######## pipe_mux_skid_flat ########
pipe_mux_skid_flat, pin placement:
(4 px per um) Pins as bars across the die edge, other pins in gray.
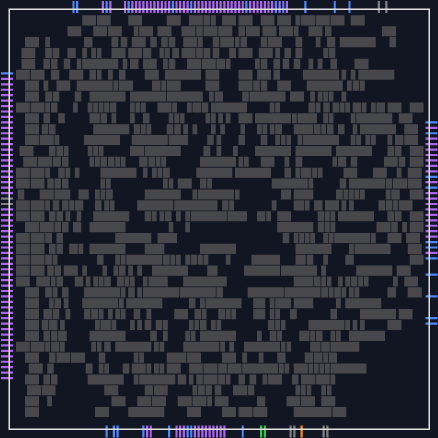
pipe_mux_skid_flat, M2 wires:
(4 px per um) Cells faint in the background.
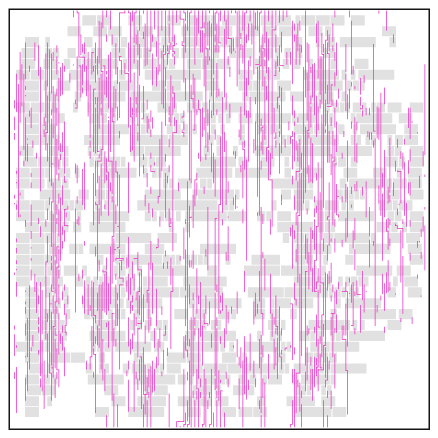
pipe_mux_skid_flat, signal wires by layer:
(4 px per um) Only two layers are drawn.
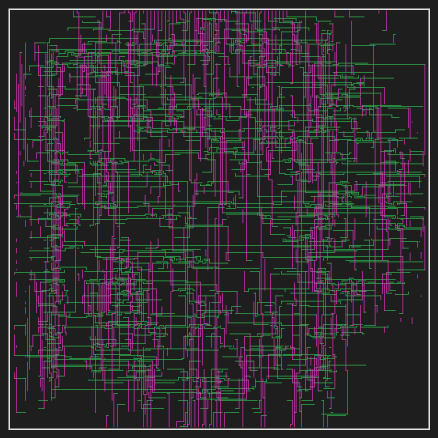
`config.mk`:
```
export PLATFORM = sky130hd
export DESIGN_NAME = pipe_mux_skid_flat
export DESIGN_NICKNAME = d
export VERILOG_FILES = /design/src/rtl/pipe_mux_skid_if.sv /design/src/rtl/pipe_mux_skid.sv /design/src/flat_wrapper.sv
export SDC_FILE = /design/constraint.sdc
export NUM_CORES = 1
export LEC_CHECK = 0
export ABC_AREA = 1
export CAP_MARGIN = 20
export CORE_UTILIZATION = 40
export DETAILED_ROUTE_END_ITERATION = 8
export PLACE_DENSITY_LB_ADDON = 0.25
export SETUP_SLACK_MARGIN = 0.2
export SYNTH_ARGS = -nofsm -noshare
export SYNTH_HDL_FRONTEND = slang
export SYNTH_SLANG_ARGS = --single-unit
export TNS_END_PERCENT = 10
```
`constraint.sdc`:
```
create_clock -name clk -period 3.1 [get_ports clk]
set_input_delay 0.62 -clock clk [delete_from_list [all_inputs] [get_ports clk]]
set_output_delay 0.62 -clock clk [all_outputs]
set_load 0.005 [all_outputs]
```
`src/rtl/pipe_mux_skid_if.sv`:
```
// Handshake and data bundle for pipe_mux_skid: upstream beat, downstream slot, flush.
// sel_err exists only when PMS_SEL_ERR_EN is defined.
interface pipe_mux_skid_if #(
    parameter int N     = 4,
    parameter int W     = 32,
    parameter int SEL_W = 2
);
    logic             flush;
    logic             in_valid;
    logic             in_ready;
    logic [SEL_W-1:0] sel;
    logic [N*W-1:0]   din;
    logic             out_valid;
    logic             out_ready;
    logic [W-1:0]     dout;
    logic [SEL_W-1:0] out_sel;
`ifdef PMS_SEL_ERR_EN
    logic             sel_err;

    modport slave (
        input  flush, in_valid, sel, din, out_ready,
        output in_ready, out_valid, dout, out_sel, sel_err
    );
    modport master (
        output flush, in_valid, sel, din, out_ready,
        input  in_ready, out_valid, dout, out_sel, sel_err
    );
`else
    modport slave (
        input  flush, in_valid, sel, din, out_ready,
        output in_ready, out_valid, dout, out_sel
    );
    modport master (
        output flush, in_valid, sel, din, out_ready,
        input  in_ready, out_valid, dout, out_sel
    );
`endif
endinterface

```
`src/rtl/pipe_mux_skid.sv`:
```
// N-way W-bit channel select registered into a valid/ready slot with a 2-entry skid buffer.
// Optional sticky out-of-range select flag enabled by defining PMS_SEL_ERR_EN.
module pipe_mux_skid #(
    parameter int N     = 4,
    parameter int W     = 32,
    parameter int SEL_W = 2
) (
    input  logic             clk,
    input  logic             reset,
    pipe_mux_skid_if.slave   bus
);
    typedef enum logic [1:0] {EMPTY, ONE, TWO} state_e;

    state_e           state_q, state_d;
    logic [W-1:0]     mainData_q, mainData_d;
    logic [W-1:0]     skidData_q, skidData_d;
    logic [SEL_W-1:0] mainSel_q, mainSel_d;
    logic [SEL_W-1:0] skidSel_q, skidSel_d;
    logic             inReady_q, inReady_d;
    logic [W-1:0]     selData;
    logic             accept;

    // Selects with no matching channel fall through to the all-zero default.
    always_comb begin
        selData = '0;
        for (int k = 0; k < N; k++) begin
            if (32'(bus.sel) == 32'(k)) begin
                selData = bus.din[k*W +: W];
            end
        end
    end

    assign accept = bus.in_valid && inReady_q;

    always_comb begin
        state_d    = state_q;
        mainData_d = mainData_q;
        mainSel_d  = mainSel_q;
        skidData_d = skidData_q;
        skidSel_d  = skidSel_q;
        if (bus.flush) begin
            state_d = EMPTY;
        end else begin
            unique case (state_q)
                EMPTY: begin
                    if (accept) begin
                        mainData_d = selData;
                        mainSel_d  = bus.sel;
                        state_d    = ONE;
                    end
                end
                ONE: begin
                    if (accept && bus.out_ready) begin
                        mainData_d = selData;
                        mainSel_d  = bus.sel;
                    end else if (accept) begin
                        skidData_d = selData;
                        skidSel_d  = bus.sel;
                        state_d    = TWO;
                    end else if (bus.out_ready) begin
                        state_d = EMPTY;
                    end
                end
                TWO: begin
                    if (bus.out_ready) begin
                        mainData_d = skidData_q;
                        mainSel_d  = skidSel_q;
                        state_d    = ONE;
                    end
                end
                default: state_d = EMPTY;
            endcase
        end
        inReady_d = (state_d != TWO);
    end

    always_ff @(posedge clk or posedge reset) begin
        if (reset) begin
            state_q    <= EMPTY;
            mainData_q <= '0;
            mainSel_q  <= '0;
            skidData_q <= '0;
            skidSel_q  <= '0;
            inReady_q  <= 1'b1;
        end else begin
            state_q    <= state_d;
            mainData_q <= mainData_d;
            mainSel_q  <= mainSel_d;
            skidData_q <= skidData_d;
            skidSel_q  <= skidSel_d;
            inReady_q  <= inReady_d;
        end
    end

    assign bus.in_ready  = inReady_q;
    assign bus.out_valid = (state_q != EMPTY);
    assign bus.dout      = mainData_q;
    assign bus.out_sel   = mainSel_q;

`ifdef PMS_SEL_ERR_EN
    logic selErr_q;
    logic selErr_d;

    // Sticky: any accepted out-of-range select latches the flag until reset.
    always_comb begin
        selErr_d = selErr_q;
        if (accept && (32'(bus.sel) >= 32'(N))) begin
            selErr_d = 1'b1;
        end
    end

    always_ff @(posedge clk or posedge reset) begin
        if (reset) begin
            selErr_q <= 1'b0;
        end else begin
            selErr_q <= selErr_d;
        end
    end

    assign bus.sel_err = selErr_q;
`else
    // Without the flag, out-of-range selects just produce zero data.
`endif
endmodule
```
`src/flat_wrapper.sv`:
```
// flat-port wrapper written by rule: the top's interface ports become plain ports
module pipe_mux_skid_flat 
#(
    parameter int N     = 4,
    parameter int W     = 32,
    parameter int SEL_W = 2
)
  (clk, reset, bus_flush, bus_in_valid, bus_sel, bus_din, bus_out_ready, bus_in_ready, bus_out_valid, bus_dout, bus_out_sel);
  pipe_mux_skid_if #(.N(N), .W(W), .SEL_W(SEL_W)) bus_i ();
  input  logic clk;
  input  logic reset;
  input wire logic [$bits(bus_i.flush)-1:0] bus_flush;
  input wire logic [$bits(bus_i.in_valid)-1:0] bus_in_valid;
  input wire logic [$bits(bus_i.sel)-1:0] bus_sel;
  input wire logic [$bits(bus_i.din)-1:0] bus_din;
  input wire logic [$bits(bus_i.out_ready)-1:0] bus_out_ready;
  output wire logic [$bits(bus_i.in_ready)-1:0] bus_in_ready;
  output wire logic [$bits(bus_i.out_valid)-1:0] bus_out_valid;
  output wire logic [$bits(bus_i.dout)-1:0] bus_dout;
  output wire logic [$bits(bus_i.out_sel)-1:0] bus_out_sel;
  assign bus_i.flush = bus_flush;
  assign bus_i.in_valid = bus_in_valid;
  assign bus_i.sel = bus_sel;
  assign bus_i.din = bus_din;
  assign bus_i.out_ready = bus_out_ready;
  assign bus_in_ready = bus_i.in_ready;
  assign bus_out_valid = bus_i.out_valid;
  assign bus_dout = bus_i.dout;
  assign bus_out_sel = bus_i.out_sel;
  pipe_mux_skid #(.N(N), .W(W), .SEL_W(SEL_W)) u_core (.clk(clk), .reset(reset), .bus(bus_i));
endmodule
```
==> ci_impl_report.md <==
### Metrics collected by this job

| Metric | Value |
|---|---|
| Largest net degree at the start of global routing | `69` |
| Post-synthesis cell area | `4210 um^2` |
| WL met2 | `6461 um` |
| Post CTS Setup Buffer Count | `0` |
| Synth Seq Share | `0.4223` |
| Hold Startpoint | `u_core.bus.dout[28]` |
| Top cell excl fill/tap | `nand2_1` |
| Max-slew violations | `0` |
| Worst EP arrival | `1.44 ns` |
| Status | `finished, final reports clean` |
| Post-Syn Nets | `738` |
| Die area | `10,940 um^2` |
| Post-DRT Antenna Nets | `0` |
| Grt ovf | `0` |
| Clock buffer count from CTS | `9` |
| Top Usage Layer GRT | `met2` |
| M2 GR Usage | `0.4253` |
| Clock Tree Buf Depth | `2` |
| Syn. warnings | `0` |
| WHS Endpoint | `u_core.bus.dout[28]` |
| Rows | `37` |
| Fp_density | `0.4097` |
| Worst Clk Skew | `0.009225 ns` |
| Initial antenna violation count | `0` |
| Reg2reg setup slack | `1.45 ns` |
| Peak fanout along the critical path | `4` |
| Nets | `886` |
| Clock slew at reported path FFs | `0.08 ns` |
| Fmax | `484.4 MHz` |
| DR vias/cell | `4.962` |
| Critical path startpoint | `u_core.state_q[1]` |
| First-pass GRT wire length | `20,630 um` |
| Placed Area | `5893 um^2` |
| Inst Count DP | `875` |
| Hold path depth | `2` |
| Fin cells | `892` |
| CP max-delay cell | `clkdlybuf4s50_1` |
| Final WS setup | `1.036 ns` |
| N_diodes | `0` |
| Vias in the first global route | `4,289` |
| Pwr dens | `484.7 nW/um^2` |
| TritonCTS clock tree | `yes` |
| CTS sink cnt | `71` |
| Top cells by area | `dfrtp_1 42%, nand2_1 21%, nand3_1 7.6%` |
| VDD IR-drop max | `0.0002341 V` |
| Yosys Instances | `603` |
| Metal-1 WL | `5446 um` |
| Top area contributor share | `0.4160` |
| Area fraction in compound gates | `0.08380` |
| Leading cell type by number of instances after synthesis | `nand2_1` |
## Picture notes: 'pin placement' of pipe_mux_skid_flat
Orange marks bus_out_valid, pins 1, direction output, edge bottom. Purple marks bus_din, pins 128, direction input, edge 54 left, 41 top, 19 right, 14 bottom. Blue marks bus_dout, pins 32, direction output, edge 12 top, 11 right, 8 bottom, 1 left. Green marks bus_out_sel, pins 2, direction output, edge bottom.
Die Y: 104.6 um
die width: 104.6 um
IO Port Bufs: 170

## Picture notes: 'M2 wires' of pipe_mux_skid_flat
The layer holds 51% of the routed length. The wires run mostly vertical.
routed via count: 4,426
Post-Route WL: 12,740 um

## Picture notes: 'signal wires by layer' of pipe_mux_skid_flat
Magenta marks metal 2, wire length 6,460 um. Green marks metal 1, wire length 5,450 um.
post-DR wirelength/cell: 14.28 um
GRT Resource Usage Total: 0.2364

-- worst max-delay path: cells and delay by family, from the launching register on --
kind	cells	cell delay, ns
buffers and inverters	2	0.57
flip-flops	1	0.45
AND/OR/NAND/NOR	1	0.08
-- layout make-up --
type                       instances  area (um^2)
clock inverter                     5        80.08
timing repair buffer             180         1792
sequential                        71         1778
inverter                          10        41.29
multi-input combinational        479         2132
fill                             977         4133
clock buffer                      11        151.4
tap                              136        170.2
-- power by group --
group          leakage [nW]  switching [mW]  total [mW]  internal (mW)
Combinational          1.88           0.370       0.846          0.476
Clock                 0.112           0.356       0.852          0.496
Sequential            0.898           0.131        1.28           1.15

######## alu_pipe_n_flat ########
alu_pipe_n_flat, signal wires by layer:
(3 px per um) Only two layers are drawn.
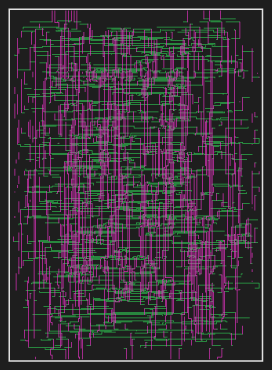
alu_pipe_n_flat, M2 wires:
(3 px per um) Cells faint in the background.
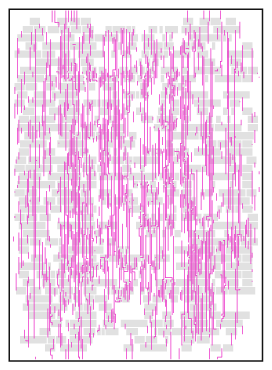
### config.mk
export PLATFORM = sky130hd
export DESIGN_NAME = alu_pipe_n_flat
export DESIGN_NICKNAME = d
export VERILOG_FILES = /design/src/rtl/alu_pipe_n_if.sv /design/src/rtl/alu_pipe_n.sv /design/src/flat_wrapper.sv
export SDC_FILE = /design/constraint.sdc
export NUM_CORES = 1
export LEC_CHECK = 0
export CORE_ASPECT_RATIO = 1.4
export CORE_UTILIZATION = 50
export DETAILED_ROUTE_END_ITERATION = 10
export GPL_TIMING_DRIVEN = 0
export PLACE_DENSITY = 0.73
export SLEW_MARGIN = 30
export SYNTH_ARGS = -nofsm -noshare
export SYNTH_HDL_FRONTEND = slang
export SYNTH_SLANG_ARGS = --single-unit
### constraint.sdc
create_clock -name clk -period 7.8 [get_ports clk]
set_clock_uncertainty 0.05 [all_clocks]
set_input_delay 1.17 -clock clk [delete_from_list [all_inputs] [get_ports clk]]
set_output_delay 1.17 -clock clk [all_outputs]
set_load 0.02 [all_outputs]
### src/rtl/alu_pipe_n_if.sv
// Operand/result stream bundle for alu_pipe_n: upstream beat handshake,
// carry-clear strobe and downstream result handshake with status flags.
interface alu_pipe_n_if #(
   parameter int WIDTH = 16
);
   logic             in_valid;
   logic             in_ready;
   logic [WIDTH-1:0] a;
   logic [WIDTH-1:0] b;
   logic [2:0]       op;
   logic             carry_clr;
   logic             out_valid;
   logic             out_ready;
   logic [WIDTH-1:0] result;
   logic             flag_c;
   logic             flag_z;
   logic             flag_n;
   logic             flag_v;

   modport master (
      output in_valid, a, b, op, carry_clr, out_ready,
      input  in_ready, out_valid, result, flag_c, flag_z, flag_n, flag_v
   );

   modport slave (
      input  in_valid, a, b, op, carry_clr, out_ready,
      output in_ready, out_valid, result, flag_c, flag_z, flag_n, flag_v
   );
endinterface

### src/rtl/alu_pipe_n.sv
// Two-stage valid/ready pipelined ALU: stage 1 captures operands, stage 2
// computes result/flags and keeps a persistent carry for ADC/SBB chaining.
module alu_pipe_n #(
   parameter int WIDTH = 16
) (
   input logic         clk,
   input logic         rst_n,
   alu_pipe_n_if.slave bus
);

   typedef enum logic [2:0] {
      OP_AND  = 3'b000,
      OP_OR   = 3'b001,
      OP_ADD  = 3'b010,
      OP_SUB  = 3'b011,
      OP_XOR  = 3'b100,
      OP_ADC  = 3'b101,
      OP_SBB  = 3'b110,
      OP_PASS = 3'b111
   } op_e;

   logic             s1_valid;
   logic [WIDTH-1:0] s1_a;
   logic [WIDTH-1:0] s1_b;
   op_e              s1_op;

   logic             s2_valid;
   logic [WIDTH-1:0] res_q;
   logic             c_out_q;
   logic             z_out_q;
   logic             n_out_q;
   logic             v_out_q;
   logic             c_q;

   logic             adv2;
   logic             accept;
   logic             is_arith;
   logic             cin;
   logic [WIDTH-1:0] b_eff;
   logic [WIDTH:0]   sum;
   logic [WIDTH-1:0] res_d;
   logic             c_d;
   logic             v_d;

   // Stage 1 may move forward whenever stage 2 is empty or is being drained,
   // so in_ready never looks at in_valid.
   assign adv2         = s1_valid & (~s2_valid | bus.out_ready);
   assign bus.in_ready = ~s1_valid | adv2;
   assign accept       = bus.in_valid & bus.in_ready;

   always_ff @(posedge clk or negedge rst_n) begin
      if (!rst_n) begin
         s1_valid <= 1'b0;
         s1_a     <= '0;
         s1_b     <= '0;
         s1_op    <= OP_AND;
      end else if (accept) begin
         s1_valid <= 1'b1;
         s1_a     <= bus.a;
         s1_b     <= bus.b;
         s1_op    <= op_e'(bus.op);
      end else if (adv2) begin
         s1_valid <= 1'b0;
      end
   end

   // Subtraction is a + ~b + cin, so b_eff is also the operand used for overflow.
   always_comb begin
      is_arith = 1'b0;
      cin      = 1'b0;
      b_eff    = s1_b;
      res_d    = s1_a;
      c_d      = 1'b0;
      v_d      = 1'b0;
      case (s1_op)
         OP_AND:  res_d = s1_a & s1_b;
         OP_OR:   res_d = s1_a | s1_b;
         OP_XOR:  res_d = s1_a ^ s1_b;
         OP_PASS: res_d = s1_a;
         OP_ADD:  is_arith = 1'b1;
         OP_ADC: begin
            is_arith = 1'b1;
            cin      = c_q;
         end
         OP_SUB: begin
            is_arith = 1'b1;
            b_eff    = ~s1_b;
            cin      = 1'b1;
         end
         OP_SBB: begin
            is_arith = 1'b1;
            b_eff    = ~s1_b;
            cin      = c_q;
         end
         default: res_d = s1_a;
      endcase
      sum = {1'b0, s1_a} + {1'b0, b_eff} + {{WIDTH{1'b0}}, cin};
      if (is_arith) begin
         res_d = sum[WIDTH-1:0];
         c_d   = sum[WIDTH];
         v_d   = (s1_a[WIDTH-1] == b_eff[WIDTH-1]) & (res_d[WIDTH-1] != s1_a[WIDTH-1]);
      end
   end

   always_ff @(posedge clk or negedge rst_n) begin
      if (!rst_n) begin
         s2_valid <= 1'b0;
         res_q    <= '0;
         c_out_q  <= 1'b0;
         z_out_q  <= 1'b0;
         n_out_q  <= 1'b0;
         v_out_q  <= 1'b0;
      end else if (adv2) begin
         s2_valid <= 1'b1;
         res_q    <= res_d;
         c_out_q  <= c_d;
         z_out_q  <= (res_d == '0);
         n_out_q  <= res_d[WIDTH-1];
         v_out_q  <= v_d;
      end else if (bus.out_ready) begin
         s2_valid <= 1'b0;
      end
   end

   // A clear coinciding with an arithmetic advance wins; the beat still
   // reports its own carry on the output.
   always_ff @(posedge clk or negedge rst_n) begin
      if (!rst_n) begin
         c_q <= 1'b0;
      end else if (bus.carry_clr) begin
         c_q <= 1'b0;
      end else if (adv2 && is_arith) begin
         c_q <= c_d;
      end
   end

   assign bus.out_valid = s2_valid;
   assign bus.result    = res_q;
   assign bus.flag_c    = c_out_q;
   assign bus.flag_z    = z_out_q;
   assign bus.flag_n    = n_out_q;
   assign bus.flag_v    = v_out_q;

endmodule

### src/flat_wrapper.sv
// flat-port wrapper written by rule: the top's interface ports become plain ports
module alu_pipe_n_flat 
#(
   parameter int WIDTH = 16
)
  (clk, rst_n, bus_in_valid, bus_a, bus_b, bus_op, bus_carry_clr, bus_out_ready, bus_in_ready, bus_out_valid, bus_result, bus_flag_c, bus_flag_z, bus_flag_n, bus_flag_v);
  alu_pipe_n_if #(.WIDTH(WIDTH)) bus_i ();
  input logic clk;
  input logic rst_n;
  input wire logic [$bits(bus_i.in_valid)-1:0] bus_in_valid;
  input wire logic [$bits(bus_i.a)-1:0] bus_a;
  input wire logic [$bits(bus_i.b)-1:0] bus_b;
  input wire logic [$bits(bus_i.op)-1:0] bus_op;
  input wire logic [$bits(bus_i.carry_clr)-1:0] bus_carry_clr;
  input wire logic [$bits(bus_i.out_ready)-1:0] bus_out_ready;
  output wire logic [$bits(bus_i.in_ready)-1:0] bus_in_ready;
  output wire logic [$bits(bus_i.out_valid)-1:0] bus_out_valid;
  output wire logic [$bits(bus_i.result)-1:0] bus_result;
  output wire logic [$bits(bus_i.flag_c)-1:0] bus_flag_c;
  output wire logic [$bits(bus_i.flag_z)-1:0] bus_flag_z;
  output wire logic [$bits(bus_i.flag_n)-1:0] bus_flag_n;
  output wire logic [$bits(bus_i.flag_v)-1:0] bus_flag_v;
  assign bus_i.in_valid = bus_in_valid;
  assign bus_i.a = bus_a;
  assign bus_i.b = bus_b;
  assign bus_i.op = bus_op;
  assign bus_i.carry_clr = bus_carry_clr;
  assign bus_i.out_ready = bus_out_ready;
  assign bus_in_ready = bus_i.in_ready;
  assign bus_out_valid = bus_i.out_valid;
  assign bus_result = bus_i.result;
  assign bus_flag_c = bus_i.flag_c;
  assign bus_flag_z = bus_i.flag_z;
  assign bus_flag_n = bus_i.flag_n;
  assign bus_flag_v = bus_i.flag_v;
  alu_pipe_n #(.WIDTH(WIDTH)) u_core (.clk(clk), .rst_n(rst_n), .bus(bus_i));
endmodule
==> ci_impl_report.md <==
### Metrics collected by this job

| Metric | Value |
|---|---|
| Mean Syn Cell Area | `9.591 um^2` |
| N_diodes | `0` |
| Unrepaired setup endpoints after global routing | `false` |
| H-tree Lvls | `3` |
| Synth top cells by count | `57 x dfrtp_1, 47 x ha_1, 46 x mux2_2, 41 x inv_1, 27 x o21ai_0` |
| Area fraction in compound gates | `0.1898` |
| Num ports | `62` |
| Metal-1 WL | `5361 um` |
| IO Port Bufs | `61` |
| Clock buffer count from CTS | `9` |
| CP max-delay cell | `clkbuf_1` |
| Nonclk inv count | `41` |
| DRC viols | `9` |
| FF/Latch Area | `1426 um^2` |
| Clock slew at reported path FFs | `0.05 ns` |
| Adder Share, Synth | `0.1337` |
| Vias in the first global route | `3,978` |
| Well-Tap Cells | `107` |
| Layout fillers | `763` |
| YS chip area | `4700 um^2` |
| Sw frac | `0.4078` |
| Top area contributor share | `0.3035` |
| Max power group | `combinational logic` |
| Post-DRT Antenna Nets | `0` |
| Largest class | `multi-input combinational cells` |
| Critical path startpoint | `u_core.s1_op[0]` |
| Clk latency of the worst-skew pair | `0.34 ns` |
| Top cells by area | `dfrtp_1 30%, ha_1 13%, mux2_2 11%` |
| Fin crit period | `4.871 ns` |
| CP cell instances | `buf_2 > clkbuf_1 > nor2b_1 > o21ai_2 > xnor2_1 > fa_1 > fa_1 > mux4_2 > mux2_2 > a2111oi_4 > nand4b_1 > nor4_2 > nand4_1 > o31ai_2` |
| ClkCell Share | `0.05699` |
| Worst Setup EP | `u_core.bus.flag_z` |
| Xor+xnor area frac | `0.04446` |
| Status | `finished, violations left` |
| Final setup fails | `0` |
| Reg2Reg Depth | `14` |
| Hold Startpoint | `u_core.bus.result[12]` |
| Violated checks | `design-rule violations` |
| Rows | `41` |
| Comb power frac | `0.534` |
| GRT met1 Usage | `0.3310` |
| Top cells excl fill/tap | `60 x clkdlybuf4s50_1, 57 x dfrtp_1, 47 x ha_1` |
| Clock network fraction of total power | `0.233` |
| Synth Seq Share | `0.3035` |
| Async S/R FF share, synth | `1.000` |
| Worst reg2reg endpoint | `u_core.bus.flag_z` |
| Met3 Use GR | `0.04452` |
| Top cell excl fill/tap | `clkdlybuf4s50_1` |
| CTS sink cnt | `57` |
| Fmax | `205.3 MHz` |
| Die width | `83.94 um` |
| Fin cells | `675` |
| Yosys Instances | `490` |
| Leading cell type by number of instances after synthesis | `dfrtp_1` |
| Total of max-cap violations | `0` |
About 'signal wires by layer' of alu_pipe_n_flat:
Green marks metal 1, wire length 5,360 um. Magenta marks metal 2, wire length 6,060 um.
routed via count: 4,033
Post-Route WL: 12,560 um

About 'M2 wires' of alu_pipe_n_flat:
The layer holds 48% of the routed length. The longest straight run is 76.2 um.
M2 GR Usage: 0.4694

through the flow:
stage / utilization / setup WS, ns / hold WS [ns] / instance area [um^2]
after floorplan: - / 3.671 / 0.4298 / 4700
after global placement: 0.5996 / 2.680 / 0.4137 / 5444
after detailed placement: 0.6019 / 2.946 / 0.4169 / 5465
after CTS: 0.6383 / 2.930 / 0.4327 / 5796
after global routing: 0.6383 / 2.590 / 0.4521 / 5796
final: 0.6383 / 2.929 / 0.4261 / 5796

######## parity_check_rx ########
--- src/rtl/parity_check_rx.sv ---
// Serial frame receiver: N data bits (LSB first) plus one parity bit, with
// a registered result strobe, a parity error flag and a saturating error counter.
module parity_check_rx #(
   parameter int N   = 8,
   parameter int ODD = 0,
   parameter int CW  = 8
) (
   input  logic         clk,
   input  logic         rst_n,
   input  logic         start,
   input  logic         bit_in,
   input  logic         bit_valid,
   input  logic         clr_cnt,
   output logic [N-1:0] data_out,
   output logic         out_valid,
   output logic         par_err,
   output logic         busy,
   output logic         abort,
   output logic [CW-1:0] err_cnt
);

   localparam logic [1:0] IDLE   = 2'd0;
   localparam logic [1:0] DATA   = 2'd1;
   localparam logic [1:0] PARITY = 2'd2;
   localparam logic [1:0] DONE   = 2'd3;

   localparam int          KW    = $clog2(N + 1);
   localparam logic [KW-1:0] LAST = KW'(N - 1);
   localparam logic        SENSE = (ODD != 0);

   logic [1:0]    state;
   logic [N-1:0]  shift;
   logic [KW-1:0] cnt;
   logic [N-1:0]  bit_mask;

   // Shift register is cleared on every start, so each accepted bit only ORs in.
   assign bit_mask = {{(N-1){1'b0}}, bit_in} << cnt;
   assign busy     = (state == DATA) || (state == PARITY);

   always_ff @(posedge clk or negedge rst_n) begin
      if (!rst_n) begin
         state     <= IDLE;
         shift     <= '0;
         cnt       <= '0;
         data_out  <= '0;
         out_valid <= 1'b0;
         par_err   <= 1'b0;
         abort     <= 1'b0;
         err_cnt   <= '0;
      end else begin
         out_valid <= 1'b0;
         abort     <= 1'b0;

         if (clr_cnt)
            err_cnt <= '0;
         else if (state == DONE && par_err && err_cnt != {CW{1'b1}})
            err_cnt <= err_cnt + CW'(1);

         case (state)
            IDLE: begin
               if (start) begin
                  state <= DATA;
                  cnt   <= '0;
                  shift <= '0;
               end
            end
            DATA: begin
               if (start) begin
                  abort <= 1'b1;
                  cnt   <= '0;
                  shift <= '0;
               end else if (bit_valid) begin
                  shift <= shift | bit_mask;
                  cnt   <= cnt + KW'(1);
                  if (cnt == LAST)
                     state <= PARITY;
               end
            end
            PARITY: begin
               if (start) begin
                  abort <= 1'b1;
                  state <= DATA;
                  cnt   <= '0;
                  shift <= '0;
               end else if (bit_valid) begin
                  state     <= DONE;
                  out_valid <= 1'b1;
                  data_out  <= shift;
                  par_err   <= ((^shift) ^ bit_in) != SENSE;
               end
            end
            default: begin
               // DONE lasts one cycle; a start here chains straight into the next frame.
               if (start) begin
                  state <= DATA;
                  cnt   <= '0;
                  shift <= '0;
               end else begin
                  state <= IDLE;
               end
            end
         endcase
      end
   end

endmodule
--- config.mk ---
export PLATFORM = sky130hd
export DESIGN_NAME = parity_check_rx
export DESIGN_NICKNAME = d
export VERILOG_FILES = /design/src/rtl/parity_check_rx.sv
export SDC_FILE = /design/constraint.sdc
export NUM_CORES = 1
export LEC_CHECK = 0
export CAP_MARGIN = 20
export CORE_MARGIN = 2
export CORE_UTILIZATION = 55
export DETAILED_ROUTE_END_ITERATION = 6
export PLACE_DENSITY = 0.82
export SYNTH_ARGS = -nofsm -noshare
export SYNTH_HDL_FRONTEND = slang
export SYNTH_SLANG_ARGS = --single-unit
export TNS_END_PERCENT = 10
--- constraint.sdc ---
create_clock -name clk -period 2.98 [get_ports clk]
set_input_delay 0.596 -clock clk [delete_from_list [all_inputs] [get_ports clk]]
set_output_delay 0.596 -clock clk [all_outputs]
set_load 0.1 [all_outputs]
==> ci_impl_report.md <==
### Metrics collected by this job

| Metric | Value |
|---|---|
| Post-cts hold buffer count | `0` |
| Clock buffer count from CTS | `5` |
| Layout cells sized above 1 | `0.2235` |
| CP Data Required Time | `2.38 ns` |
| Largest class | `registers` |
| Die Y | `58.36 um` |
| Clock network fraction of total power | `0.176` |
| Status | `finished, final reports clean` |
| Finished Cell Area | `1902 um^2` |
| Hold/Removal Path Class | `flip-flop to flip-flop` |
| Final non-clock buffer share | `0.1132` |
| Fin cells | `210` |
| Initial antenna violation count | `0` |
| IO Port Bufs | `25` |
| Total of max-cap violations | `0` |
| VDD IR-drop max | `0.001109 V` |
| Clock Tree Buf Depth | `2` |
| Die width | `58.36 um` |
| FFs & Latches | `33` |
| Comb pwr | `0.598 mW` |
| Flops out of synthesis | `33` |
| Worst Setup EP | `busy` |
| Inst Count DP | `202` |
| Unique cell types | `31` |
| EDFF count, synth | `0` |
| Worst Clk Skew | `0.007656 ns` |
| CP top delay family | `flip-flops` |
| Sequential Power Share | `0.395` |
| Static Leak | `0.9296 nW` |
| Syn Inst Count | `150` |
| ClkCell Share | `0.02895` |
| Tool warnings | `30` |
| Synth Seq Share | `0.5081` |
| CP max-delay cell | `dfrtp_1` |
| Sw power | `0.6433 mW` |
| Post-Syn Nets | `163` |
| YS chip area | `1625 um^2` |
| Post-CTS Resized | `0` |
| Critical path startpoint | `state[0]` |
| Nets | `191` |
| Unrepaired setup endpoints after global routing | `false` |
| Drt first pass iters | `4` |
| Commonest flop | `dfrtp_1` |
| Pwr dens | `732.3 nW/um^2` |
| Syn. warnings | `0` |
| Comb power frac | `0.430` |
| TritonCTS clock tree | `yes` |
| Crit start category | `flip-flop` |
| Yosys Instances | `150` |
| Iteration-0 DRC Markers | `20` |
| Post-DRT Antenna Nets | `0` |
| Hold Startpoint | `data_out[2]` |
| Fin crit share | `0.7111` |
| Routed via count | `1,171` |
| Async S/R FF share, synth | `1.000` |
| Synth top cells by count | `33 x dfrtp_1, 22 x nor2_1, 12 x xnor2_1, 11 x nand2_1, 10 x a21oi_1` |
| Sw frac | `0.4619` |
| Dpl ws | `0.8405 ns` |
| Top cell excl fill/tap | `dfrtp_1` |
| Clock root cell | `clkbuf_4` |
| Reg2Reg Depth | `4` |
| DR vias/cell | `5.576` |
| DRC viols | `0` |
| Worst EP arrival | `1.52 ns` |
| Non-CTS buffers | `27` |
| Post-synthesis cell area | `1625 um^2` |
[cells by family after synthesis]
group	count (synthesis)	synth area share
simple gates	51	0.1493
flops	33	0.5081
compound gates	19	0.08083
xor+xnor	17	0.1001
buf+inv	12	0.03387
mux	11	0.07391
fa+ha+maj	7	0.05389
[sequential cells by signal (all words and copies together), names as in the netlist]
name and count:
shift 8, out_valid 1, cnt 4, data_out 8, err_cnt 8, state 2, par_err 1, abort 1
[layer usage]
metal	part of all wire	routed length, um	track usage
met1	0.46	1320	0.2493
met3	0.048	138	0.06593
met4	0.016	45	0.06645
met2	0.48	1371	0.3339
met5	0	0	0
parity_check_rx, cell outlines without signal wires:
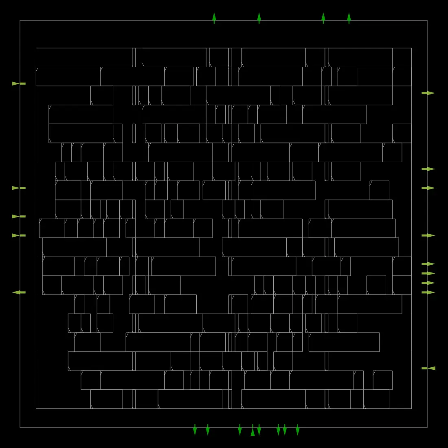
Well-Tap Cells: 31
core area: 2781 um^2
fin util: 0.6838
Layout fillers: 227
Rows: 19

parity_check_rx, signal wires by layer:
(6 px per um) Only two layers are drawn.
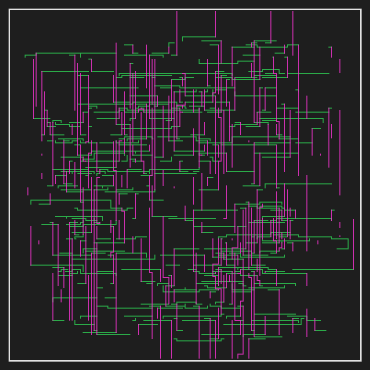
Green marks metal 1, wire length 1,320 um. Magenta marks metal 2, wire length 1,370 um.
post-DR wirelength/cell: 13.70 um
Post-Route WL: 2876 um
GRT Resource Usage Total: 0.2013


######## fetch_stage ########
$ cat config.mk
export PLATFORM = sky130hd
export DESIGN_NAME = fetch_stage
export DESIGN_NICKNAME = d
export VERILOG_FILES = /design/src/rtl/fetch_stage.sv
export SDC_FILE = /design/constraint.sdc
export NUM_CORES = 1
export LEC_CHECK = 0
export CORE_MARGIN = 5
export CORE_UTILIZATION = 25
export CTS_CLUSTER_DIAMETER = 100
export CTS_CLUSTER_SIZE = 28
export DETAILED_ROUTE_END_ITERATION = 7
export PLACE_DENSITY = 0.46
export SLEW_MARGIN = 25
export SYNTH_ARGS = -nofsm -noshare
export SYNTH_HDL_FRONTEND = slang
export SYNTH_SLANG_ARGS = --single-unit
$ cat constraint.sdc
create_clock -name clk -period 3.2 [get_ports clk]
set_input_delay 0.48 -clock clk [delete_from_list [all_inputs] [get_ports clk]]
set_output_delay 0.48 -clock clk [all_outputs]
set_load 0.01 [all_outputs]
$ cat src/rtl/fetch_stage.sv
// Instruction fetch stage: owns the PC, issues in-order requests to
// instruction memory over a grant/valid handshake, buffers the returned
// words in a small queue and hands one instruction per cycle to decode.
module fetch_stage #(
    parameter logic [31:0] RESET_PC = 32'h0000_0000,
    parameter int          QDEPTH   = 4
) (
    input  logic        clk,
    input  logic        rst,
    input  logic        ena,
    input  logic        stop,
    input  logic        branch_taken,
    input  logic [31:0] branch_target,
    output logic        imem_req,
    output logic [31:0] imem_addr,
    input  logic        imem_gnt,
    input  logic        imem_rvalid,
    input  logic [31:0] imem_rdata,
    output logic [31:0] instruccion,
    output logic [31:0] pc_next,
    output logic        inst_valid
);
    localparam int AW = $clog2(QDEPTH);
    localparam int CW = AW + 1;
    localparam logic [CW:0] QDEPTH_W = (CW + 1)'(QDEPTH);

    logic [31:0]   pc_reg, pc_next_val;
    logic [31:0]   resp_pc_reg, resp_pc_next;
    logic [AW-1:0] wr_ptr_reg, wr_ptr_next;
    logic [AW-1:0] rd_ptr_reg, rd_ptr_next;
    logic [CW-1:0] count_reg, count_next;
    logic [CW-1:0] outstanding_reg, outstanding_next;
    logic [CW-1:0] drop_reg, drop_next;

    logic [31:0]   q_word [QDEPTH];
    logic [31:0]   q_pc   [QDEPTH];

    logic          redirect;
    logic          fire;
    logic          drop_now;
    logic          push;
    logic          pop;
    logic [CW:0]   credits;

    // Credits in use: every in-flight response already owns a queue slot.
    assign credits  = {1'b0, outstanding_reg} + {1'b0, count_reg};
    assign redirect = ena & branch_taken;
    // Request is combinational and withdrawn during reset, redirect or ena=0.
    assign imem_req = rst & ena & ~branch_taken & (credits < QDEPTH_W);
    assign fire     = imem_req & imem_gnt;
    assign drop_now = imem_rvalid & (drop_reg != '0);
    // A word arriving on the redirect edge is lost with the flush.
    assign push     = imem_rvalid & (drop_reg == '0) & ~redirect;
    assign pop      = ena & ~stop & inst_valid & ~branch_taken;

    assign imem_addr   = pc_reg;
    assign inst_valid  = (count_reg != '0);
    assign instruccion = inst_valid ? q_word[rd_ptr_reg] : 32'h0;
    assign pc_next     = inst_valid ? (q_pc[rd_ptr_reg] + 32'd4) : 32'h0;

    // Next-state computation for PC, pointers and the three counters.
    always_comb begin
        pc_next_val      = pc_reg;
        resp_pc_next     = resp_pc_reg;
        wr_ptr_next      = wr_ptr_reg;
        rd_ptr_next      = rd_ptr_reg;
        count_next       = count_reg;
        outstanding_next = outstanding_reg + CW'(fire) - CW'(imem_rvalid);
        drop_next        = drop_reg - CW'(drop_now);

        if (redirect) begin
            pc_next_val  = branch_target;
            resp_pc_next = branch_target;
            wr_ptr_next  = '0;
            rd_ptr_next  = '0;
            count_next   = '0;
            // Words still to be discarded are themselves counted in
            // outstanding, so everything left in flight after this edge
            // is exactly outstanding minus the response consumed now.
            drop_next    = outstanding_reg - CW'(imem_rvalid);
        end else begin
            if (fire) begin
                pc_next_val = pc_reg + 32'd4;
            end
            if (push) begin
                resp_pc_next = resp_pc_reg + 32'd4;
                wr_ptr_next  = wr_ptr_reg + AW'(1);
            end
            if (pop) begin
                rd_ptr_next = rd_ptr_reg + AW'(1);
            end
            count_next = count_reg + CW'(push) - CW'(pop);
        end
    end

    // Control state register with asynchronous active-low reset.
    always_ff @(posedge clk or negedge rst) begin
        if (!rst) begin
            pc_reg          <= RESET_PC;
            resp_pc_reg     <= RESET_PC;
            wr_ptr_reg      <= '0;
            rd_ptr_reg      <= '0;
            count_reg       <= '0;
            outstanding_reg <= '0;
            drop_reg        <= '0;
        end else begin
            pc_reg          <= pc_next_val;
            resp_pc_reg     <= resp_pc_next;
            wr_ptr_reg      <= wr_ptr_next;
            rd_ptr_reg      <= rd_ptr_next;
            count_reg       <= count_next;
            outstanding_reg <= outstanding_next;
            drop_reg        <= drop_next;
        end
    end

    // Queue storage; contents are only observed while count is non-zero.
    always_ff @(posedge clk) begin
        if (push) begin
            q_word[wr_ptr_reg] <= imem_rdata;
            q_pc[wr_ptr_reg]   <= resp_pc_reg;
        end
    end

endmodule

fetch_stage, cell outlines without signal wires:
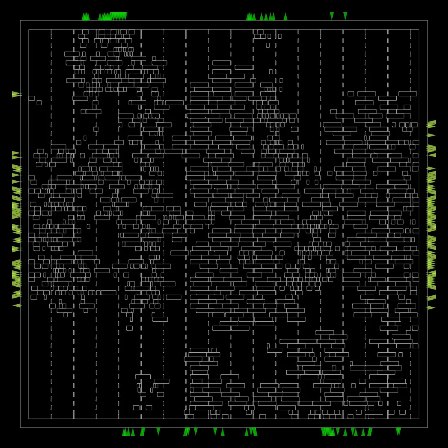
fin cells: 1,981
Layout fillers: 5,689
sequential share of cell area: 0.5120
FFs & Latches: 331
core area: 57,480 um^2

fetch_stage, M2 wires:
(1.5 px per um) Cells faint in the background.
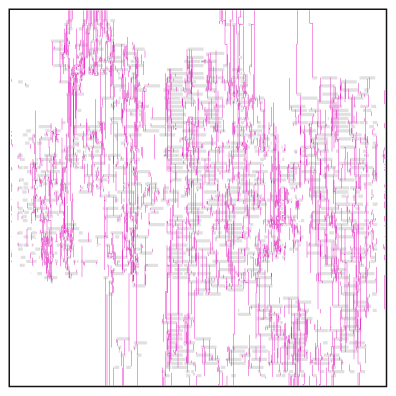
The longest straight run is 114 um. The layer carries 17,400 um of wire. 1,084 nets have wire on it.
Post-Route WL: 37,790 um
routed via count: 8,898
M2 GR Usage: 0.1879

final cells by class:
class	count	area (um^2)
sequential	331	9572
timing repair buffer	269	2653
clock inverter	7	98.84
clock buffer	25	508.0
fill	5689	38780
multi-input combinational	560	4815
inverter	24	90.09
tap	765	957.2
metrics by stage:
step,setup TNS (ns),hold WS [ns],utilization
4_1_cts,-8.407,0.4502,0.3222
6_report,-6.255,0.4722,0.3252
3_3_place_gp,-4.687,0.5333,0.3061
5_1_grt,-11.48,0.4736,0.3252
3_5_place_dp,-5.293,0.5332,0.3061
2_1_floorplan,0,0.1844,-
==> ci_impl_report.md <==
### Metrics collected by this job

| Metric | Value |
|---|---|
| Status | `finished, violations left` |
| Violated checks | `negative setup slack` |
| Crit start category | `flip-flop` |
| Reg-to-Reg Start | `count_reg[2]` |
| Synth top cells by count | `256 x edfxtp_1, 75 x dfrtp_1, 62 x mux4_2, 61 x nor2_1, 53 x a21oi_1` |
| Hold/Removal Path Class | `primary input to async pin` |
| EDFF count, synth | `256` |
| Critical path startpoint | `rd_ptr_reg[0]` |
| Die area | `62,770 um^2` |
| Peak fanout along the critical path | `8` |
| Xor+xnor area frac | `0.03512` |
| Post-DR wirelength/cell | `19.07 um` |
| WS Path Type | `flip-flop to primary output` |
| Final hold violations | `0` |
| Total Power | `13.01 mW` |
| Worst reg2reg endpoint | `imem_addr[29]` |
| Grt ovf | `0` |
| Top Usage Layer GRT | `met2` |
| Nets | `1,294` |
| Crit path buf inv count | `3` |
| H-tree Lvls | `1` |
| Dominant combinational family | `simple AND/OR/NAND/NOR gates` |
| Adder Share, Synth | `0.01747` |
| Iteration-0 DRC Markers | `386` |
| Cell-internal power | `8.755 mW` |
| Top layer in use | `met4` |
| Metal-1 WL | `18,240 um` |
| Tool warnings | `31` |
| Post-Synth Simple-Gate Area | `0.1164` |
| IO Port Bufs | `168` |
| Fp_density | `0.2517` |
| Final setup fails | `23` |
| Clock network fraction of total power | `0.208` |
| CP max-delay cell | `dfrtp_4` |
| Dpl ws | `-0.4918 ns` |
| DRC viols | `0` |
| WL met2 | `17,350 um` |
| Unrepaired setup endpoints after global routing | `true` |
| Final WS setup | `-0.4615 ns` |
| Largest net degree at the start of global routing | `95` |
| Layout cells sized above 1 | `0.2196` |
| Post-cts hold buffer count | `1` |

######## vga_timing_core ########
vga_timing_core, signal wires by layer:
(2 px per um) Only two layers are drawn.
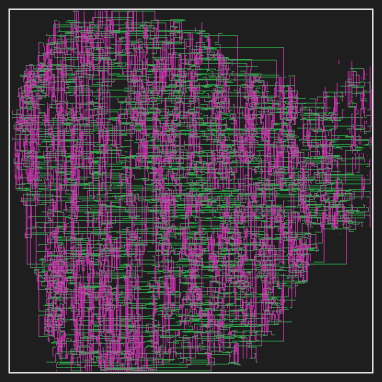
vga_timing_core, pin placement:
(2 px per um) Pins as bars across the die edge, other pins in gray.
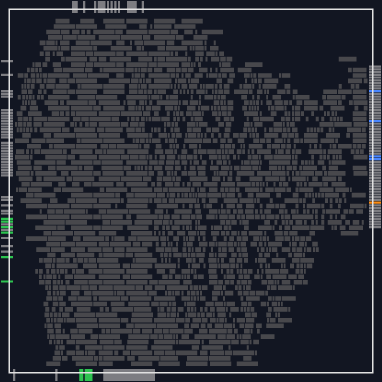
File: config.mk
export PLATFORM = sky130hd
export DESIGN_NAME = vga_timing_core
export DESIGN_NICKNAME = d
export VERILOG_FILES = /design/src/rtl/vga_timing_core.sv
export SDC_FILE = /design/constraint.sdc
export NUM_CORES = 1
export LEC_CHECK = 0
export CAP_MARGIN = 10
export CORE_MARGIN = 2
export CORE_UTILIZATION = 59
export DETAILED_ROUTE_END_ITERATION = 8
export DONT_BUFFER_PORTS = 1
export PLACE_DENSITY = 0.83
export SLEW_MARGIN = 40
export SYNTH_ARGS = -nofsm -noshare
export SYNTH_HDL_FRONTEND = slang
export SYNTH_SLANG_ARGS = --single-unit
File: constraint.sdc
create_clock -name pxl_clk -period 16.3 [get_ports pxl_clk]
set_clock_uncertainty 0.15 [all_clocks]
set_input_delay 1.63 -clock pxl_clk [delete_from_list [all_inputs] [get_ports pxl_clk]]
set_output_delay 1.63 -clock pxl_clk [all_outputs]
set_load 0.03 [all_outputs]
File: src/rtl/vga_timing_core.sv
// vga_timing_core: VESA sync/active generator with frame-boundary config swap and pixel request/return alignment.
// Optional colour bars replace rgb_* when VGA_TIMING_CORE_TEST_PATTERN_EN is defined.
module vga_timing_core #(
  parameter int COLOR_W  = 4,
  parameter int CNT_W    = 12,
  parameter int PIPE_LAT = 2
) (
  input  logic               pxl_clk,
  input  logic               pxl_rst,
  input  logic [CNT_W-1:0]   horz_res,
  input  logic [CNT_W-1:0]   horz_front,
  input  logic [CNT_W-1:0]   horz_back,
  input  logic [CNT_W-1:0]   horz_sync_len,
  input  logic [CNT_W-1:0]   vert_res,
  input  logic [CNT_W-1:0]   vert_front,
  input  logic [CNT_W-1:0]   vert_back,
  input  logic [CNT_W-1:0]   vert_sync_len,
  input  logic               hsync_pol,
  input  logic               vsync_pol,
  input  logic               cfg_update,
  output logic               cfg_pending,
  output logic               cfg_error,
  output logic               pxl_req,
  output logic [CNT_W-1:0]   pxl_x,
  output logic [CNT_W-1:0]   pxl_y,
  input  logic [COLOR_W-1:0] rgb_red,
  input  logic [COLOR_W-1:0] rgb_green,
  input  logic [COLOR_W-1:0] rgb_blue,
  input  logic               test_pattern,
  output logic               vga_hsync,
  output logic               vga_vsync,
  output logic [COLOR_W-1:0] vga_red,
  output logic [COLOR_W-1:0] vga_green,
  output logic [COLOR_W-1:0] vga_blue,
  output logic               horz_active,
  output logic               vert_active,
  output logic               frame_active,
  output logic               line_start,
  output logic               frame_start
);
  localparam int SW = CNT_W + 2;
  localparam logic [SW-1:0] MAX_TOT = SW'(1) << CNT_W;

  typedef struct packed {
    logic [CNT_W-1:0] hres, hfront, hback, hsync;
    logic [CNT_W-1:0] vres, vfront, vback, vsync;
    logic             hpol, vpol;
  } cfg_t;

  typedef struct packed {
    logic       hs, vs, ha, va, ls, fs;
    logic [2:0] bar;
  } flg_t;

  function automatic logic [SW-1:0] zx(input logic [CNT_W-1:0] a);
    return {2'b00, a};
  endfunction

  cfg_t in_cfg, act_q, act_d, shd_q, shd_d;
  logic cfg_pending_q, cfg_pending_d, cfg_error_q, cfg_error_d;
  logic run_q, run_d;
  logic [CNT_W-1:0] h_cnt_q, h_cnt_d, v_cnt_q, v_cnt_d;
  logic [CNT_W-1:0] last_x_q, last_x_d, last_y_q, last_y_d;
  logic [3*COLOR_W-1:0] rgb_q, rgb_d;
  flg_t dly_q [1:PIPE_LAT+1];
  flg_t dly_d [1:PIPE_LAT+1];
  flg_t tap   [0:PIPE_LAT+1];
  flg_t flg0;

  logic [SW-1:0] hz, vz, h_sb, h_ae, h_tot, v_sb, v_ae, v_tot, in_htot, in_vtot;
  logic in_bad, h_last, v_last, ha0, va0;
  logic [CNT_W-1:0] cur_x, cur_y;
  logic [2:0] bar_idx;

  assign in_cfg = '{hres: horz_res, hfront: horz_front, hback: horz_back, hsync: horz_sync_len,
                    vres: vert_res, vfront: vert_front, vback: vert_back, vsync: vert_sync_len,
                    hpol: hsync_pol, vpol: vsync_pol};

  assign in_htot = zx(horz_res) + zx(horz_front) + zx(horz_back) + zx(horz_sync_len);
  assign in_vtot = zx(vert_res) + zx(vert_front) + zx(vert_back) + zx(vert_sync_len);
  assign in_bad  = (horz_res == '0) | (horz_front == '0) | (horz_back == '0) | (horz_sync_len == '0) |
                   (vert_res == '0) | (vert_front == '0) | (vert_back == '0) | (vert_sync_len == '0) |
                   (in_htot > MAX_TOT) | (in_vtot > MAX_TOT);

  // Line layout: sync, back porch, active, front porch.
  assign hz     = zx(h_cnt_q);
  assign vz     = zx(v_cnt_q);
  assign h_sb   = zx(act_q.hsync) + zx(act_q.hback);
  assign h_ae   = h_sb + zx(act_q.hres);
  assign h_tot  = h_ae + zx(act_q.hfront);
  assign v_sb   = zx(act_q.vsync) + zx(act_q.vback);
  assign v_ae   = v_sb + zx(act_q.vres);
  assign v_tot  = v_ae + zx(act_q.vfront);
  assign h_last = (hz == h_tot - SW'(1));
  assign v_last = (vz == v_tot - SW'(1));
  assign ha0    = (hz >= h_sb) & (hz < h_ae);
  assign va0    = (vz >= v_sb) & (vz < v_ae);
  assign cur_x  = CNT_W'(hz - h_sb);
  assign cur_y  = CNT_W'(vz - v_sb);

`ifdef VGA_TIMING_CORE_TEST_PATTERN_EN
  logic [SW-1:0] bar_w;
  always_comb begin
    bar_w   = (act_q.hres < CNT_W'(8)) ? SW'(1) : zx(act_q.hres >> 3);
    bar_idx = '0;
    for (int k = 1; k < 8; k++)
      if (zx(cur_x) >= SW'(k) * bar_w) bar_idx = bar_idx + 3'd1;
  end
`else
  logic unused_tp;
  assign unused_tp = test_pattern;
  assign bar_idx   = '0;
`endif

  always_comb begin
    flg0     = '0;
    flg0.hs  = run_q & (hz < zx(act_q.hsync));
    flg0.vs  = run_q & (vz < zx(act_q.vsync));
    flg0.ha  = run_q & ha0;
    flg0.va  = run_q & va0;
    flg0.ls  = run_q & (h_cnt_q == '0);
    flg0.fs  = run_q & (h_cnt_q == '0) & (v_cnt_q == '0);
    flg0.bar = bar_idx;
  end

  always_comb begin
    tap[0] = flg0;
    for (int k = 1; k <= PIPE_LAT + 1; k++) tap[k] = dly_q[k];
    for (int k = 1; k <= PIPE_LAT + 1; k++) dly_d[k] = tap[k-1];
  end

  // Colour is sampled in the cycle the delayed request becomes due.
  always_comb begin
    rgb_d = '0;
    if (tap[PIPE_LAT].ha & tap[PIPE_LAT].va) begin
      rgb_d = {rgb_red, rgb_green, rgb_blue};
`ifdef VGA_TIMING_CORE_TEST_PATTERN_EN
      if (test_pattern)
        rgb_d = {{COLOR_W{tap[PIPE_LAT].bar[2]}}, {COLOR_W{tap[PIPE_LAT].bar[1]}},
                 {COLOR_W{tap[PIPE_LAT].bar[0]}}};
`endif
    end
  end

  always_comb begin
    act_d         = act_q;
    shd_d         = shd_q;
    cfg_pending_d = cfg_pending_q;
    cfg_error_d   = 1'b0;
    run_d         = 1'b1;
    h_cnt_d       = h_cnt_q;
    v_cnt_d       = v_cnt_q;
    last_x_d      = pxl_req ? cur_x : last_x_q;
    last_y_d      = pxl_req ? cur_y : last_y_q;
    if (cfg_update) begin
      if (in_bad) cfg_error_d = 1'b1;
      else begin
        shd_d         = in_cfg;
        cfg_pending_d = 1'b1;
      end
    end
    if (run_q) begin
      if (h_last) begin
        h_cnt_d = '0;
        v_cnt_d = v_last ? '0 : v_cnt_q + CNT_W'(1);
      end else begin
        h_cnt_d = h_cnt_q + CNT_W'(1);
      end
      // A capture landing on the boundary itself bypasses the pending state.
      if (h_last & v_last) begin
        if (cfg_update & ~in_bad) begin
          act_d         = in_cfg;
          cfg_pending_d = 1'b0;
        end else if (cfg_pending_q) begin
          act_d         = shd_q;
          cfg_pending_d = 1'b0;
        end
      end
    end
  end

  always_ff @(posedge pxl_clk) begin
    if (pxl_rst) begin
      act_q         <= in_cfg;
      shd_q         <= in_cfg;
      cfg_pending_q <= 1'b0;
      cfg_error_q   <= 1'b0;
      run_q         <= 1'b0;
      h_cnt_q       <= '0;
      v_cnt_q       <= '0;
      last_x_q      <= '0;
      last_y_q      <= '0;
      rgb_q         <= '0;
      dly_q         <= '{default: '0};
    end else begin
      act_q         <= act_d;
      shd_q         <= shd_d;
      cfg_pending_q <= cfg_pending_d;
      cfg_error_q   <= cfg_error_d;
      run_q         <= run_d;
      h_cnt_q       <= h_cnt_d;
      v_cnt_q       <= v_cnt_d;
      last_x_q      <= last_x_d;
      last_y_q      <= last_y_d;
      rgb_q         <= rgb_d;
      dly_q         <= dly_d;
    end
  end

  // Sync level is applied at the pins so a polarity swap re-encodes in-flight samples.
  assign vga_hsync    = ~(tap[PIPE_LAT+1].hs ^ act_q.hpol);
  assign vga_vsync    = ~(tap[PIPE_LAT+1].vs ^ act_q.vpol);
  assign horz_active  = tap[PIPE_LAT+1].ha;
  assign vert_active  = tap[PIPE_LAT+1].va;
  assign frame_active = tap[PIPE_LAT+1].ha & tap[PIPE_LAT+1].va;
  assign line_start   = tap[PIPE_LAT+1].ls;
  assign frame_start  = tap[PIPE_LAT+1].fs;
  assign vga_red      = rgb_q[3*COLOR_W-1 -: COLOR_W];
  assign vga_green    = rgb_q[2*COLOR_W-1 -: COLOR_W];
  assign vga_blue     = rgb_q[COLOR_W-1:0];
  assign pxl_req      = run_q & ha0 & va0;
  assign pxl_x        = pxl_req ? cur_x : last_x_q;
  assign pxl_y        = pxl_req ? cur_y : last_y_q;
  assign cfg_pending  = cfg_pending_q;
  assign cfg_error    = cfg_error_q;
endmodule

==> ci_impl_report.md <==
### Metrics collected by this job

| Metric | Value |
|---|---|
| Comb pwr | `2.03 mW` |
| Top Usage Layer GRT | `met2` |
| Worst Setup EP | `pxl_x[10]` |
| Metal-1 WL | `18,770 um` |
| Reg2Reg Depth | `30` |
| Flops out of synthesis | `277` |
| Final non-clock buffer share | `0.002265` |
| Fin crit period | `9.379 ns` |
| N_diodes | `0` |
| Mux cell area share | `0.06601` |
| Slew margin rel. | `0.4003` |
| Gate Area | `10,210 um^2` |
| Area fraction in compound gates | `0.1230` |
| WHS Endpoint | `dly_d[3]` |
| Hold/Removal Path Class | `flip-flop to flip-flop` |
| Post-DRT Antenna Nets | `0` |
| H-tree Lvls | `1` |
| Non-CTS buffers | `6` |
| Nonclk inv count | `164` |
| DRC viols | `0` |
| Fin cells | `2,119` |
| Post-cts hold buffer count | `0` |
| FF/Latch Area | `7507 um^2` |
| Crit path buf inv count | `1` |
| ClkCell Share | `0.05047` |
| Comb/total area | `0.5138` |
| Placed Area | `18,870 um^2` |
| Sw frac | `0.4041` |
| Status | `finished, final reports clean` |
| Tool warnings | `31` |
| Mean Syn Cell Area | `10.88 um^2` |
| Final GP Congestion | `0.8945` |
| Fmax | `106.6 MHz` |
| Top cells by area | `edfxtp_1 32%, ha_1 13%, dfxtp_1 8.8%` |
| Vias in the first global route | `13.15k` |
| Syn. warnings | `0` |
| Dpl ws | `7.627 ns` |
| FFs & Latches | `277` |
| Worst reg2reg endpoint | `act_q[58]` |
| Post-synthesis cell area | `18,480 um^2` |
| Clock Tree Buf Depth | `3` |
| CTS sink cnt | `277` |
| Total of max-cap violations | `0` |
| Finished Cell Area | `19,880 um^2` |
| Dominant combinational family | `adder cells` |
| DP HPWL | `34,040 um` |
| Top area contributor share | `0.3185` |
| WS Path Type | `flip-flop to primary output` |
## Picture notes: 'signal wires by layer' of vga_timing_core
Green marks metal 1, wire length 18,800 um. Magenta marks metal 2, wire length 20.4 mm.
post-DR wirelength/cell: 20.73 um
Post-Route WL: 43,920 um
routed via count: 13.18k
GRT Resource Usage Total: 0.2648

## Picture notes: 'pin placement' of vga_timing_core
Blue marks vga_blue, pins 4, direction output, edge right. Green marks horz_sync_len, pins 12, direction input, edge 6 bottom, 6 left. Orange marks vga_vsync, pins 1, direction output, edge right.
IO Port Bufs: 0
Die Y: 181.0 um
die width: 181.0 um

Yosys cell counts, drive strengths merged (12+ instances only):
cell type and count:
and3 19, o21ai 83, ha 194, nand4 15
a21o 31, a211oi 18, buf 15, nor4 39
inv 164, nand2 71, a31oi 12, edfxtp 196
nor2 79, nor3 29, fa 56, nand3 38
dfxtp 81, xnor2 83, o21a 15, mux2 100
clkbuf 22, nand2b 15, o21bai 14, a21oi 98
nor2b 33, xor2 50

######## agc_mem_sequencer ########
agc_mem_sequencer, signal wires by layer:
(4 px per um) Only two layers are drawn.
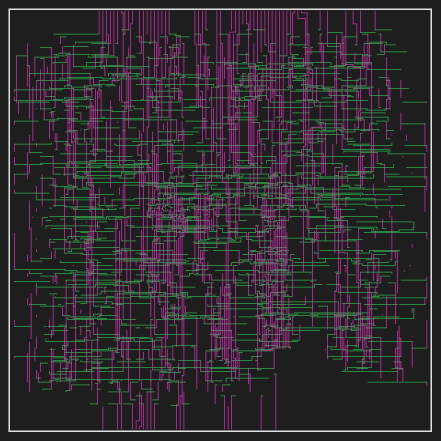
agc_mem_sequencer, cell outlines without signal wires:
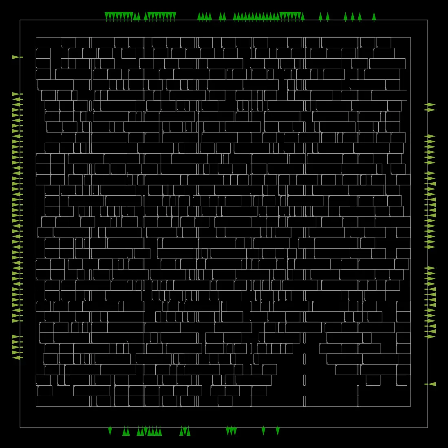
agc_mem_sequencer, pin placement:
(4 px per um) Pins as bars across the die edge, other pins in gray.
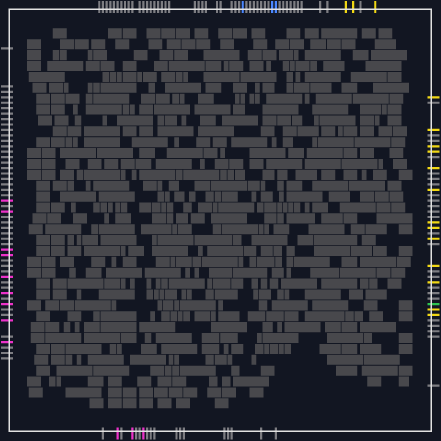
## src/rtl/agc_mem_pkg.sv

```systemverilog
// agc_mem_pkg: sequencer state encoding, bank-register addresses, and the
// logical-to-physical address translation used by agc_mem_sequencer.
package agc_mem_pkg;

    typedef enum logic [1:0] {
        ST_IDLE   = 2'd0,
        ST_GRANT  = 2'd1,
        ST_ACCESS = 2'd2,
        ST_RESP   = 2'd3
    } seq_state_t;

    localparam logic [11:0] EB_ADDR = 12'o3;
    localparam logic [11:0] FB_ADDR = 12'o4;
    localparam logic [11:0] BB_ADDR = 12'o6;
    localparam logic [11:0] SB_ADDR = 12'o7;

    // 12-bit logical address to 16-bit physical address using the current banks
    function automatic logic [15:0] agc_translate(
        input logic [2:0]  eb,
        input logic [4:0]  fb,
        input logic        sb,
        input logic [11:0] addr
    );
        logic [15:0] phys;
        if (addr[11]) begin
            phys = {4'b0, addr};
        end else if (!addr[10]) begin
            if (addr[9:8] == 2'b11) phys = {5'b0, eb, addr[7:0]};
            else                    phys = {6'b0, addr[9:0]};
        end else if ((fb[4:3] == 2'b11) && sb) begin
            phys = {3'b100, fb[2:0], addr[9:0]};
        end else begin
            phys = {1'b0, fb, addr[9:0]};
        end
        return phys;
    endfunction

    function automatic logic is_bank_addr(input logic [11:0] addr);
        return (addr == EB_ADDR) || (addr == FB_ADDR) ||
               (addr == BB_ADDR) || (addr == SB_ADDR);
    endfunction

    // Bank readback keeps each field in the bit positions used for writing
    function automatic logic [15:0] bank_read(
        input logic [2:0]  eb,
        input logic [4:0]  fb,
        input logic        sb,
        input logic [11:0] addr
    );
        logic [15:0] val;
        val = 16'h0000;
        case (addr)
            EB_ADDR: val = {5'b0, eb, 8'b0};
            FB_ADDR: val = {1'b0, fb, 10'b0};
            BB_ADDR: val = {1'b0, fb, 7'b0, eb};
            SB_ADDR: val = {9'b0, sb, 6'b0};
            default: val = 16'h0000;
        endcase
        return val;
    endfunction

endpackage

```

## src/rtl/agc_rr_arb.sv

```systemverilog
// agc_rr_arb: two-way CPU/counter arbiter. Round-robin by default; with
// CTR_FIXED_PRI=1 the counter unit always wins contention.
module agc_rr_arb #(
    parameter int CTR_FIXED_PRI = 0
) (
    input  logic clk,
    input  logic rst_n,
    input  logic cpu_req,
    input  logic ctr_req,
    input  logic grant_en,
    output logic grant_cpu,
    output logic grant_ctr
);

    logic prio_ctr;

    // Pick a winner from the current requests and the round-robin pointer
    always_comb begin
        grant_cpu = 1'b0;
        grant_ctr = 1'b0;
        if (cpu_req && ctr_req) begin
            if ((CTR_FIXED_PRI != 0) || prio_ctr) grant_ctr = 1'b1;
            else                                  grant_cpu = 1'b1;
        end else begin
            grant_cpu = cpu_req;
            grant_ctr = ctr_req;
        end
    end

    // Pointer moves only when a grant is actually taken; the loser is favoured next
    always_ff @(posedge clk or negedge rst_n) begin
        if (!rst_n) begin
            prio_ctr <= 1'b0;
        end else if (grant_en && (grant_cpu || grant_ctr)) begin
            prio_ctr <= grant_cpu;
        end
    end

endmodule

```

## src/rtl/agc_mem_sequencer.sv

```systemverilog
// agc_mem_sequencer: owns EB/FB/superbank and shares the memory port between
// the CPU and the counter unit, translating logical to physical addresses.
// Build option FIXED_WRITE_PROTECT_EN: writes with addr[11:10] != 00 are
// refused (no memory cycle) and acknowledged with err.
//
// state  | meaning
// IDLE   | waiting; samples requests and latches the winner's request
// GRANT  | translates the address; bank-register accesses complete here
// ACCESS | memory cycle active, abort timer running
// RESP   | one-cycle ack (with err on abort or refusal) to the owner
module agc_mem_sequencer
    import agc_mem_pkg::*;
#(
    parameter int unsigned TIMEOUT_CYC   = 15,
    parameter int          CTR_FIXED_PRI = 0
) (
    input  logic        clk,
    input  logic        rst_n,
    input  logic        cpu_req,
    input  logic        cpu_we,
    input  logic [11:0] cpu_addr,
    input  logic [15:0] cpu_wdata,
    output logic        cpu_ack,
    output logic [15:0] cpu_rdata,
    input  logic        ctr_req,
    input  logic        ctr_we,
    input  logic [11:0] ctr_addr,
    input  logic [15:0] ctr_wdata,
    output logic        ctr_ack,
    output logic [15:0] ctr_rdata,
    output logic        mem_en,
    output logic        mem_we,
    output logic [15:0] mem_addr,
    output logic [15:0] mem_wdata,
    input  logic [15:0] mem_rdata,
    input  logic        mem_ready,
    output logic [2:0]  eb_q,
    output logic [4:0]  fb_q,
    output logic        sb_q,
    output logic        err
);

    localparam logic [7:0] TMO_LOAD = TIMEOUT_CYC[7:0];

    seq_state_t  state, state_nxt;
    logic        grant_cpu, grant_ctr;
    logic        sample;
    logic        owner_ctr;
    logic        we_lat;
    logic [11:0] addr_lat;
    logic [2:0]  eb;
    logic [4:0]  fb;
    logic        sb;
    logic [7:0]  tmr;
    logic        err_flag;
    logic        bank_hit;
    logic        prot_hit;
    logic        load_rdata;
    logic        set_err;
    logic [15:0] resp_data;

    agc_rr_arb #(
        .CTR_FIXED_PRI(CTR_FIXED_PRI)
    ) u_arb (
        .clk      (clk),
        .rst_n    (rst_n),
        .cpu_req  (cpu_req),
        .ctr_req  (ctr_req),
        .grant_en (sample),
        .grant_cpu(grant_cpu),
        .grant_ctr(grant_ctr)
    );

    assign bank_hit = is_bank_addr(addr_lat);

`ifdef FIXED_WRITE_PROTECT_EN
    assign prot_hit = we_lat && (addr_lat[11:10] != 2'b00);
`else
    assign prot_hit = 1'b0;
`endif

    assign mem_en  = (state == ST_ACCESS);
    assign mem_we  = (state == ST_ACCESS) && we_lat;
    assign cpu_ack = (state == ST_RESP) && !owner_ctr;
    assign ctr_ack = (state == ST_RESP) && owner_ctr;
    assign err     = (state == ST_RESP) && err_flag;
    assign eb_q    = eb;
    assign fb_q    = fb;
    assign sb_q    = sb;

    // State register
    always_ff @(posedge clk or negedge rst_n) begin
        if (!rst_n) state <= ST_IDLE;
        else        state <= state_nxt;
    end

    // Next state plus the response data/err decisions taken on leaving GRANT/ACCESS
    always_comb begin
        state_nxt  = state;
        sample     = 1'b0;
        load_rdata = 1'b0;
        set_err    = 1'b0;
        resp_data  = 16'h0000;
        case (state)
            ST_IDLE: begin
                if (cpu_req || ctr_req) begin
                    sample    = 1'b1;
                    state_nxt = ST_GRANT;
                end
            end
            ST_GRANT: begin
                if (prot_hit) begin
                    load_rdata = 1'b1;
                    set_err    = 1'b1;
                    state_nxt  = ST_RESP;
                end else if (bank_hit) begin
                    load_rdata = 1'b1;
                    resp_data  = bank_read(eb, fb, sb, addr_lat);
                    state_nxt  = ST_RESP;
                end else begin
                    state_nxt = ST_ACCESS;
                end
            end
            ST_ACCESS: begin
                if (mem_ready) begin
                    load_rdata = 1'b1;
                    resp_data  = mem_rdata;
                    state_nxt  = ST_RESP;
                end else if (tmr == 8'd1) begin
                    // last allowed cycle without ready: abort with zero data
                    load_rdata = 1'b1;
                    set_err    = 1'b1;
                    state_nxt  = ST_RESP;
                end
            end
            ST_RESP: state_nxt = ST_IDLE;
            default: state_nxt = ST_IDLE;
        endcase
    end

    // Latch the winning request when it is sampled in IDLE
    always_ff @(posedge clk or negedge rst_n) begin
        if (!rst_n) begin
            owner_ctr <= 1'b0;
            we_lat    <= 1'b0;
            addr_lat  <= 12'h000;
            mem_wdata <= 16'h0000;
        end else if (sample) begin
            owner_ctr <= grant_ctr;
            we_lat    <= grant_ctr ? ctr_we    : cpu_we;
            addr_lat  <= grant_ctr ? ctr_addr  : cpu_addr;
            mem_wdata <= grant_ctr ? ctr_wdata : cpu_wdata;
        end
    end

    // Translate in GRANT and run the abort down-counter during ACCESS
    always_ff @(posedge clk or negedge rst_n) begin
        if (!rst_n) begin
            mem_addr <= 16'h0000;
            tmr      <= 8'h00;
        end else if (state == ST_GRANT) begin
            mem_addr <= agc_translate(eb, fb, sb, addr_lat);
            tmr      <= TMO_LOAD;
        end else if ((state == ST_ACCESS) && !mem_ready) begin
            tmr <= tmr - 8'd1;
        end
    end

    // Response data for the owner and the err flag shown during RESP
    always_ff @(posedge clk or negedge rst_n) begin
        if (!rst_n) begin
            cpu_rdata <= 16'h0000;
            ctr_rdata <= 16'h0000;
            err_flag  <= 1'b0;
        end else begin
            if (sample)  err_flag <= 1'b0;
            if (set_err) err_flag <= 1'b1;
            if (load_rdata) begin
                if (owner_ctr) ctr_rdata <= resp_data;
                else           cpu_rdata <= resp_data;
            end
        end
    end

    // Bank-register writes land in GRANT, after this request's translation
    always_ff @(posedge clk or negedge rst_n) begin
        if (!rst_n) begin
            eb <= 3'b000;
            fb <= 5'b00000;
            sb <= 1'b0;
        end else if ((state == ST_GRANT) && bank_hit && we_lat && !prot_hit) begin
            case (addr_lat)
                EB_ADDR: eb <= mem_wdata[10:8];
                FB_ADDR: fb <= mem_wdata[14:10];
                BB_ADDR: begin
                    fb <= mem_wdata[14:10];
                    eb <= mem_wdata[2:0];
                end
                SB_ADDR: sb <= mem_wdata[6];
                default: ;
            endcase
        end
    end

endmodule

```

## config.mk

```make
export PLATFORM = sky130hd
export DESIGN_NAME = agc_mem_sequencer
export DESIGN_NICKNAME = d
export VERILOG_FILES = /design/src/rtl/agc_mem_pkg.sv /design/src/rtl/agc_rr_arb.sv /design/src/rtl/agc_mem_sequencer.sv
export SDC_FILE = /design/constraint.sdc
export NUM_CORES = 1
export LEC_CHECK = 0
export CAP_MARGIN = 20
export CORE_MARGIN = 4
export CORE_UTILIZATION = 50
export CTS_BUF_LIST = sky130_fd_sc_hd__clkbuf_16
export CTS_CLUSTER_DIAMETER = 150
export DETAILED_ROUTE_END_ITERATION = 12
export GPL_TIMING_DRIVEN = 0
export PLACE_DENSITY_LB_ADDON = 0.15
export SETUP_SLACK_MARGIN = 0.02
export SLEW_MARGIN = 10
export SYNTH_ARGS = -nofsm -noshare
export SYNTH_HDL_FRONTEND = slang
export SYNTH_HIERARCHICAL = 1
export SYNTH_SLANG_ARGS = --single-unit
```

## constraint.sdc

```tcl
create_clock -name clk -period 4 [get_ports clk]
set_clock_uncertainty 0.05 [all_clocks]
set_input_delay 0.6 -clock clk [delete_from_list [all_inputs] [get_ports clk]]
set_output_delay 0.6 -clock clk [all_outputs]
set_load 0.05 [all_outputs]
```

==> ci_impl_report.md <==
### Metrics collected by this job

| Metric | Value |
|---|---|
| Hold/Removal Path Class | `primary input to async pin` |
| CP cell instances | `inv_1 > ha_1 > clkbuf_1 > and2_1 > clkdlybuf4s50_1` |
| Post-DR wirelength/cell | `17.45 um` |
| CP max-delay cell | `clkdlybuf4s50_1` |
| Nets | `655` |
| Clk latency of the worst-skew pair | `0.34 ns` |
| Fin crit share | `0.7538` |
| Inst Count DP | `670` |
| P_clk | `0.877 mW` |
| Met3 Use GR | `0.06671` |
| Drt first pass iters | `4` |
| N_diodes | `0` |
| Finished Cell Area | `6741 um^2` |
| Die area | `11,050 um^2` |
| Core area | `9196 um^2` |
| Tool warnings | `30` |
| Critical path startpoint | `state[0]` |
| Total of max-cap violations | `0` |
| Cell-internal power | `2.895 mW` |
| VDD IR-drop max | `0.0004167 V` |
| Clock network fraction of total power | `0.163` |
| CTS sink cnt | `99` |
| DR vias/cell | `5.456` |
| Non-CTS buffers | `175` |
| Fmax | `331.6 MHz` |
| Status | `finished, final reports clean` |
| Actual slew at the worst max-slew pin | `0.7739 ns` |
| Dpl ws | `1.316 ns` |
| Comb power frac | `0.522` |
| Post-synthesis cell area | `4717 um^2` |
| WL met2 | `5867 um` |
| WL met3 | `762 um` |
| Largest net degree at the start of global routing | `67` |
| CP Data Required Time | `3.35 ns` |
| Layout cells sized above 1 | `0.1304` |
| Fin crit period | `3.015 ns` |
| Clock slew at reported path FFs | `0.07 ns` |
| H-tree Lvls | `3` |
| Nonclk inv count | `18` |
| Max power group | `combinational logic` |
| Unrepaired setup endpoints after global routing | `false` |
| Crit path buf inv count | `3` |
| Metal-1 WL | `5107 um` |
| Hold Slack | `0.1486 ns` |
| Slowest stage delay, CP | `0.79 ns` |
| Sw power | `2.467 mW` |
| Reg-to-Reg Start | `state[1]` |
Notes on 'signal wires by layer' of agc_mem_sequencer above:
Green marks metal 1, wire length 5,110 um. Magenta marks metal 2, wire length 5,870 um.
Post-Route WL: 11,970 um
routed via count: 3,743
GRT Resource Usage Total: 0.2257

Notes on 'cell outlines without signal wires' of agc_mem_sequencer above:
Well-Tap Cells: 111
Layout fillers: 680
FFs & Latches: 99
sequential share of cell area: 0.3675
Rows: 35

Notes on 'pin placement' of agc_mem_sequencer above:
Yellow marks cpu_rdata, pins 16, direction output, edge 13 right, 3 top. Green marks mem_ready, pins 1, direction input, edge right. Magenta marks cpu_addr, pins 12, direction input, edge 9 left, 3 bottom. Blue marks eb_q, pins 3, direction output, edge top.
All pins by edge: 51 top, 50 left, 38 right, 18 bottom.
IO Port Bufs: 156
Die Y: 105.1 um
die width: 105.1 um

cells in the final DEF (no fill, tap or decap), drive strengths merged, types with 4 or more instances in the layout:
| cell | n |
|---|---|
| ha | 6 |
| clkbuf | 23 |
| buf | 6 |
| nand3 | 8 |
| a21oi | 6 |
| nor2 | 11 |
| mux2i | 39 |
| mux2 | 45 |
| o21ai | 42 |
| clkinv | 4 |
| and2 | 5 |
| dfrtp | 99 |
| clkdlybuf4s50 | 155 |
| inv | 20 |
| nand4 | 4 |
| nand2 | 51 |
| and3 | 6 |

######## ext_pipe ########
ext_pipe, M2 wires:
(3 px per um) Cells faint in the background.
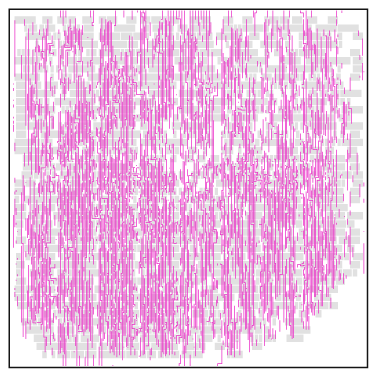
ext_pipe, close-up of the layout:
Window x 39 to 79, y 39 to 79 um. Cells in gray, sequential cells in the stronger gray; small squares are vias.
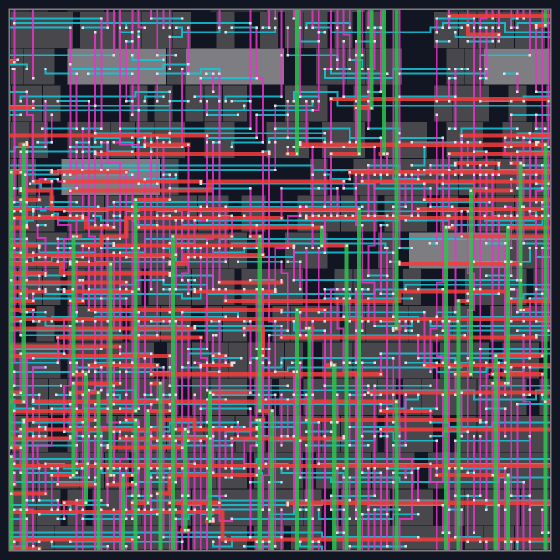
ext_pipe, cell outlines without signal wires:
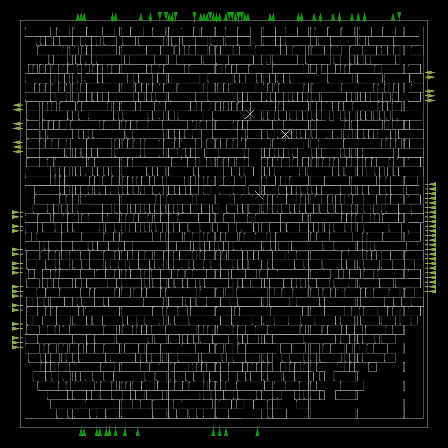
## src/rtl/ext_pkg.sv

```systemverilog
// ---------------------------------------------------------------------------
// ext_pkg
// Shared definitions for the immediate-extension / target-generation unit
// that sits on the ID->EX boundary of the MIPS32 pipeline.
//   - op encodings for the five extension modes (5-7 are reserved)
//   - default widths used by ext_core and ext_pipe
//   - the layout of one held pipeline entry at default width
// ---------------------------------------------------------------------------
package ext_pkg;

    // Extension mode encodings carried on the 3-bit op field
    localparam logic [2:0] OP_ZERO   = 3'd0;
    localparam logic [2:0] OP_SIGN   = 3'd1;
    localparam logic [2:0] OP_LUI    = 3'd2;
    localparam logic [2:0] OP_BRANCH = 3'd3;
    localparam logic [2:0] OP_JUMP   = 3'd4;

    // Default widths: result/PC, I-type immediate, J-type index
    localparam int EXT_DATA_W = 32;
    localparam int EXT_IMM_W  = 16;
    localparam int EXT_JIMM_W = 26;

    // One held entry at default width: {valid, ext, err}
    typedef struct packed {
        logic                  valid;
        logic [EXT_DATA_W-1:0] ext;
        logic                  err;
    } ext_entry_t;

    // Every code above OP_JUMP is reserved
    function automatic logic isReservedOp(input logic [2:0] op);
        return op > OP_JUMP;
    endfunction

endpackage

```

## src/rtl/ext_core.sv

```systemverilog
// ---------------------------------------------------------------------------
// ext_core
// Purely combinational extension datapath.
// Ports:
//   i_imm  [JIMM_W-1:0]  raw immediate field (I-type uses the low IMM_W bits)
//   i_pc   [DATA_W-1:0]  PC of the instruction
//   i_op   [2:0]         extension mode
//   o_ext  [DATA_W-1:0]  extended value / generated target (0 for reserved)
//   o_err                high for reserved op codes
// ---------------------------------------------------------------------------
module ext_core
    import ext_pkg::*;
#(
    parameter int DATA_W = EXT_DATA_W,
    parameter int IMM_W  = EXT_IMM_W,
    parameter int JIMM_W = EXT_JIMM_W
) (
    input  logic [JIMM_W-1:0] i_imm,
    input  logic [DATA_W-1:0] i_pc,
    input  logic [2:0]        i_op,
    output logic [DATA_W-1:0] o_ext,
    output logic              o_err
);

    // Bits of pc+4 below this mask are replaced by the jump index and the
    // two word-alignment zeros; shifting by DATA_W yields 0, so the mask
    // degenerates to all ones when the index fills the whole word.
    localparam logic [DATA_W-1:0] J_LOW_MASK =
        (DATA_W'(1) << (JIMM_W + 2)) - DATA_W'(1);

    logic [IMM_W-1:0]  w_immI;
    logic [DATA_W-1:0] w_zext;
    logic [DATA_W-1:0] w_sext;
    logic [DATA_W-1:0] w_pcPlus4;
    logic [DATA_W-1:0] w_jIdx;

    assign w_immI    = i_imm[IMM_W-1:0];
    assign w_zext    = DATA_W'(w_immI);
    assign w_sext    = DATA_W'($signed(w_immI));
    assign w_pcPlus4 = i_pc + DATA_W'(4);
    assign w_jIdx    = DATA_W'(i_imm) << 2;

    // Mode select. LUI reuses the zero-extended value shifted to the top;
    // branch offsets are word offsets, so the sign-extended value is scaled
    // by 4 and the sum wraps silently.
    always_comb begin
        o_ext = '0;
        o_err = 1'b0;
        case (i_op)
            OP_ZERO:   o_ext = w_zext;
            OP_SIGN:   o_ext = w_sext;
            OP_LUI:    o_ext = w_zext << (DATA_W - IMM_W);
            OP_BRANCH: o_ext = w_pcPlus4 + (w_sext << 2);
            OP_JUMP:   o_ext = (w_pcPlus4 & ~J_LOW_MASK) | w_jIdx;
            default:   o_err = isReservedOp(i_op);
        endcase
    end

endmodule

```

## src/rtl/ext_pipe.sv

```systemverilog
// ---------------------------------------------------------------------------
// ext_pipe
// Pipelined immediate-extension unit with a valid/ready handshake and a
// 2-entry skid buffer (main + skid), so in_ready comes straight from a flop.
// Ports:
//   clk, reset            rising-edge clock, synchronous active-high reset
//   flush                 synchronous flush, discards all held entries
//   in_valid / in_ready   producer handshake (in_ready registered)
//   imm [JIMM_W-1:0]      raw immediate field
//   pc  [DATA_W-1:0]      PC of the instruction
//   op  [2:0]             extension mode (5-7 reserved)
//   out_valid / out_ready consumer handshake
//   ext [DATA_W-1:0]      result held in the main entry
//   out_err               main entry came from a reserved op
//   err_cnt [CNT_W-1:0]   saturating count of accepted reserved ops
// ---------------------------------------------------------------------------
module ext_pipe
    import ext_pkg::*;
#(
    parameter int DATA_W = EXT_DATA_W,
    parameter int IMM_W  = EXT_IMM_W,
    parameter int JIMM_W = EXT_JIMM_W,
    parameter int CNT_W  = 8
) (
    input  logic              clk,
    input  logic              reset,
    input  logic              flush,
    input  logic              in_valid,
    output logic              in_ready,
    input  logic [JIMM_W-1:0] imm,
    input  logic [DATA_W-1:0] pc,
    input  logic [2:0]        op,
    output logic              out_valid,
    input  logic              out_ready,
    output logic [DATA_W-1:0] ext,
    output logic              out_err,
    output logic [CNT_W-1:0]  err_cnt
);

    // Same layout as ext_entry_t, sized by this instance's DATA_W
    typedef struct packed {
        logic              valid;
        logic [DATA_W-1:0] ext;
        logic              err;
    } entry_t;

    localparam logic [CNT_W-1:0] CNT_MAX = '1;

    entry_t            r_main;
    entry_t            r_skid;
    logic              r_inReady;
    logic [CNT_W-1:0]  r_errCnt;

    entry_t            w_mainNext;
    entry_t            w_skidNext;
    entry_t            w_newEntry;
    logic [CNT_W-1:0]  w_errCntNext;
    logic [DATA_W-1:0] w_coreExt;
    logic              w_coreErr;
    logic              w_accept;
    logic              w_retire;

    // The result is computed at accept time and captured into an entry
    ext_core #(
        .DATA_W (DATA_W),
        .IMM_W  (IMM_W),
        .JIMM_W (JIMM_W)
    ) u_core (
        .i_imm (imm),
        .i_pc  (pc),
        .i_op  (op),
        .o_ext (w_coreExt),
        .o_err (w_coreErr)
    );

    assign w_accept   = in_valid && r_inReady;
    assign w_retire   = r_main.valid && out_ready;
    assign w_newEntry = '{valid: 1'b1, ext: w_coreExt, err: w_coreErr};

    // Skid-buffer steering. When the main slot frees up (empty or retiring)
    // a waiting skid entry always moves up first to keep FIFO order, and a
    // new input lands behind it. Invalidating an entry only clears its valid
    // bit so the data fields hold their last value.
    always_comb begin
        w_mainNext   = r_main;
        w_skidNext   = r_skid;
        w_errCntNext = r_errCnt;
        if (!r_main.valid || w_retire) begin
            if (r_skid.valid) begin
                w_mainNext       = r_skid;
                w_skidNext.valid = 1'b0;
                if (w_accept) begin
                    w_skidNext = w_newEntry;
                end
            end else begin
                w_mainNext.valid = 1'b0;
                if (w_accept) begin
                    w_mainNext = w_newEntry;
                end
            end
        end else if (w_accept) begin
            w_skidNext = w_newEntry;
        end
        if (w_accept && w_coreErr && (r_errCnt != CNT_MAX)) begin
            w_errCntNext = r_errCnt + CNT_W'(1);
        end
    end

    // State update. Reset wins over flush; flush drops both entries and any
    // same-cycle input but leaves the error count and held data alone.
    // in_ready is the inverse of the next skid valid, so a full buffer
    // never accepts.
    always_ff @(posedge clk) begin
        if (reset) begin
            r_main    <= '0;
            r_skid    <= '0;
            r_inReady <= 1'b1;
            r_errCnt  <= '0;
        end else if (flush) begin
            r_main.valid <= 1'b0;
            r_skid.valid <= 1'b0;
            r_inReady    <= 1'b1;
        end else begin
            r_main    <= w_mainNext;
            r_skid    <= w_skidNext;
            r_inReady <= !w_skidNext.valid;
            r_errCnt  <= w_errCntNext;
        end
    end

    assign in_ready  = r_inReady;
    assign out_valid = r_main.valid;
    assign ext       = r_main.ext;
    assign out_err   = r_main.err;
    assign err_cnt   = r_errCnt;

endmodule
```

## config.mk

```make
export PLATFORM = sky130hd
export DESIGN_NAME = ext_pipe
export DESIGN_NICKNAME = d
export VERILOG_FILES = /design/src/rtl/ext_pkg.sv /design/src/rtl/ext_core.sv /design/src/rtl/ext_pipe.sv
export SDC_FILE = /design/constraint.sdc
export NUM_CORES = 1
export LEC_CHECK = 0
export ABC_AREA = 1
export CORE_UTILIZATION = 50
export CTS_CLUSTER_DIAMETER = 30
export CTS_CLUSTER_SIZE = 10
export DETAILED_ROUTE_END_ITERATION = 8
export GPL_TIMING_DRIVEN = 0
export MAX_ROUTING_LAYER = met4
export PLACE_DENSITY = 0.81
export SETUP_SLACK_MARGIN = 0.15
export SLEW_MARGIN = 5
export SYNTH_ARGS = -nofsm -noshare
export SYNTH_HDL_FRONTEND = slang
export SYNTH_HIERARCHICAL = 1
export SYNTH_SLANG_ARGS = --single-unit
```

## constraint.sdc

```tcl
create_clock -name clk -period 2.88 [get_ports clk]
set_clock_uncertainty 0.15 [all_clocks]
set_input_delay 0.288 -clock clk [delete_from_list [all_inputs] [get_ports clk]]
set_output_delay 0.288 -clock clk [all_outputs]
set_load 0.01 [all_outputs]
```

==> ci_impl_report.md <==
### Metrics collected by this job

| Metric | Value |
|---|---|
| Met3 Use GR | `0.07759` |
| Post-DRT Antenna Nets | `0` |
| Final setup fails | `23` |
| MI comb cells | `904` |
| Drt first pass iters | `9` |
| Synth Seq Share | `0.2255` |
| Sequential share of cell area | `0.1438` |
| WL met3 | `3144 um` |
| Violated checks | `design-rule violations, negative setup slack` |
| FF/Latch Area | `1541 um^2` |
| Core area | `13,300 um^2` |
| P_clk | `1.22 mW` |
| EDFF count, synth | `0` |
| First-pass GRT wire length | `39,280 um` |
| Async S/R FF share, synth | `0` |
| ClkCell Share | `0.02953` |
| Top cells excl fill/tap | `262 x nand2_1, 154 x nor2_1, 109 x inv_1` |
| Comb power frac | `0.398` |
| Metal-1 WL | `10,840 um` |
| Hold/Removal Path Class | `flip-flop to flip-flop` |
| WS Path Type | `primary input to flip-flop` |
| Clock Tree Buf Depth | `2` |
| Adder Share, Synth | `0.07249` |
| Top cells by area | `dfxtp_1 23%, nand2_1 19%, nor2_1 11%` |
| Mux cell area share | `0` |
| Final hold violations | `0` |
| Final WS setup | `-0.3835 ns` |
| Crit path buf inv count | `4` |
| Fmax | `306.4 MHz` |
| DRC viols | `5` |
| Status | `finished, violations left` |
| FFs & Latches | `77` |
| Die area | `14,140 um^2` |
| Nets | `1,443` |
| Unrepaired setup endpoints after global routing | `true` |
About 'M2 wires' of ext_pipe:
The longest straight run is 58.8 um. The layer carries 13,100 um of wire. 1,259 nets have wire on it.
Post-Route WL: 29,290 um
M2 GR Usage: 0.5676

About 'close-up of the layout' of ext_pipe:
Cyan marks metal 1. Green marks metal 4. Red marks metal 3. Magenta marks metal 2.
Sequential cells in the window: 5. Netlist names of flops here include r_skid (5). 198 logic cells have their middle in the window. Most frequent: nand2_1 (45), inv_1 (20), nand2_2 (20).

About 'cell outlines without signal wires' of ext_pipe:
Well-Tap Cells: 176
fin cells: 1,519
Layout fillers: 849

## what timing repair did
item	in CTS	in global routing
gates resized	274	205
buffers inserted	48	22
hold endpoints to repair	0	0
pin swaps	143	111
setup endpoints to repair	50	47
## final timing paths
path                                  from          to  slack, ns  cells after the start
worst max register to register  r_skid[33]     out_err       1.19                      5
worst min register to register  r_skid[30]  r_skid[30]       0.33                      2
worst min-delay path            r_skid[30]  r_skid[30]       0.33                      2
worst max-delay path                 pc[3]     ext[31]      -0.38                     25
## registers in the layout, summed over array words and instances, names as in the netlist
signal,count
out_err,1
in_ready,1
out_valid,1
err_cnt,8
ext,32
r_skid,34

######## vga_fb_writer ########
vga_fb_writer, pin placement:
(4 px per um) Pins as bars across the die edge, other pins in gray.
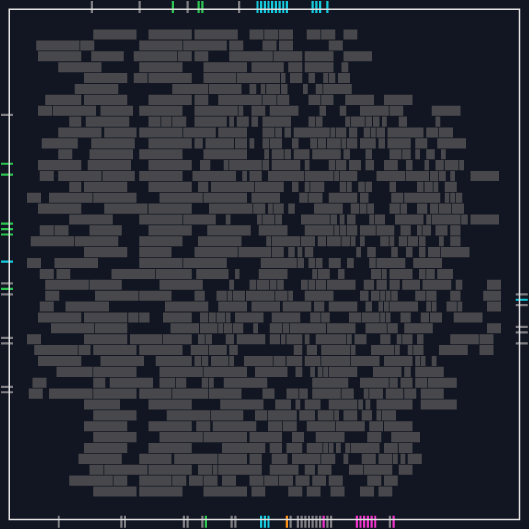
vga_fb_writer, signal wires by layer:
(3 px per um) Only two layers are drawn.
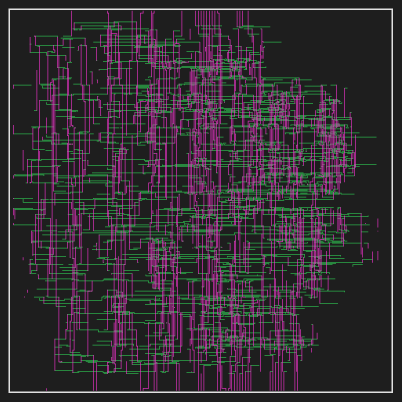
===== config.mk =====
export PLATFORM = sky130hd
export DESIGN_NAME = vga_fb_writer
export DESIGN_NICKNAME = d
export VERILOG_FILES = /design/src/rtl/vga_pkg.sv /design/src/rtl/vga_px_fifo.sv /design/src/rtl/vga_fb_writer.sv
export SDC_FILE = /design/constraint.sdc
export NUM_CORES = 1
export LEC_CHECK = 0
export ABC_AREA = 0
export CORE_MARGIN = 4
export CORE_UTILIZATION = 50
export DETAILED_ROUTE_END_ITERATION = 10
export PLACE_DENSITY = 0.74
export SYNTH_ARGS = -nofsm -noshare
export SYNTH_HDL_FRONTEND = slang
export SYNTH_SLANG_ARGS = --single-unit

===== constraint.sdc =====
create_clock -name clk -period 2.53 [get_ports clk]
set_input_delay 0.506 -clock clk [delete_from_list [all_inputs] [get_ports clk]]
set_output_delay 0.506 -clock clk [all_outputs]
set_load 0.05 [all_outputs]

===== src/rtl/vga_pkg.sv =====
// rtl/vga_pkg.sv - shared framebuffer geometry, pixel entry layout and write FSM encoding
package vga_pkg;

    localparam int FB_ADDR_W = 18;
    localparam int FB_X_BITS = 9;

    // RGB 3-3-2 layout: red [7:5], blue [4:2], green [1:0]
    typedef struct packed {
        logic [2:0] red;
        logic [2:0] blue;
        logic [1:0] green;
    } rgb332_t;

    typedef struct packed {
        logic [FB_X_BITS-1:0] y;
        logic [FB_X_BITS-1:0] x;
        rgb332_t              color;
    } px_entry_t;

    localparam int PX_W = $bits(px_entry_t);

    typedef enum logic [1:0] {
        ST_IDLE   = 2'd0,
        ST_SETUP  = 2'd1,
        ST_STROBE = 2'd2,
        ST_HOLD   = 2'd3
    } wr_state_t;

endpackage


===== src/rtl/vga_px_fifo.sv =====
// rtl/vga_px_fifo.sv - pixel request FIFO, synchronous reset, refuses pushes while full
module vga_px_fifo #(
    parameter int WIDTH = 26,
    parameter int DEPTH = 4
) (
    input  logic             clk,
    input  logic             rst,
    input  logic             push,
    input  logic [WIDTH-1:0] push_data,
    input  logic             pop,
    output logic [WIDTH-1:0] head,
    output logic             full,
    output logic             empty
);
    localparam int AW = $clog2(DEPTH);

    logic [WIDTH-1:0] r_mem [DEPTH];
    logic [AW-1:0]    r_wr_ptr;
    logic [AW-1:0]    r_rd_ptr;
    logic [AW:0]      r_count;
    logic             w_do_push;
    logic             w_do_pop;

    assign full      = (r_count == (AW+1)'(DEPTH));
    assign empty     = (r_count == '0);
    assign head      = r_mem[r_rd_ptr];
    assign w_do_push = push && !full;
    assign w_do_pop  = pop && !empty;

    always_ff @(posedge clk) begin
        if (rst) begin
            r_wr_ptr <= '0;
            r_rd_ptr <= '0;
            r_count  <= '0;
        end else begin
            if (w_do_push) r_wr_ptr <= r_wr_ptr + 1'b1;
            if (w_do_pop)  r_rd_ptr <= r_rd_ptr + 1'b1;
            r_count <= r_count + {{AW{1'b0}}, w_do_push} - {{AW{1'b0}}, w_do_pop};
        end
    end

    always_ff @(posedge clk) begin
        if (w_do_push) r_mem[r_wr_ptr] <= push_data;
    end

endmodule


===== src/rtl/vga_fb_writer.sv =====
// rtl/vga_fb_writer.sv - queues pixel writes and full-frame clears into a shared framebuffer SRAM
module vga_fb_writer
    import vga_pkg::*;
#(
    parameter int FB_HEIGHT  = 480,
    parameter int FIFO_DEPTH = 4
) (
    input  logic                 clk,
    input  logic                 rst,
    input  logic                 display_enable,
    input  logic                 in_valid,
    output logic                 in_ready,
    input  logic [9:0]           in_x,
    input  logic [9:0]           in_y,
    input  logic [7:0]           in_color,
    input  logic                 clear_start,
    input  logic [7:0]           clear_color,
    output logic [FB_ADDR_W-1:0] mem_addr,
    output logic [7:0]           mem_data,
    output logic                 mem_wr_enable,
    output logic                 chip_enable,
    output logic                 busy,
    output logic                 drop_pulse
);
    localparam logic [FB_ADDR_W-1:0] CLEAR_LAST = FB_ADDR_W'((1 << FB_X_BITS) * FB_HEIGHT - 1);

    wr_state_t            r_state;
    logic [FB_ADDR_W-1:0] r_mem_addr;
    logic [7:0]           r_mem_data;
    logic                 r_mem_wr;
    logic                 r_cs;
    logic                 r_busy;
    logic                 r_drop;
    logic                 r_cur_clear;
    logic                 r_clear_active;
    logic [FB_ADDR_W-1:0] r_clear_addr;
    logic [7:0]           r_clear_color;

    logic                 w_full;
    logic                 w_empty;
    logic [PX_W-1:0]      w_head;
    px_entry_t            w_head_px;
    px_entry_t            w_push_px;
    logic                 w_accept;
    logic                 w_in_range;
    logic                 w_push;
    logic                 w_pop;
    logic                 w_clear_go;
    logic [FB_ADDR_W-1:0] w_clear_addr;
    logic [7:0]           w_clear_color;

    assign in_ready   = !w_full && !rst;
    assign w_accept   = in_valid && in_ready;
    assign w_in_range = !in_x[9] && (32'(in_y) < FB_HEIGHT);
    assign w_push     = w_accept && w_in_range;
    assign w_push_px  = {in_y[FB_X_BITS-1:0], in_x[FB_X_BITS-1:0], in_color};
    assign w_head_px  = w_head;
    assign w_pop      = (r_state == ST_SETUP) && !display_enable && !r_cur_clear;

    // A clear_start seen this cycle already counts as the active clear when choosing the next job
    assign w_clear_go    = clear_start || r_clear_active;
    assign w_clear_addr  = clear_start ? '0 : r_clear_addr;
    assign w_clear_color = clear_start ? clear_color : r_clear_color;

    vga_px_fifo #(
        .WIDTH (PX_W),
        .DEPTH (FIFO_DEPTH)
    ) u_fifo (
        .clk       (clk),
        .rst       (rst),
        .push      (w_push),
        .push_data (w_push_px),
        .pop       (w_pop),
        .head      (w_head),
        .full      (w_full),
        .empty     (w_empty)
    );

    always_ff @(posedge clk) begin
        if (rst) begin
            r_state        <= ST_IDLE;
            r_mem_addr     <= '0;
            r_mem_data     <= '0;
            r_mem_wr       <= 1'b0;
            r_cs           <= 1'b0;
            r_busy         <= 1'b0;
            r_drop         <= 1'b0;
            r_cur_clear    <= 1'b0;
            r_clear_active <= 1'b0;
            r_clear_addr   <= '0;
            r_clear_color  <= '0;
        end else begin
            r_drop   <= w_accept && !w_in_range;
            r_busy   <= w_push || !w_empty || (r_state != ST_IDLE) || w_clear_go;
            r_mem_wr <= 1'b0;

            // Counter advances only when a clear write commits to its strobe
            if (clear_start) begin
                r_clear_active <= 1'b1;
                r_clear_addr   <= '0;
                r_clear_color  <= clear_color;
            end else if (r_state == ST_SETUP && !display_enable && r_cur_clear && r_clear_active) begin
                if (r_clear_addr == CLEAR_LAST) r_clear_active <= 1'b0;
                else                            r_clear_addr   <= r_clear_addr + 1'b1;
            end

            case (r_state)
                ST_IDLE: begin
                    r_cs <= 1'b0;
                    if (!display_enable && w_clear_go) begin
                        r_state     <= ST_SETUP;
                        r_cs        <= 1'b1;
                        r_cur_clear <= 1'b1;
                        r_mem_addr  <= w_clear_addr;
                        r_mem_data  <= w_clear_color;
                    end else if (!display_enable && !w_empty) begin
                        r_state     <= ST_SETUP;
                        r_cs        <= 1'b1;
                        r_cur_clear <= 1'b0;
                        r_mem_addr  <= {w_head_px.y, w_head_px.x};
                        r_mem_data  <= w_head_px.color;
                    end
                end
                ST_SETUP: begin
                    if (display_enable) begin
                        r_state <= ST_IDLE;
                        r_cs    <= 1'b0;
                    end else begin
                        r_state  <= ST_STROBE;
                        r_mem_wr <= 1'b1;
                    end
                end
                ST_STROBE: begin
                    r_state <= ST_HOLD;
                end
                ST_HOLD: begin
                    if (!display_enable && !w_clear_go && !w_empty) begin
                        r_state     <= ST_SETUP;
                        r_cur_clear <= 1'b0;
                        r_mem_addr  <= {w_head_px.y, w_head_px.x};
                        r_mem_data  <= w_head_px.color;
                    end else begin
                        r_state <= ST_IDLE;
                        r_cs    <= 1'b0;
                    end
                end
                default: begin
                    r_state <= ST_IDLE;
                    r_cs    <= 1'b0;
                end
            endcase
        end
    end

    assign mem_addr      = r_mem_addr;
    assign mem_data      = r_mem_data;
    assign mem_wr_enable = r_mem_wr;
    assign chip_enable   = r_cs;
    assign busy          = r_busy;
    assign drop_pulse    = r_drop;

endmodule

==> ci_impl_report.md <==
### Metrics collected by this job

| Metric | Value |
|---|---|
| Worst Clk Skew | `0.01090 ns` |
| Final GP Congestion | `0.8750` |
| Inst Count DP | `778` |
| CP top delay family | `adder cells` |
| Synth top cells by count | `104 x edfxtp_1, 69 x dfxtp_1, 43 x nand2_1, 35 x nor2_1, 29 x nand3_1` |
| Max FFs per register | `104` |
| Slew margin rel. | `0.3683` |
| Actual slew at the worst max-slew pin | `0.9441 ns` |
| Post-Synth Simple-Gate Area | `0.1254` |
| Xor+xnor area frac | `0.004933` |
| Cell type with the largest total area | `edfxtp_1` |
| H-tree Lvls | `4` |
| Syn Inst Count | `534` |
| WS Path Type | `flip-flop to flip-flop` |
| Finished Cell Area | `8843 um^2` |
| Sw frac | `0.2637` |
| Post-synthesis cell area | `7102 um^2` |
| Flops out of synthesis | `173` |
| Fp_density | `0.5116` |
| P_clk | `2.53 mW` |
| Fin cells | `811` |
| Hold Startpoint | `r_clear_color[5]` |
| DRC viols | `0` |
| Reg2Reg Depth | `10` |
| Fin Setup TNS | `0 ns` |
| Vias in the first global route | `4,779` |
| Sequential Power Share | `0.490` |
| Leading cell type by number of instances after synthesis | `edfxtp_1` |
| Worst reg2reg endpoint | `u_fifo.r_count[2]` |
| Cell-internal power | `4.667 mW` |
| TritonCTS clock tree | `yes` |
| Sw power | `1.672 mW` |
| Clock slew at reported path FFs | `0.07 ns` |
| Critical path startpoint | `u_fifo.r_count[1]` |
| YS chip area | `7102 um^2` |
| Slowest stage delay, CP | `0.46 ns` |
| Status | `finished, final reports clean` |
| CP cell instances | `nor3_1 > nor3_4 > ha_1 > inv_1 > ha_1 > inv_1 > fa_1 > xor2_1 > xnor2_1 > nor2_1` |
| Critical path depth in cells | `10` |
| Reg2reg setup slack | `0.17 ns` |
| Final hold violations | `0` |
| Max-slew violations | `0` |
| Final setup fails | `0` |
| Max power group | `sequential cells` |
| WHS Endpoint | `r_clear_color[5]` |
| Comb pwr | `0.699 mW` |
| Clock Tree Buf Depth | `2` |
| First-pass GRT wire length | `25,130 um` |
| Die area | `16,170 um^2` |
| Worst Setup EP | `u_fifo.r_count[2]` |
| Area Overhead vs Synth | `24.52%` |
| Crit path buf inv count | `2` |
| Core area | `13,880 um^2` |
| Hold Slack | `0.4990 ns` |
| Clock root cell | `clkbuf_16` |
## Picture notes: 'pin placement' of vga_fb_writer
Orange marks drop_pulse, pins 1, direction output, edge bottom. Green marks in_y, pins 10, direction input, edge 6 left, 3 top, 1 bottom. Cyan marks mem_addr, pins 18, direction output, edge 13 top, 3 bottom, 1 left, 1 right. Magenta marks clear_color, pins 8, direction input, edge bottom.
All pins by edge: 32 bottom, 20 top, 14 left, 6 right.
die width: 127.2 um
Die Y: 127.2 um
IO Port Bufs: 71

## Picture notes: 'signal wires by layer' of vga_fb_writer
Green marks metal 1, wire length 6,710 um. Magenta marks metal 2, wire length 7,650 um.
Post-Route WL: 15,320 um
GRT Resource Usage Total: 0.1987
post-DR wirelength/cell: 18.89 um
routed via count: 4,672

==> final cells by class <==
type	instances	area, um^2
Fill cell	1056	5037
Sequential cell	173	4506
Multi-Input combinational cell	307	2392
Timing Repair Buffer	107	1081
Clock buffer	17	425.4
Tap cell	180	225.2
Clock inverter	15	168.9
Inverter	12	45.04
==> layer usage <==
metal	vias up	track usage	part of all wire
met2	115	0.3253	0.50
met1	2300	0.2584	0.44
met5	-	0	0
met4	0	0.06814	0.020
li1	2234	-	-
met3	23	0.05309	0.042
==> repair_timing <==
action,4_1_cts,5_1_grt
gates resized,0,3
setup buffers,0,1
endpoints found under the setup margin,0,1

######## alu_op_sequencer ########
[src/rtl/alu_pkg.sv]
// Shared definitions for the ALU operation sequencer: op encodings,
// command byte bit positions and the sequencer state encoding.
package alu_pkg;

    typedef enum logic [2:0] {
        OP_ADD = 3'd0,
        OP_SUB = 3'd1,
        OP_AND = 3'd2,
        OP_OR  = 3'd3,
        OP_XOR = 3'd4,
        OP_NOT = 3'd5,
        OP_SHL = 3'd6,
        OP_SHR = 3'd7
    } alu_op_t;

    localparam int CMD_OP_LSB    = 0;
    localparam int CMD_OP_MSB    = 2;
    localparam int CMD_CHAIN_BIT = 3;
    localparam int CMD_UNARY_BIT = 4;

    typedef enum logic [2:0] {
        S_IDLE  = 3'd0,
        S_GET_A = 3'd1,
        S_GET_B = 3'd2,
        S_EXEC  = 3'd3,
        S_RESP  = 3'd4
    } seq_state_t;

endpackage

[src/rtl/alu_op_sequencer.sv]
// ALU operation sequencer: collects a command byte and up to two operand
// bytes from a valid/ready stream, drives registered operands to an external
// combinational ALU, waits ALU_LATENCY cycles, then offers the captured
// result on a valid/ready output.
// Ports:
//   clk, rst            - clock, async active-high reset
//   in_data/valid/ready - command/operand byte stream
//   alu_a/alu_b/alu_s   - registered ALU operands and op select
//   alu_result          - combinational result from the ALU
//   out_data/valid/ready- result handshake
//   busy                - high whenever not IDLE
module alu_op_sequencer
    import alu_pkg::*;
#(
    parameter int unsigned ALU_LATENCY = 1
) (
    input  logic       clk,
    input  logic       rst,
    input  logic [7:0] in_data,
    input  logic       in_valid,
    output logic       in_ready,
    output logic [7:0] alu_a,
    output logic [7:0] alu_b,
    output logic [2:0] alu_s,
    input  logic [7:0] alu_result,
    output logic [7:0] out_data,
    output logic       out_valid,
    input  logic       out_ready,
    output logic       busy
);

    localparam logic [3:0] LAT_LAST = 4'(ALU_LATENCY - 1);

    seq_state_t r_state;
    seq_state_t w_next;

    logic [7:0] r_alu_a;
    logic [7:0] r_alu_b;
    logic [2:0] r_alu_s;
    logic [7:0] r_out_data;
    logic [7:0] r_chain;
    logic [3:0] r_cnt;
    logic       r_unary;

    logic w_acc;
    logic w_chain;
    logic w_unary;
    logic w_exec_done;
    logic w_unused;

    // Bits [7:5] of a command byte carry no meaning.
    assign w_unused = ^in_data[7:5];

    assign w_chain     = in_data[CMD_CHAIN_BIT];
    assign w_unary     = in_data[CMD_UNARY_BIT];
    assign w_acc       = in_valid && in_ready;
    assign w_exec_done = (r_cnt == LAT_LAST);

    assign in_ready  = (r_state == S_IDLE) ||
                       (r_state == S_GET_A) ||
                       (r_state == S_GET_B);
    assign busy      = (r_state != S_IDLE);
    assign out_valid = (r_state == S_RESP);
    assign out_data  = r_out_data;
    assign alu_a     = r_alu_a;
    assign alu_b     = r_alu_b;
    assign alu_s     = r_alu_s;

    always_comb begin
        w_next = r_state;
        unique case (r_state)
            S_IDLE: begin
                if (w_acc) begin
                    if (!w_chain)
                        w_next = S_GET_A;
                    else if (!w_unary)
                        w_next = S_GET_B;
                    else
                        w_next = S_EXEC;
                end
            end
            S_GET_A: begin
                if (w_acc)
                    w_next = r_unary ? S_EXEC : S_GET_B;
            end
            S_GET_B: begin
                if (w_acc)
                    w_next = S_EXEC;
            end
            S_EXEC: begin
                if (w_exec_done)
                    w_next = S_RESP;
            end
            S_RESP: begin
                if (out_ready)
                    w_next = S_IDLE;
            end
            default: w_next = S_IDLE;
        endcase
    end

    always_ff @(posedge clk or posedge rst) begin
        if (rst) begin
            r_state    <= S_IDLE;
            r_alu_a    <= 8'h00;
            r_alu_b    <= 8'h00;
            r_alu_s    <= 3'b000;
            r_out_data <= 8'h00;
            r_chain    <= 8'h00;
            r_cnt      <= 4'd0;
            r_unary    <= 1'b0;
        end else begin
            r_state <= w_next;
            unique case (r_state)
                S_IDLE: begin
                    if (w_acc) begin
                        r_alu_s <= in_data[CMD_OP_MSB:CMD_OP_LSB];
                        r_unary <= w_unary;
                        if (w_chain)
                            r_alu_a <= r_chain;
                        if (w_unary)
                            r_alu_b <= 8'h00;
                    end
                end
                S_GET_A: begin
                    if (w_acc)
                        r_alu_a <= in_data;
                end
                S_GET_B: begin
                    if (w_acc)
                        r_alu_b <= in_data;
                end
                S_EXEC: begin
                    if (w_exec_done) begin
                        r_out_data <= alu_result;
                        r_chain    <= alu_result;
                    end else begin
                        r_cnt <= r_cnt + 4'd1;
                    end
                end
                S_RESP: begin
                end
                default: begin
                end
            endcase
            // Counter restarts on every entry into EXEC.
            if (w_next == S_EXEC && r_state != S_EXEC)
                r_cnt <= 4'd0;
        end
    end

endmodule

[config.mk]
export PLATFORM = sky130hd
export DESIGN_NAME = alu_op_sequencer
export DESIGN_NICKNAME = d
export VERILOG_FILES = /design/src/rtl/alu_pkg.sv /design/src/rtl/alu_op_sequencer.sv
export SDC_FILE = /design/constraint.sdc
export NUM_CORES = 1
export LEC_CHECK = 0
export ABC_AREA = 1
export CAP_MARGIN = 25
export CORE_MARGIN = 2
export CORE_UTILIZATION = 40
export CTS_CLUSTER_SIZE = 28
export DETAILED_ROUTE_END_ITERATION = 12
export PLACE_DENSITY = 0.79
export SETUP_SLACK_MARGIN = 0.02
export SLEW_MARGIN = 15
export SYNTH_ARGS = -nofsm -noshare
export SYNTH_HDL_FRONTEND = slang
export SYNTH_SLANG_ARGS = --single-unit
[constraint.sdc]
create_clock -name clk -period 2.8 [get_ports clk]
set_input_delay 0.28 -clock clk [delete_from_list [all_inputs] [get_ports clk]]
set_output_delay 0.28 -clock clk [all_outputs]
set_load 0.005 [all_outputs]
alu_op_sequencer, M2 wires:
(6 px per um) Cells faint in the background.
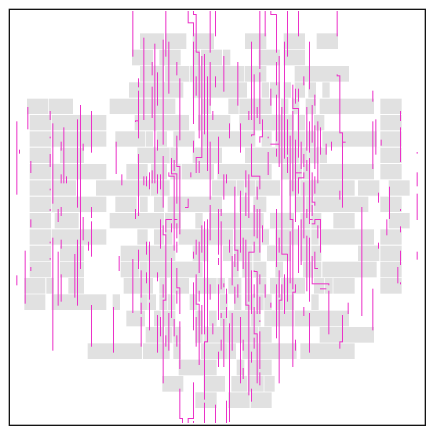
201 nets have wire on it. The longest straight run is 27.2 um. The layer holds 46% of the routed length. The wires run mostly vertical.
Post-Route WL: 3651 um
M2 GR Usage: 0.2596
routed via count: 1,329

==> ci_impl_report.md <==
### Metrics collected by this job

| Metric | Value |
|---|---|
| Max-slew violations | `0` |
| ClkCell Share | `0.04821` |
| Number of clock buffers in the layout | `5` |
| CTS sink cnt | `35` |
| Final non-clock buffer share | `0.2132` |
| FF/Latch Area | `875.8 um^2` |
| Status | `finished, final reports clean` |
| Worst Clk Skew | `0.01135 ns` |
| Drt first pass iters | `4` |
| Grt ovf | `0` |
| Mean Syn Cell Area | `10.15 um^2` |
| Tool warnings | `27` |
| H-tree Lvls | `2` |
| Final hold violations | `0` |
| Placed Area | `2223 um^2` |
| WL met2 | `1663 um` |
| Fp_density | `0.4208` |
| Post-DR wirelength/cell | `13.47 um` |
| Peak fanout along the critical path | `12` |
| Flops out of synthesis | `35` |
| Unique cell types | `28` |
| Post-synthesis cell area | `1695 um^2` |
| First-pass GRT wire length | `6492 um` |
| Met3 Use GR | `0.04825` |
| Slew margin rel. | `0.5667` |
| Synth top cells by count | `35 x dfrtp_1, 29 x nand2_1, 21 x nand3_1, 19 x inv_1, 9 x o21ai_1` |
| Vias in the first global route | `1,360` |
alu_op_sequencer, cell outlines without signal wires:
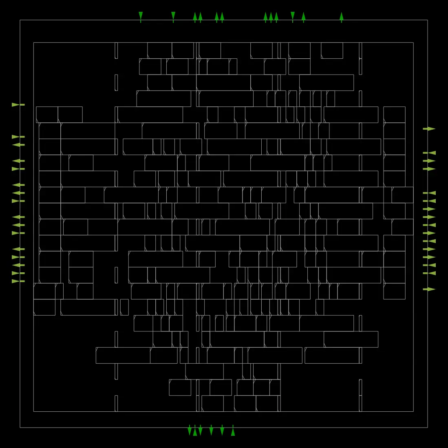
fin cells: 271
fin util: 0.5798
FFs & Latches: 35
Rows: 23
Well-Tap Cells: 50

power by group:
part	internal [mW]	switching (mW)
combinational	0.661	0.524
clock	0.265	0.190
sequential	0.731	0.198
cells by family after synthesis:
family,share of synthesized area
AND-OR/OR-AND,0.06715
multiplexers,0.09521
buffers and inverters,0.06790
AND/OR/NAND/NOR,0.2229
XOR/XNOR,0.01550
adder cells (fa/ha/maj),0.01476
flip-flops,0.5166
worst max-delay path: stages, from the launching register on:
cell	delay, ns
dfrtp_1	0.54
nor3b_1	0.33
clkdlybuf4s50_1	0.57

######## mem_arbiter_flat ########
mem_arbiter_flat, pin placement:
(3 px per um) Pins as bars across the die edge, other pins in gray.
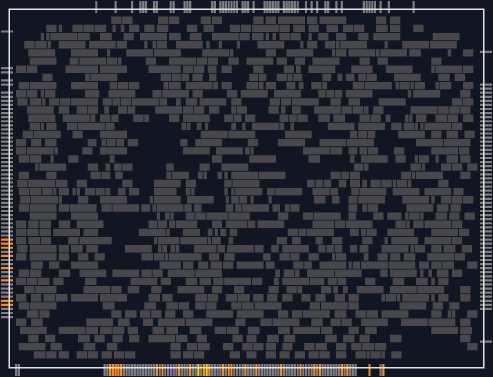
mem_arbiter_flat, M2 wires:
(2 px per um) Cells faint in the background.
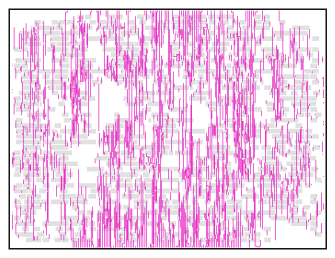
<file path="config.mk">
export PLATFORM = sky130hd
export DESIGN_NAME = mem_arbiter_flat
export DESIGN_NICKNAME = d
export VERILOG_FILES = /design/src/rtl/mem_arbiter_if.sv /design/src/rtl/mem_arbiter.sv /design/src/flat_wrapper.sv
export SDC_FILE = /design/constraint.sdc
export NUM_CORES = 1
export LEC_CHECK = 0
export CORE_ASPECT_RATIO = 0.75
export CORE_MARGIN = 1.5
export CORE_UTILIZATION = 40
export CTS_CLUSTER_SIZE = 40
export DETAILED_ROUTE_END_ITERATION = 8
export PLACE_DENSITY_LB_ADDON = 0.08
export SYNTH_ARGS = -nofsm -noshare
export SYNTH_HDL_FRONTEND = slang
export SYNTH_SLANG_ARGS = --single-unit
</file>
<file path="constraint.sdc">
create_clock -name clock -period 2.31 [get_ports clock]
set_input_delay 0.3465 -clock clock [delete_from_list [all_inputs] [get_ports clock]]
set_output_delay 0.3465 -clock clock [all_outputs]
set_load 0.05 [all_outputs]
</file>
<file path="src/rtl/mem_arbiter_if.sv">
// mem_arbiter_if: signal bundle between the fetch/data requesters, mem_arbiter and a single-port memory
//   fetch port : i_req, i_addr -> i_gnt, i_rvalid, i_rdata
//   data port  : d_req, d_we, d_size, d_addr, d_wdata -> d_gnt, d_rvalid, d_rdata, d_err
//   memory port: m_addr, m_wdata, m_rw -> m_rdata (combinational read of m_addr)
//   slave modport is the arbiter's view, master modport is the environment's view
interface mem_arbiter_if;
   logic        i_req;
   logic [31:0] i_addr;
   logic        i_gnt;
   logic        i_rvalid;
   logic [31:0] i_rdata;
   logic        d_req;
   logic        d_we;
   logic [1:0]  d_size;
   logic [31:0] d_addr;
   logic [31:0] d_wdata;
   logic        d_gnt;
   logic        d_rvalid;
   logic [31:0] d_rdata;
   logic        d_err;
   logic [31:0] m_addr;
   logic [31:0] m_wdata;
   logic        m_rw;
   logic [31:0] m_rdata;
   modport slave (
      input  i_req, i_addr, d_req, d_we, d_size, d_addr, d_wdata, m_rdata,
      output i_gnt, i_rvalid, i_rdata, d_gnt, d_rvalid, d_rdata, d_err, m_addr, m_wdata, m_rw
   );
   modport master (
      output i_req, i_addr, d_req, d_we, d_size, d_addr, d_wdata, m_rdata,
      input  i_gnt, i_rvalid, i_rdata, d_gnt, d_rvalid, d_rdata, d_err, m_addr, m_wdata, m_rw
   );
endinterface

</file>
<file path="src/rtl/mem_arbiter.sv">
// mem_arbiter: arbitrates a fetch port and a data port onto one single-port word memory
//   clock   : system clock, all state on rising edge
//   reset_n : asynchronous active-low reset
//   bus     : mem_arbiter_if.slave (fetch, data and memory signals)
//   ARB_RR_EN: when defined, contention alternates between ports; otherwise data always wins
module mem_arbiter (
   input logic          clock,
   input logic          reset_n,
   mem_arbiter_if.slave bus
);
   typedef enum logic [2:0] {IDLE, RD, WR, RMW_RD, RMW_WR} state_t;
   state_t      state;
   logic        owner_d;
   logic [3:0]  be, be_n;
   logic [31:0] wd, wd_n, merged;
   logic [31:0] m_addr, m_wdata, i_rdata, d_rdata;
   logic        m_rw, i_rvalid, d_rvalid, d_err;
   logic        idle, bad, d_win, i_win;
   assign idle = state == IDLE;
   assign bad  = bus.d_size == 2'b11 || (bus.d_size == 2'b01 && bus.d_addr[0]) ||
                 (bus.d_size == 2'b10 && bus.d_addr[1:0] != 2'b00);
`ifdef ARB_RR_EN
   logic last_d;
   assign d_win = idle && bus.d_req && (!bus.i_req || !last_d);
`else
   assign d_win = idle && bus.d_req;
`endif
   assign i_win = idle && bus.i_req && !d_win;
   // sub-word store data is replicated across lanes so the byte enables alone select it
   assign be_n = bus.d_size[0] ? (bus.d_addr[1] ? 4'b1100 : 4'b0011) : 4'b0001 << bus.d_addr[1:0];
   assign wd_n = bus.d_size[0] ? {2{bus.d_wdata[15:0]}} : {4{bus.d_wdata[7:0]}};
   always_comb begin
      merged = bus.m_rdata;
      for (int k = 0; k < 4; k++)
         if (be[k]) merged[8*k +: 8] = wd[8*k +: 8];
   end
   always_ff @(posedge clock or negedge reset_n)
      if (!reset_n) begin
         state    <= IDLE;
         owner_d  <= 1'b0;
         be       <= '0;
         wd       <= '0;
         m_addr   <= '0;
         m_wdata  <= '0;
         m_rw     <= 1'b0;
         i_rvalid <= 1'b0;
         i_rdata  <= '0;
         d_rvalid <= 1'b0;
         d_rdata  <= '0;
         d_err    <= 1'b0;
`ifdef ARB_RR_EN
         last_d   <= 1'b0;
`endif
      end else begin
         i_rvalid <= 1'b0;
         d_rvalid <= 1'b0;
         d_err    <= 1'b0;
`ifdef ARB_RR_EN
         if (d_win || i_win) last_d <= d_win;
`endif
         case (state)
            IDLE:
               if (d_win) begin
                  if (bad) begin
                     // rejected without touching memory; the error response follows next cycle
                     d_rvalid <= 1'b1;
                     d_err    <= 1'b1;
                     d_rdata  <= '0;
                  end else begin
                     owner_d <= 1'b1;
                     m_addr  <= {bus.d_addr[31:2], 2'b00};
                     if (!bus.d_we) state <= RD;
                     else if (bus.d_size == 2'b10) begin
                        state   <= WR;
                        m_rw    <= 1'b1;
                        m_wdata <= bus.d_wdata;
                     end else begin
                        state <= RMW_RD;
                        be    <= be_n;
                        wd    <= wd_n;
                     end
                  end
               end else if (i_win) begin
                  owner_d <= 1'b0;
                  m_addr  <= {bus.i_addr[31:2], 2'b00};
                  state   <= RD;
               end
            RD: begin
               state <= IDLE;
               if (owner_d) begin
                  d_rvalid <= 1'b1;
                  d_rdata  <= bus.m_rdata;
               end else begin
                  i_rvalid <= 1'b1;
                  i_rdata  <= bus.m_rdata;
               end
            end
            RMW_RD: begin
               state   <= RMW_WR;
               m_rw    <= 1'b1;
               m_wdata <= merged;
            end
            default: begin
               state    <= IDLE;
               m_rw     <= 1'b0;
               m_wdata  <= '0;
               d_rvalid <= 1'b1;
               d_rdata  <= '0;
            end
         endcase
      end
   assign bus.i_gnt    = i_win;
   assign bus.d_gnt    = d_win;
   assign bus.i_rvalid = i_rvalid;
   assign bus.i_rdata  = i_rdata;
   assign bus.d_rvalid = d_rvalid;
   assign bus.d_rdata  = d_rdata;
   assign bus.d_err    = d_err;
   assign bus.m_addr   = m_addr;
   assign bus.m_wdata  = m_wdata;
   assign bus.m_rw     = m_rw;
endmodule

</file>
<file path="src/flat_wrapper.sv">
// flat-port wrapper written by rule: the top's interface ports become plain ports
module mem_arbiter_flat 
  (clock, reset_n, bus_i_req, bus_i_addr, bus_d_req, bus_d_we, bus_d_size, bus_d_addr, bus_d_wdata, bus_m_rdata, bus_i_gnt, bus_i_rvalid, bus_i_rdata, bus_d_gnt, bus_d_rvalid, bus_d_rdata, bus_d_err, bus_m_addr, bus_m_wdata, bus_m_rw);
  mem_arbiter_if bus_i ();
  input logic clock;
  input logic reset_n;
  input wire logic [$bits(bus_i.i_req)-1:0] bus_i_req;
  input wire logic [$bits(bus_i.i_addr)-1:0] bus_i_addr;
  input wire logic [$bits(bus_i.d_req)-1:0] bus_d_req;
  input wire logic [$bits(bus_i.d_we)-1:0] bus_d_we;
  input wire logic [$bits(bus_i.d_size)-1:0] bus_d_size;
  input wire logic [$bits(bus_i.d_addr)-1:0] bus_d_addr;
  input wire logic [$bits(bus_i.d_wdata)-1:0] bus_d_wdata;
  input wire logic [$bits(bus_i.m_rdata)-1:0] bus_m_rdata;
  output wire logic [$bits(bus_i.i_gnt)-1:0] bus_i_gnt;
  output wire logic [$bits(bus_i.i_rvalid)-1:0] bus_i_rvalid;
  output wire logic [$bits(bus_i.i_rdata)-1:0] bus_i_rdata;
  output wire logic [$bits(bus_i.d_gnt)-1:0] bus_d_gnt;
  output wire logic [$bits(bus_i.d_rvalid)-1:0] bus_d_rvalid;
  output wire logic [$bits(bus_i.d_rdata)-1:0] bus_d_rdata;
  output wire logic [$bits(bus_i.d_err)-1:0] bus_d_err;
  output wire logic [$bits(bus_i.m_addr)-1:0] bus_m_addr;
  output wire logic [$bits(bus_i.m_wdata)-1:0] bus_m_wdata;
  output wire logic [$bits(bus_i.m_rw)-1:0] bus_m_rw;
  assign bus_i.i_req = bus_i_req;
  assign bus_i.i_addr = bus_i_addr;
  assign bus_i.d_req = bus_d_req;
  assign bus_i.d_we = bus_d_we;
  assign bus_i.d_size = bus_d_size;
  assign bus_i.d_addr = bus_d_addr;
  assign bus_i.d_wdata = bus_d_wdata;
  assign bus_i.m_rdata = bus_m_rdata;
  assign bus_i_gnt = bus_i.i_gnt;
  assign bus_i_rvalid = bus_i.i_rvalid;
  assign bus_i_rdata = bus_i.i_rdata;
  assign bus_d_gnt = bus_i.d_gnt;
  assign bus_d_rvalid = bus_i.d_rvalid;
  assign bus_d_rdata = bus_i.d_rdata;
  assign bus_d_err = bus_i.d_err;
  assign bus_m_addr = bus_i.m_addr;
  assign bus_m_wdata = bus_i.m_wdata;
  assign bus_m_rw = bus_i.m_rw;
  mem_arbiter u_core (.clock(clock), .reset_n(reset_n), .bus(bus_i));
endmodule
</file>
==> ci_impl_report.md <==
### Metrics collected by this job

| Metric | Value |
|---|---|
| Vias in the first global route | `5,855` |
| Grt ovf | `0` |
| Total of max-cap violations | `0` |
| Fin util | `0.6191` |
| Clock slew at reported path FFs | `0.06 ns` |
| Crit path buf inv count | `2` |
| FF/Latch Area | `3854 um^2` |
| Largest net degree at the start of global routing | `87` |
| Gate Area | `3032 um^2` |
| Status | `finished, final reports clean` |
| Cell type with the largest total area | `dfrtp_1` |
| FFs & Latches | `154` |
| Post-DR wirelength/cell | `19.26 um` |
| P_clk | `3.02 mW` |
| Post CTS Setup Buffer Count | `0` |
| Fin Setup TNS | `0 ns` |
| DRC viols | `0` |
| Area Overhead vs Synth | `51.81%` |
| Seq power | `4.34 mW` |
| Dpl ws | `0.05817 ns` |
| Worst reg2reg endpoint | `u_core.bus.i_rdata[11]` |
| Drt first pass iters | `4` |
| DR vias/cell | `4.992` |
## Picture notes: 'pin placement' of mem_arbiter_flat
Purple marks bus_i_gnt, pins 1, direction output, edge bottom. Orange marks bus_m_addr, pins 32, direction output, edge 24 bottom, 8 left. Yellow marks bus_d_size, pins 2, direction input, edge bottom.
All pins by edge: 97 bottom, 61 left, 58 right, 53 top.
die width: 157.7 um
IO Port Bufs: 264
Die Y: 119.0 um

## Picture notes: 'M2 wires' of mem_arbiter_flat
The layer holds 46% of the routed length. 891 nets have wire on it. The layer carries 9,700 um of wire.
routed via count: 5,526
M2 GR Usage: 0.3525
Post-Route WL: 21,320 um

==> layer usage <==
metal | GRT usage | wire (um)
met1 | 0.3172 | 9825
met2 | 0.3525 | 9702
met3 | 0.06659 | 1509
met4 | 0.06781 | 285
met5 | 0 | 0
==> worst max-delay path by stage <==
stage,slack [ns],from,cells after the start,to
floorplan,0.41,u_core.state[0],4,bus_i_gnt
global placement,0.10,bus_d_req,7,u_core.wd[18]
detailed placement,0.06,bus_d_req,6,u_core.bus.m_addr[16]
CTS,0.003,u_core.state[0],5,bus_i_gnt
global route,0.06,u_core.state[0],5,bus_i_gnt
finish,0.19,u_core.state[2],5,bus_i_gnt

######## muldiv_unit ########
### config.mk
export PLATFORM = sky130hd
export DESIGN_NAME = muldiv_unit
export DESIGN_NICKNAME = d
export VERILOG_FILES = /design/src/rtl/muldiv_pkg.sv /design/src/rtl/muldiv_negate.sv /design/src/rtl/muldiv_unit.sv
export SDC_FILE = /design/constraint.sdc
export NUM_CORES = 1
export LEC_CHECK = 0
export ABC_CLOCK_PERIOD_IN_PS = 7000
export CORE_ASPECT_RATIO = 0.75
export CORE_MARGIN = 2
export CORE_UTILIZATION = 30
export DETAILED_ROUTE_END_ITERATION = 6
export HOLD_SLACK_MARGIN = 0.15
export PLACE_DENSITY_LB_ADDON = 0.3
export SYNTH_ARGS = -nofsm -noshare
export SYNTH_HDL_FRONTEND = slang
export SYNTH_SLANG_ARGS = --single-unit
### constraint.sdc
create_clock -name clock -period 7 [get_ports clock]
set_clock_uncertainty 0.15 [all_clocks]
set_input_delay 1.4 -clock clock [delete_from_list [all_inputs] [get_ports clock]]
set_output_delay 1.4 -clock clock [all_outputs]
set_load 0.01 [all_outputs]
### src/rtl/muldiv_pkg.sv
// Shared types for the sequential multiply/divide unit: op encoding, FSM states, counter sizing.
package muldiv_pkg;

    typedef enum logic [1:0] {
        OP_MULT  = 2'b00,
        OP_MULTU = 2'b01,
        OP_DIV   = 2'b10,
        OP_DIVU  = 2'b11
    } op_e;

    typedef enum logic [1:0] {
        ST_IDLE,
        ST_RUN,
        ST_FIX,
        ST_DONE
    } state_e;

    localparam int MULDIV_DEF_WIDTH = 32;
    localparam int MULDIV_CNT_W     = $clog2(MULDIV_DEF_WIDTH);

    function automatic int cnt_width(input int width);
        return $clog2(width);
    endfunction

endpackage

### src/rtl/muldiv_negate.sv
// Conditional two's-complement negate; purely combinational, no flow control.
module muldiv_negate #(
    parameter int W = 32
) (
    input  logic [W-1:0] in_dat,
    input  logic         neg,
    output logic [W-1:0] out_dat
);

    assign out_dat = neg ? ((~in_dat) + {{(W-1){1'b0}}, 1'b1}) : in_dat;

endmodule

### src/rtl/muldiv_unit.sv
// Iterative shift-add multiply / restoring divide with HI/LO registers; WIDTH+2 cycles start-to-idle.
// start is ignored unless idle (no queueing); divider and div_zero exist only with MULDIV_DIV_EN.
module muldiv_unit
    import muldiv_pkg::*;
#(
    parameter int WIDTH = 32
) (
    input  logic             clock,
    input  logic             reset,
    input  logic             start,
    input  logic [1:0]       op,
    input  logic [WIDTH-1:0] a,
    input  logic [WIDTH-1:0] b,
    input  logic             hi_we,
    input  logic             lo_we,
    input  logic [WIDTH-1:0] wdata,
    output logic             busy,
    output logic             done,
    output logic             div_zero,
    output logic [WIDTH-1:0] hi,
    output logic [WIDTH-1:0] lo
);

    localparam int CNT_W = cnt_width(WIDTH);

    state_e               state_q, state_d;
    logic [CNT_W-1:0]     cnt_q, cnt_d;
    logic [2*WIDTH-1:0]   acc_q, acc_d;
    logic [WIDTH-1:0]     mcand_q, mcand_d;
    logic                 neg_res_q, neg_res_d;
    logic [WIDTH-1:0]     hi_q, hi_d;
    logic [WIDTH-1:0]     lo_q, lo_d;

    op_e                  op_in;
    logic                 signed_op, op_div, a_neg, b_neg;
    logic [WIDTH-1:0]     a_mag, b_mag;
    logic [WIDTH:0]       mul_sum;
    logic [2*WIDTH-1:0]   mul_step, prod_fix;

    assign op_in     = op_e'(op);
    assign signed_op = (op_in == OP_MULT) || (op_in == OP_DIV);
    assign op_div    = (op_in == OP_DIV) || (op_in == OP_DIVU);
    assign a_neg     = signed_op & a[WIDTH-1];
    assign b_neg     = signed_op & b[WIDTH-1];

    muldiv_negate #(.W(WIDTH))   u_neg_a    (.in_dat(a),     .neg(a_neg),     .out_dat(a_mag));
    muldiv_negate #(.W(WIDTH))   u_neg_b    (.in_dat(b),     .neg(b_neg),     .out_dat(b_mag));
    muldiv_negate #(.W(2*WIDTH)) u_neg_prod (.in_dat(acc_q), .neg(neg_res_q), .out_dat(prod_fix));

    // Multiplier sits in the low half and drains out as the product shifts in from the top.
    assign mul_sum  = {1'b0, acc_q[2*WIDTH-1:WIDTH]} + (acc_q[0] ? {1'b0, mcand_q} : '0);
    assign mul_step = {mul_sum, acc_q[WIDTH-1:1]};

`ifdef MULDIV_DIV_EN
    logic                 is_div_q, is_div_d;
    logic                 neg_rem_q, neg_rem_d;
    logic                 div_zero_q, div_zero_d;
    logic [WIDTH:0]       rem_sh, trial;
    logic [2*WIDTH-1:0]   div_step;
    logic [WIDTH-1:0]     quo_fix, rem_fix;

    // Remainder in the high half, dividend/quotient in the low half.
    assign rem_sh   = {acc_q[2*WIDTH-1:WIDTH], acc_q[WIDTH-1]};
    assign trial    = rem_sh - {1'b0, mcand_q};
    assign div_step = trial[WIDTH] ? {rem_sh[WIDTH-1:0], acc_q[WIDTH-2:0], 1'b0}
                                   : {trial[WIDTH-1:0],  acc_q[WIDTH-2:0], 1'b1};

    muldiv_negate #(.W(WIDTH)) u_neg_quo (.in_dat(acc_q[WIDTH-1:0]),       .neg(neg_res_q), .out_dat(quo_fix));
    muldiv_negate #(.W(WIDTH)) u_neg_rem (.in_dat(acc_q[2*WIDTH-1:WIDTH]), .neg(neg_rem_q), .out_dat(rem_fix));

    assign div_zero = div_zero_q;
`else
    assign div_zero = 1'b0;
`endif

    always_comb begin
        state_d   = state_q;
        cnt_d     = cnt_q;
        acc_d     = acc_q;
        mcand_d   = mcand_q;
        neg_res_d = neg_res_q;
        hi_d      = hi_q;
        lo_d      = lo_q;
`ifdef MULDIV_DIV_EN
        is_div_d   = is_div_q;
        neg_rem_d  = neg_rem_q;
        div_zero_d = div_zero_q;
`endif
        case (state_q)
            ST_IDLE: begin
                if (start) begin
                    cnt_d     = CNT_W'(WIDTH - 1);
                    neg_res_d = a_neg ^ b_neg;
`ifdef MULDIV_DIV_EN
                    div_zero_d = 1'b0;
                    neg_rem_d  = a_neg;
                    is_div_d   = op_div;
                    if (op_div) begin
                        acc_d   = {{WIDTH{1'b0}}, a_mag};
                        mcand_d = b_mag;
                        if (b == '0) begin
                            hi_d       = a;
                            lo_d       = '1;
                            div_zero_d = 1'b1;
                            state_d    = ST_DONE;
                        end else begin
                            state_d = ST_RUN;
                        end
                    end else begin
                        acc_d   = {{WIDTH{1'b0}}, b_mag};
                        mcand_d = a_mag;
                        state_d = ST_RUN;
                    end
`else
                    if (op_div) begin
                        state_d = ST_DONE;
                    end else begin
                        acc_d   = {{WIDTH{1'b0}}, b_mag};
                        mcand_d = a_mag;
                        state_d = ST_RUN;
                    end
`endif
                end else begin
                    if (hi_we) hi_d = wdata;
                    if (lo_we) lo_d = wdata;
                end
            end
            ST_RUN: begin
`ifdef MULDIV_DIV_EN
                acc_d = is_div_q ? div_step : mul_step;
`else
                acc_d = mul_step;
`endif
                cnt_d = cnt_q - 1'b1;
                if (cnt_q == '0) state_d = ST_FIX;
            end
            ST_FIX: begin
`ifdef MULDIV_DIV_EN
                if (is_div_q) begin
                    hi_d = rem_fix;
                    lo_d = quo_fix;
                end else begin
                    {hi_d, lo_d} = prod_fix;
                end
`else
                {hi_d, lo_d} = prod_fix;
`endif
                state_d = ST_DONE;
            end
            ST_DONE: state_d = ST_IDLE;
            default: state_d = ST_IDLE;
        endcase
    end

    always_ff @(posedge clock or posedge reset) begin
        if (reset) begin
            state_q   <= ST_IDLE;
            cnt_q     <= '0;
            acc_q     <= '0;
            mcand_q   <= '0;
            neg_res_q <= 1'b0;
            hi_q      <= '0;
            lo_q      <= '0;
`ifdef MULDIV_DIV_EN
            is_div_q   <= 1'b0;
            neg_rem_q  <= 1'b0;
            div_zero_q <= 1'b0;
`endif
        end else begin
            state_q   <= state_d;
            cnt_q     <= cnt_d;
            acc_q     <= acc_d;
            mcand_q   <= mcand_d;
            neg_res_q <= neg_res_d;
            hi_q      <= hi_d;
            lo_q      <= lo_d;
`ifdef MULDIV_DIV_EN
            is_div_q   <= is_div_d;
            neg_rem_q  <= neg_rem_d;
            div_zero_q <= div_zero_d;
`endif
        end
    end

    assign busy = (state_q != ST_IDLE);
    assign done = (state_q == ST_DONE);
    assign hi   = hi_q;
    assign lo   = lo_q;

endmodule

muldiv_unit, signal wires by layer:
(1.5 px per um) Only two layers are drawn.
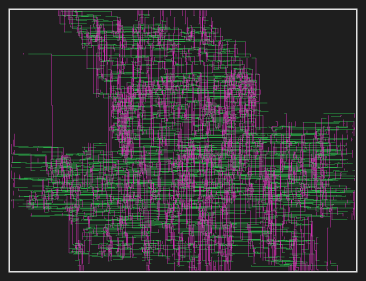
Green marks metal 1, wire length 19,500 um. Magenta marks metal 2, wire length 15,800 um.
GRT Resource Usage Total: 0.1885
Post-Route WL: 38,300 um
routed via count: 10.85k

muldiv_unit, cell outlines without signal wires:
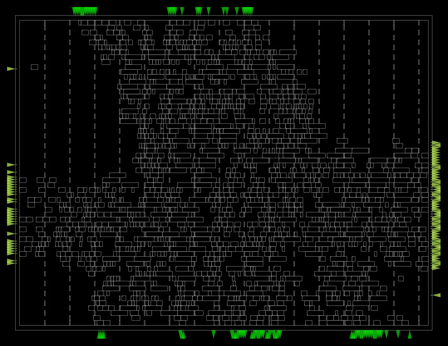
fin cells: 2,025
Layout fillers: 3,934
FFs & Latches: 168
Rows: 62
core area: 38,170 um^2

==> ci_impl_report.md <==
### Metrics collected by this job

| Metric | Value |
|---|---|
| Critical path depth in cells | `7` |
| Final hold violations | `0` |
| Top area contributor share | `0.3636` |
| Num ports | `170` |
| DRC viols | `0` |
| Top Usage Layer GRT | `met1` |
| Tool warnings | `30` |
| Clock Tree Buf Depth | `2` |
| N_diodes | `0` |
| Post-synthesis cell area | `11,560 um^2` |
| Gate Area | `6965 um^2` |
| CP dominant cell by count | `nand2_1` |
| Non-CTS buffers | `178` |
| Slew margin rel. | `0.1731` |
| Initial antenna violation count | `0` |
| P_clk | `0.980 mW` |
| CP max-delay cell | `or2_2` |
| Status | `finished, final reports clean` |
| Post-Syn Nets | `1,536` |
| Post CTS Setup Buffer Count | `0` |
| CP Data Required Time | `7.17 ns` |
| CTS sink cnt | `168` |
| Async S/R FF share, synth | `1.000` |
| Comb power frac | `0.521` |
| Reg2reg setup slack | `2.82 ns` |
| Worst EP arrival | `4.63 ns` |
| Fmax | `224.1 MHz` |
| CP cell instances | `clkdlybuf4s50_1 > nand2_1 > or2_2 > o21ai_1 > nand2_1 > o21ai_0 > mux2_2` |
| First-pass GRT wire length | `59,510 um` |
| Max power group | `combinational logic` |
| Clock slew at reported path FFs | `0.08 ns` |
| Nets | `1,645` |
| EDFF count, synth | `0` |
| Sw frac | `0.4687` |
| Hold/Removal Path Class | `flip-flop to flip-flop` |
| VDD IR-drop max | `0.0002540 V` |
| Hold Slack | `0.3269 ns` |
| Yosys Instances | `1,391` |
| Finished Cell Area | `14,260 um^2` |
| Clock network fraction of total power | `0.163` |
| Metal-1 WL | `19,460 um` |
| Number of clock buffers in the layout | `17` |
| Hold path depth | `2` |
| Area Overhead vs Synth | `23.32%` |
| Die Y | `174.0 um` |
| Leading cell type by number of instances after synthesis | `nand2_1` |
| Cell type with the largest total area | `dfrtp_1` |
| Post-CTS Resized | `0` |
| Fin crit period | `4.462 ns` |
| Final GP Congestion | `0.8779` |
| Clk latency of the worst-skew pair | `0.45 ns` |
| Fin crit share | `0.6375` |
| Cell-internal power | `3.192 mW` |
| Seq power | `1.90 mW` |
| Sw power | `2.816 mW` |
| Unrepaired setup endpoints after global routing | `false` |
| Commonest flop | `dfrtp_1` |
| Inst Count DP | `1,993` |
| Grt ovf | `0` |
## state kept, by name, summed over array words and instances, names as in the netlist
register and cells:
acc_q 64, hi 32, lo 32, mcand_q 32, cnt_q 5, state_q 2, neg_res_q 1
## kinds of logic after synthesis
kind of cell	count (synthesis)	share of synthesized area
AND-OR/OR-AND	462	0.2470
buffers and inverters	110	0.03679
adder cells (fa/ha/maj)	42	0.04609
AND/OR/NAND/NOR	455	0.1894
XOR/XNOR	145	0.1098
multiplexers	8	0.007033
flip-flops	168	0.3636
other	1	0.0003243

######## prog_loader ########
prog_loader, M2 wires:
(4 px per um) Cells faint in the background.
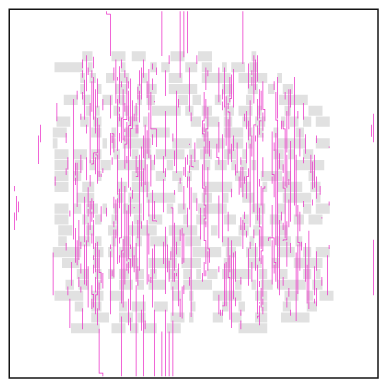
[config.mk]
export PLATFORM = sky130hd
export DESIGN_NAME = prog_loader
export DESIGN_NICKNAME = d
export VERILOG_FILES = /design/src/rtl/cpu_pkg.sv /design/src/rtl/prog_loader.sv
export SDC_FILE = /design/constraint.sdc
export NUM_CORES = 1
export LEC_CHECK = 0
export CAP_MARGIN = 20
export CELL_PAD_IN_SITES_DETAIL_PLACEMENT = 1
export CELL_PAD_IN_SITES_GLOBAL_PLACEMENT = 1
export CORE_MARGIN = 10
export CORE_UTILIZATION = 40
export DETAILED_ROUTE_END_ITERATION = 10
export PLACE_DENSITY_LB_ADDON = 0.1
export SLEW_MARGIN = 15
export SYNTH_ARGS = -nofsm -noshare
export SYNTH_HDL_FRONTEND = slang
export SYNTH_SLANG_ARGS = --single-unit
[constraint.sdc]
create_clock -name clk -period 3.35 [get_ports clk]
set_input_delay 0.67 -clock clk [delete_from_list [all_inputs] [get_ports clk]]
set_output_delay 0.67 -clock clk [all_outputs]
set_load 0.01 [all_outputs]
[src/rtl/cpu_pkg.sv]
// rtl/cpu_pkg.sv - shared cpu/loader constants: loader states, memory depth, cpu opcodes
package cpu_pkg;

  localparam int MEM_DEPTH = 256;

  typedef enum logic [2:0] {
    LD_LEN   = 3'd0,
    LD_DATA  = 3'd1,
    LD_CHECK = 3'd2,
    LD_CLEAR = 3'd3,
    LD_RUN   = 3'd4,
    LD_ERROR = 3'd5
  } ld_state_e;

  // Opcode bytes understood by the cpu; 0x00 doubles as the NOP left by zero-fill.
  localparam logic [7:0] OP_NOP      = 8'h00;
  localparam logic [7:0] OP_LDI      = 8'h61;
  localparam logic [7:0] OP_ADD      = 8'h22;
  localparam logic [7:0] OP_JMP      = 8'h6A;
  localparam logic [7:0] OP_OUT_HALT = 8'hE7;

endpackage

[src/rtl/prog_loader.sv]
// rtl/prog_loader.sv - framed byte-stream boot loader into cpu memory, then cpu release
module prog_loader
  import cpu_pkg::*;
#(
  parameter int ADDR_WIDTH = 8,
  parameter int DATA_WIDTH = 8
) (
  input  logic                  clk,
  input  logic                  reset,
  input  logic                  in_valid,
  input  logic [DATA_WIDTH-1:0] in_data,
  output logic                  in_ready,
  input  logic                  reload,
  output logic                  mem_we,
  output logic [ADDR_WIDTH-1:0] mem_addr,
  output logic [DATA_WIDTH-1:0] mem_data,
  output logic                  cpu_reset,
  output logic                  load_done,
  output logic                  chk_err
);

  localparam int CW = ADDR_WIDTH + 1;
  localparam logic [CW-1:0] FULL = CW'(MEM_DEPTH);

  ld_state_e             state;
  logic [CW-1:0]         cnt;
  logic [CW-1:0]         len;
  logic [DATA_WIDTH-1:0] sum;
  logic                  xfer;

  assign xfer = in_valid && in_ready;

  always_ff @(posedge clk) begin
    if (!reset) begin
      state <= LD_LEN;
      cnt   <= '0;
      len   <= '0;
      sum   <= '0;
    end else begin
      case (state)
        LD_LEN: if (xfer) begin
          // A length byte of zero encodes a full-memory frame.
          len   <= (in_data == '0) ? FULL : CW'(in_data);
          cnt   <= '0;
          sum   <= '0;
          state <= LD_DATA;
        end
        LD_DATA: if (xfer) begin
          cnt <= cnt + CW'(1);
          sum <= sum + in_data;
          if (cnt + CW'(1) == len) state <= LD_CHECK;
        end
        LD_CHECK: if (xfer) begin
          if (in_data != sum)  state <= LD_ERROR;
          else if (len < FULL) state <= LD_CLEAR;
          else                 state <= LD_RUN;
        end
        LD_CLEAR: begin
          cnt <= cnt + CW'(1);
          if (cnt[ADDR_WIDTH-1:0] == '1) state <= LD_RUN;
        end
        LD_RUN, LD_ERROR: if (reload) state <= LD_LEN;
        default: state <= LD_LEN;
      endcase
    end
  end

  // Outputs are forced to their idle values whenever reset is held low,
  // even before the first reset edge has moved the state register.
  always_comb begin
    in_ready  = 1'b0;
    mem_we    = 1'b0;
    mem_addr  = '0;
    mem_data  = '0;
    cpu_reset = 1'b1;
    load_done = 1'b0;
    chk_err   = 1'b0;
    if (reset) begin
      case (state)
        LD_LEN, LD_CHECK: in_ready = 1'b1;
        LD_DATA: begin
          in_ready = 1'b1;
          mem_we   = in_valid;
          mem_addr = cnt[ADDR_WIDTH-1:0];
          mem_data = in_data;
        end
        LD_CLEAR: begin
          mem_we   = 1'b1;
          mem_addr = cnt[ADDR_WIDTH-1:0];
        end
        LD_RUN: begin
          cpu_reset = 1'b0;
          load_done = 1'b1;
        end
        LD_ERROR: chk_err = 1'b1;
        default: ;
      endcase
    end
  end

endmodule

==> ci_impl_report.md <==
### Metrics collected by this job

| Metric | Value |
|---|---|
| Status | `finished, final reports clean` |
| TritonCTS clock tree | `yes` |
| Fin util | `0.4998` |
| Clock slew at reported path FFs | `0.07 ns` |
| Fin Setup TNS | `0 ns` |
| Sw frac | `0.2786` |
| Hold Startpoint | `cnt[8]` |
| Max power group | `sequential cells` |
| Syn Inst Count | `261` |
| First-pass GRT wire length | `10,180 um` |
| Top flop regs | `cnt (9), len (9), sum (8)` |
| Final setup fails | `0` |
| Fin crit period | `2.967 ns` |
| Crit path buf inv count | `3` |
| Fin cells | `360` |
| Initial antenna violation count | `0` |
| Crit start category | `primary input` |
| Seq power | `0.361 mW` |
| Cell-internal power | `0.5789 mW` |
| Top cell excl fill/tap | `clkdlybuf4s50_1` |
| Fin crit share | `0.8858` |
| Iteration-0 DRC Markers | `99` |
| Post-Synth Simple-Gate Area | `0.3008` |
| Post-DRT Antenna Nets | `0` |
| WL met2 | `2862 um` |
| Layout cells sized above 1 | `0.07586` |
| Die width | `91.82 um` |
| Reg-to-Reg Start | `cnt[0]` |
| GRT Resource Usage Total | `0.1433` |
| Worst Clk Skew | `0.002420 ns` |
| WS Path Type | `primary input to primary output` |
| Max-slew violations | `0` |
| Inst Count DP | `353` |
| P_clk | `0.301 mW` |
| Actual slew at the worst max-slew pin | `0.7286 ns` |
| Total of max-cap violations | `0` |
| Top cells excl fill/tap | `32 x clkdlybuf4s50_1, 30 x nand2_1, 29 x dfxtp_1` |
| CP max-delay cell | `clkdlybuf4s50_1` |
| Area Overhead vs Synth | `22.13%` |
| Met3 Use GR | `0.03586` |
| Worst Setup EP | `load_done` |
| CP top delay family | `buffers and inverters` |
| Critical path startpoint | `reset` |
| Peak fanout along the critical path | `2` |
| Largest net degree at the start of global routing | `43` |
| Top layer in use | `met4` |
| Post-synthesis cell area | `2063 um^2` |
| Post CTS Setup Buffer Count | `0` |
| Top area contributor share | `0.2814` |
About 'M2 wires' of prog_loader:
The wires run mostly vertical. 272 nets have wire on it. The layer carries 2,860 um of wire. The longest straight run is 42.0 um. The layer holds 48% of the routed length.
M2 GR Usage: 0.2506
Post-Route WL: 5919 um
routed via count: 1,999

[cell type report]
type / instances / area [um^2]
multi-input combinational: 210 / 1378
sequential: 29 / 580.6
clock buffer: 7 / 86.33
fill: 633 / 2522
timing repair buffer: 38 / 365.4
tap: 70 / 87.58
inverter: 6 / 22.52
[kinds of logic (layout without fill, tap and decap cells)]
logic type,Yosys count,count (layout)
compound gates,70,70
xor+xnor,15,15
fa+ha+maj,9,9
buf+inv,22,51
flops,29,29
mux,3,3
simple gates,113,113

######## vdp_super_res_writer_flat ########
vdp_super_res_writer_flat, signal wires by layer:
(2 px per um) Only two layers are drawn.
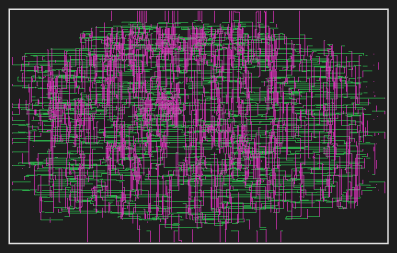
vdp_super_res_writer_flat, cell outlines without signal wires:
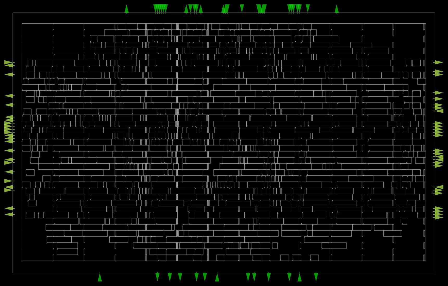
### src/rtl/vdp_super_res_writer_if.sv
// Bus bundle for the super-res VRAM writer: mode/config inputs, the byte
// stream from the CPU/command side and the write handshake toward the VRAM
// arbiter. With SUPER_RES_WRITER_MASK_EN defined, a per-word byte-enable
// field (vram_wr_mask) is added.
interface vdp_super_res_writer_if #(
    parameter int FIFO_DEPTH = 4,
    parameter int ADDR_W     = 17
);
    localparam int LVL_W = $clog2(FIFO_DEPTH) + 1;

    logic              vdp_super;
    logic              super_color;
    logic              super_mid;
    logic              cfg_addr_wr;
    logic [ADDR_W-1:0] cfg_addr;
    logic              pix_wr;
    logic [7:0]        pix_data;
    logic              pix_ready;
    logic              flush;
    logic              vram_wr_req;
    logic [ADDR_W-1:0] vram_wr_addr;
    logic [31:0]       vram_wr_data;
    logic              vram_wr_ack;
    logic [LVL_W-1:0]  fifo_level;
    logic              overflow;
`ifdef SUPER_RES_WRITER_MASK_EN
    logic [3:0]        vram_wr_mask;
`endif

    // Source/arbiter side: drives bytes, config and acks.
    modport master (
        output vdp_super, super_color, super_mid, cfg_addr_wr, cfg_addr,
        output pix_wr, pix_data, flush, vram_wr_ack,
        input  pix_ready, vram_wr_req, vram_wr_addr, vram_wr_data,
        input  fifo_level, overflow
`ifdef SUPER_RES_WRITER_MASK_EN
        , input vram_wr_mask
`endif
    );

    // Writer side.
    modport slave (
        input  vdp_super, super_color, super_mid, cfg_addr_wr, cfg_addr,
        input  pix_wr, pix_data, flush, vram_wr_ack,
        output pix_ready, vram_wr_req, vram_wr_addr, vram_wr_data,
        output fifo_level, overflow
`ifdef SUPER_RES_WRITER_MASK_EN
        , output vram_wr_mask
`endif
    );
endinterface

### src/rtl/vdp_super_res_writer.sv
// Super-res VRAM writer: packs a byte stream into 32-bit words in scan-out
// layout (24bpp: {00,R,G,B}; 16bpp: {p0,p1}) and queues them with an
// auto-incrementing address toward the VRAM arbiter (req/ack).
// Optional feature macro: SUPER_RES_WRITER_MASK_EN (per-word byte enables).
module vdp_super_res_writer #(
    parameter int FIFO_DEPTH = 4,
    parameter int ADDR_W     = 17,
    parameter int ADDR_STEP  = 2
) (
    input  logic                   clk,
    input  logic                   reset_n,
    vdp_super_res_writer_if.slave  bus
);
    localparam int PTR_W = $clog2(FIFO_DEPTH);
    localparam int LVL_W = PTR_W + 1;
    localparam logic [LVL_W-1:0] DEPTH_L = LVL_W'(FIFO_DEPTH);

    // Assembler and control state
    logic [7:0]        byte_q [4];
    logic [7:0]        byte_d [4];
    logic [2:0]        cnt_q, cnt_d;
    logic [ADDR_W-1:0] addr_q, addr_d;
    logic              mode_q, mode_d;
    logic              pend_q, pend_d;
    logic              ovf_q, ovf_d;
    logic [PTR_W-1:0]  wptr_q, wptr_d, rptr_q, rptr_d;
    logic [LVL_W-1:0]  lvl_q, lvl_d;

    // FIFO storage
    logic [ADDR_W-1:0] fifo_addr_q [FIFO_DEPTH];
    logic [31:0]       fifo_data_q [FIFO_DEPTH];
`ifdef SUPER_RES_WRITER_MASK_EN
    logic [3:0]        fifo_mask_q [FIFO_DEPTH];
    logic [3:0]        push_mask;
`endif

    logic              en, mode_col, req, accept, complete, space, want_flush, push, pop;
    logic [2:0]        cnt_base, cnt_new, nbytes;
    logic [ADDR_W-1:0] addr_base;
    logic [31:0]       push_data;

    assign en       = bus.vdp_super & (bus.super_color | bus.super_mid);
    assign mode_col = bus.super_color;
    assign req      = (lvl_q != '0);

    assign bus.pix_ready    = reset_n & en & (lvl_q < DEPTH_L) & ~pend_q;
    assign bus.vram_wr_req  = req;
    assign bus.vram_wr_addr = req ? fifo_addr_q[rptr_q] : '0;
    assign bus.vram_wr_data = req ? fifo_data_q[rptr_q] : '0;
    assign bus.fifo_level   = lvl_q;
    assign bus.overflow     = ovf_q;
`ifdef SUPER_RES_WRITER_MASK_EN
    assign bus.vram_wr_mask = req ? fifo_mask_q[rptr_q] : 4'b0000;
`endif

    // Next-state: address/mode overrides first, then byte capture, then push/flush/pop.
    always_comb begin
        cnt_base  = (bus.cfg_addr_wr | (mode_col != mode_q)) ? 3'd0 : cnt_q;
        addr_base = bus.cfg_addr_wr ? bus.cfg_addr : addr_q;
        nbytes    = mode_col ? 3'd3 : 3'd4;
        accept    = bus.pix_wr & bus.pix_ready;
        for (int i = 0; i < 4; i++) begin
            byte_d[i] = (cnt_base == 3'd0) ? 8'h00 : byte_q[i];
        end
        cnt_new = cnt_base;
        if (accept) begin
            byte_d[cnt_base[1:0]] = bus.pix_data;
            cnt_new = cnt_base + 3'd1;
        end
        complete   = accept & (cnt_new == nbytes);
        space      = (lvl_q < DEPTH_L);
        want_flush = (bus.flush | pend_q) & (cnt_new != 3'd0) & ~complete;
        push       = en & (complete | (want_flush & space));
        pop        = req & bus.vram_wr_ack;
        push_data  = mode_col ? {8'h00, byte_d[0], byte_d[1], byte_d[2]}
                              : {byte_d[0], byte_d[1], byte_d[2], byte_d[3]};
`ifdef SUPER_RES_WRITER_MASK_EN
        // Enables fill from the first byte lane of the layout downward.
        push_mask = 4'b0000;
        for (int i = 0; i < 4; i++) begin
            if (3'(i) < cnt_new) begin
                if (mode_col) begin
                    if (i < 3) push_mask[2-i] = 1'b1;
                end else begin
                    push_mask[3-i] = 1'b1;
                end
            end
        end
`endif
        mode_d = mode_col;
        pend_d = want_flush & ~space;
        if (push) begin
            cnt_d  = 3'd0;
            addr_d = addr_base + ADDR_W'(ADDR_STEP);
        end else begin
            cnt_d  = cnt_new;
            addr_d = addr_base;
        end
        lvl_d  = lvl_q + LVL_W'(push) - LVL_W'(pop);
        wptr_d = push ? wptr_q + PTR_W'(1) : wptr_q;
        rptr_d = pop  ? rptr_q + PTR_W'(1) : rptr_q;
        ovf_d  = ovf_q | (bus.pix_wr & ~bus.pix_ready);
        if (!en) begin
            cnt_d  = 3'd0;
            addr_d = '0;
            pend_d = 1'b0;
            lvl_d  = '0;
            wptr_d = '0;
            rptr_d = '0;
        end
    end

    // Control registers with synchronous active-low reset.
    always_ff @(posedge clk) begin
        if (!reset_n) begin
            cnt_q  <= 3'd0;
            addr_q <= '0;
            mode_q <= 1'b0;
            pend_q <= 1'b0;
            ovf_q  <= 1'b0;
            wptr_q <= '0;
            rptr_q <= '0;
            lvl_q  <= '0;
        end else begin
            cnt_q  <= cnt_d;
            addr_q <= addr_d;
            mode_q <= mode_d;
            pend_q <= pend_d;
            ovf_q  <= ovf_d;
            wptr_q <= wptr_d;
            rptr_q <= rptr_d;
            lvl_q  <= lvl_d;
        end
    end

    // Datapath storage: assembler bytes and FIFO entries, no reset needed.
    always_ff @(posedge clk) begin
        for (int i = 0; i < 4; i++) begin
            byte_q[i] <= byte_d[i];
        end
        if (push) begin
            fifo_addr_q[wptr_q] <= addr_base;
            fifo_data_q[wptr_q] <= push_data;
`ifdef SUPER_RES_WRITER_MASK_EN
            fifo_mask_q[wptr_q] <= push_mask;
`endif
        end
    end
endmodule

### src/flat_wrapper.sv
// flat-port wrapper written by rule: the top's interface ports become plain ports
module vdp_super_res_writer_flat 
#(
    parameter int FIFO_DEPTH = 4,
    parameter int ADDR_W     = 17,
    parameter int ADDR_STEP  = 2
)
  (clk, reset_n, bus_vdp_super, bus_super_color, bus_super_mid, bus_cfg_addr_wr, bus_cfg_addr, bus_pix_wr, bus_pix_data, bus_flush, bus_vram_wr_ack, bus_pix_ready, bus_vram_wr_req, bus_vram_wr_addr, bus_vram_wr_data, bus_fifo_level, bus_overflow);
  vdp_super_res_writer_if #(.FIFO_DEPTH(FIFO_DEPTH), .ADDR_W(ADDR_W)) bus_i ();
  input  logic clk;
  input  logic reset_n;
  input wire logic [$bits(bus_i.vdp_super)-1:0] bus_vdp_super;
  input wire logic [$bits(bus_i.super_color)-1:0] bus_super_color;
  input wire logic [$bits(bus_i.super_mid)-1:0] bus_super_mid;
  input wire logic [$bits(bus_i.cfg_addr_wr)-1:0] bus_cfg_addr_wr;
  input wire logic [$bits(bus_i.cfg_addr)-1:0] bus_cfg_addr;
  input wire logic [$bits(bus_i.pix_wr)-1:0] bus_pix_wr;
  input wire logic [$bits(bus_i.pix_data)-1:0] bus_pix_data;
  input wire logic [$bits(bus_i.flush)-1:0] bus_flush;
  input wire logic [$bits(bus_i.vram_wr_ack)-1:0] bus_vram_wr_ack;
  output wire logic [$bits(bus_i.pix_ready)-1:0] bus_pix_ready;
  output wire logic [$bits(bus_i.vram_wr_req)-1:0] bus_vram_wr_req;
  output wire logic [$bits(bus_i.vram_wr_addr)-1:0] bus_vram_wr_addr;
  output wire logic [$bits(bus_i.vram_wr_data)-1:0] bus_vram_wr_data;
  output wire logic [$bits(bus_i.fifo_level)-1:0] bus_fifo_level;
  output wire logic [$bits(bus_i.overflow)-1:0] bus_overflow;
  assign bus_i.vdp_super = bus_vdp_super;
  assign bus_i.super_color = bus_super_color;
  assign bus_i.super_mid = bus_super_mid;
  assign bus_i.cfg_addr_wr = bus_cfg_addr_wr;
  assign bus_i.cfg_addr = bus_cfg_addr;
  assign bus_i.pix_wr = bus_pix_wr;
  assign bus_i.pix_data = bus_pix_data;
  assign bus_i.flush = bus_flush;
  assign bus_i.vram_wr_ack = bus_vram_wr_ack;
  assign bus_pix_ready = bus_i.pix_ready;
  assign bus_vram_wr_req = bus_i.vram_wr_req;
  assign bus_vram_wr_addr = bus_i.vram_wr_addr;
  assign bus_vram_wr_data = bus_i.vram_wr_data;
  assign bus_fifo_level = bus_i.fifo_level;
  assign bus_overflow = bus_i.overflow;
  vdp_super_res_writer #(.FIFO_DEPTH(FIFO_DEPTH), .ADDR_W(ADDR_W), .ADDR_STEP(ADDR_STEP)) u_core (.clk(clk), .reset_n(reset_n), .bus(bus_i));
endmodule
### config.mk
export PLATFORM = sky130hd
export DESIGN_NAME = vdp_super_res_writer_flat
export DESIGN_NICKNAME = d
export VERILOG_FILES = /design/src/rtl/vdp_super_res_writer_if.sv /design/src/rtl/vdp_super_res_writer.sv /design/src/flat_wrapper.sv
export SDC_FILE = /design/constraint.sdc
export NUM_CORES = 1
export LEC_CHECK = 0
export ABC_CLOCK_PERIOD_IN_PS = 10600
export CAP_MARGIN = 20
export CORE_ASPECT_RATIO = 0.6
export CORE_MARGIN = 4
export CORE_UTILIZATION = 55
export CTS_CLUSTER_SIZE = 8
export DETAILED_ROUTE_END_ITERATION = 16
export PLACE_DENSITY = 0.87
export REMOVE_ABC_BUFFERS = 1
export SLEW_MARGIN = 10
export SYNTH_ARGS = -nofsm -noshare
export SYNTH_HDL_FRONTEND = slang
export SYNTH_SLANG_ARGS = --single-unit
### constraint.sdc
create_clock -name clk -period 10.6 [get_ports clk]
set_input_delay 2.12 -clock clk [delete_from_list [all_inputs] [get_ports clk]]
set_output_delay 2.12 -clock clk [all_outputs]
set_load 0.02 [all_outputs]
==> ci_impl_report.md <==
### Metrics collected by this job

| Metric | Value |
|---|---|
| Synth top cells by count | `196 x edfxtp_1, 67 x nand2_1, 64 x dfxtp_1, 60 x and2_1, 49 x mux4_2` |
| Flops out of synthesis | `260` |
| Post-DR wirelength/cell | `22.16 um` |
| Adder Share, Synth | `0.01465` |
| TritonCTS clock tree | `yes` |
| Area Overhead vs Synth | `21.69%` |
| WL met3 | `1972 um` |
| Critical path startpoint | `bus_super_color` |
| Top layer in use | `met4` |
| Total of max-cap violations | `0` |
| Comb/total area | `0.2601` |
| Layout fillers | `1,276` |
| IO Port Bufs | `88` |
| Async S/R FF share, synth | `0` |
| Vias in the first global route | `6,645` |
| Nets | `851` |
| Fmax | `158.6 MHz` |
| GRT met1 Usage | `0.3352` |
| Hold Slack | `0.4813 ns` |
| Die Y | `116.3 um` |
| Drt first pass iters | `5` |
| Syn Inst Count | `703` |
| Status | `finished, final reports clean` |
| Placed Area | `11,910 um^2` |
| Total Power | `2.304 mW` |
| CP top delay family | `simple AND/OR/NAND/NOR gates` |
| DP HPWL | `14,410 um` |
| Clock slew at reported path FFs | `0.05 ns` |
| Gate Area | `3406 um^2` |
| Fin crit share | `0.5950` |
| CP max-delay cell | `and2_2` |
| Reg2reg setup slack | `6.13 ns` |
| M2 GR Usage | `0.3449` |
| Post-synthesis cell area | `10,760 um^2` |
| Final WS setup | `4.293 ns` |
| Finished Cell Area | `13,090 um^2` |
| Final hold violations | `0` |
| Hold Startpoint | `u_core.byte_q[3][7]` |
| Static Leak | `4.528 nW` |
| Post-Synth Simple-Gate Area | `0.1136` |
| WL met2 | `10,880 um` |
| N_diodes | `0` |
| Post-DRT Antenna Nets | `0` |
| Clock buffer count from CTS | `38` |
| Slew margin rel. | `0.4042` |
| Worst EP arrival | `6.44 ns` |
| Reg2Reg Depth | `11` |
| Max FFs per register | `128` |
| YS chip area | `10,760 um^2` |
| Tool warnings | `31` |
About 'signal wires by layer' of vdp_super_res_writer_flat:
Green marks metal 1, wire length 11,100 um. Magenta marks metal 2, wire length 10,900 um.
Post-Route WL: 24,390 um
routed via count: 6,468
GRT Resource Usage Total: 0.2244

About 'cell outlines without signal wires' of vdp_super_res_writer_flat:
Well-Tap Cells: 266
sequential share of cell area: 0.5477
FFs & Latches: 260

-- power by group --
part	leakage [nW]	internal (mW)	switching (mW)	total (mW)
Combinational	1.60	0.0299	0.0387	0.0686
Sequential	2.38	1.09	0.00239	1.10
Clock	0.551	0.728	0.410	1.14
Total	4.53	1.85	0.451	2.30
-- placed cells by master (no fill, tap or decap), drive strengths merged, types with 8 or more instances in the layout --
master           n
ha              11
nor2            21
clkdlybuf4s50   87
mux2            36
mux4            49
o21ai           11
buf             12
nor3            19
inv             13
a21oi            8
nand2           67
nor2b           11
a22o             8
and2            60
dfxtp           64
nand3           22
edfxtp         196
clkbuf          70

######## tdm_demux4 ########
===== src/rtl/tdm_demux4.sv =====
// Four-slot TDM demultiplexer: collects slot words 0..3 of a frame into shadow
// registers and publishes the whole frame on q0..q3 in one edge.
module tdm_demux4 #(
  parameter int WIDTH = 4
) (
  input  logic             clk,
  input  logic             reset,
  input  logic [WIDTH-1:0] din,
  input  logic             din_valid,
  input  logic             sof,
  output logic [WIDTH-1:0] q0,
  output logic [WIDTH-1:0] q1,
  output logic [WIDTH-1:0] q2,
  output logic [WIDTH-1:0] q3,
  output logic             frame_valid,
  output logic             frame_err,
  output logic [1:0]       slot
);

  localparam logic [0:0] ST_IDLE    = 1'b0;
  localparam logic [0:0] ST_COLLECT = 1'b1;

  logic [0:0]       r_state;
  logic [1:0]       r_slot;
  logic [WIDTH-1:0] r_sh0;
  logic [WIDTH-1:0] r_sh1;
  logic [WIDTH-1:0] r_sh2;
  logic [WIDTH-1:0] r_q0;
  logic [WIDTH-1:0] r_q1;
  logic [WIDTH-1:0] r_q2;
  logic [WIDTH-1:0] r_q3;
  logic             r_frame_valid;
  logic             r_frame_err;

  // Frame FSM, shadow capture and atomic publication of completed frames
  always_ff @(posedge clk) begin
    if (reset) begin
      r_state       <= ST_IDLE;
      r_slot        <= 2'd0;
      r_sh0         <= {WIDTH{1'b0}};
      r_sh1         <= {WIDTH{1'b0}};
      r_sh2         <= {WIDTH{1'b0}};
      r_q0          <= {WIDTH{1'b0}};
      r_q1          <= {WIDTH{1'b0}};
      r_q2          <= {WIDTH{1'b0}};
      r_q3          <= {WIDTH{1'b0}};
      r_frame_valid <= 1'b0;
      r_frame_err   <= 1'b0;
    end else begin
      r_frame_valid <= 1'b0;
      r_frame_err   <= 1'b0;
      if (din_valid) begin
        case (r_state)
          ST_IDLE: begin
            if (sof) begin
              r_sh0   <= din;
              r_slot  <= 2'd1;
              r_state <= ST_COLLECT;
            end else begin
              r_state <= ST_IDLE;
            end
          end
          ST_COLLECT: begin
            if (sof) begin
              // Early start: drop the partial frame and restart at slot 1
              r_frame_err <= 1'b1;
              r_sh0       <= din;
              r_slot      <= 2'd1;
            end else begin
              case (r_slot)
                2'd1: begin
                  r_sh1  <= din;
                  r_slot <= 2'd2;
                end
                2'd2: begin
                  r_sh2  <= din;
                  r_slot <= 2'd3;
                end
                2'd3: begin
                  r_q0          <= r_sh0;
                  r_q1          <= r_sh1;
                  r_q2          <= r_sh2;
                  r_q3          <= din;
                  r_frame_valid <= 1'b1;
                  r_slot        <= 2'd0;
                  r_state       <= ST_IDLE;
                end
                default: begin
                  // Slot 0 is unreachable while collecting; recover to idle
                  r_slot  <= 2'd0;
                  r_state <= ST_IDLE;
                end
              endcase
            end
          end
          default: begin
            r_slot  <= 2'd0;
            r_state <= ST_IDLE;
          end
        endcase
      end else begin
        r_state <= r_state;
      end
    end
  end

  assign q0          = r_q0;
  assign q1          = r_q1;
  assign q2          = r_q2;
  assign q3          = r_q3;
  assign frame_valid = r_frame_valid;
  assign frame_err   = r_frame_err;
  assign slot        = r_slot;

endmodule

===== config.mk =====
export PLATFORM = sky130hd
export DESIGN_NAME = tdm_demux4
export DESIGN_NICKNAME = d
export VERILOG_FILES = /design/src/rtl/tdm_demux4.sv
export SDC_FILE = /design/constraint.sdc
export NUM_CORES = 1
export LEC_CHECK = 0
export ABC_AREA = 0
export CAP_MARGIN = 20
export CORE_MARGIN = 2
export CORE_UTILIZATION = 50
export DETAILED_ROUTE_END_ITERATION = 10
export PLACE_DENSITY = 0.78
export SLEW_MARGIN = 10
export SYNTH_ARGS = -nofsm -noshare
export SYNTH_HDL_FRONTEND = slang
export SYNTH_SLANG_ARGS = --single-unit

===== constraint.sdc =====
create_clock -name clk -period 2.72 [get_ports clk]
set_input_delay 0.544 -clock clk [delete_from_list [all_inputs] [get_ports clk]]
set_output_delay 0.544 -clock clk [all_outputs]
set_load 0.01 [all_outputs]

tdm_demux4, signal wires by layer:
(6 px per um) Only two layers are drawn.
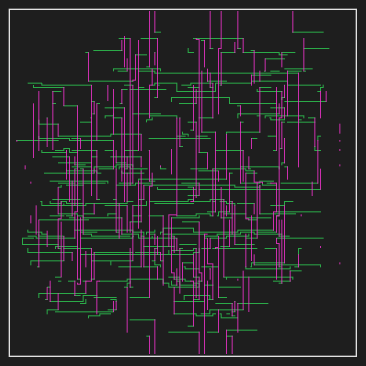
Magenta marks metal 2, wire length 1,150 um. Green marks metal 1, wire length 1,140 um.
routed via count: 976
post-DR wirelength/cell: 12.88 um
Post-Route WL: 2472 um
GRT Resource Usage Total: 0.1651

==> ci_impl_report.md <==
### Metrics collected by this job

| Metric | Value |
|---|---|
| CP top delay family | `buffers and inverters` |
| Synth top cells by count | `33 x dfxtp_1, 32 x nand2b_1, 24 x mux2i_1, 5 x a21bo_2, 5 x a21oi_1` |
| Gate Area | `695.7 um^2` |
| Sw power | `0.1935 mW` |
| Cell-internal power | `0.6702 mW` |
| Cell type with the largest total area | `dfxtp_1` |
| Post-cts hold buffer count | `0` |
| Area fraction in compound gates | `0.06707` |
| Peak fanout along the critical path | `6` |
| Fp_density | `0.5254` |
| Unique cell types | `24` |
| Status | `finished, final reports clean` |
| Number of clock buffers in the layout | `7` |
| Nonclk inv count | `2` |
| Placed Area | `1703 um^2` |
| CTS sink cnt | `33` |
| Post-CTS Resized | `0` |
| Clock root cell | `clkbuf_4` |
| Layout cells sized above 1 | `0.1118` |
| Fin crit period | `1.886 ns` |
| Final GP Congestion | `0.7033` |
| Finished Cell Area | `1773 um^2` |
| Largest class | `multi-input combinational cells` |
| Adder Share, Synth | `0.03484` |
| Drt first pass iters | `3` |
| Post CTS Setup Buffer Count | `0` |
| CP max-delay cell | `clkdlybuf4s50_1` |
| Non-CTS buffers | `31` |
| Total of max-cap violations | `0` |
| Final hold violations | `0` |
| Hold path depth | `2` |
| Slowest stage delay, CP | `0.58 ns` |
| DRC viols | `0` |
| Tool warnings | `29` |
| Dominant combinational family | `simple AND/OR/NAND/NOR gates` |
| Vias in the first global route | `962` |
| N_diodes | `0` |
| WHS Endpoint | `q0[2]` |
| EDFF count, synth | `0` |
| Synth Seq Share | `0.4599` |
| TritonCTS clock tree | `yes` |
| Dpl ws | `0.5954 ns` |
| Final setup fails | `0` |
| Rows | `19` |
| Crit start category | `flip-flop` |
| Hold/Removal Path Class | `flip-flop to flip-flop` |
| Layout fillers | `240` |
| Slew margin rel. | `0.6798` |
| Comb pwr | `0.0586 mW` |
| Hold Startpoint | `q0[2]` |
| ClkCell Share | `0.03952` |
| DP HPWL | `1755 um` |
| Post-synthesis cell area | `1436 um^2` |
| Grt ovf | `0` |
| WS Path Type | `flip-flop to primary output` |
| Leading cell type by number of instances after synthesis | `dfxtp_1` |
| MI comb cells | `87` |
| Reg-to-Reg Start | `slot[1]` |
| Syn Inst Count | `133` |
| Final WS setup | `0.8342 ns` |
| Worst EP arrival | `1.34 ns` |
[routing by layer]
metal / vias up / GRT usage / wire length (um)
li1: 504 / - / -
met1: 443 / 0.1830 / 1143
met2: 22 / 0.2760 / 1149
met3: 7 / 0.04989 / 115
met4: 0 / 0.09967 / 63
met5: - / 0 / 0
[placed cells by master, fill, tap and decap left out, types with 2 or more instances in the layout]
cell and n:
ha_1 4, a21oi_1 5, dfxtp_1 33, mux2i_1 24
nand2b_1 32, buf_4 4, and4b_1 3, nand3_1 4
clkbuf_4 5, clkdlybuf4s50_1 27, inv_1 2, clkbuf_8 2
a21bo_2 5

######## arc4_key_search ########
## src/rtl/arc4_key_search.sv

```systemverilog
// Brute-force ARC4 key search controller: sweeps keys through an external
// arc4 core and reports the first key whose length-prefixed plaintext is printable.
module arc4_key_search #(
   parameter int               KEY_W     = 24,
   parameter logic [KEY_W-1:0] KEY_FIRST = '0,
   parameter int               KEY_STEP  = 1,
   parameter int               ADDR_W    = 8,
   parameter logic [7:0]       CHAR_LO   = 8'h20,
   parameter logic [7:0]       CHAR_HI   = 8'h7E
) (
   input  logic              clk,
   input  logic              reset,
   input  logic              start,
   input  logic              stop,
   output logic              rdy,
   output logic              key_valid,
   output logic              key_found,
   output logic [KEY_W-1:0]  key,
   output logic              core_en,
   output logic [KEY_W-1:0]  core_key,
   input  logic              core_rdy,
   output logic [ADDR_W-1:0] pt_addr,
   input  logic [7:0]        pt_rddata
);

   typedef enum logic [2:0] {
      S_IDLE,
      S_LAUNCH,
      S_WAIT_ACK,
      S_WAIT_DONE,
      S_RD_LEN,
      S_SCAN,
      S_NEXT,
      S_DONE
   } state_t;

   state_t              r_state;
   logic                r_rdy;
   logic                r_key_valid;
   logic                r_key_found;
   logic [KEY_W-1:0]    r_key;
   logic                r_core_en;
   logic [KEY_W-1:0]    r_core_key;
   logic [ADDR_W-1:0]   r_pt_addr;
   logic [7:0]          r_len;
   logic [7:0]          r_idx;
   logic                r_ph;

   logic [KEY_W:0]      w_sum;
   logic                w_byte_ok;
   logic                w_abort;

   // Extra top bit catches the carry that marks an exhausted key space
   assign w_sum     = {1'b0, r_core_key} + (KEY_W+1)'(KEY_STEP);
   assign w_byte_ok = (pt_rddata >= CHAR_LO) && (pt_rddata <= CHAR_HI);
   assign w_abort   = stop && (r_state != S_IDLE) && (r_state != S_DONE);

   always_ff @(posedge clk) begin
      if (!reset) begin
         r_state     <= S_IDLE;
         r_rdy       <= 1'b1;
         r_key_valid <= 1'b0;
         r_key_found <= 1'b0;
         r_key       <= '0;
         r_core_en   <= 1'b0;
         r_core_key  <= KEY_FIRST;
         r_pt_addr   <= '0;
         r_len       <= '0;
         r_idx       <= '0;
         r_ph        <= 1'b0;
      end else begin
         r_core_en <= 1'b0;
         if (w_abort) begin
            r_state     <= S_DONE;
            r_key_found <= 1'b0;
            r_key_valid <= 1'b1;
            r_rdy       <= 1'b1;
         end else begin
            unique case (r_state)
               S_IDLE, S_DONE: begin
                  if (start) begin
                     r_core_key  <= KEY_FIRST;
                     r_rdy       <= 1'b0;
                     r_key_valid <= 1'b0;
                     r_key_found <= 1'b0;
                     r_state     <= S_LAUNCH;
                  end
               end
               S_LAUNCH: begin
                  if (core_rdy) begin
                     r_core_en <= 1'b1;
                     r_state   <= S_WAIT_ACK;
                  end
               end
               S_WAIT_ACK: begin
                  if (!core_rdy) r_state <= S_WAIT_DONE;
               end
               S_WAIT_DONE: begin
                  if (core_rdy) begin
                     r_pt_addr <= '0;
                     r_ph      <= 1'b0;
                     r_state   <= S_RD_LEN;
                  end
               end
               // r_ph=0: address settles into the RAM; r_ph=1: data sampled
               S_RD_LEN: begin
                  if (!r_ph) begin
                     r_ph <= 1'b1;
                  end else begin
                     r_len <= pt_rddata;
                     if (pt_rddata == 8'd0) begin
                        r_key       <= r_core_key;
                        r_key_found <= 1'b1;
                        r_key_valid <= 1'b1;
                        r_rdy       <= 1'b1;
                        r_state     <= S_DONE;
                     end else begin
                        r_idx     <= 8'd1;
                        r_pt_addr <= ADDR_W'(1);
                        r_ph      <= 1'b0;
                        r_state   <= S_SCAN;
                     end
                  end
               end
               S_SCAN: begin
                  if (!r_ph) begin
                     r_ph <= 1'b1;
                  end else if (!w_byte_ok) begin
                     r_state <= S_NEXT;
                  end else if (r_idx == r_len) begin
                     r_key       <= r_core_key;
                     r_key_found <= 1'b1;
                     r_key_valid <= 1'b1;
                     r_rdy       <= 1'b1;
                     r_state     <= S_DONE;
                  end else begin
                     r_idx     <= r_idx + 8'd1;
                     r_pt_addr <= ADDR_W'(r_idx + 8'd1);
                     r_ph      <= 1'b0;
                  end
               end
               S_NEXT: begin
                  if (w_sum[KEY_W]) begin
                     r_key_found <= 1'b0;
                     r_key_valid <= 1'b1;
                     r_rdy       <= 1'b1;
                     r_state     <= S_DONE;
                  end else begin
                     r_core_key <= w_sum[KEY_W-1:0];
                     r_state    <= S_LAUNCH;
                  end
               end
               default: r_state <= S_IDLE;
            endcase
         end
      end
   end

   assign rdy       = r_rdy;
   assign key_valid = r_key_valid;
   assign key_found = r_key_found;
   assign key       = r_key;
   assign core_en   = r_core_en;
   assign core_key  = r_core_key;
   assign pt_addr   = r_pt_addr;

endmodule
```

## config.mk

```make
export PLATFORM = sky130hd
export DESIGN_NAME = arc4_key_search
export DESIGN_NICKNAME = d
export VERILOG_FILES = /design/src/rtl/arc4_key_search.sv
export SDC_FILE = /design/constraint.sdc
export NUM_CORES = 1
export LEC_CHECK = 0
export ABC_AREA = 1
export CORE_MARGIN = 3
export CORE_UTILIZATION = 48
export DETAILED_ROUTE_END_ITERATION = 10
export GPL_ROUTABILITY_DRIVEN = 1
export PLACE_DENSITY_LB_ADDON = 0.2
export SLEW_MARGIN = 10
export SYNTH_ARGS = -nofsm -noshare
export SYNTH_HDL_FRONTEND = slang
export SYNTH_SLANG_ARGS = --single-unit
```

## constraint.sdc

```tcl
create_clock -name clk -period 1.7 [get_ports clk]
set_input_delay 0.17 -clock clk [delete_from_list [all_inputs] [get_ports clk]]
set_output_delay 0.17 -clock clk [all_outputs]
set_load 0.02 [all_outputs]
```

==> ci_impl_report.md <==
### Metrics collected by this job

| Metric | Value |
|---|---|
| Total Power | `8.237 mW` |
| DP HPWL | `8496 um` |
| Sw power | `3.230 mW` |
| Violated checks | `negative setup slack` |
| Clock root cell | `clkbuf_8` |
| Number of clock buffers in the layout | `11` |
| Status | `finished, violations left` |
| Flops out of synthesis | `80` |
| Worst EP arrival | `2.03 ns` |
| Die width | `98.54 um` |
| Synth top cells by count | `133 x nand2_1, 113 x nor2_1, 80 x dfxtp_1, 60 x inv_1, 50 x o21ai_0` |
| Final WS setup | `-0.02833 ns` |
| Final setup fails | `21` |
| Placed Area | `5425 um^2` |
| Non-CTS buffers | `150` |
| Reg-to-Reg Start | `r_idx[4]` |
| Comb/total area | `0.3864` |
| Largest class | `multi-input combinational cells` |
| Layout cells sized above 1 | `0.2388` |
power by group through the flow:
stage          Combinational (mW)  Clock [mW]  Sequential, mW
3_5_place_dp                 3.57           0            2.46
5_1_grt                      4.40        1.81            2.51
4_1_cts                      3.62        1.71            2.44
6_report                     4.07        1.71            2.46
3_3_place_gp                 3.49           0            2.45
2_1_floorplan                1.95           0            2.76
cell families after synthesis:
family	Yosys count
XOR/XNOR	10
buffers and inverters	85
AND/OR/NAND/NOR	324
AND-OR/OR-AND	112
adder cells (fa/ha/maj)	2
flip-flops	80
arc4_key_search, signal wires by layer:
(4 px per um) Only two layers are drawn.
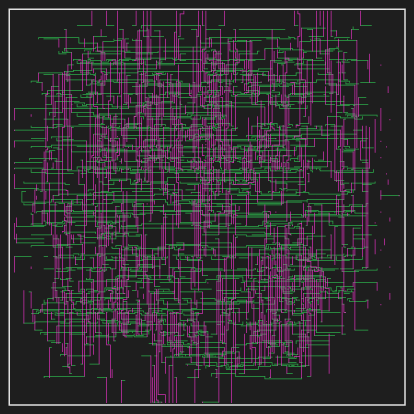
Magenta marks metal 2, wire length 5,700 um. Green marks metal 1, wire length 5,620 um.
Post-Route WL: 12,240 um
post-DR wirelength/cell: 14.12 um
GRT Resource Usage Total: 0.2367

arc4_key_search, pin placement:
(4 px per um) Pins as bars across the die edge, other pins in gray.
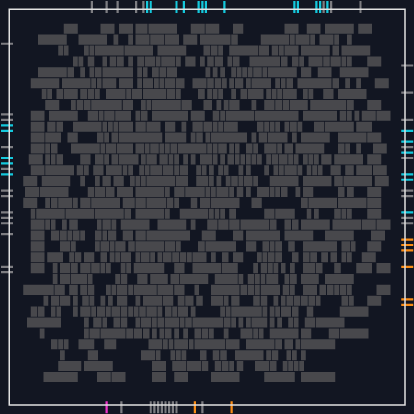
Cyan marks core_key, pins 24, direction output, edge 13 top, 6 right, 5 left. Magenta marks core_rdy, pins 1, direction input, edge bottom. Orange marks pt_addr, pins 8, direction output, edge 6 right, 2 bottom.
All pins by edge: 21 right, 21 top, 18 left, 13 bottom.
IO Port Bufs: 72
Die Y: 98.54 um


######## exec_sequencer ########
**src/rtl/exec_sequencer.sv**
```systemverilog
// Multi-cycle instruction sequencer: fetches one 16-bit instruction, reads operands,
// hands them to an external ALU, and writes the result back to a 16 x 32 register file.
module exec_sequencer #(
  parameter int COND_EN = 1
) (
  input  logic        CLK,
  input  logic        nReset,
  input  logic [15:0] Instr,
  input  logic        InstrValid,
  output logic        InstrReady,
  output logic [31:0] ScrA,
  output logic [31:0] ScrB,
  output logic        ALUControl,
  output logic [2:0]  InstrCode,
  input  logic [31:0] ALUResult,
  input  logic        ALUFlags,
  output logic        ZFlag,
  output logic        Done,
  output logic        Illegal,
  input  logic [3:0]  DbgAddr,
  output logic [31:0] DbgData,
  output logic [1:0]  dbg_state
);

  typedef enum logic [1:0] {
    IDLE   = 2'd0,
    DECODE = 2'd1,
    EXEC   = 2'd2,
    WB     = 2'd3
  } state_t;

  state_t      state;
  logic [15:0] instr_q;
  logic [31:0] res_q;
  logic        zero_q;
  logic        skip_q;
  logic [31:0] rf [16];

  logic [2:0] op;
  logic [3:0] rd, rn, rm;
  assign op = instr_q[15:13];
  assign rd = instr_q[11:8];
  assign rn = instr_q[7:4];
  assign rm = instr_q[3:0];

  // Handshake: a transfer happens on a rising edge where InstrValid and InstrReady
  // are both high; InstrReady is high only while idle, so Instr is ignored otherwise.
  assign InstrReady = (state == IDLE);
  assign DbgData    = rf[DbgAddr];
  assign dbg_state  = state;

  always_ff @(posedge CLK or negedge nReset) begin
    if (!nReset) begin
      state      <= IDLE;
      instr_q    <= '0;
      res_q      <= '0;
      zero_q     <= 1'b0;
      skip_q     <= 1'b0;
      ScrA       <= '0;
      ScrB       <= '0;
      ALUControl <= 1'b0;
      InstrCode  <= '0;
      ZFlag      <= 1'b0;
      Done       <= 1'b0;
      Illegal    <= 1'b0;
      for (int i = 0; i < 16; i++) rf[i] <= '0;
    end else begin
      Done    <= 1'b0;
      Illegal <= 1'b0;
      case (state)
        IDLE: begin
          if (InstrValid) begin
            instr_q <= Instr;
            // Conditional instructions with a clear zero flag retire without executing.
            if ((COND_EN != 0) && Instr[12] && !ZFlag) begin
              skip_q <= 1'b1;
              state  <= WB;
            end else begin
              skip_q <= 1'b0;
              state  <= DECODE;
            end
          end
        end
        DECODE: begin
          ScrA       <= rf[rn];
          ScrB       <= rf[rm];
          InstrCode  <= op;
          ALUControl <= (op == 3'b001) || (op == 3'b011);
          state      <= EXEC;
        end
        EXEC: begin
          res_q  <= ALUResult;
          zero_q <= ALUFlags;
          state  <= WB;
        end
        WB: begin
          Done <= 1'b1;
          if (!skip_q) begin
            if (op[2]) begin
              Illegal <= 1'b1;
            end else begin
              ZFlag <= zero_q;
              if (op != 3'b011) rf[rd] <= res_q;
            end
          end
          state <= IDLE;
        end
        default: state <= IDLE;
      endcase
    end
  end

endmodule

```
**config.mk**
```make
export PLATFORM = sky130hd
export DESIGN_NAME = exec_sequencer
export DESIGN_NICKNAME = d
export VERILOG_FILES = /design/src/rtl/exec_sequencer.sv
export SDC_FILE = /design/constraint.sdc
export NUM_CORES = 1
export LEC_CHECK = 0
export ABC_AREA = 1
export CELL_PAD_IN_SITES_DETAIL_PLACEMENT = 0
export CELL_PAD_IN_SITES_GLOBAL_PLACEMENT = 1
export CORE_MARGIN = 5
export CORE_UTILIZATION = 40
export CTS_BUF_LIST = sky130_fd_sc_hd__clkbuf_16
export DETAILED_ROUTE_END_ITERATION = 16
export PLACE_DENSITY_LB_ADDON = 0.15
export SYNTH_ARGS = -nofsm -noshare
export SYNTH_HDL_FRONTEND = slang
export SYNTH_SLANG_ARGS = --single-unit
```
**constraint.sdc**
```tcl
create_clock -name CLK -period 4.8 [get_ports CLK]
set_clock_uncertainty 0.15 [all_clocks]
set_input_delay 0.96 -clock CLK [delete_from_list [all_inputs] [get_ports CLK]]
set_output_delay 0.96 -clock CLK [all_outputs]
set_load 0.005 [all_outputs]
```
exec_sequencer, M2 wires:
(1 px per um) Cells faint in the background.
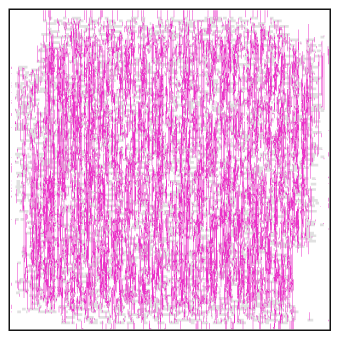
The longest straight run is 129 um. The layer holds 45% of the routed length. 3,787 nets have wire on it.
routed via count: 38.58k
Post-Route WL: 156,000 um
M2 GR Usage: 0.4711

exec_sequencer, signal wires by layer:
(1 px per um) Only two layers are drawn.
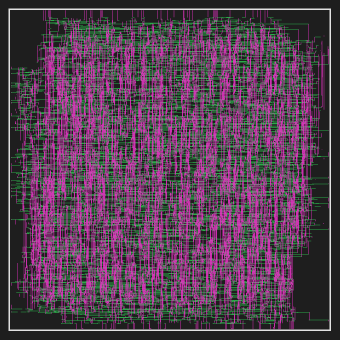
Magenta marks metal 2, wire length 69.8 mm. Green marks metal 1, wire length 69.3 mm.
GRT Resource Usage Total: 0.2974
post-DR wirelength/cell: 22.68 um

==> ci_impl_report.md <==
### Metrics collected by this job

| Metric | Value |
|---|---|
| Status | `finished, final reports clean` |
| Num ports | `162` |
| Placed Area | `40,640 um^2` |
| Xor+xnor area frac | `0` |
| ClkCell Share | `0.05737` |
| Top cells excl fill/tap | `2,152 x nand2_1, 961 x nand3_1, 626 x dfrtp_1` |
| Top Usage Layer GRT | `met2` |
| Vias in the first global route | `36.63k` |
| Layout cells sized above 1 | `0.06166` |
| Metal-1 WL | `69,260 um` |
| Actual slew at the worst max-slew pin | `1.175 ns` |
| Finished Cell Area | `43,120 um^2` |
| Syn. warnings | `0` |
| DRC viols | `0` |
| Die width | `319.6 um` |
| Final hold violations | `0` |
| Critical path startpoint | `DbgAddr[0]` |
| Final non-clock buffer share | `0.06292` |
| Crit start category | `primary input` |
| Top layer in use | `met5` |
| CP Data Required Time | `3.69 ns` |
| Rows | `113` |
| WL met3 | `12,690 um` |
| Tool warnings | `41` |
| Cell type with the largest total area | `dfrtp_1` |
| Hold/Removal Path Class | `primary input to async pin` |
| Gate Area | `19,230 um^2` |
| Post-CTS Resized | `0` |
| Synth top cells by count | `2,152 x nand2_1, 963 x nand3_1, 634 x dfrtp_1, 552 x o21ai_0, 277 x inv_1` |
| Non-CTS buffers | `260` |
| CP top delay family | `buffers and inverters` |
| CP Capture Type | `primary output` |
| Post-cts hold buffer count | `0` |
| Final WS setup | `0.6936 ns` |
| Worst EP arrival | `3.00 ns` |
| WL met2 | `69,760 um` |
| Adder Share, Synth | `0.001306` |
| Die area | `102,100 um^2` |
| Clock root cell | `clkbuf_16` |
| Async S/R FF share, synth | `1.000` |
| GRT met1 Usage | `0.4291` |
| Static Leak | `19.16 nW` |
| Top area contributor share | `0.4139` |
| EDFF count, synth | `0` |
| N_diodes | `0` |
| Unrepaired setup endpoints after global routing | `false` |
| MI comb cells | `4,256` |
| Largest net degree at the start of global routing | `172` |
| Hold Slack | `0.1802 ns` |
| Area Overhead vs Synth | `12.47%` |
| Comb/total area | `0.4461` |
| Clock buffer count from CTS | `79` |
| Post-synthesis cell area | `38,330 um^2` |
| IO Port Bufs | `161` |
| CP cell instances | `buf_8 > buf_4 > nand2_1 > o21ai_0 > nand2_1 > nand3_1 > nand3_1 > nand2_1 > clkdlybuf4s50_1` |
| Final setup fails | `0` |
| Syn Inst Count | `5,676` |
| Mean Syn Cell Area | `6.754 um^2` |
sequential cells by signal (all words and copies together) (netlist names), 2 cells and up:
| name | cells |
|---|---|
| InstrCode | 3 |
| ScrA | 32 |
| ScrB | 32 |
| dbg_state | 2 |
| instr_q | 15 |
| res_q | 32 |
| rf | 512 |
power breakdown:
| part | switching, mW | internal [mW] |
|---|---|---|
| registers | 2.37 | 7.15 |
| logic | 8.85 | 3.95 |
| clock network | 2.52 | 3.35 |

######## delayfixed_seq_ctl ########
===== src/rtl/delayfixed_seq_ctl.sv =====
// delayfixed_seq_ctl
// Shares one fixed-delay cell among NREQ requesters. Requests are served
// round-robin: the winner's launch raises the cell input, the synchronized
// cell output ends the FIRE phase, its fall ends the RELEASE phase, and a
// RECOVER gap is enforced before the next launch. Both active phases are
// bounded by TOUT_CYC cycles.
//
// Ports:
//   CELCLK    clock
//   CELRSTN   asynchronous active-low reset
//   req       level requests, one bit per requester
//   grant     one-hot owner of the delay cell
//   dly_i     drive to the delay-cell input
//   dly_o     delay-cell output, asynchronous to CELCLK
//   done      one-cycle completion pulse
//   done_id   index of the requester that completed, valid with done
//   tmo       one-cycle timeout pulse, coincident with done
//   busy      high whenever the sequencer is not idle
//   meas_cyc  launch-to-edge cycle count, valid with done
//
// Build option: define DELAYFIXED_SEQ_MEAS_EN to build the 8-bit launch-to-edge
// measurement. Without it meas_cyc is tied to 0 and the cycle counter is only
// as wide as the larger of TOUT_CYC and RECOV_CYC requires.
module delayfixed_seq_ctl #(
  parameter int unsigned NREQ      = 4,
  parameter int unsigned TOUT_CYC  = 16,
  parameter int unsigned RECOV_CYC = 4
) (
  input  logic            CELCLK,
  input  logic            CELRSTN,
  input  logic [NREQ-1:0] req,
  output logic [NREQ-1:0] grant,
  output logic            dly_i,
  input  logic            dly_o,
  output logic            done,
  output logic [2:0]      done_id,
  output logic            tmo,
  output logic            busy,
  output logic [7:0]      meas_cyc
);

  localparam int unsigned IDX_W = (NREQ > 1) ? $clog2(NREQ) : 1;
`ifdef DELAYFIXED_SEQ_MEAS_EN
  localparam int unsigned CNT_W = 8;
`else
  localparam int unsigned MAX_CYC = (TOUT_CYC > RECOV_CYC) ? TOUT_CYC : RECOV_CYC;
  localparam int unsigned CNT_W   = $clog2(MAX_CYC);
`endif

  typedef enum logic [1:0] {
    ST_IDLE    = 2'd0,
    ST_FIRE    = 2'd1,
    ST_RELEASE = 2'd2,
    ST_RECOVER = 2'd3
  } state_t;

  state_t            state, state_nxt;
  logic [CNT_W-1:0]  cnt, cnt_nxt;
  logic [2:0]        ptr, ptr_nxt;
  logic [2:0]        owner, owner_nxt;
  logic [NREQ-1:0]   grant_nxt;
  logic              dly_i_nxt;
  logic              done_nxt;
  logic [2:0]        done_id_nxt;
  logic              tmo_nxt;
  logic              tmo_flag, tmo_flag_nxt;
  logic              busy_nxt;
  logic [1:0]        sync_q;
  logic              o_s;
  logic              pick_vld;
  logic [2:0]        pick_idx;
  int unsigned       cand;
`ifdef DELAYFIXED_SEQ_MEAS_EN
  logic [7:0]        meas_q, meas_nxt;
`endif

  // Two-flop synchronizer for the asynchronous cell output
  always_ff @(posedge CELCLK or negedge CELRSTN) begin
    if (!CELRSTN) begin
      sync_q <= 2'b00;
    end else begin
      sync_q <= {sync_q[0], dly_o};
    end
  end

  assign o_s = sync_q[1];

  // Round-robin pick: first set request at or after ptr, wrapping at NREQ-1
  always_comb begin
    pick_vld = 1'b0;
    pick_idx = 3'd0;
    cand     = 0;
    for (int unsigned i = 0; i < NREQ; i++) begin
      cand = 32'(ptr) + i;
      if (cand >= NREQ) begin
        cand = cand - NREQ;
      end
      if (!pick_vld && req[cand[IDX_W-1:0]]) begin
        pick_vld = 1'b1;
        pick_idx = 3'(cand);
      end
    end
  end

  // State and output registers
  always_ff @(posedge CELCLK or negedge CELRSTN) begin
    if (!CELRSTN) begin
      state    <= ST_IDLE;
      cnt      <= '0;
      ptr      <= 3'd0;
      owner    <= 3'd0;
      grant    <= '0;
      dly_i    <= 1'b0;
      done     <= 1'b0;
      done_id  <= 3'd0;
      tmo      <= 1'b0;
      tmo_flag <= 1'b0;
      busy     <= 1'b0;
    end else begin
      state    <= state_nxt;
      cnt      <= cnt_nxt;
      ptr      <= ptr_nxt;
      owner    <= owner_nxt;
      grant    <= grant_nxt;
      dly_i    <= dly_i_nxt;
      done     <= done_nxt;
      done_id  <= done_id_nxt;
      tmo      <= tmo_nxt;
      tmo_flag <= tmo_flag_nxt;
      busy     <= busy_nxt;
    end
  end

`ifdef DELAYFIXED_SEQ_MEAS_EN
  // Launch-to-edge measurement register
  always_ff @(posedge CELCLK or negedge CELRSTN) begin
    if (!CELRSTN) begin
      meas_q <= 8'h00;
    end else begin
      meas_q <= meas_nxt;
    end
  end

  assign meas_cyc = meas_q;
`else
  assign meas_cyc = 8'h00;
`endif

  // Next-state and output logic
  always_comb begin
    state_nxt    = state;
    cnt_nxt      = cnt;
    ptr_nxt      = ptr;
    owner_nxt    = owner;
    grant_nxt    = grant;
    dly_i_nxt    = dly_i;
    done_nxt     = 1'b0;
    done_id_nxt  = done_id;
    tmo_nxt      = 1'b0;
    tmo_flag_nxt = tmo_flag;
`ifdef DELAYFIXED_SEQ_MEAS_EN
    meas_nxt     = meas_q;
`endif

    case (state)
      ST_IDLE: begin
        if (pick_vld) begin
          state_nxt    = ST_FIRE;
          cnt_nxt      = '0;
          owner_nxt    = pick_idx;
          ptr_nxt      = (pick_idx == 3'(NREQ - 1)) ? 3'd0 : pick_idx + 3'd1;
          grant_nxt    = NREQ'(1) << pick_idx;
          dly_i_nxt    = 1'b1;
          tmo_flag_nxt = 1'b0;
        end
      end

      ST_FIRE: begin
        cnt_nxt = cnt + CNT_W'(1);
        if (o_s) begin
          state_nxt = ST_RELEASE;
          cnt_nxt   = '0;
          dly_i_nxt = 1'b0;
`ifdef DELAYFIXED_SEQ_MEAS_EN
          meas_nxt  = cnt;
`endif
        end else if (cnt == CNT_W'(TOUT_CYC - 1)) begin
          state_nxt    = ST_RELEASE;
          cnt_nxt      = '0;
          dly_i_nxt    = 1'b0;
          tmo_flag_nxt = 1'b1;
`ifdef DELAYFIXED_SEQ_MEAS_EN
          meas_nxt     = 8'hFF;
`endif
        end
      end

      ST_RELEASE: begin
        cnt_nxt = cnt + CNT_W'(1);
        // A cell output still high at the limit is a timeout on its own
        if (!o_s || (cnt == CNT_W'(TOUT_CYC - 1))) begin
          state_nxt   = ST_RECOVER;
          cnt_nxt     = '0;
          done_nxt    = 1'b1;
          done_id_nxt = owner;
          tmo_nxt     = tmo_flag | o_s;
          grant_nxt   = '0;
        end
      end

      ST_RECOVER: begin
        cnt_nxt = cnt + CNT_W'(1);
        if (cnt == CNT_W'(RECOV_CYC - 1)) begin
          state_nxt = ST_IDLE;
          cnt_nxt   = '0;
        end
      end

      default: begin
        state_nxt = ST_IDLE;
        cnt_nxt   = '0;
        grant_nxt = '0;
        dly_i_nxt = 1'b0;
      end
    endcase

    busy_nxt = (state_nxt != ST_IDLE);
  end

endmodule


===== config.mk =====
export PLATFORM = sky130hd
export DESIGN_NAME = delayfixed_seq_ctl
export DESIGN_NICKNAME = d
export VERILOG_FILES = /design/src/rtl/delayfixed_seq_ctl.sv
export SDC_FILE = /design/constraint.sdc
export NUM_CORES = 1
export LEC_CHECK = 0
export CORE_ASPECT_RATIO = 1.2
export CORE_UTILIZATION = 50
export DETAILED_ROUTE_END_ITERATION = 12
export PLACE_DENSITY = 0.81
export SYNTH_ARGS = -nofsm -noshare
export SYNTH_HDL_FRONTEND = slang
export SYNTH_SLANG_ARGS = --single-unit

===== constraint.sdc =====
create_clock -name CELCLK -period 5.5 [get_ports CELCLK]
set_input_delay 0.825 -clock CELCLK [delete_from_list [all_inputs] [get_ports CELCLK]]
set_output_delay 0.825 -clock CELCLK [all_outputs]
set_load 0.02 [all_outputs]

delayfixed_seq_ctl, power grid:
(8 px per um) Pins as bars on the die edge. Tap cells in gray.
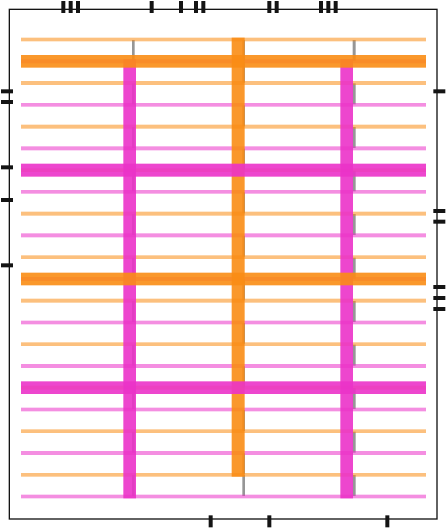
Orange marks VDD. Magenta marks VSS.
3 straps on met4. The core has 21 rows. 26 signal pins sit on the boundary.
die width: 53.28 um
core area: 2890 um^2
VDD IR-drop max: 0.0002896 V

==> ci_impl_report.md <==
### Metrics collected by this job

| Metric | Value |
|---|---|
| Sw frac | `0.4265` |
| Status | `finished, final reports clean` |
| Total of max-cap violations | `0` |
| Clock Tree Buf Depth | `2` |
| Fin Setup TNS | `0 ns` |
| Worst Clk Skew | `0.004787 ns` |
| Async S/R FF share, synth | `1.000` |
| Initial antenna violation count | `0` |
| Hold Startpoint | `sync_q[0]` |
| Clock network fraction of total power | `0.094` |
| Post-cts hold buffer count | `0` |
| Worst reg2reg endpoint | `grant[0]` |
| Area Overhead vs Synth | `9.516%` |
| Peak fanout along the critical path | `13` |
| Nets | `190` |
| Post-Route WL | `3182 um` |
| CP cell instances | `clkdlybuf4s50_1 > mux4_2 > a211oi_1 > o32a_1 > inv_1 > ha_1 > o31ai_1` |
| DR vias/cell | `6.029` |
| CP Data Required Time | `5.73 ns` |
| Drt first pass iters | `4` |
| Xor+xnor area frac | `0.005551` |
| Finished Cell Area | `1728 um^2` |
| Worst EP arrival | `3.22 ns` |
delayfixed_seq_ctl, signal wires by layer:
(6 px per um) Only two layers are drawn.
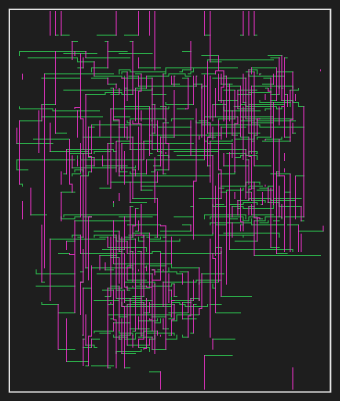
Green marks metal 1, wire length 1,370 um. Magenta marks metal 2, wire length 1,610 um.
GRT Resource Usage Total: 0.2117
routed via count: 1,260

[stage by stage]
stage	worst slack, ns	util
floorplan	3.045	-
global placement	2.322	0.5900
detailed placement	2.173	0.5900
CTS	2.508	0.5978
global route	2.387	0.5978
finish	2.511	0.5978
[power by group through the flow]
stage | clock network [mW] | registers (mW) | logic, mW
2_1_floorplan | 0 | 0.322 | 0.320
3_3_place_gp | 0 | 0.320 | 0.414
3_5_place_dp | 0 | 0.329 | 0.432
4_1_cts | 0.0788 | 0.325 | 0.435
5_1_grt | 0.0885 | 0.336 | 0.476
6_report | 0.0782 | 0.325 | 0.433

######## apb_requester ########
$ cat src/rtl/apb_pkg.sv
`timescale 1ns/1ps
// apb_pkg: shared types and constants for the APB requester and its benches.
package apb_pkg;

    // Byte strobes carried on both the CPU port and the APB bus.
    localparam int STRB_WIDTH = 4;

    // Transfer phases of the requester.
    typedef enum logic [1:0] {
        IDLE   = 2'd0,
        SETUP  = 2'd1,
        ACCESS = 2'd2
    } apb_state_t;

    // Interrupt controller register map on the peripheral bus.
    localparam logic [31:0] INTCTRL_PENDING = 32'h2000_0000;
    localparam logic [31:0] INTCTRL_MASK    = 32'h2000_0004;

endpackage

$ cat src/rtl/apb_watchdog.sv
`timescale 1ns/1ps
// apb_watchdog: counts stalled ACCESS cycles and flags when the limit is hit.
// Only instantiated when APB_REQUESTER_TIMEOUT_EN is defined.
module apb_watchdog #(
    parameter int TIMEOUT_CYCLES = 255
) (
    input  logic pclk,
    input  logic presetn,
    input  logic in_access,
    input  logic pready,
    output logic expired
);

    localparam int CNT_WIDTH = $clog2(TIMEOUT_CYCLES + 1);
    localparam logic [CNT_WIDTH-1:0] CNT_LIMIT = CNT_WIDTH'(TIMEOUT_CYCLES);
    localparam logic [CNT_WIDTH-1:0] CNT_ONE   = CNT_WIDTH'(1);

    logic [CNT_WIDTH-1:0] count_r;
    logic                 at_limit_s;

    assign at_limit_s = (count_r == CNT_LIMIT);
    // The requester gives pready priority, so expiry only reflects the count.
    assign expired    = in_access && at_limit_s;

    // Count stalled ACCESS cycles; outside ACCESS the count sits at zero so
    // every transfer enters ACCESS with a fresh count.
    always_ff @(posedge pclk or negedge presetn) begin
        if (!presetn) begin
            count_r <= {CNT_WIDTH{1'b0}};
        end else if (!in_access) begin
            count_r <= {CNT_WIDTH{1'b0}};
        end else if (!pready && !at_limit_s) begin
            count_r <= count_r + CNT_ONE;
        end else begin
            count_r <= count_r;
        end
    end

endmodule

$ cat src/rtl/apb_requester.sv
`timescale 1ns/1ps
// apb_requester: turns one CPU valid/ready load/store request into an APB
// SETUP -> ACCESS transfer and returns read data / error as a one-cycle pulse.
// Optional ACCESS-phase timeout: define APB_REQUESTER_TIMEOUT_EN.
module apb_requester
    import apb_pkg::*;
#(
    parameter int ADDR_WIDTH     = 32,
    parameter int DATA_WIDTH     = 32,
    parameter int TIMEOUT_CYCLES = 255
) (
    input  logic                  pclk,
    input  logic                  presetn,
    input  logic                  req_valid,
    output logic                  req_ready,
    input  logic [ADDR_WIDTH-1:0] req_addr,
    input  logic [DATA_WIDTH-1:0] req_wdata,
    input  logic [STRB_WIDTH-1:0] req_wstb,
    input  logic                  req_write,
    output logic                  rsp_valid,
    output logic [DATA_WIDTH-1:0] rsp_rdata,
    output logic                  rsp_err,
    output logic [ADDR_WIDTH-1:0] paddr,
    output logic [DATA_WIDTH-1:0] pdata,
    input  logic [DATA_WIDTH-1:0] prdata,
    output logic                  psel,
    output logic                  penable,
    output logic                  pwrite,
    output logic [STRB_WIDTH-1:0] pstb,
    input  logic                  pready,
    input  logic                  perr,
    output logic                  bus_err
);

    apb_state_t            state_r,     state_nxt_s;
    logic                  req_ready_r, req_ready_nxt_s;
    logic                  rsp_valid_r, rsp_valid_nxt_s;
    logic [DATA_WIDTH-1:0] rsp_rdata_r, rsp_rdata_nxt_s;
    logic                  rsp_err_r,   rsp_err_nxt_s;
    logic [ADDR_WIDTH-1:0] paddr_r,     paddr_nxt_s;
    logic [DATA_WIDTH-1:0] pdata_r,     pdata_nxt_s;
    logic                  psel_r,      psel_nxt_s;
    logic                  penable_r,   penable_nxt_s;
    logic                  pwrite_r,    pwrite_nxt_s;
    logic [STRB_WIDTH-1:0] pstb_r,      pstb_nxt_s;
    logic                  bus_err_r,   bus_err_nxt_s;
    logic                  wd_expired_s;

`ifdef APB_REQUESTER_TIMEOUT_EN
    logic in_access_s;
    assign in_access_s = (state_r == ACCESS);

    apb_watchdog #(
        .TIMEOUT_CYCLES (TIMEOUT_CYCLES)
    ) u_watchdog (
        .pclk      (pclk),
        .presetn   (presetn),
        .in_access (in_access_s),
        .pready    (pready),
        .expired   (wd_expired_s)
    );
`else
    // Without the watchdog an ACCESS phase only ends on pready.
    assign wd_expired_s = 1'b0;
`endif

    // Next state and next value of every registered output.
    always_comb begin
        state_nxt_s     = state_r;
        paddr_nxt_s     = paddr_r;
        pdata_nxt_s     = pdata_r;
        pwrite_nxt_s    = pwrite_r;
        pstb_nxt_s      = pstb_r;
        rsp_rdata_nxt_s = rsp_rdata_r;
        psel_nxt_s      = 1'b0;
        penable_nxt_s   = 1'b0;
        rsp_valid_nxt_s = 1'b0;
        rsp_err_nxt_s   = 1'b0;
        bus_err_nxt_s   = 1'b0;

        case (state_r)
            IDLE: begin
                if (req_valid && req_ready_r) begin
                    paddr_nxt_s  = req_addr;
                    pdata_nxt_s  = req_wdata;
                    pwrite_nxt_s = req_write;
                    // Reads never carry strobes onto the bus.
                    pstb_nxt_s   = req_write ? req_wstb : {STRB_WIDTH{1'b0}};
                    psel_nxt_s   = 1'b1;
                    state_nxt_s  = SETUP;
                end else begin
                    state_nxt_s  = IDLE;
                end
            end
            SETUP: begin
                psel_nxt_s    = 1'b1;
                penable_nxt_s = 1'b1;
                state_nxt_s   = ACCESS;
            end
            ACCESS: begin
                if (pready) begin
                    rsp_valid_nxt_s = 1'b1;
                    rsp_err_nxt_s   = perr;
                    bus_err_nxt_s   = perr;
                    if (!pwrite_r) begin
                        rsp_rdata_nxt_s = prdata;
                    end else begin
                        rsp_rdata_nxt_s = rsp_rdata_r;
                    end
                    state_nxt_s = IDLE;
                end else if (wd_expired_s) begin
                    // Silent completer: terminate as an erroring completion.
                    rsp_valid_nxt_s = 1'b1;
                    rsp_err_nxt_s   = 1'b1;
                    bus_err_nxt_s   = 1'b1;
                    state_nxt_s     = IDLE;
                end else begin
                    psel_nxt_s    = 1'b1;
                    penable_nxt_s = 1'b1;
                    state_nxt_s   = ACCESS;
                end
            end
            default: begin
                state_nxt_s = IDLE;
            end
        endcase

        req_ready_nxt_s = (state_nxt_s == IDLE);
    end

    // State and output registers; reset clears psel/penable immediately.
    always_ff @(posedge pclk or negedge presetn) begin
        if (!presetn) begin
            state_r     <= IDLE;
            req_ready_r <= 1'b0;
            rsp_valid_r <= 1'b0;
            rsp_rdata_r <= {DATA_WIDTH{1'b0}};
            rsp_err_r   <= 1'b0;
            paddr_r     <= {ADDR_WIDTH{1'b0}};
            pdata_r     <= {DATA_WIDTH{1'b0}};
            psel_r      <= 1'b0;
            penable_r   <= 1'b0;
            pwrite_r    <= 1'b0;
            pstb_r      <= {STRB_WIDTH{1'b0}};
            bus_err_r   <= 1'b0;
        end else begin
            state_r     <= state_nxt_s;
            req_ready_r <= req_ready_nxt_s;
            rsp_valid_r <= rsp_valid_nxt_s;
            rsp_rdata_r <= rsp_rdata_nxt_s;
            rsp_err_r   <= rsp_err_nxt_s;
            paddr_r     <= paddr_nxt_s;
            pdata_r     <= pdata_nxt_s;
            psel_r      <= psel_nxt_s;
            penable_r   <= penable_nxt_s;
            pwrite_r    <= pwrite_nxt_s;
            pstb_r      <= pstb_nxt_s;
            bus_err_r   <= bus_err_nxt_s;
        end
    end

    assign req_ready = req_ready_r;
    assign rsp_valid = rsp_valid_r;
    assign rsp_rdata = rsp_rdata_r;
    assign rsp_err   = rsp_err_r;
    assign paddr     = paddr_r;
    assign pdata     = pdata_r;
    assign psel      = psel_r;
    assign penable   = penable_r;
    assign pwrite    = pwrite_r;
    assign pstb      = pstb_r;
    assign bus_err   = bus_err_r;

endmodule

$ cat config.mk
export PLATFORM = sky130hd
export DESIGN_NAME = apb_requester
export DESIGN_NICKNAME = d
export VERILOG_FILES = /design/src/rtl/apb_pkg.sv /design/src/rtl/apb_watchdog.sv /design/src/rtl/apb_requester.sv
export SDC_FILE = /design/constraint.sdc
export NUM_CORES = 1
export LEC_CHECK = 0
export ABC_AREA = 1
export CORE_MARGIN = 2
export CORE_UTILIZATION = 41
export CTS_CLUSTER_DIAMETER = 80
export DETAILED_ROUTE_END_ITERATION = 7
export GPL_ROUTABILITY_DRIVEN = 0
export GPL_TIMING_DRIVEN = 0
export PLACE_DENSITY = 0.9
export SETUP_SLACK_MARGIN = 0.4
export SYNTH_ARGS = -nofsm -noshare
export SYNTH_HDL_FRONTEND = slang
export SYNTH_SLANG_ARGS = --single-unit
$ cat constraint.sdc
create_clock -name pclk -period 1.4 [get_ports pclk]
set_input_delay 0.35 -clock pclk [delete_from_list [all_inputs] [get_ports pclk]]
set_output_delay 0.35 -clock pclk [all_outputs]
set_load 0.02 [all_outputs]
apb_requester, pin placement:
(4 px per um) Pins as bars across the die edge, other pins in gray.
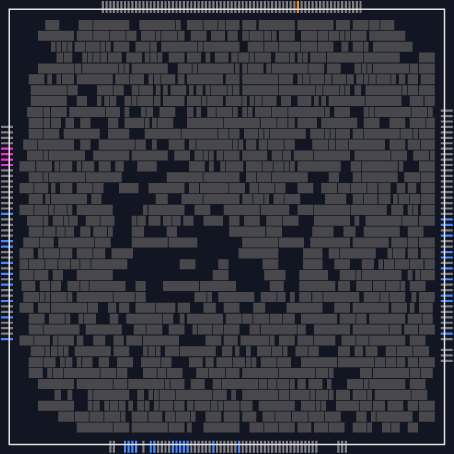
Blue marks pdata, pins 32, direction output, edge 13 bottom, 10 right, 9 left. Orange marks rsp_err, pins 1, direction output, edge top. Magenta marks pstb, pins 4, direction output, edge left.
die width: 108.5 um
Die Y: 108.5 um
IO Port Bufs: 212

==> ci_impl_report.md <==
### Metrics collected by this job

| Metric | Value |
|---|---|
| Status | `finished, violations left` |
| Violated checks | `negative setup slack` |
| CTS sink cnt | `108` |
| Pwr dens | `2311 nW/um^2` |
| Final WS setup | `-0.01376 ns` |
| Post CTS Setup Buffer Count | `49` |
| Synth Seq Share | `0.6042` |
| Worst Clk Skew | `0.01038 ns` |
| Nonclk inv count | `77` |
| Tool warnings | `32` |
| Final non-clock buffer share | `0.4125` |
| Post-Route WL | `15,180 um` |
| Async S/R FF share, synth | `1.000` |
| Comb pwr | `12.3 mW` |
| Fin Setup TNS | `-0.01427 ns` |
| Gate Area | `1703 um^2` |
| Yosys Instances | `464` |
| Post-CTS Resized | `724` |
| Placed Area | `6820 um^2` |
| Post-DR wirelength/cell | `16.25 um` |
| Synth top cells by count | `143 x nand2_1, 108 x dfrtp_1, 76 x inv_1, 37 x o21ai_2, 33 x nand3_1` |
| Total Power | `19.99 mW` |
| FFs & Latches | `108` |
| Clock root cell | `clkbuf_8` |
| Final setup fails | `2` |
| Clock network fraction of total power | `0.099` |
| Post-Syn Nets | `574` |
| Iteration-0 DRC Markers | `214` |
| Mean Syn Cell Area | `9.640 um^2` |
| P_clk | `1.98 mW` |
| H-tree Lvls | `3` |
| Largest net degree at the start of global routing | `58` |
| Die area | `11,760 um^2` |
| Num ports | `213` |
| Commonest flop | `dfrtp_1` |
| Final hold violations | `0` |
| Drt first pass iters | `4` |
| Comb/total area | `0.1969` |
| Max power group | `combinational logic` |
| Clk latency of the worst-skew pair | `0.37 ns` |
| Cell-internal power | `12.06 mW` |
| Finished Cell Area | `8648 um^2` |
| Reg2reg setup slack | `-0.01 ns` |
| Critical path startpoint | `state_r[1]` |
| WS Path Type | `flip-flop to flip-flop` |
apb_requester, close-up of the layout:
Window x 34 to 74, y 34 to 74 um. Cells in gray, sequential cells in the stronger gray; small squares are vias.
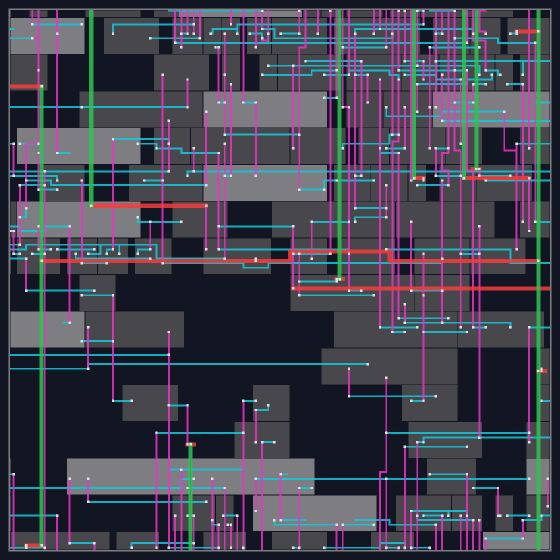
Magenta marks metal 2. Cyan marks metal 1. Green marks metal 4. Red marks metal 3.
85 logic cells have their middle in the window. Netlist names of flops here include pdata (4), paddr (3), state_r (2). Most frequent: buf_6 (13), buf_4 (13), dfrtp_1 (11). Sequential cells in the window: 11.

-- worst max-delay path, stage by stage, from the launching register on --
cell and delay [ns]:
dfrtp_1 0.42, inv_2 0.10, ha_4 0.15, nand3_4 0.08, buf_6 0.14, buf_8 0.13, clkbuf_16 0.16, nand2_1 0.08
o21ai_1 0.07
-- placed cells by master (no fill, tap or decap), drive strengths merged, types with 2 or more instances in the layout --
| master | instances |
|---|---|
| clkbuf | 18 |
| ha | 4 |
| inv | 77 |
| o21ai | 69 |
| dfrtp | 108 |
| buf | 230 |
| nand2 | 143 |
| nor2 | 2 |
| nand3 | 35 |
| clkdlybuf4s50 | 104 |

######## blk_07b2ef ########
### src/rtl/blk_07b2ef_pkg.sv
// Shared constants for the two-level carry look-ahead adder.
// Group width, default operand width and the derived group count live here.
package blk_07b2ef_pkg;

    localparam int CLA_GROUP     = 4;
    localparam int DEFAULT_WIDTH = 4;

    function automatic int num_groups(input int width);
        return width / CLA_GROUP;
    endfunction

    localparam int DEFAULT_NUM_GROUPS = num_groups(DEFAULT_WIDTH);

endpackage

### src/rtl/blk_07b2ef_cla_group4.sv
// Combinational 4-bit carry look-ahead group.
// Internal carries are flat sum-of-products; group generate/propagate feed the upper level.
module cla_group4
    import blk_07b2ef_pkg::*;
(
    input  logic [CLA_GROUP-1:0] a,
    input  logic [CLA_GROUP-1:0] b,
    input  logic                 c_in,
    output logic [CLA_GROUP-1:0] sum,
    output logic                 g,
    output logic                 p
);

    logic [CLA_GROUP-1:0] gen_s;
    logic [CLA_GROUP-1:0] prop_s;
    logic [CLA_GROUP-1:0] carry_s;

    assign gen_s  = a & b;
    assign prop_s = a ^ b;

    // Each carry is a two-level SOP of g, p and the group carry-in; no ripple chain.
    assign carry_s[0] = c_in;
    assign carry_s[1] = gen_s[0] | (prop_s[0] & c_in);
    assign carry_s[2] = gen_s[1] | (prop_s[1] & gen_s[0]) | (prop_s[1] & prop_s[0] & c_in);
    assign carry_s[3] = gen_s[2] | (prop_s[2] & gen_s[1]) | (prop_s[2] & prop_s[1] & gen_s[0])
                      | (prop_s[2] & prop_s[1] & prop_s[0] & c_in);

    assign sum = prop_s ^ carry_s;
    assign g   = gen_s[3] | (prop_s[3] & gen_s[2]) | (prop_s[3] & prop_s[2] & gen_s[1])
               | (prop_s[3] & prop_s[2] & prop_s[1] & gen_s[0]);
    assign p   = &prop_s;

endmodule

### src/rtl/blk_07b2ef.sv
// Registered WIDTH-bit adder built from 4-bit look-ahead groups and a second
// look-ahead level that computes every group carry directly from G, P and cin.
module blk_07b2ef
    import blk_07b2ef_pkg::*;
#(
    parameter int WIDTH = DEFAULT_WIDTH
) (
    input  logic             clk,
    input  logic             rst_n,
    output logic             cout,
    output logic [WIDTH-1:0] sum,
    input  logic [WIDTH-1:0] a,
    input  logic [WIDTH-1:0] b,
    input  logic             cin
);

    localparam int NGRP = num_groups(WIDTH);

    logic [NGRP-1:0]           grp_g_s;
    logic [NGRP-1:0]           grp_p_s;
    logic [NGRP:0]             grp_c_s;
    logic [NGRP:0]             gen_ext_s;
    logic [NGRP-1:0][NGRP:0]   term_s;
    logic [WIDTH-1:0]          sum_s;
    logic [WIDTH-1:0]          sum_r;
    logic                      cout_r;

    for (genvar k = 0; k < NGRP; k++) begin : g_grp
        cla_group4 u_grp (
            .a    (a[CLA_GROUP*k +: CLA_GROUP]),
            .b    (b[CLA_GROUP*k +: CLA_GROUP]),
            .c_in (grp_c_s[k]),
            .sum  (sum_s[CLA_GROUP*k +: CLA_GROUP]),
            .g    (grp_g_s[k]),
            .p    (grp_p_s[k])
        );
    end

    // Entry 0 is cin, entry j is G of group j-1, so carry k+1 = OR_j (gen_ext[j] & P[j..k]).
    assign gen_ext_s = {grp_g_s, cin};
    assign grp_c_s[0] = cin;

    for (genvar k = 0; k < NGRP; k++) begin : g_carry
        for (genvar j = 0; j <= NGRP; j++) begin : g_term
            if (j == k + 1) begin : g_last
                assign term_s[k][j] = gen_ext_s[j];
            end else if (j <= k) begin : g_mid
                assign term_s[k][j] = gen_ext_s[j] & (&grp_p_s[k:j]);
            end else begin : g_none
                assign term_s[k][j] = 1'b0;
            end
        end
        assign grp_c_s[k+1] = |term_s[k];
    end

    // Output register; reset clears immediately and drops any pending result.
    always_ff @(posedge clk or negedge rst_n) begin
        if (!rst_n) begin
            sum_r  <= {WIDTH{1'b0}};
            cout_r <= 1'b0;
        end else begin
            sum_r  <= sum_s;
            cout_r <= grp_c_s[NGRP];
        end
    end

    assign sum  = sum_r;
    assign cout = cout_r;

endmodule

### config.mk
export PLATFORM = sky130hd
export DESIGN_NAME = blk_07b2ef
export DESIGN_NICKNAME = d
export VERILOG_FILES = /design/src/rtl/blk_07b2ef_pkg.sv /design/src/rtl/blk_07b2ef_cla_group4.sv /design/src/rtl/blk_07b2ef.sv
export SDC_FILE = /design/constraint.sdc
export NUM_CORES = 1
export LEC_CHECK = 0
export CORE_AREA = 2 2 39 41
export CTS_CLUSTER_DIAMETER = 100
export DETAILED_ROUTE_END_ITERATION = 16
export DIE_AREA = 0 0 41 43
export PLACE_DENSITY_LB_ADDON = 0.1
export SLEW_MARGIN = 20
export SYNTH_ARGS = -nofsm -noshare
export SYNTH_HDL_FRONTEND = slang
export SYNTH_SLANG_ARGS = --single-unit
### constraint.sdc
create_clock -name clk -period 1.2 [get_ports clk]
set_input_delay 0.18 -clock clk [delete_from_list [all_inputs] [get_ports clk]]
set_output_delay 0.18 -clock clk [all_outputs]
set_load 0.02 [all_outputs]
blk_07b2ef, pin placement:
(12 px per um) Pins as bars across the die edge, other pins in gray.
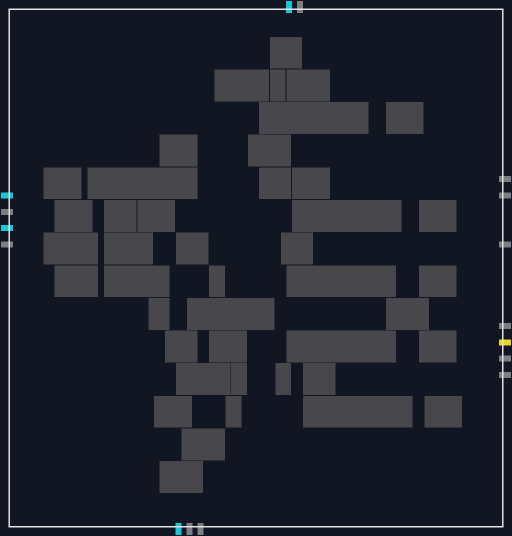
Yellow marks clk, pins 1, direction input, edge right. Cyan marks b, pins 4, direction input, edge 2 left, 1 bottom, 1 top.
All pins by edge: 7 right, 4 left, 3 bottom, 2 top.
IO Port Bufs: 15
Die Y: 43 um
die width: 41 um

==> ci_impl_report.md <==
### Metrics collected by this job

| Metric | Value |
|---|---|
| Status | `finished, final reports clean` |
| Worst Setup EP | `cout` |
| Unique cell types | `9` |
| Crit start category | `primary input` |
| Top cells excl fill/tap | `8 x dlygate4sd2_1, 5 x dfrtp_1, 5 x clkdlybuf4s50_1` |
| Unrepaired setup endpoints after global routing | `false` |
| Finished Cell Area | `495.5 um^2` |
| Slowest stage delay, CP | `0.41 ns` |
| Fin cells | `59` |
| Nets | `60` |
| DR vias/cell | `3.831` |
| Fmax | `849.4 MHz` |
| Top layer in use | `met3` |
| FF/Latch Area | `125.1 um^2` |
| Fin crit period | `1.177 ns` |
| Grt ovf | `0` |
| Largest class | `buffers` |
| Mean Syn Cell Area | `12.40 um^2` |
| Top cells by area | `dfrtp_1 46%, ha_1 18%, a21o_1 8.3%` |
| FFs & Latches | `5` |
| Vias in the first global route | `221` |
[worst max-delay path, delay by kind of cell]
kind | cells | cell delay [ns]
AND-OR/OR-AND | 3 | 0.54
buffers and inverters | 1 | 0.41
adder cells (fa/ha/maj) | 1 | 0.18
[flip-flops by register name, summed over array words and instances (netlist names)]
register	flops
cout	1
sum	4
[layer usage]
metal  vias up  track usage
met2        11       0.1250
met5         -            0
met3         0      0.01571
li1        114            -
met4         0       0.1000
met1       101      0.05178
[power breakdown]
group,switching (mW),internal [mW]
Combinational,0.0941,0.0985
Clock,0.0655,0.125
Sequential,0.00460,0.198

######## dlx_regfile ########
dlx_regfile, M2 wires:
(1 px per um) Cells faint in the background.
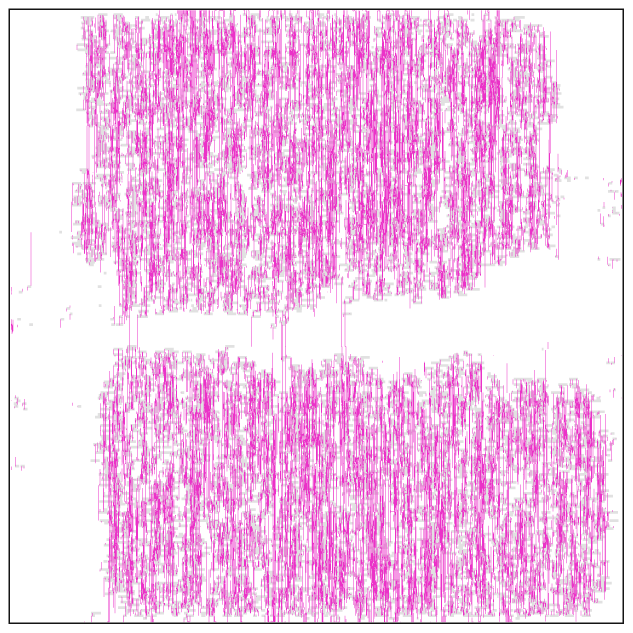
dlx_regfile, cell outlines without signal wires:
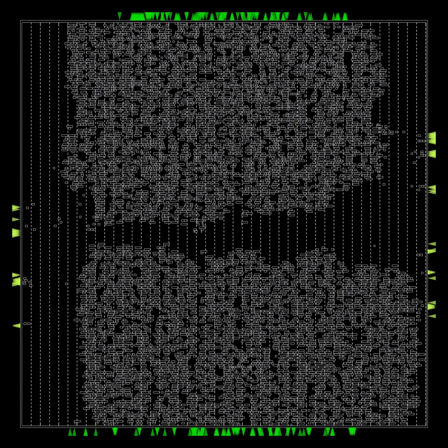
**src/rtl/dlx_regfile.sv**
```systemverilog
// DLX architectural register file: 32 GPRs (R0 hardwired to zero) and 32 FPRs, combinational reads.
// Optional macro DLX_REGFILE_WB_BYPASS_EN forwards same-cycle write data onto the read buses.
module dlx_regfile #(
   parameter int NREGS    = 32,
   parameter int DW       = 32,
   parameter int LINK_REG = 31,
   localparam int AW      = $clog2(NREGS)
) (
   input  logic          clk,
   input  logic          rst_n,
   input  logic [0:AW-1] rs1_addr,
   input  logic [0:AW-1] rs2_addr,
   output logic [0:DW-1] busA,
   output logic [0:DW-1] busB,
   input  logic [0:AW-1] fs1_addr,
   input  logic [0:AW-1] fs2_addr,
   output logic [0:DW-1] fbusA,
   output logic [0:DW-1] fbusB,
   input  logic          gp_we,
   input  logic [0:AW-1] gp_waddr,
   input  logic [0:DW-1] gp_wdata,
   input  logic          fp_we,
   input  logic [0:AW-1] fp_waddr,
   input  logic [0:DW-1] fp_wdata,
   input  logic          link_we,
   input  logic [0:DW-1] link_data
);

   // Reset asserts immediately but write acceptance resumes only after two clean edges.
   logic [1:0] rst_sync_q;
   logic       wr_ok;

   always_ff @(posedge clk or negedge rst_n) begin
      if (!rst_n) begin
         rst_sync_q <= '0;
      end else begin
         rst_sync_q <= {rst_sync_q[0], 1'b1};
      end
   end

   assign wr_ok = rst_sync_q[1];

   logic [0:DW-1] gpr_word [NREGS];
   logic [0:DW-1] fpr_word [NREGS];

   assign gpr_word[0] = '0;

   genvar gi;
   generate
      for (gi = 1; gi < NREGS; gi++) begin : g_gpr
         logic [0:DW-1] r_q, r_d;

         // The link write shadows a colliding gp write to the link register.
         always_comb begin
            r_d = r_q;
            if (wr_ok) begin
               if (link_we && (gi == LINK_REG)) begin
                  r_d = link_data;
               end else if (gp_we && (gp_waddr == AW'(gi))) begin
                  r_d = gp_wdata;
               end
            end
         end

         always_ff @(posedge clk or negedge rst_n) begin
            if (!rst_n) begin
               r_q <= '0;
            end else begin
               r_q <= r_d;
            end
         end

         assign gpr_word[gi] = r_q;
      end

      for (gi = 0; gi < NREGS; gi++) begin : g_fpr
         logic [0:DW-1] r_q, r_d;

         always_comb begin
            r_d = r_q;
            if (wr_ok && fp_we && (fp_waddr == AW'(gi))) begin
               r_d = fp_wdata;
            end
         end

         always_ff @(posedge clk or negedge rst_n) begin
            if (!rst_n) begin
               r_q <= '0;
            end else begin
               r_q <= r_d;
            end
         end

         assign fpr_word[gi] = r_q;
      end
   endgenerate

`ifdef DLX_REGFILE_WB_BYPASS_EN
   function automatic logic [0:DW-1] gpr_read(input logic [0:AW-1] a);
      gpr_read = gpr_word[a];
      if (rst_n && wr_ok && (a != '0)) begin
         if (link_we && (a == AW'(LINK_REG))) begin
            gpr_read = link_data;
         end else if (gp_we && (a == gp_waddr)) begin
            gpr_read = gp_wdata;
         end
      end
   endfunction

   function automatic logic [0:DW-1] fpr_read(input logic [0:AW-1] a);
      fpr_read = fpr_word[a];
      if (rst_n && wr_ok && fp_we && (a == fp_waddr)) begin
         fpr_read = fp_wdata;
      end
   endfunction
`else
   function automatic logic [0:DW-1] gpr_read(input logic [0:AW-1] a);
      gpr_read = gpr_word[a];
   endfunction

   function automatic logic [0:DW-1] fpr_read(input logic [0:AW-1] a);
      fpr_read = fpr_word[a];
   endfunction
`endif

   always_comb begin
      busA  = gpr_read(rs1_addr);
      busB  = gpr_read(rs2_addr);
      fbusA = fpr_read(fs1_addr);
      fbusB = fpr_read(fs2_addr);
   end

endmodule
```
**config.mk**
```make
export PLATFORM = sky130hd
export DESIGN_NAME = dlx_regfile
export DESIGN_NICKNAME = d
export VERILOG_FILES = /design/src/rtl/dlx_regfile.sv
export SDC_FILE = /design/constraint.sdc
export NUM_CORES = 2
export LEC_CHECK = 0
export CORE_MARGIN = 2
export CORE_UTILIZATION = 29
export DETAILED_ROUTE_END_ITERATION = 7
export PLACE_DENSITY = 0.46
export SLEW_MARGIN = 15
export SYNTH_ARGS = -nofsm -noshare
export SYNTH_HDL_FRONTEND = slang
export SYNTH_SLANG_ARGS = --single-unit
```
**constraint.sdc**
```tcl
create_clock -name clk -period 3.9 [get_ports clk]
set_clock_uncertainty 0.05 [all_clocks]
set_input_delay 0.975 -clock clk [delete_from_list [all_inputs] [get_ports clk]]
set_output_delay 0.975 -clock clk [all_outputs]
set_load 0.02 [all_outputs]
```
==> ci_impl_report.md <==
### Metrics collected by this job

| Metric | Value |
|---|---|
| Cell type with the largest total area | `dfrtp_1` |
| Non-CTS buffers | `1,190` |
| Inst Count DP | `12.01k` |
| Largest net degree at the start of global routing | `124` |
| Status | `finished, violations left` |
| Biggest register | `g_fpr.r_q` |
| Clock Tree Buf Depth | `4` |
| Async S/R FF share, synth | `1.000` |
| Hold path depth | `0` |
| Top cells excl fill/tap | `2,039 x mux2_2, 2,017 x dfrtp_1, 1,024 x mux4_2` |
| GRT Resource Usage Total | `0.2048` |
| Static Leak | `58.95 nW` |
| Worst EP arrival | `3.12 ns` |
| Layout cells sized above 1 | `0.6234` |
| Comb/total area | `0.4094` |
| Drt first pass iters | `7` |
| Grt ovf | `0` |
| Well-Tap Cells | `4,950` |
| Fmax | `241.4 MHz` |
| Critical path depth in cells | `8` |
| Fin crit share | `1.062` |
| EDFF count, synth | `0` |
| Comb power frac | `0.195` |
| Final setup fails | `55` |
| Sequential Power Share | `0.423` |
| CTS sink cnt | `2,018` |
| Critical path startpoint | `fs2_addr[4]` |
| Violated checks | `negative setup slack` |
| Commonest flop | `dfrtp_1` |
| Synth top cells by count | `2,097 x mux2_2, 2,018 x dfrtp_1, 1,024 x mux4_2, 480 x clkbuf_1, 226 x mux2i_1` |
| Post-CTS Resized | `880` |
| Yosys Instances | `6,826` |
| Actual slew at the worst max-slew pin | `1.171 ns` |
| Top cell excl fill/tap | `mux2_2` |
| Total of max-cap violations | `0` |
| Final hold violations | `0` |
| Sw frac | `0.2707` |
| Top cells by area | `dfrtp_1 47%, mux2_2 22%, mux4_2 21%` |
| N_diodes | `5` |
| DR vias/cell | `5.424` |
| Core area | `368,900 um^2` |
| Pwr dens | `449.0 nW/um^2` |
| Reg-to-Reg Start | `rst_sync_q[1]` |
| Num ports | `259` |
| WHS Endpoint | `rst_sync_q[1]` |
| Leading cell type by number of instances after synthesis | `mux2_2` |
| Vias in the first global route | `73.62k` |
| Finished Cell Area | `134,700 um^2` |
| Die width | `612.5 um` |
| CP top delay family | `multiplexers` |
| Post-DR wirelength/cell | `30.59 um` |
| Worst reg2reg endpoint | `g_fpr[3].r_q[20]` |
| Iteration-0 DRC Markers | `4,535` |
| Number of clock buffers in the layout | `329` |
| Post-cts hold buffer count | `1` |
| Final WS setup | `-0.2429 ns` |
| Slew margin rel. | `0.2167` |
| Max-slew violations | `0` |
| Fin crit period | `4.143 ns` |
Notes on 'M2 wires' of dlx_regfile above:
7,192 nets have wire on it. The layer carries 182 mm of wire. The longest straight run is 216 um. The layer holds 47% of the routed length.
M2 GR Usage: 0.3292
routed via count: 68.60k
Post-Route WL: 386,900 um

Notes on 'cell outlines without signal wires' of dlx_regfile above:
fin util: 0.3652
FFs & Latches: 2,018
sequential share of cell area: 0.3749

stage by stage:
stage / TNS [ns] / utilization
global route: -7.580 / 0.3652
floorplan: 0 / -
CTS: -8.280 / 0.3638
finish: -5.712 / 0.3652
detailed placement: -64.00 / 0.3303
global placement: -65.59 / 0.3303
kinds of logic after synthesis:
kind of cell / share of synthesized area
other: 0.00003492
AND-OR/OR-AND: 0.03280
multiplexers: 0.4572
flip-flops: 0.4702
buffers and inverters: 0.02988
AND/OR/NAND/NOR: 0.009903
routing by layer:
layer	global-route usage	routed length (um)
met1	0.2891	175700
met2	0.3292	181600
met3	0.02492	16880
met4	0.06145	12640
met5	0	60

######## load_store_unit ########
File: src/rtl/load_store_unit.sv
// Load/store bridge from the core to a word-addressed, ready-handshaked data memory.
// Latency: done two cycles after start plus memory wait cycles; stall holds the core until done.
module load_store_unit #(
   parameter int WIDTH   = 32,
   parameter int TIMEOUT = 16
) (
   input  logic             clk,
   input  logic             rst_n,
   input  logic             mem_read,
   input  logic             mem_write,
   input  logic [2:0]       funct3,
   input  logic [WIDTH-1:0] addr,
   input  logic [WIDTH-1:0] write_data,
   output logic [WIDTH-1:0] read_data,
   output logic             done,
   output logic             err,
   output logic             stall,
   output logic             mem_req,
   output logic             mem_we,
   output logic [WIDTH-1:0] mem_addr,
   output logic [WIDTH-1:0] mem_wdata,
   output logic [3:0]       mem_wstrb,
   input  logic             mem_ready,
   input  logic [WIDTH-1:0] mem_rdata
);

   localparam int CW = (TIMEOUT > 2) ? $clog2(TIMEOUT) : 1;

   typedef enum logic [1:0] {IDLE, REQ, DONE} state_t;

   state_t           state_q, state_d;
   logic [WIDTH-1:0] maddr_q, maddr_d;
   logic [1:0]       off_q, off_d;
   logic [2:0]       f3_q, f3_d;
   logic             we_q, we_d;
   logic [3:0]       wstrb_q, wstrb_d;
   logic [WIDTH-1:0] wdata_q, wdata_d;
   logic [CW-1:0]    cnt_q, cnt_d;
   logic [WIDTH-1:0] rdata_q, rdata_d;
   logic             err_q, err_d;

   logic             start;
   logic             is_store;
   logic             legal;
   logic             aligned;
   logic [3:0]       strb_c;
   logic [WIDTH-1:0] wrep_c;
   logic [7:0]       byte_c;
   logic [15:0]      half_c;
   logic [WIDTH-1:0] ext_c;

   assign start    = mem_read | mem_write;
   assign is_store = mem_write & ~mem_read;

   always_comb begin
      legal = 1'b0;
      if (is_store) begin
         legal = (funct3 == 3'b000) || (funct3 == 3'b001) || (funct3 == 3'b010);
      end else begin
         legal = (funct3 == 3'b000) || (funct3 == 3'b001) || (funct3 == 3'b010) ||
                 (funct3 == 3'b100) || (funct3 == 3'b101);
      end
      case (funct3[1:0])
         2'b01:   aligned = ~addr[0];
         2'b10:   aligned = (addr[1:0] == 2'b00);
         default: aligned = 1'b1;
      endcase
      case (funct3[1:0])
         2'b00: begin
            strb_c = 4'b0001 << addr[1:0];
            wrep_c = {4{write_data[7:0]}};
         end
         2'b01: begin
            strb_c = 4'b0011 << {addr[1], 1'b0};
            wrep_c = {2{write_data[15:0]}};
         end
         default: begin
            strb_c = 4'b1111;
            wrep_c = write_data;
         end
      endcase
   end

   always_comb begin
      case (off_q)
         2'b00:   byte_c = mem_rdata[7:0];
         2'b01:   byte_c = mem_rdata[15:8];
         2'b10:   byte_c = mem_rdata[23:16];
         default: byte_c = mem_rdata[31:24];
      endcase
      half_c = off_q[1] ? mem_rdata[31:16] : mem_rdata[15:0];
      case (f3_q)
         3'b000:  ext_c = {{24{byte_c[7]}}, byte_c};
         3'b100:  ext_c = {24'd0, byte_c};
         3'b001:  ext_c = {{16{half_c[15]}}, half_c};
         3'b101:  ext_c = {16'd0, half_c};
         default: ext_c = mem_rdata;
      endcase
   end

   always_comb begin
      state_d = state_q;
      maddr_d = maddr_q;
      off_d   = off_q;
      f3_d    = f3_q;
      we_d    = we_q;
      wstrb_d = wstrb_q;
      wdata_d = wdata_q;
      cnt_d   = cnt_q;
      rdata_d = rdata_q;
      err_d   = err_q;
      case (state_q)
         IDLE: begin
            if (start) begin
               if (legal && aligned) begin
                  maddr_d = {addr[WIDTH-1:2], 2'b00};
                  off_d   = addr[1:0];
                  f3_d    = funct3;
                  we_d    = is_store;
                  wstrb_d = is_store ? strb_c : 4'b0000;
                  wdata_d = wrep_c;
                  cnt_d   = '0;
                  err_d   = 1'b0;
                  state_d = REQ;
               end else begin
                  err_d   = 1'b1;
                  state_d = DONE;
               end
            end
         end
         REQ: begin
            if (mem_ready) begin
               if (!we_q) rdata_d = ext_c;
               state_d = DONE;
            end else if (cnt_q == CW'(TIMEOUT - 1)) begin
               err_d   = 1'b1;
               rdata_d = '0;
               state_d = DONE;
            end else begin
               cnt_d = cnt_q + 1'b1;
            end
         end
         default: state_d = IDLE;
      endcase
   end

   always_ff @(posedge clk or negedge rst_n) begin
      if (!rst_n) begin
         state_q <= IDLE;
         maddr_q <= '0;
         off_q   <= '0;
         f3_q    <= '0;
         we_q    <= 1'b0;
         wstrb_q <= '0;
         wdata_q <= '0;
         cnt_q   <= '0;
         rdata_q <= '0;
         err_q   <= 1'b0;
      end else begin
         state_q <= state_d;
         maddr_q <= maddr_d;
         off_q   <= off_d;
         f3_q    <= f3_d;
         we_q    <= we_d;
         wstrb_q <= wstrb_d;
         wdata_q <= wdata_d;
         cnt_q   <= cnt_d;
         rdata_q <= rdata_d;
         err_q   <= err_d;
      end
   end

   // Reset gates stall so a held request cannot freeze the core while rst_n is low.
   assign stall     = rst_n & (((state_q == IDLE) & start) | (state_q == REQ));
   assign mem_req   = (state_q == REQ);
   assign done      = (state_q == DONE);
   assign err       = err_q;
   assign read_data = rdata_q;
   assign mem_we    = we_q;
   assign mem_addr  = maddr_q;
   assign mem_wdata = wdata_q;
   assign mem_wstrb = wstrb_q;

endmodule

File: config.mk
export PLATFORM = sky130hd
export DESIGN_NAME = load_store_unit
export DESIGN_NICKNAME = d
export VERILOG_FILES = /design/src/rtl/load_store_unit.sv
export SDC_FILE = /design/constraint.sdc
export NUM_CORES = 1
export LEC_CHECK = 0
export CAP_MARGIN = 20
export CORE_MARGIN = 2
export CORE_UTILIZATION = 39
export DETAILED_ROUTE_END_ITERATION = 7
export PLACE_DENSITY = 0.76
export RECOVER_POWER = 100
export SKIP_CTS_REPAIR_TIMING = 1
export SLEW_MARGIN = 10
export SYNTH_ARGS = -nofsm -noshare
export SYNTH_HDL_FRONTEND = slang
export SYNTH_SLANG_ARGS = --single-unit
File: constraint.sdc
create_clock -name clk -period 1.6 [get_ports clk]
set_input_delay 0.32 -clock clk [delete_from_list [all_inputs] [get_ports clk]]
set_output_delay 0.32 -clock clk [all_outputs]
set_load 0.02 [all_outputs]
load_store_unit, signal wires by layer:
(3 px per um) Only two layers are drawn.
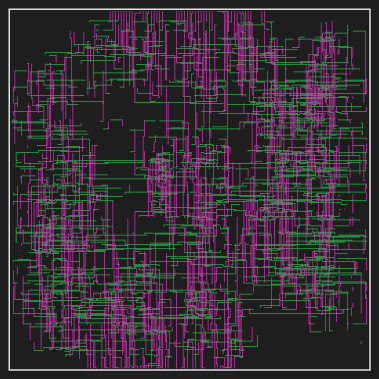
Green marks metal 1, wire length 6,600 um. Magenta marks metal 2, wire length 8,330 um.
routed via count: 4,616
post-DR wirelength/cell: 18.40 um
GRT Resource Usage Total: 0.2064
Post-Route WL: 16,270 um

load_store_unit, pin placement:
(4 px per um) Pins as bars across the die edge, other pins in gray.
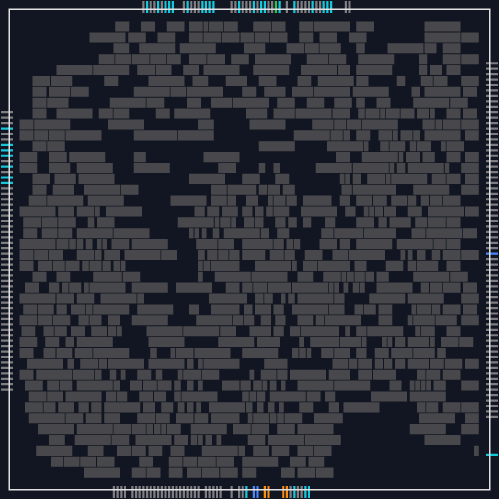
Orange marks mem_wstrb, pins 4, direction output, edge bottom. Green marks mem_ready, pins 1, direction input, edge top. Blue marks funct3, pins 3, direction input, edge 2 bottom, 1 right. Cyan marks mem_addr, pins 32, direction output, edge 20 top, 7 left, 4 bottom, 1 right.
All pins by edge: 67 right, 52 left, 46 top, 44 bottom.
die width: 119.7 um
IO Port Bufs: 206
Die Y: 119.7 um

==> logic make-up (layout without fill, tap and decap cells) <==
| family | after synthesis | after routing | synth area share |
|---|---|---|---|
| AOI/OAI and AO/OA | 113 | 113 | 0.1528 |
| adders and majority gates | 4 | 4 | 0.009581 |
| buffers and inverters | 37 | 288 | 0.03808 |
| DFF | 111 | 111 | 0.5317 |
| muxes | 65 | 65 | 0.1511 |
| other | 1 | 2 | 0.0007179 |
| and+or+nand+nor | 124 | 125 | 0.1159 |
==> ci_impl_report.md <==
### Metrics collected by this job

| Metric | Value |
|---|---|
| Hold/Removal Path Class | `primary input to async pin` |
| Tool warnings | `32` |
| Layout fillers | `941` |
| Unique cell types | `45` |
| Async S/R FF share, synth | `1.000` |
| WS Path Type | `flip-flop to primary output` |
| Fin util | `0.6830` |
| CP Data Required Time | `1.28 ns` |
| Mean Syn Cell Area | `11.48 um^2` |
| Hold Slack | `0.06194 ns` |
| Synth Seq Share | `0.5317` |
| Status | `finished, violations left` |
| Initial antenna violation count | `0` |
| Rows | `42` |
| Max power group | `combinational logic` |
| Comb power frac | `0.532` |
| Inst Count DP | `843` |
| Crit start category | `flip-flop` |
| Placed Area | `7791 um^2` |
| Dpl ws | `-0.7549 ns` |
| Final setup fails | `75` |
| Unrepaired setup endpoints after global routing | `true` |
| Peak fanout along the critical path | `3` |
| Reg2Reg Depth | `4` |
| Drt first pass iters | `4` |
| Top cells by area | `dfrtp_1 53%, mux2_2 7.1%, a22o_1 5.0%` |
| Clock Tree Buf Depth | `2` |
| Num ports | `209` |
| Violated checks | `negative setup slack` |
| Nets | `811` |
| MI comb cells | `309` |
| Slowest stage delay, CP | `0.41 ns` |
| Top area contributor share | `0.5317` |
| Final WS setup | `-0.2387 ns` |
| Slew margin rel. | `0.5747` |
| Critical path startpoint | `state_q[0]` |
| Syn Inst Count | `455` |
| P_clk | `2.42 mW` |
| Clock root cell | `clkbuf_16` |
| Fin crit period | `1.839 ns` |
| DP HPWL | `10,770 um` |
| Sw power | `5.980 mW` |
| Worst reg2reg endpoint | `read_data[10]` |
| Core area | `13,140 um^2` |
| Post-DRT Antenna Nets | `0` |
| CP cell instances | `nor3_2 > nor2_2 > buf_4 > and2_4 > buf_6` |
| DR vias/cell | `5.222` |
| Top cells excl fill/tap | `110 x dfrtp_1, 105 x dlymetal6s2s_1, 95 x clkdlybuf4s50_1` |
| Syn. warnings | `0` |
| Critical path depth in cells | `5` |
| CP max-delay cell | `dfrtp_1` |
| Sw frac | `0.3770` |
| Fin crit share | `1.149` |
| Seq power | `5.00 mW` |
| Die area | `14,340 um^2` |
| Final GP Congestion | `0.8339` |
| Well-Tap Cells | `176` |
| Total Power | `15.86 mW` |
| M2 GR Usage | `0.3507` |
| H-tree Lvls | `3` |
| WL met2 | `8330 um` |
| Clock network fraction of total power | `0.153` |

######## rom_loader ########
rom_loader, signal wires by layer:
(3 px per um) Only two layers are drawn.
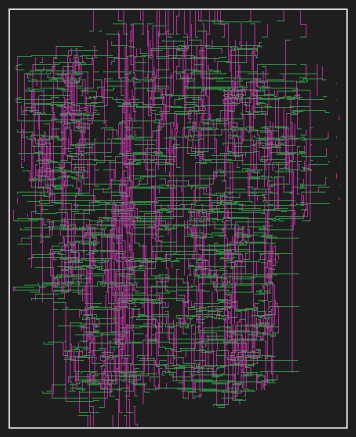
rom_loader, close-up of the layout:
Window x 36 to 76, y 50 to 90 um. Cells in gray, sequential cells in the stronger gray; small squares are vias.
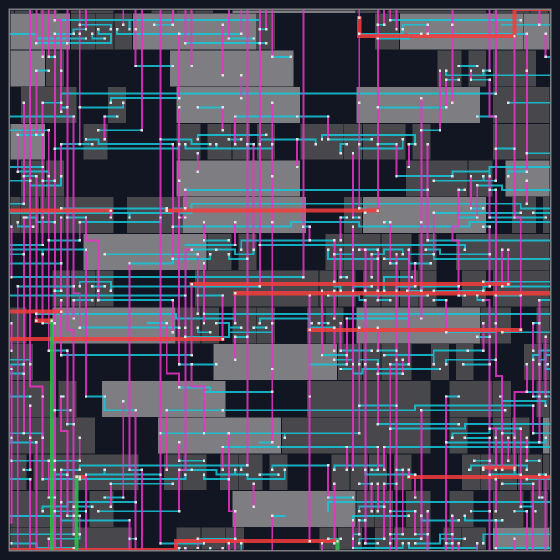
## src/rtl/rom_loader.sv

```systemverilog
// rom_loader: UART byte stream -> Hack instruction ROM writer.
// Frame: SYNC, LEN_HI, LEN_LO, N words (hi byte first), CHK (mod-256 sum of data bytes).
// Ports: i_CLK/i_RESET clock and async reset; i_Byte/i_Byte_Valid byte strobe in;
//   o_Write_EN/o_Address/o_Data ROM write port; o_CPU_Hold CPU reset request;
//   o_Busy frame in progress; o_Done image verified; o_Error 01 chk, 10 timeout, 11 length.
module rom_loader #(
  parameter int          ADDR_WIDTH     = 15,
  parameter int          TIMEOUT_CYCLES = 50000,
  parameter logic [7:0]  SYNC_BYTE      = 8'hA5
) (
  input  logic                  i_CLK,
  input  logic                  i_RESET,
  input  logic [7:0]            i_Byte,
  input  logic                  i_Byte_Valid,
  output logic                  o_Write_EN,
  output logic [ADDR_WIDTH-1:0] o_Address,
  output logic [15:0]           o_Data,
  output logic                  o_CPU_Hold,
  output logic                  o_Busy,
  output logic                  o_Done,
  output logic [1:0]            o_Error
);

  localparam int TW = $clog2(TIMEOUT_CYCLES + 1);
  localparam logic [TW-1:0] TMAX = TW'(TIMEOUT_CYCLES - 1);
  localparam logic [16:0] CAP = 17'(1) << ADDR_WIDTH;

  typedef enum logic [2:0] {
    S_IDLE, S_LEN_HI, S_LEN_LO, S_DATA_HI,
    S_DATA_LO, S_CHECK, S_DONE, S_ERROR
  } state_t;

  state_t                state_q, state_d;
  logic [15:0]           len_q, len_d;
  logic [16:0]           cnt_q, cnt_d;
  logic [7:0]            hi_q, hi_d;
  logic [7:0]            chk_q, chk_d;
  logic [ADDR_WIDTH-1:0] addr_q, addr_d;
  logic [ADDR_WIDTH-1:0] wa_d;
  logic [15:0]           wd_d;
  logic                  we_d;
  logic [1:0]            err_q, err_d;
  logic [TW-1:0]         tmr_q, tmr_d;
  logic                  active;
  logic [15:0]           n_w;

  assign active = (state_q == S_LEN_HI) || (state_q == S_LEN_LO) ||
                  (state_q == S_DATA_HI) || (state_q == S_DATA_LO) ||
                  (state_q == S_CHECK);
  assign n_w = {len_q[15:8], i_Byte};

  always_ff @(posedge i_CLK or posedge i_RESET) begin
    if (i_RESET) begin
      state_q    <= S_IDLE;
      len_q      <= '0;
      cnt_q      <= '0;
      hi_q       <= '0;
      chk_q      <= '0;
      addr_q     <= '0;
      o_Address  <= '0;
      o_Data     <= '0;
      o_Write_EN <= 1'b0;
      err_q      <= '0;
      tmr_q      <= '0;
    end else begin
      state_q    <= state_d;
      len_q      <= len_d;
      cnt_q      <= cnt_d;
      hi_q       <= hi_d;
      chk_q      <= chk_d;
      addr_q     <= addr_d;
      o_Address  <= wa_d;
      o_Data     <= wd_d;
      o_Write_EN <= we_d;
      err_q      <= err_d;
      tmr_q      <= tmr_d;
    end
  end

  always_comb begin
    state_d = state_q;
    len_d   = len_q;
    cnt_d   = cnt_q;
    hi_d    = hi_q;
    chk_d   = chk_q;
    addr_d  = addr_q;
    wa_d    = o_Address;
    wd_d    = o_Data;
    we_d    = 1'b0;
    err_d   = err_q;
    tmr_d   = tmr_q;

    if (active) begin
      tmr_d = i_Byte_Valid ? '0 : tmr_q + 1'b1;
    end

    case (state_q)
      S_IDLE, S_DONE, S_ERROR: begin
        if (i_Byte_Valid && i_Byte == SYNC_BYTE) begin
          state_d = S_LEN_HI;
          err_d   = 2'b00;
          addr_d  = '0;
          chk_d   = '0;
          cnt_d   = '0;
          tmr_d   = '0;
        end
      end
      S_LEN_HI: begin
        if (i_Byte_Valid) begin
          len_d[15:8] = i_Byte;
          state_d     = S_LEN_LO;
        end
      end
      S_LEN_LO: begin
        if (i_Byte_Valid) begin
          len_d[7:0] = i_Byte;
          if ({1'b0, n_w} > CAP) begin
            state_d = S_ERROR;
            err_d   = 2'b11;
          end else if (n_w == 16'd0) begin
            state_d = S_CHECK;
          end else begin
            state_d = S_DATA_HI;
          end
        end
      end
      S_DATA_HI: begin
        if (i_Byte_Valid) begin
          hi_d    = i_Byte;
          chk_d   = chk_q + i_Byte;
          state_d = S_DATA_LO;
        end
      end
      S_DATA_LO: begin
        if (i_Byte_Valid) begin
          chk_d  = chk_q + i_Byte;
          we_d   = 1'b1;
          wa_d   = addr_q;
          wd_d   = {hi_q, i_Byte};
          addr_d = addr_q + 1'b1;
          cnt_d  = cnt_q + 17'd1;
          if (cnt_q + 17'd1 == {1'b0, len_q}) begin
            state_d = S_CHECK;
          end else begin
            state_d = S_DATA_HI;
          end
        end
      end
      S_CHECK: begin
        if (i_Byte_Valid) begin
          if (i_Byte == chk_q) begin
            state_d = S_DONE;
          end else begin
            state_d = S_ERROR;
            err_d   = 2'b01;
          end
        end
      end
      default: state_d = S_IDLE;
    endcase

    // Silence inside a frame overrides whatever the byte path decided.
    if (active && !i_Byte_Valid && tmr_q == TMAX) begin
      state_d = S_ERROR;
      err_d   = 2'b10;
    end
  end

  assign o_Busy     = active;
  assign o_CPU_Hold = active || (state_q == S_ERROR);
  assign o_Done     = (state_q == S_DONE);
  assign o_Error    = err_q;

endmodule

```

## config.mk

```make
export PLATFORM = sky130hd
export DESIGN_NAME = rom_loader
export DESIGN_NICKNAME = d
export VERILOG_FILES = /design/src/rtl/rom_loader.sv
export SDC_FILE = /design/constraint.sdc
export NUM_CORES = 1
export LEC_CHECK = 0
export ABC_AREA = 1
export CAP_MARGIN = 40
export CORE_ASPECT_RATIO = 1.25
export CORE_MARGIN = 2
export CORE_UTILIZATION = 44
export CTS_CLUSTER_SIZE = 20
export DETAILED_ROUTE_END_ITERATION = 6
export PLACE_DENSITY = 0.66
export SYNTH_ARGS = -nofsm -noshare
export SYNTH_HDL_FRONTEND = slang
export SYNTH_SLANG_ARGS = --single-unit
```

## constraint.sdc

```tcl
create_clock -name i_CLK -period 8 [get_ports i_CLK]
set_clock_uncertainty 0.05 [all_clocks]
set_input_delay 1.6 -clock i_CLK [delete_from_list [all_inputs] [get_ports i_CLK]]
set_output_delay 1.6 -clock i_CLK [all_outputs]
set_load 0.05 [all_outputs]
```

==> ci_impl_report.md <==
### Metrics collected by this job

| Metric | Value |
|---|---|
| Synth Seq Share | `0.4557` |
| Fin crit period | `4.084 ns` |
| Gate Area | `3042 um^2` |
| Unique cell types | `51` |
| Clk latency of the worst-skew pair | `0.41 ns` |
| Iteration-0 DRC Markers | `310` |
| Reg-to-Reg Start | `state_q[1]` |
| Reg2Reg Depth | `10` |
| Placed Area | `7078 um^2` |
| Critical path depth in cells | `10` |
| Finished Cell Area | `7695 um^2` |
| EDFF count, synth | `0` |
| FF/Latch Area | `2928 um^2` |
| Post-Synth Simple-Gate Area | `0.2954` |
| Commonest flop | `dfrtp_1` |
| Fin util | `0.5364` |
| Fp_density | `0.4478` |
| Well-Tap Cells | `178` |
| MI comb cells | `586` |
| Hold/Removal Path Class | `flip-flop to flip-flop` |
| FFs & Latches | `117` |
| Final WS setup | `3.916 ns` |
| Final GP Congestion | `0.8897` |
| Final hold violations | `0` |
| Area Overhead vs Synth | `19.77%` |
| Worst Setup EP | `addr_q[4]` |
| Fin cells | `1,062` |
| Grt ovf | `0` |
| Post-synthesis cell area | `6425 um^2` |
| Status | `finished, final reports clean` |
About 'signal wires by layer' of rom_loader:
Magenta marks metal 2, wire length 7,700 um. Green marks metal 1, wire length 6,770 um.
GRT Resource Usage Total: 0.2018
post-DR wirelength/cell: 14.35 um

About 'close-up of the layout' of rom_loader:
Magenta marks metal 2. Red marks metal 3. Cyan marks metal 1. Green marks metal 4.
Netlist names of flops here include len_q (8), cnt_q (3), o_Data (2). Sequential cells in the window: 15. Most frequent: nand2_1 (38), o21ai_0 (17), dfrtp_1 (15). 124 logic cells have their middle in the window.

==> per-layer routing <==
layer  up-vias  part of all wire  GRT usage
met3        22             0.032    0.04283
met1      2575              0.44     0.2552
met4         0             0.019    0.07125
li1       2798                 -          -
met5         -                 0          0
met2        86              0.51     0.3418
==> tightest hold or removal path: stages, from the launching register on <==
cell	delay, ns
dfrtp_1	0.34
nand2_1	0.05
nand2_1	0.05
==> where the power goes <==
part | switching, mW | internal [mW]
sequential | 0.195 | 0.815
combinational | 0.907 | 0.456
clock | 0.293 | 0.503

######## if_fetch_unit ########
if_fetch_unit, signal wires by layer:
(3 px per um) Only two layers are drawn.
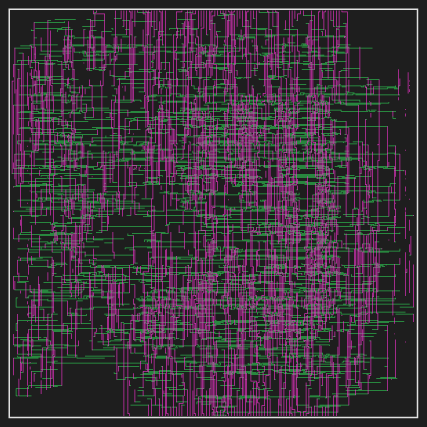
if_fetch_unit, cell outlines without signal wires:
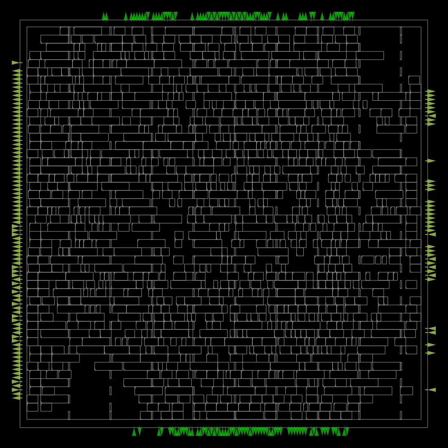
<file path="config.mk">
export PLATFORM = sky130hd
export DESIGN_NAME = if_fetch_unit
export DESIGN_NICKNAME = d
export VERILOG_FILES = /design/src/rtl/if_fetch_unit.sv
export SDC_FILE = /design/constraint.sdc
export NUM_CORES = 1
export LEC_CHECK = 0
export ABC_CLOCK_PERIOD_IN_PS = 5900
export CORE_MARGIN = 2
export CORE_UTILIZATION = 50
export DETAILED_ROUTE_END_ITERATION = 10
export HOLD_SLACK_MARGIN = 0.08
export PLACE_DENSITY = 0.83
export SYNTH_ARGS = -nofsm -noshare
export SYNTH_HDL_FRONTEND = slang
export SYNTH_SLANG_ARGS = --single-unit
</file>
<file path="constraint.sdc">
create_clock -name clk -period 5.9 [get_ports clk]
set_input_delay 1.18 -clock clk [delete_from_list [all_inputs] [get_ports clk]]
set_output_delay 1.18 -clock clk [all_outputs]
set_load 0.1 [all_outputs]
</file>
<file path="src/rtl/if_fetch_unit.sv">
// Instruction-fetch stage: holds the PC, fetches one word per request/valid
// handshake and computes the next PC from the controller's NPCOp at commit.
module if_fetch_unit #(
    parameter logic [31:0] RESET_PC = 32'h0000_3000,
    parameter int          CNT_W    = 32
) (
    input  logic             clk,
    input  logic             rstn,
    output logic             imem_req,
    output logic [31:0]      imem_addr,
    input  logic             imem_valid,
    input  logic [31:0]      imem_rdata,
    output logic [31:0]      instr,
    output logic             instr_valid,
    output logic [5:0]       Op,
    output logic [5:0]       Funct,
    output logic [31:0]      pc,
    output logic [31:0]      pc_plus4,
    input  logic             commit,
    input  logic [1:0]       NPCOp,
    input  logic [31:0]      rs_data,
    output logic             fetch_err,
    output logic [CNT_W-1:0] retired
);

    typedef enum logic {
        FETCH = 1'b0,
        HOLD  = 1'b1
    } state_e;

    localparam logic [1:0] NPC_PLUS4  = 2'b00;
    localparam logic [1:0] NPC_BRANCH = 2'b01;
    localparam logic [1:0] NPC_JUMP   = 2'b10;
    localparam logic [1:0] NPC_JUMPR  = 2'b11;

    state_e           state_q, state_d;
    logic [31:0]      pc_q, pc_d;
    logic [31:0]      pc4_q, pc4_d;
    logic [31:0]      instr_q, instr_d;
    logic             ivalid_q, ivalid_d;
    logic             req_q, req_d;
    logic             err_q, err_d;
    logic [CNT_W-1:0] ret_q, ret_d;

    logic [31:0] npc;
    logic [31:0] br_off;
    logic        misalign;

    assign br_off   = {{14{instr_q[15]}}, instr_q[15:0], 2'b00};
    assign misalign = (NPCOp == NPC_JUMPR) && (rs_data[1:0] != 2'b00);

    // pc_plus4 is kept registered, so it doubles as the sequential successor
    always_comb begin
        npc = pc4_q;
        unique case (NPCOp)
            NPC_PLUS4:  npc = pc4_q;
            NPC_BRANCH: npc = pc4_q + br_off;
            NPC_JUMP:   npc = {pc4_q[31:28], instr_q[25:0], 2'b00};
            NPC_JUMPR:  npc = {rs_data[31:2], 2'b00};
            default:    npc = pc4_q;
        endcase
    end

    always_comb begin
        state_d  = state_q;
        pc_d     = pc_q;
        pc4_d    = pc4_q;
        instr_d  = instr_q;
        ivalid_d = ivalid_q;
        req_d    = req_q;
        err_d    = err_q;
        ret_d    = ret_q;
        unique case (state_q)
            FETCH: begin
                req_d = 1'b1;
                // a response only counts against a request already on the bus
                if (req_q && imem_valid) begin
                    instr_d  = imem_rdata;
                    ivalid_d = 1'b1;
                    req_d    = 1'b0;
                    state_d  = HOLD;
                end
            end
            HOLD: begin
                req_d = 1'b0;
                if (commit) begin
                    pc_d     = npc;
                    pc4_d    = npc + 32'd4;
                    ivalid_d = 1'b0;
                    ret_d    = ret_q + CNT_W'(1);
                    req_d    = 1'b1;
                    state_d  = FETCH;
                    if (misalign) begin
                        err_d = 1'b1;
                    end
                end
            end
            default: state_d = FETCH;
        endcase
    end

    always_ff @(posedge clk or negedge rstn) begin
        if (!rstn) begin
            state_q  <= FETCH;
            pc_q     <= RESET_PC;
            pc4_q    <= RESET_PC + 32'd4;
            instr_q  <= 32'd0;
            ivalid_q <= 1'b0;
            req_q    <= 1'b0;
            err_q    <= 1'b0;
            ret_q    <= '0;
        end else begin
            state_q  <= state_d;
            pc_q     <= pc_d;
            pc4_q    <= pc4_d;
            instr_q  <= instr_d;
            ivalid_q <= ivalid_d;
            req_q    <= req_d;
            err_q    <= err_d;
            ret_q    <= ret_d;
        end
    end

    assign imem_req    = req_q;
    assign imem_addr   = pc_q;
    assign instr       = instr_q;
    assign instr_valid = ivalid_q;
    assign Op          = instr_q[31:26];
    assign Funct       = instr_q[5:0];
    assign pc          = pc_q;
    assign pc_plus4    = pc4_q;
    assign fetch_err   = err_q;
    assign retired     = ret_q;

endmodule

</file>
==> ci_impl_report.md <==
### Metrics collected by this job

| Metric | Value |
|---|---|
| Status | `finished, final reports clean` |
| Post-cts hold buffer count | `0` |
| Worst reg2reg endpoint | `pc_plus4[31]` |
| Actual slew at the worst max-slew pin | `1.038 ns` |
| N_diodes | `0` |
| Post-Synth Simple-Gate Area | `0.1665` |
| Synth Seq Share | `0.3765` |
| Fmax | `229.5 MHz` |
| Final GP Congestion | `0.9873` |
| Vias in the first global route | `7,792` |
| Worst EP arrival | `4.70 ns` |
| CP top delay family | `simple AND/OR/NAND/NOR gates` |
| Reg2Reg Depth | `11` |
| Core area | `17,120 um^2` |
| Clock slew at reported path FFs | `0.06 ns` |
| Syn Inst Count | `914` |
Notes on 'signal wires by layer' of if_fetch_unit above:
Green marks metal 1, wire length 10,700 um. Magenta marks metal 2, wire length 12,700 um.
Post-Route WL: 26,280 um
routed via count: 7,832
GRT Resource Usage Total: 0.2863
post-DR wirelength/cell: 19.67 um

Notes on 'cell outlines without signal wires' of if_fetch_unit above:
fin util: 0.6708
FFs & Latches: 130
Rows: 48

[layout make-up]
class	count	area, um^2
Fill cell	1399	5635
Multi-Input combinational cell	679	4816
Sequential cell	130	3259
Timing Repair Buffer	251	2486
Clock buffer	17	425.4
Tap cell	225	281.5
Clock inverter	15	141.4
Inverter	19	71.32
[metal layers]
layer	routed length (um)	track usage	vias up	share of wire
met2	12670	0.4818	361	0.48
met3	2094	0.06771	69	0.080
met1	10690	0.3554	3763	0.41
li1	-	-	3639	-
met5	0	0	-	0
met4	817	0.1140	0	0.031

######## alu_rr_arbiter ########
alu_rr_arbiter, close-up of the layout:
Window x 34 to 74, y 45 to 85 um. Cells in gray, sequential cells in the stronger gray; small squares are vias.
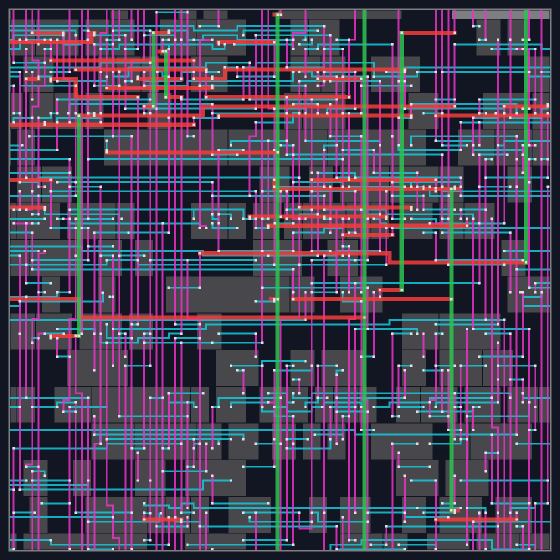
**config.mk**
```make
export PLATFORM = sky130hd
export DESIGN_NAME = alu_rr_arbiter
export DESIGN_NICKNAME = d
export VERILOG_FILES = /design/src/rtl/alu_rr_arbiter_pkg.sv /design/src/rtl/alu_rr_arbiter_alu.sv /design/src/rtl/alu_rr_arbiter.sv
export SDC_FILE = /design/constraint.sdc
export NUM_CORES = 1
export LEC_CHECK = 0
export CAP_MARGIN = 10
export CORE_ASPECT_RATIO = 1.25
export CORE_MARGIN = 10
export CORE_UTILIZATION = 30
export DETAILED_ROUTE_END_ITERATION = 6
export PLACE_DENSITY = 0.62
export REMOVE_ABC_BUFFERS = 1
export SLEW_MARGIN = 20
export SYNTH_ARGS = -nofsm -noshare
export SYNTH_HDL_FRONTEND = slang
export SYNTH_SLANG_ARGS = --single-unit
```
**constraint.sdc**
```tcl
create_clock -name clk -period 3.67 [get_ports clk]
set_clock_uncertainty 0.05 [all_clocks]
set_input_delay 0.734 -clock clk [delete_from_list [all_inputs] [get_ports clk]]
set_output_delay 0.734 -clock clk [all_outputs]
set_load 0.005 [all_outputs]
```
**src/rtl/alu_rr_arbiter_pkg.sv**
```systemverilog
// Shared opcode and FSM state definitions for the round-robin ALU arbiter.
// Both requesters and the ALU datapath agree on these opcode values.
package alu_rr_arbiter_pkg;

   localparam logic [2:0] ALU_ADD = 3'b000;
   localparam logic [2:0] ALU_SUB = 3'b001;
   localparam logic [2:0] ALU_AND = 3'b010;
   localparam logic [2:0] ALU_OR  = 3'b011;
   localparam logic [2:0] ALU_XOR = 3'b100;
   localparam logic [2:0] ALU_ASR = 3'b101;
   localparam logic [2:0] ALU_LSR = 3'b110;
   localparam logic [2:0] ALU_BAD = 3'b111;

   typedef enum logic [1:0] {
      IDLE = 2'd0,
      EXEC = 2'd1,
      RESP = 2'd2
   } state_e;

endpackage

```
**src/rtl/alu_rr_arbiter_alu.sv**
```systemverilog
// Purely combinational ALU: wrap-around add/sub, bitwise ops and right shifts.
// Unsupported opcodes yield zero; the caller flags them as errors.
module alu_rr_arbiter_alu
   import alu_rr_arbiter_pkg::*;
#(
   parameter int DATA_W = 8,
   parameter int CTRL_W = 3
) (
   input  logic [DATA_W-1:0] a,
   input  logic [DATA_W-1:0] b,
   input  logic [CTRL_W-1:0] ctrl,
   output logic [DATA_W-1:0] y
);

   always_comb begin
      y = '0;
      case (ctrl)
         ALU_ADD: y = a + b;
         ALU_SUB: y = a - b;
         ALU_AND: y = a & b;
         ALU_OR:  y = a | b;
         ALU_XOR: y = a ^ b;
         // Shift amounts at or beyond DATA_W fill entirely with the sign bit.
         ALU_ASR: y = $signed(a) >>> b;
         ALU_LSR: y = a >> b;
         default: y = '0;
      endcase
   end

endmodule

```
**src/rtl/alu_rr_arbiter.sv**
```systemverilog
// Two-requester front end for one shared ALU: round-robin grant, one operation
// in flight, registered result returned with the issuing requester's id.
module alu_rr_arbiter
   import alu_rr_arbiter_pkg::*;
#(
   parameter int DATA_W = 8,
   parameter int CTRL_W = 3
) (
   input  logic              clk,
   input  logic              rst,
   input  logic              req0_valid,
   output logic              req0_ready,
   input  logic [DATA_W-1:0] req0_a,
   input  logic [DATA_W-1:0] req0_b,
   input  logic [CTRL_W-1:0] req0_ctrl,
   input  logic              req1_valid,
   output logic              req1_ready,
   input  logic [DATA_W-1:0] req1_a,
   input  logic [DATA_W-1:0] req1_b,
   input  logic [CTRL_W-1:0] req1_ctrl,
   output logic              resp_valid,
   input  logic              resp_ready,
   output logic              resp_id,
   output logic [DATA_W-1:0] resp_data,
   output logic              resp_err,
   output logic              busy
);

   state_e              state_q, state_d;
   logic                last_grant_q, last_grant_d;
   logic [DATA_W-1:0]   a_q, a_d;
   logic [DATA_W-1:0]   b_q, b_d;
   logic [CTRL_W-1:0]   ctrl_q, ctrl_d;
   logic                id_q, id_d;
   logic                resp_valid_q, resp_valid_d;
   logic                resp_id_q, resp_id_d;
   logic [DATA_W-1:0]   resp_data_q, resp_data_d;
   logic                resp_err_q, resp_err_d;

   logic                grant0;
   logic                grant1;
   logic                op_bad;
   logic [DATA_W-1:0]   alu_y;

   alu_rr_arbiter_alu #(
      .DATA_W (DATA_W),
      .CTRL_W (CTRL_W)
   ) u_alu (
      .a    (a_q),
      .b    (b_q),
      .ctrl (ctrl_q),
      .y    (alu_y)
   );

   // On contention the requester that did not win last time is favoured;
   // a lone requester always wins.
   assign grant0 = req0_valid & ~(req1_valid & ~last_grant_q);
   assign grant1 = req1_valid & ~(req0_valid &  last_grant_q);

   assign req0_ready = (state_q == IDLE) & grant0;
   assign req1_ready = (state_q == IDLE) & grant1;
   assign op_bad     = (ctrl_q == ALU_BAD);

   always_comb begin
      state_d      = state_q;
      last_grant_d = last_grant_q;
      a_d          = a_q;
      b_d          = b_q;
      ctrl_d       = ctrl_q;
      id_d         = id_q;
      resp_valid_d = resp_valid_q;
      resp_id_d    = resp_id_q;
      resp_data_d  = resp_data_q;
      resp_err_d   = resp_err_q;
      case (state_q)
         IDLE: begin
            if (grant0 | grant1) begin
               a_d          = grant1 ? req1_a    : req0_a;
               b_d          = grant1 ? req1_b    : req0_b;
               ctrl_d       = grant1 ? req1_ctrl : req0_ctrl;
               id_d         = grant1;
               last_grant_d = grant1;
               state_d      = EXEC;
            end
         end
         EXEC: begin
            resp_data_d  = op_bad ? '0 : alu_y;
            resp_err_d   = op_bad;
            resp_id_d    = id_q;
            resp_valid_d = 1'b1;
            state_d      = RESP;
         end
         RESP: begin
            if (resp_ready) begin
               resp_valid_d = 1'b0;
               state_d      = IDLE;
            end
         end
         default: begin
            state_d = IDLE;
         end
      endcase
   end

   always_ff @(posedge clk) begin
      if (rst) begin
         state_q      <= IDLE;
         last_grant_q <= 1'b1;
         a_q          <= '0;
         b_q          <= '0;
         ctrl_q       <= '0;
         id_q         <= 1'b0;
         resp_valid_q <= 1'b0;
         resp_id_q    <= 1'b0;
         resp_data_q  <= '0;
         resp_err_q   <= 1'b0;
      end else begin
         state_q      <= state_d;
         last_grant_q <= last_grant_d;
         a_q          <= a_d;
         b_q          <= b_d;
         ctrl_q       <= ctrl_d;
         id_q         <= id_d;
         resp_valid_q <= resp_valid_d;
         resp_id_q    <= resp_id_d;
         resp_data_q  <= resp_data_d;
         resp_err_q   <= resp_err_d;
      end
   end

   assign resp_valid = resp_valid_q;
   assign resp_id    = resp_id_q;
   assign resp_data  = resp_data_q;
   assign resp_err   = resp_err_q;
   assign busy       = (state_q != IDLE);

endmodule

```
==> ci_impl_report.md <==
### Metrics collected by this job

| Metric | Value |
|---|---|
| Status | `finished, final reports clean` |
| FFs & Latches | `34` |
| EDFF count, synth | `0` |
| Cell type with the largest total area | `dfxtp_1` |
| Fmax | `335.0 MHz` |
| Nonclk inv count | `22` |
| Num ports | `57` |
| Largest net degree at the start of global routing | `39` |
| Hold Slack | `0.4071 ns` |
| Comb power frac | `0.462` |
| Sequential share of cell area | `0.1856` |
| Fp_density | `0.3096` |
| Hold path depth | `2` |
| Post-DR wirelength/cell | `17.54 um` |
| Reg-to-Reg Start | `ctrl_q[1]` |
| Core area | `9223 um^2` |
| Top cells by area | `dfxtp_1 24%, ha_1 11%, mux2i_1 9.8%` |
| Clock Tree Buf Depth | `2` |
| Crit path buf inv count | `0` |
| Total of max-cap violations | `0` |
| Pwr dens | `444.2 nW/um^2` |
| Largest class | `multi-input combinational cells` |
| Post-cts hold buffer count | `0` |
| Grt ovf | `0` |
| Post-DRT Antenna Nets | `0` |
Notes on 'close-up of the layout' of alu_rr_arbiter above:
Magenta marks metal 2. Red marks metal 3. Green marks metal 4. Cyan marks metal 1.
Sequential cells in the window: 0. Most frequent: nand2_1 (15), a21oi_1 (14), o21ai_0 (8). 124 logic cells have their middle in the window.

power groups by stage:
stage / Clock [mW] / Combinational (mW) / Sequential (mW)
2_1_floorplan: 0 / 0.474 / 0.485
3_3_place_gp: 0 / 0.739 / 0.483
3_5_place_dp: 0 / 0.744 / 0.483
4_1_cts: 0.410 / 0.748 / 0.476
5_1_grt: 0.426 / 0.836 / 0.484
6_report: 0.400 / 0.752 / 0.476
routing by layer:
layer | track usage | wire [um]
met4 | 0.05427 | 239
met5 | 0 | 0
met2 | 0.2538 | 4894
met3 | 0.02034 | 463
met1 | 0.1511 | 3803


==> gallery <==
M2 wires.
image #1
(6 px per um) Cells faint in the background.
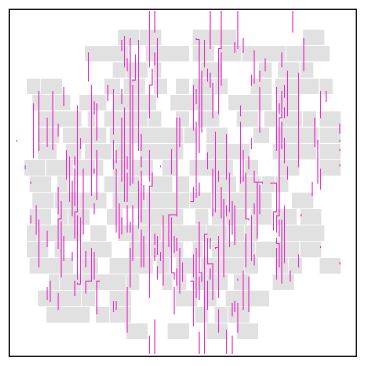
image #2
(2 px per um) Cells faint in the background.
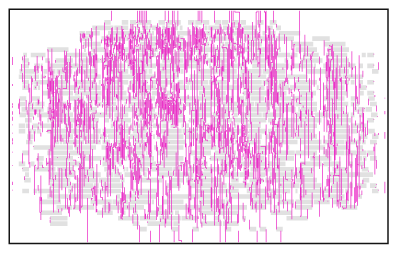
image #3
(6 px per um) Cells faint in the background.
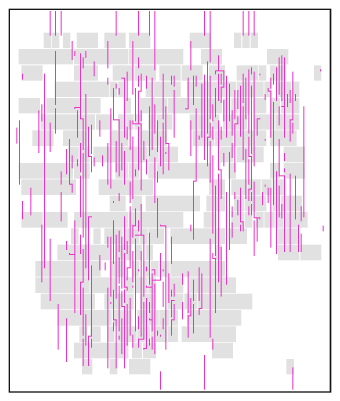
image #4
(3 px per um) Cells faint in the background.
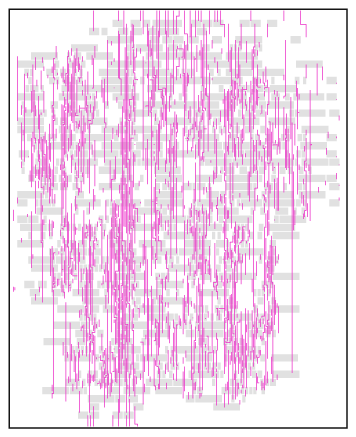
image #5
(3 px per um) Cells faint in the background.
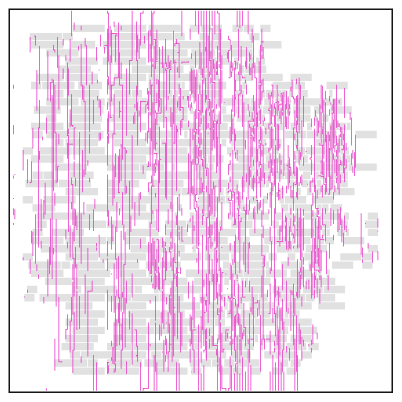
image #6
(2 px per um) Cells faint in the background.
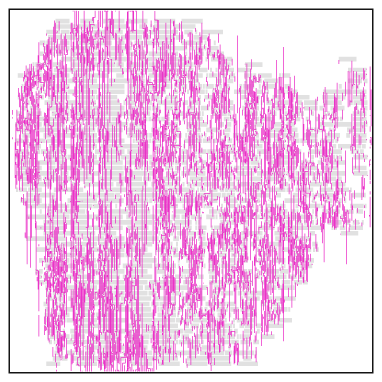
- largest die: image #6
image #1: tdm_demux4
image #3: delayfixed_seq_ctl
image #4: rom_loader
image #5: vga_fb_writer
image #6: vga_timing_core
image #2: vdp_super_res_writer_flat

Key to image #2:
The layer holds 45% of the routed length. The layer carries 10,900 um of wire.


==> notes/layouts.md <==
Pictures saved along the way, in no particular order.

Signal wires by layer.
(a)
(1 px per um) Only two layers are drawn.
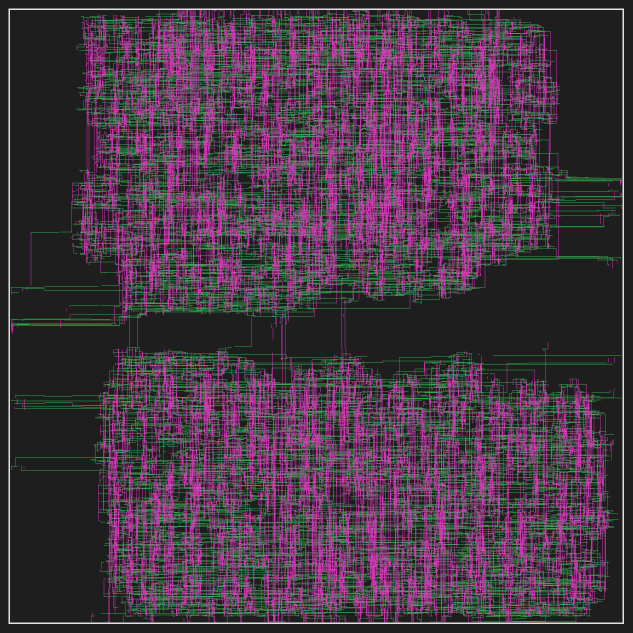
(b)
(3 px per um) Only two layers are drawn.
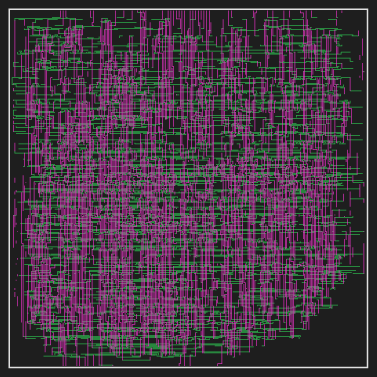
(c)
(8 px per um) Only two layers are drawn.
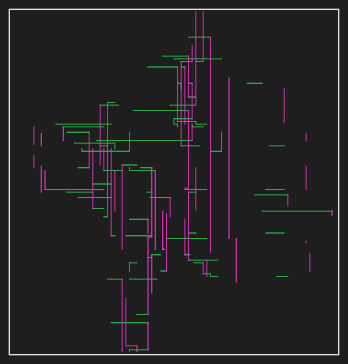
(d)
(6 px per um) Only two layers are drawn.
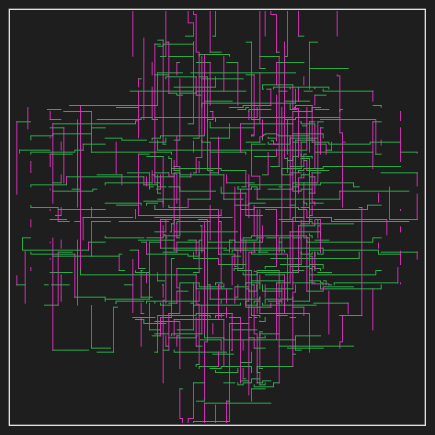
(e)
(1.5 px per um) Only two layers are drawn.
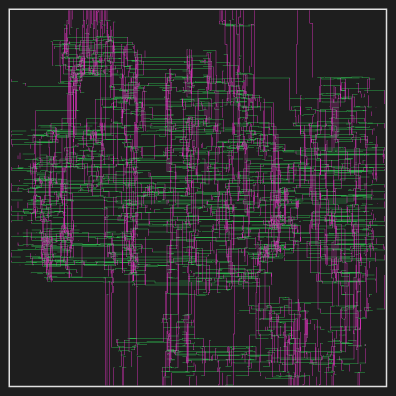
(f)
(2 px per um) Only two layers are drawn.
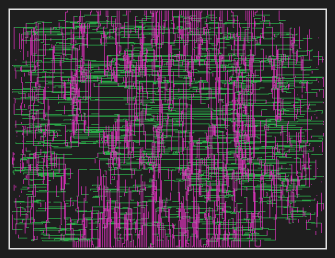
| from | picture |
|---|---|
| blk_07b2ef | (c) |
| ext_pipe | (b) |
| fetch_stage | (e) |
| dlx_regfile | (a) |
| alu_op_sequencer | (d) |
| mem_arbiter_flat | (f) |
Of these, smallest die: (c)
Of these, least wire: (c)

Key to (d):
Magenta marks metal 2, wire length 1,660 um. Green marks metal 1, wire length 1,720 um.

Power and IR drop assume default switching activity.
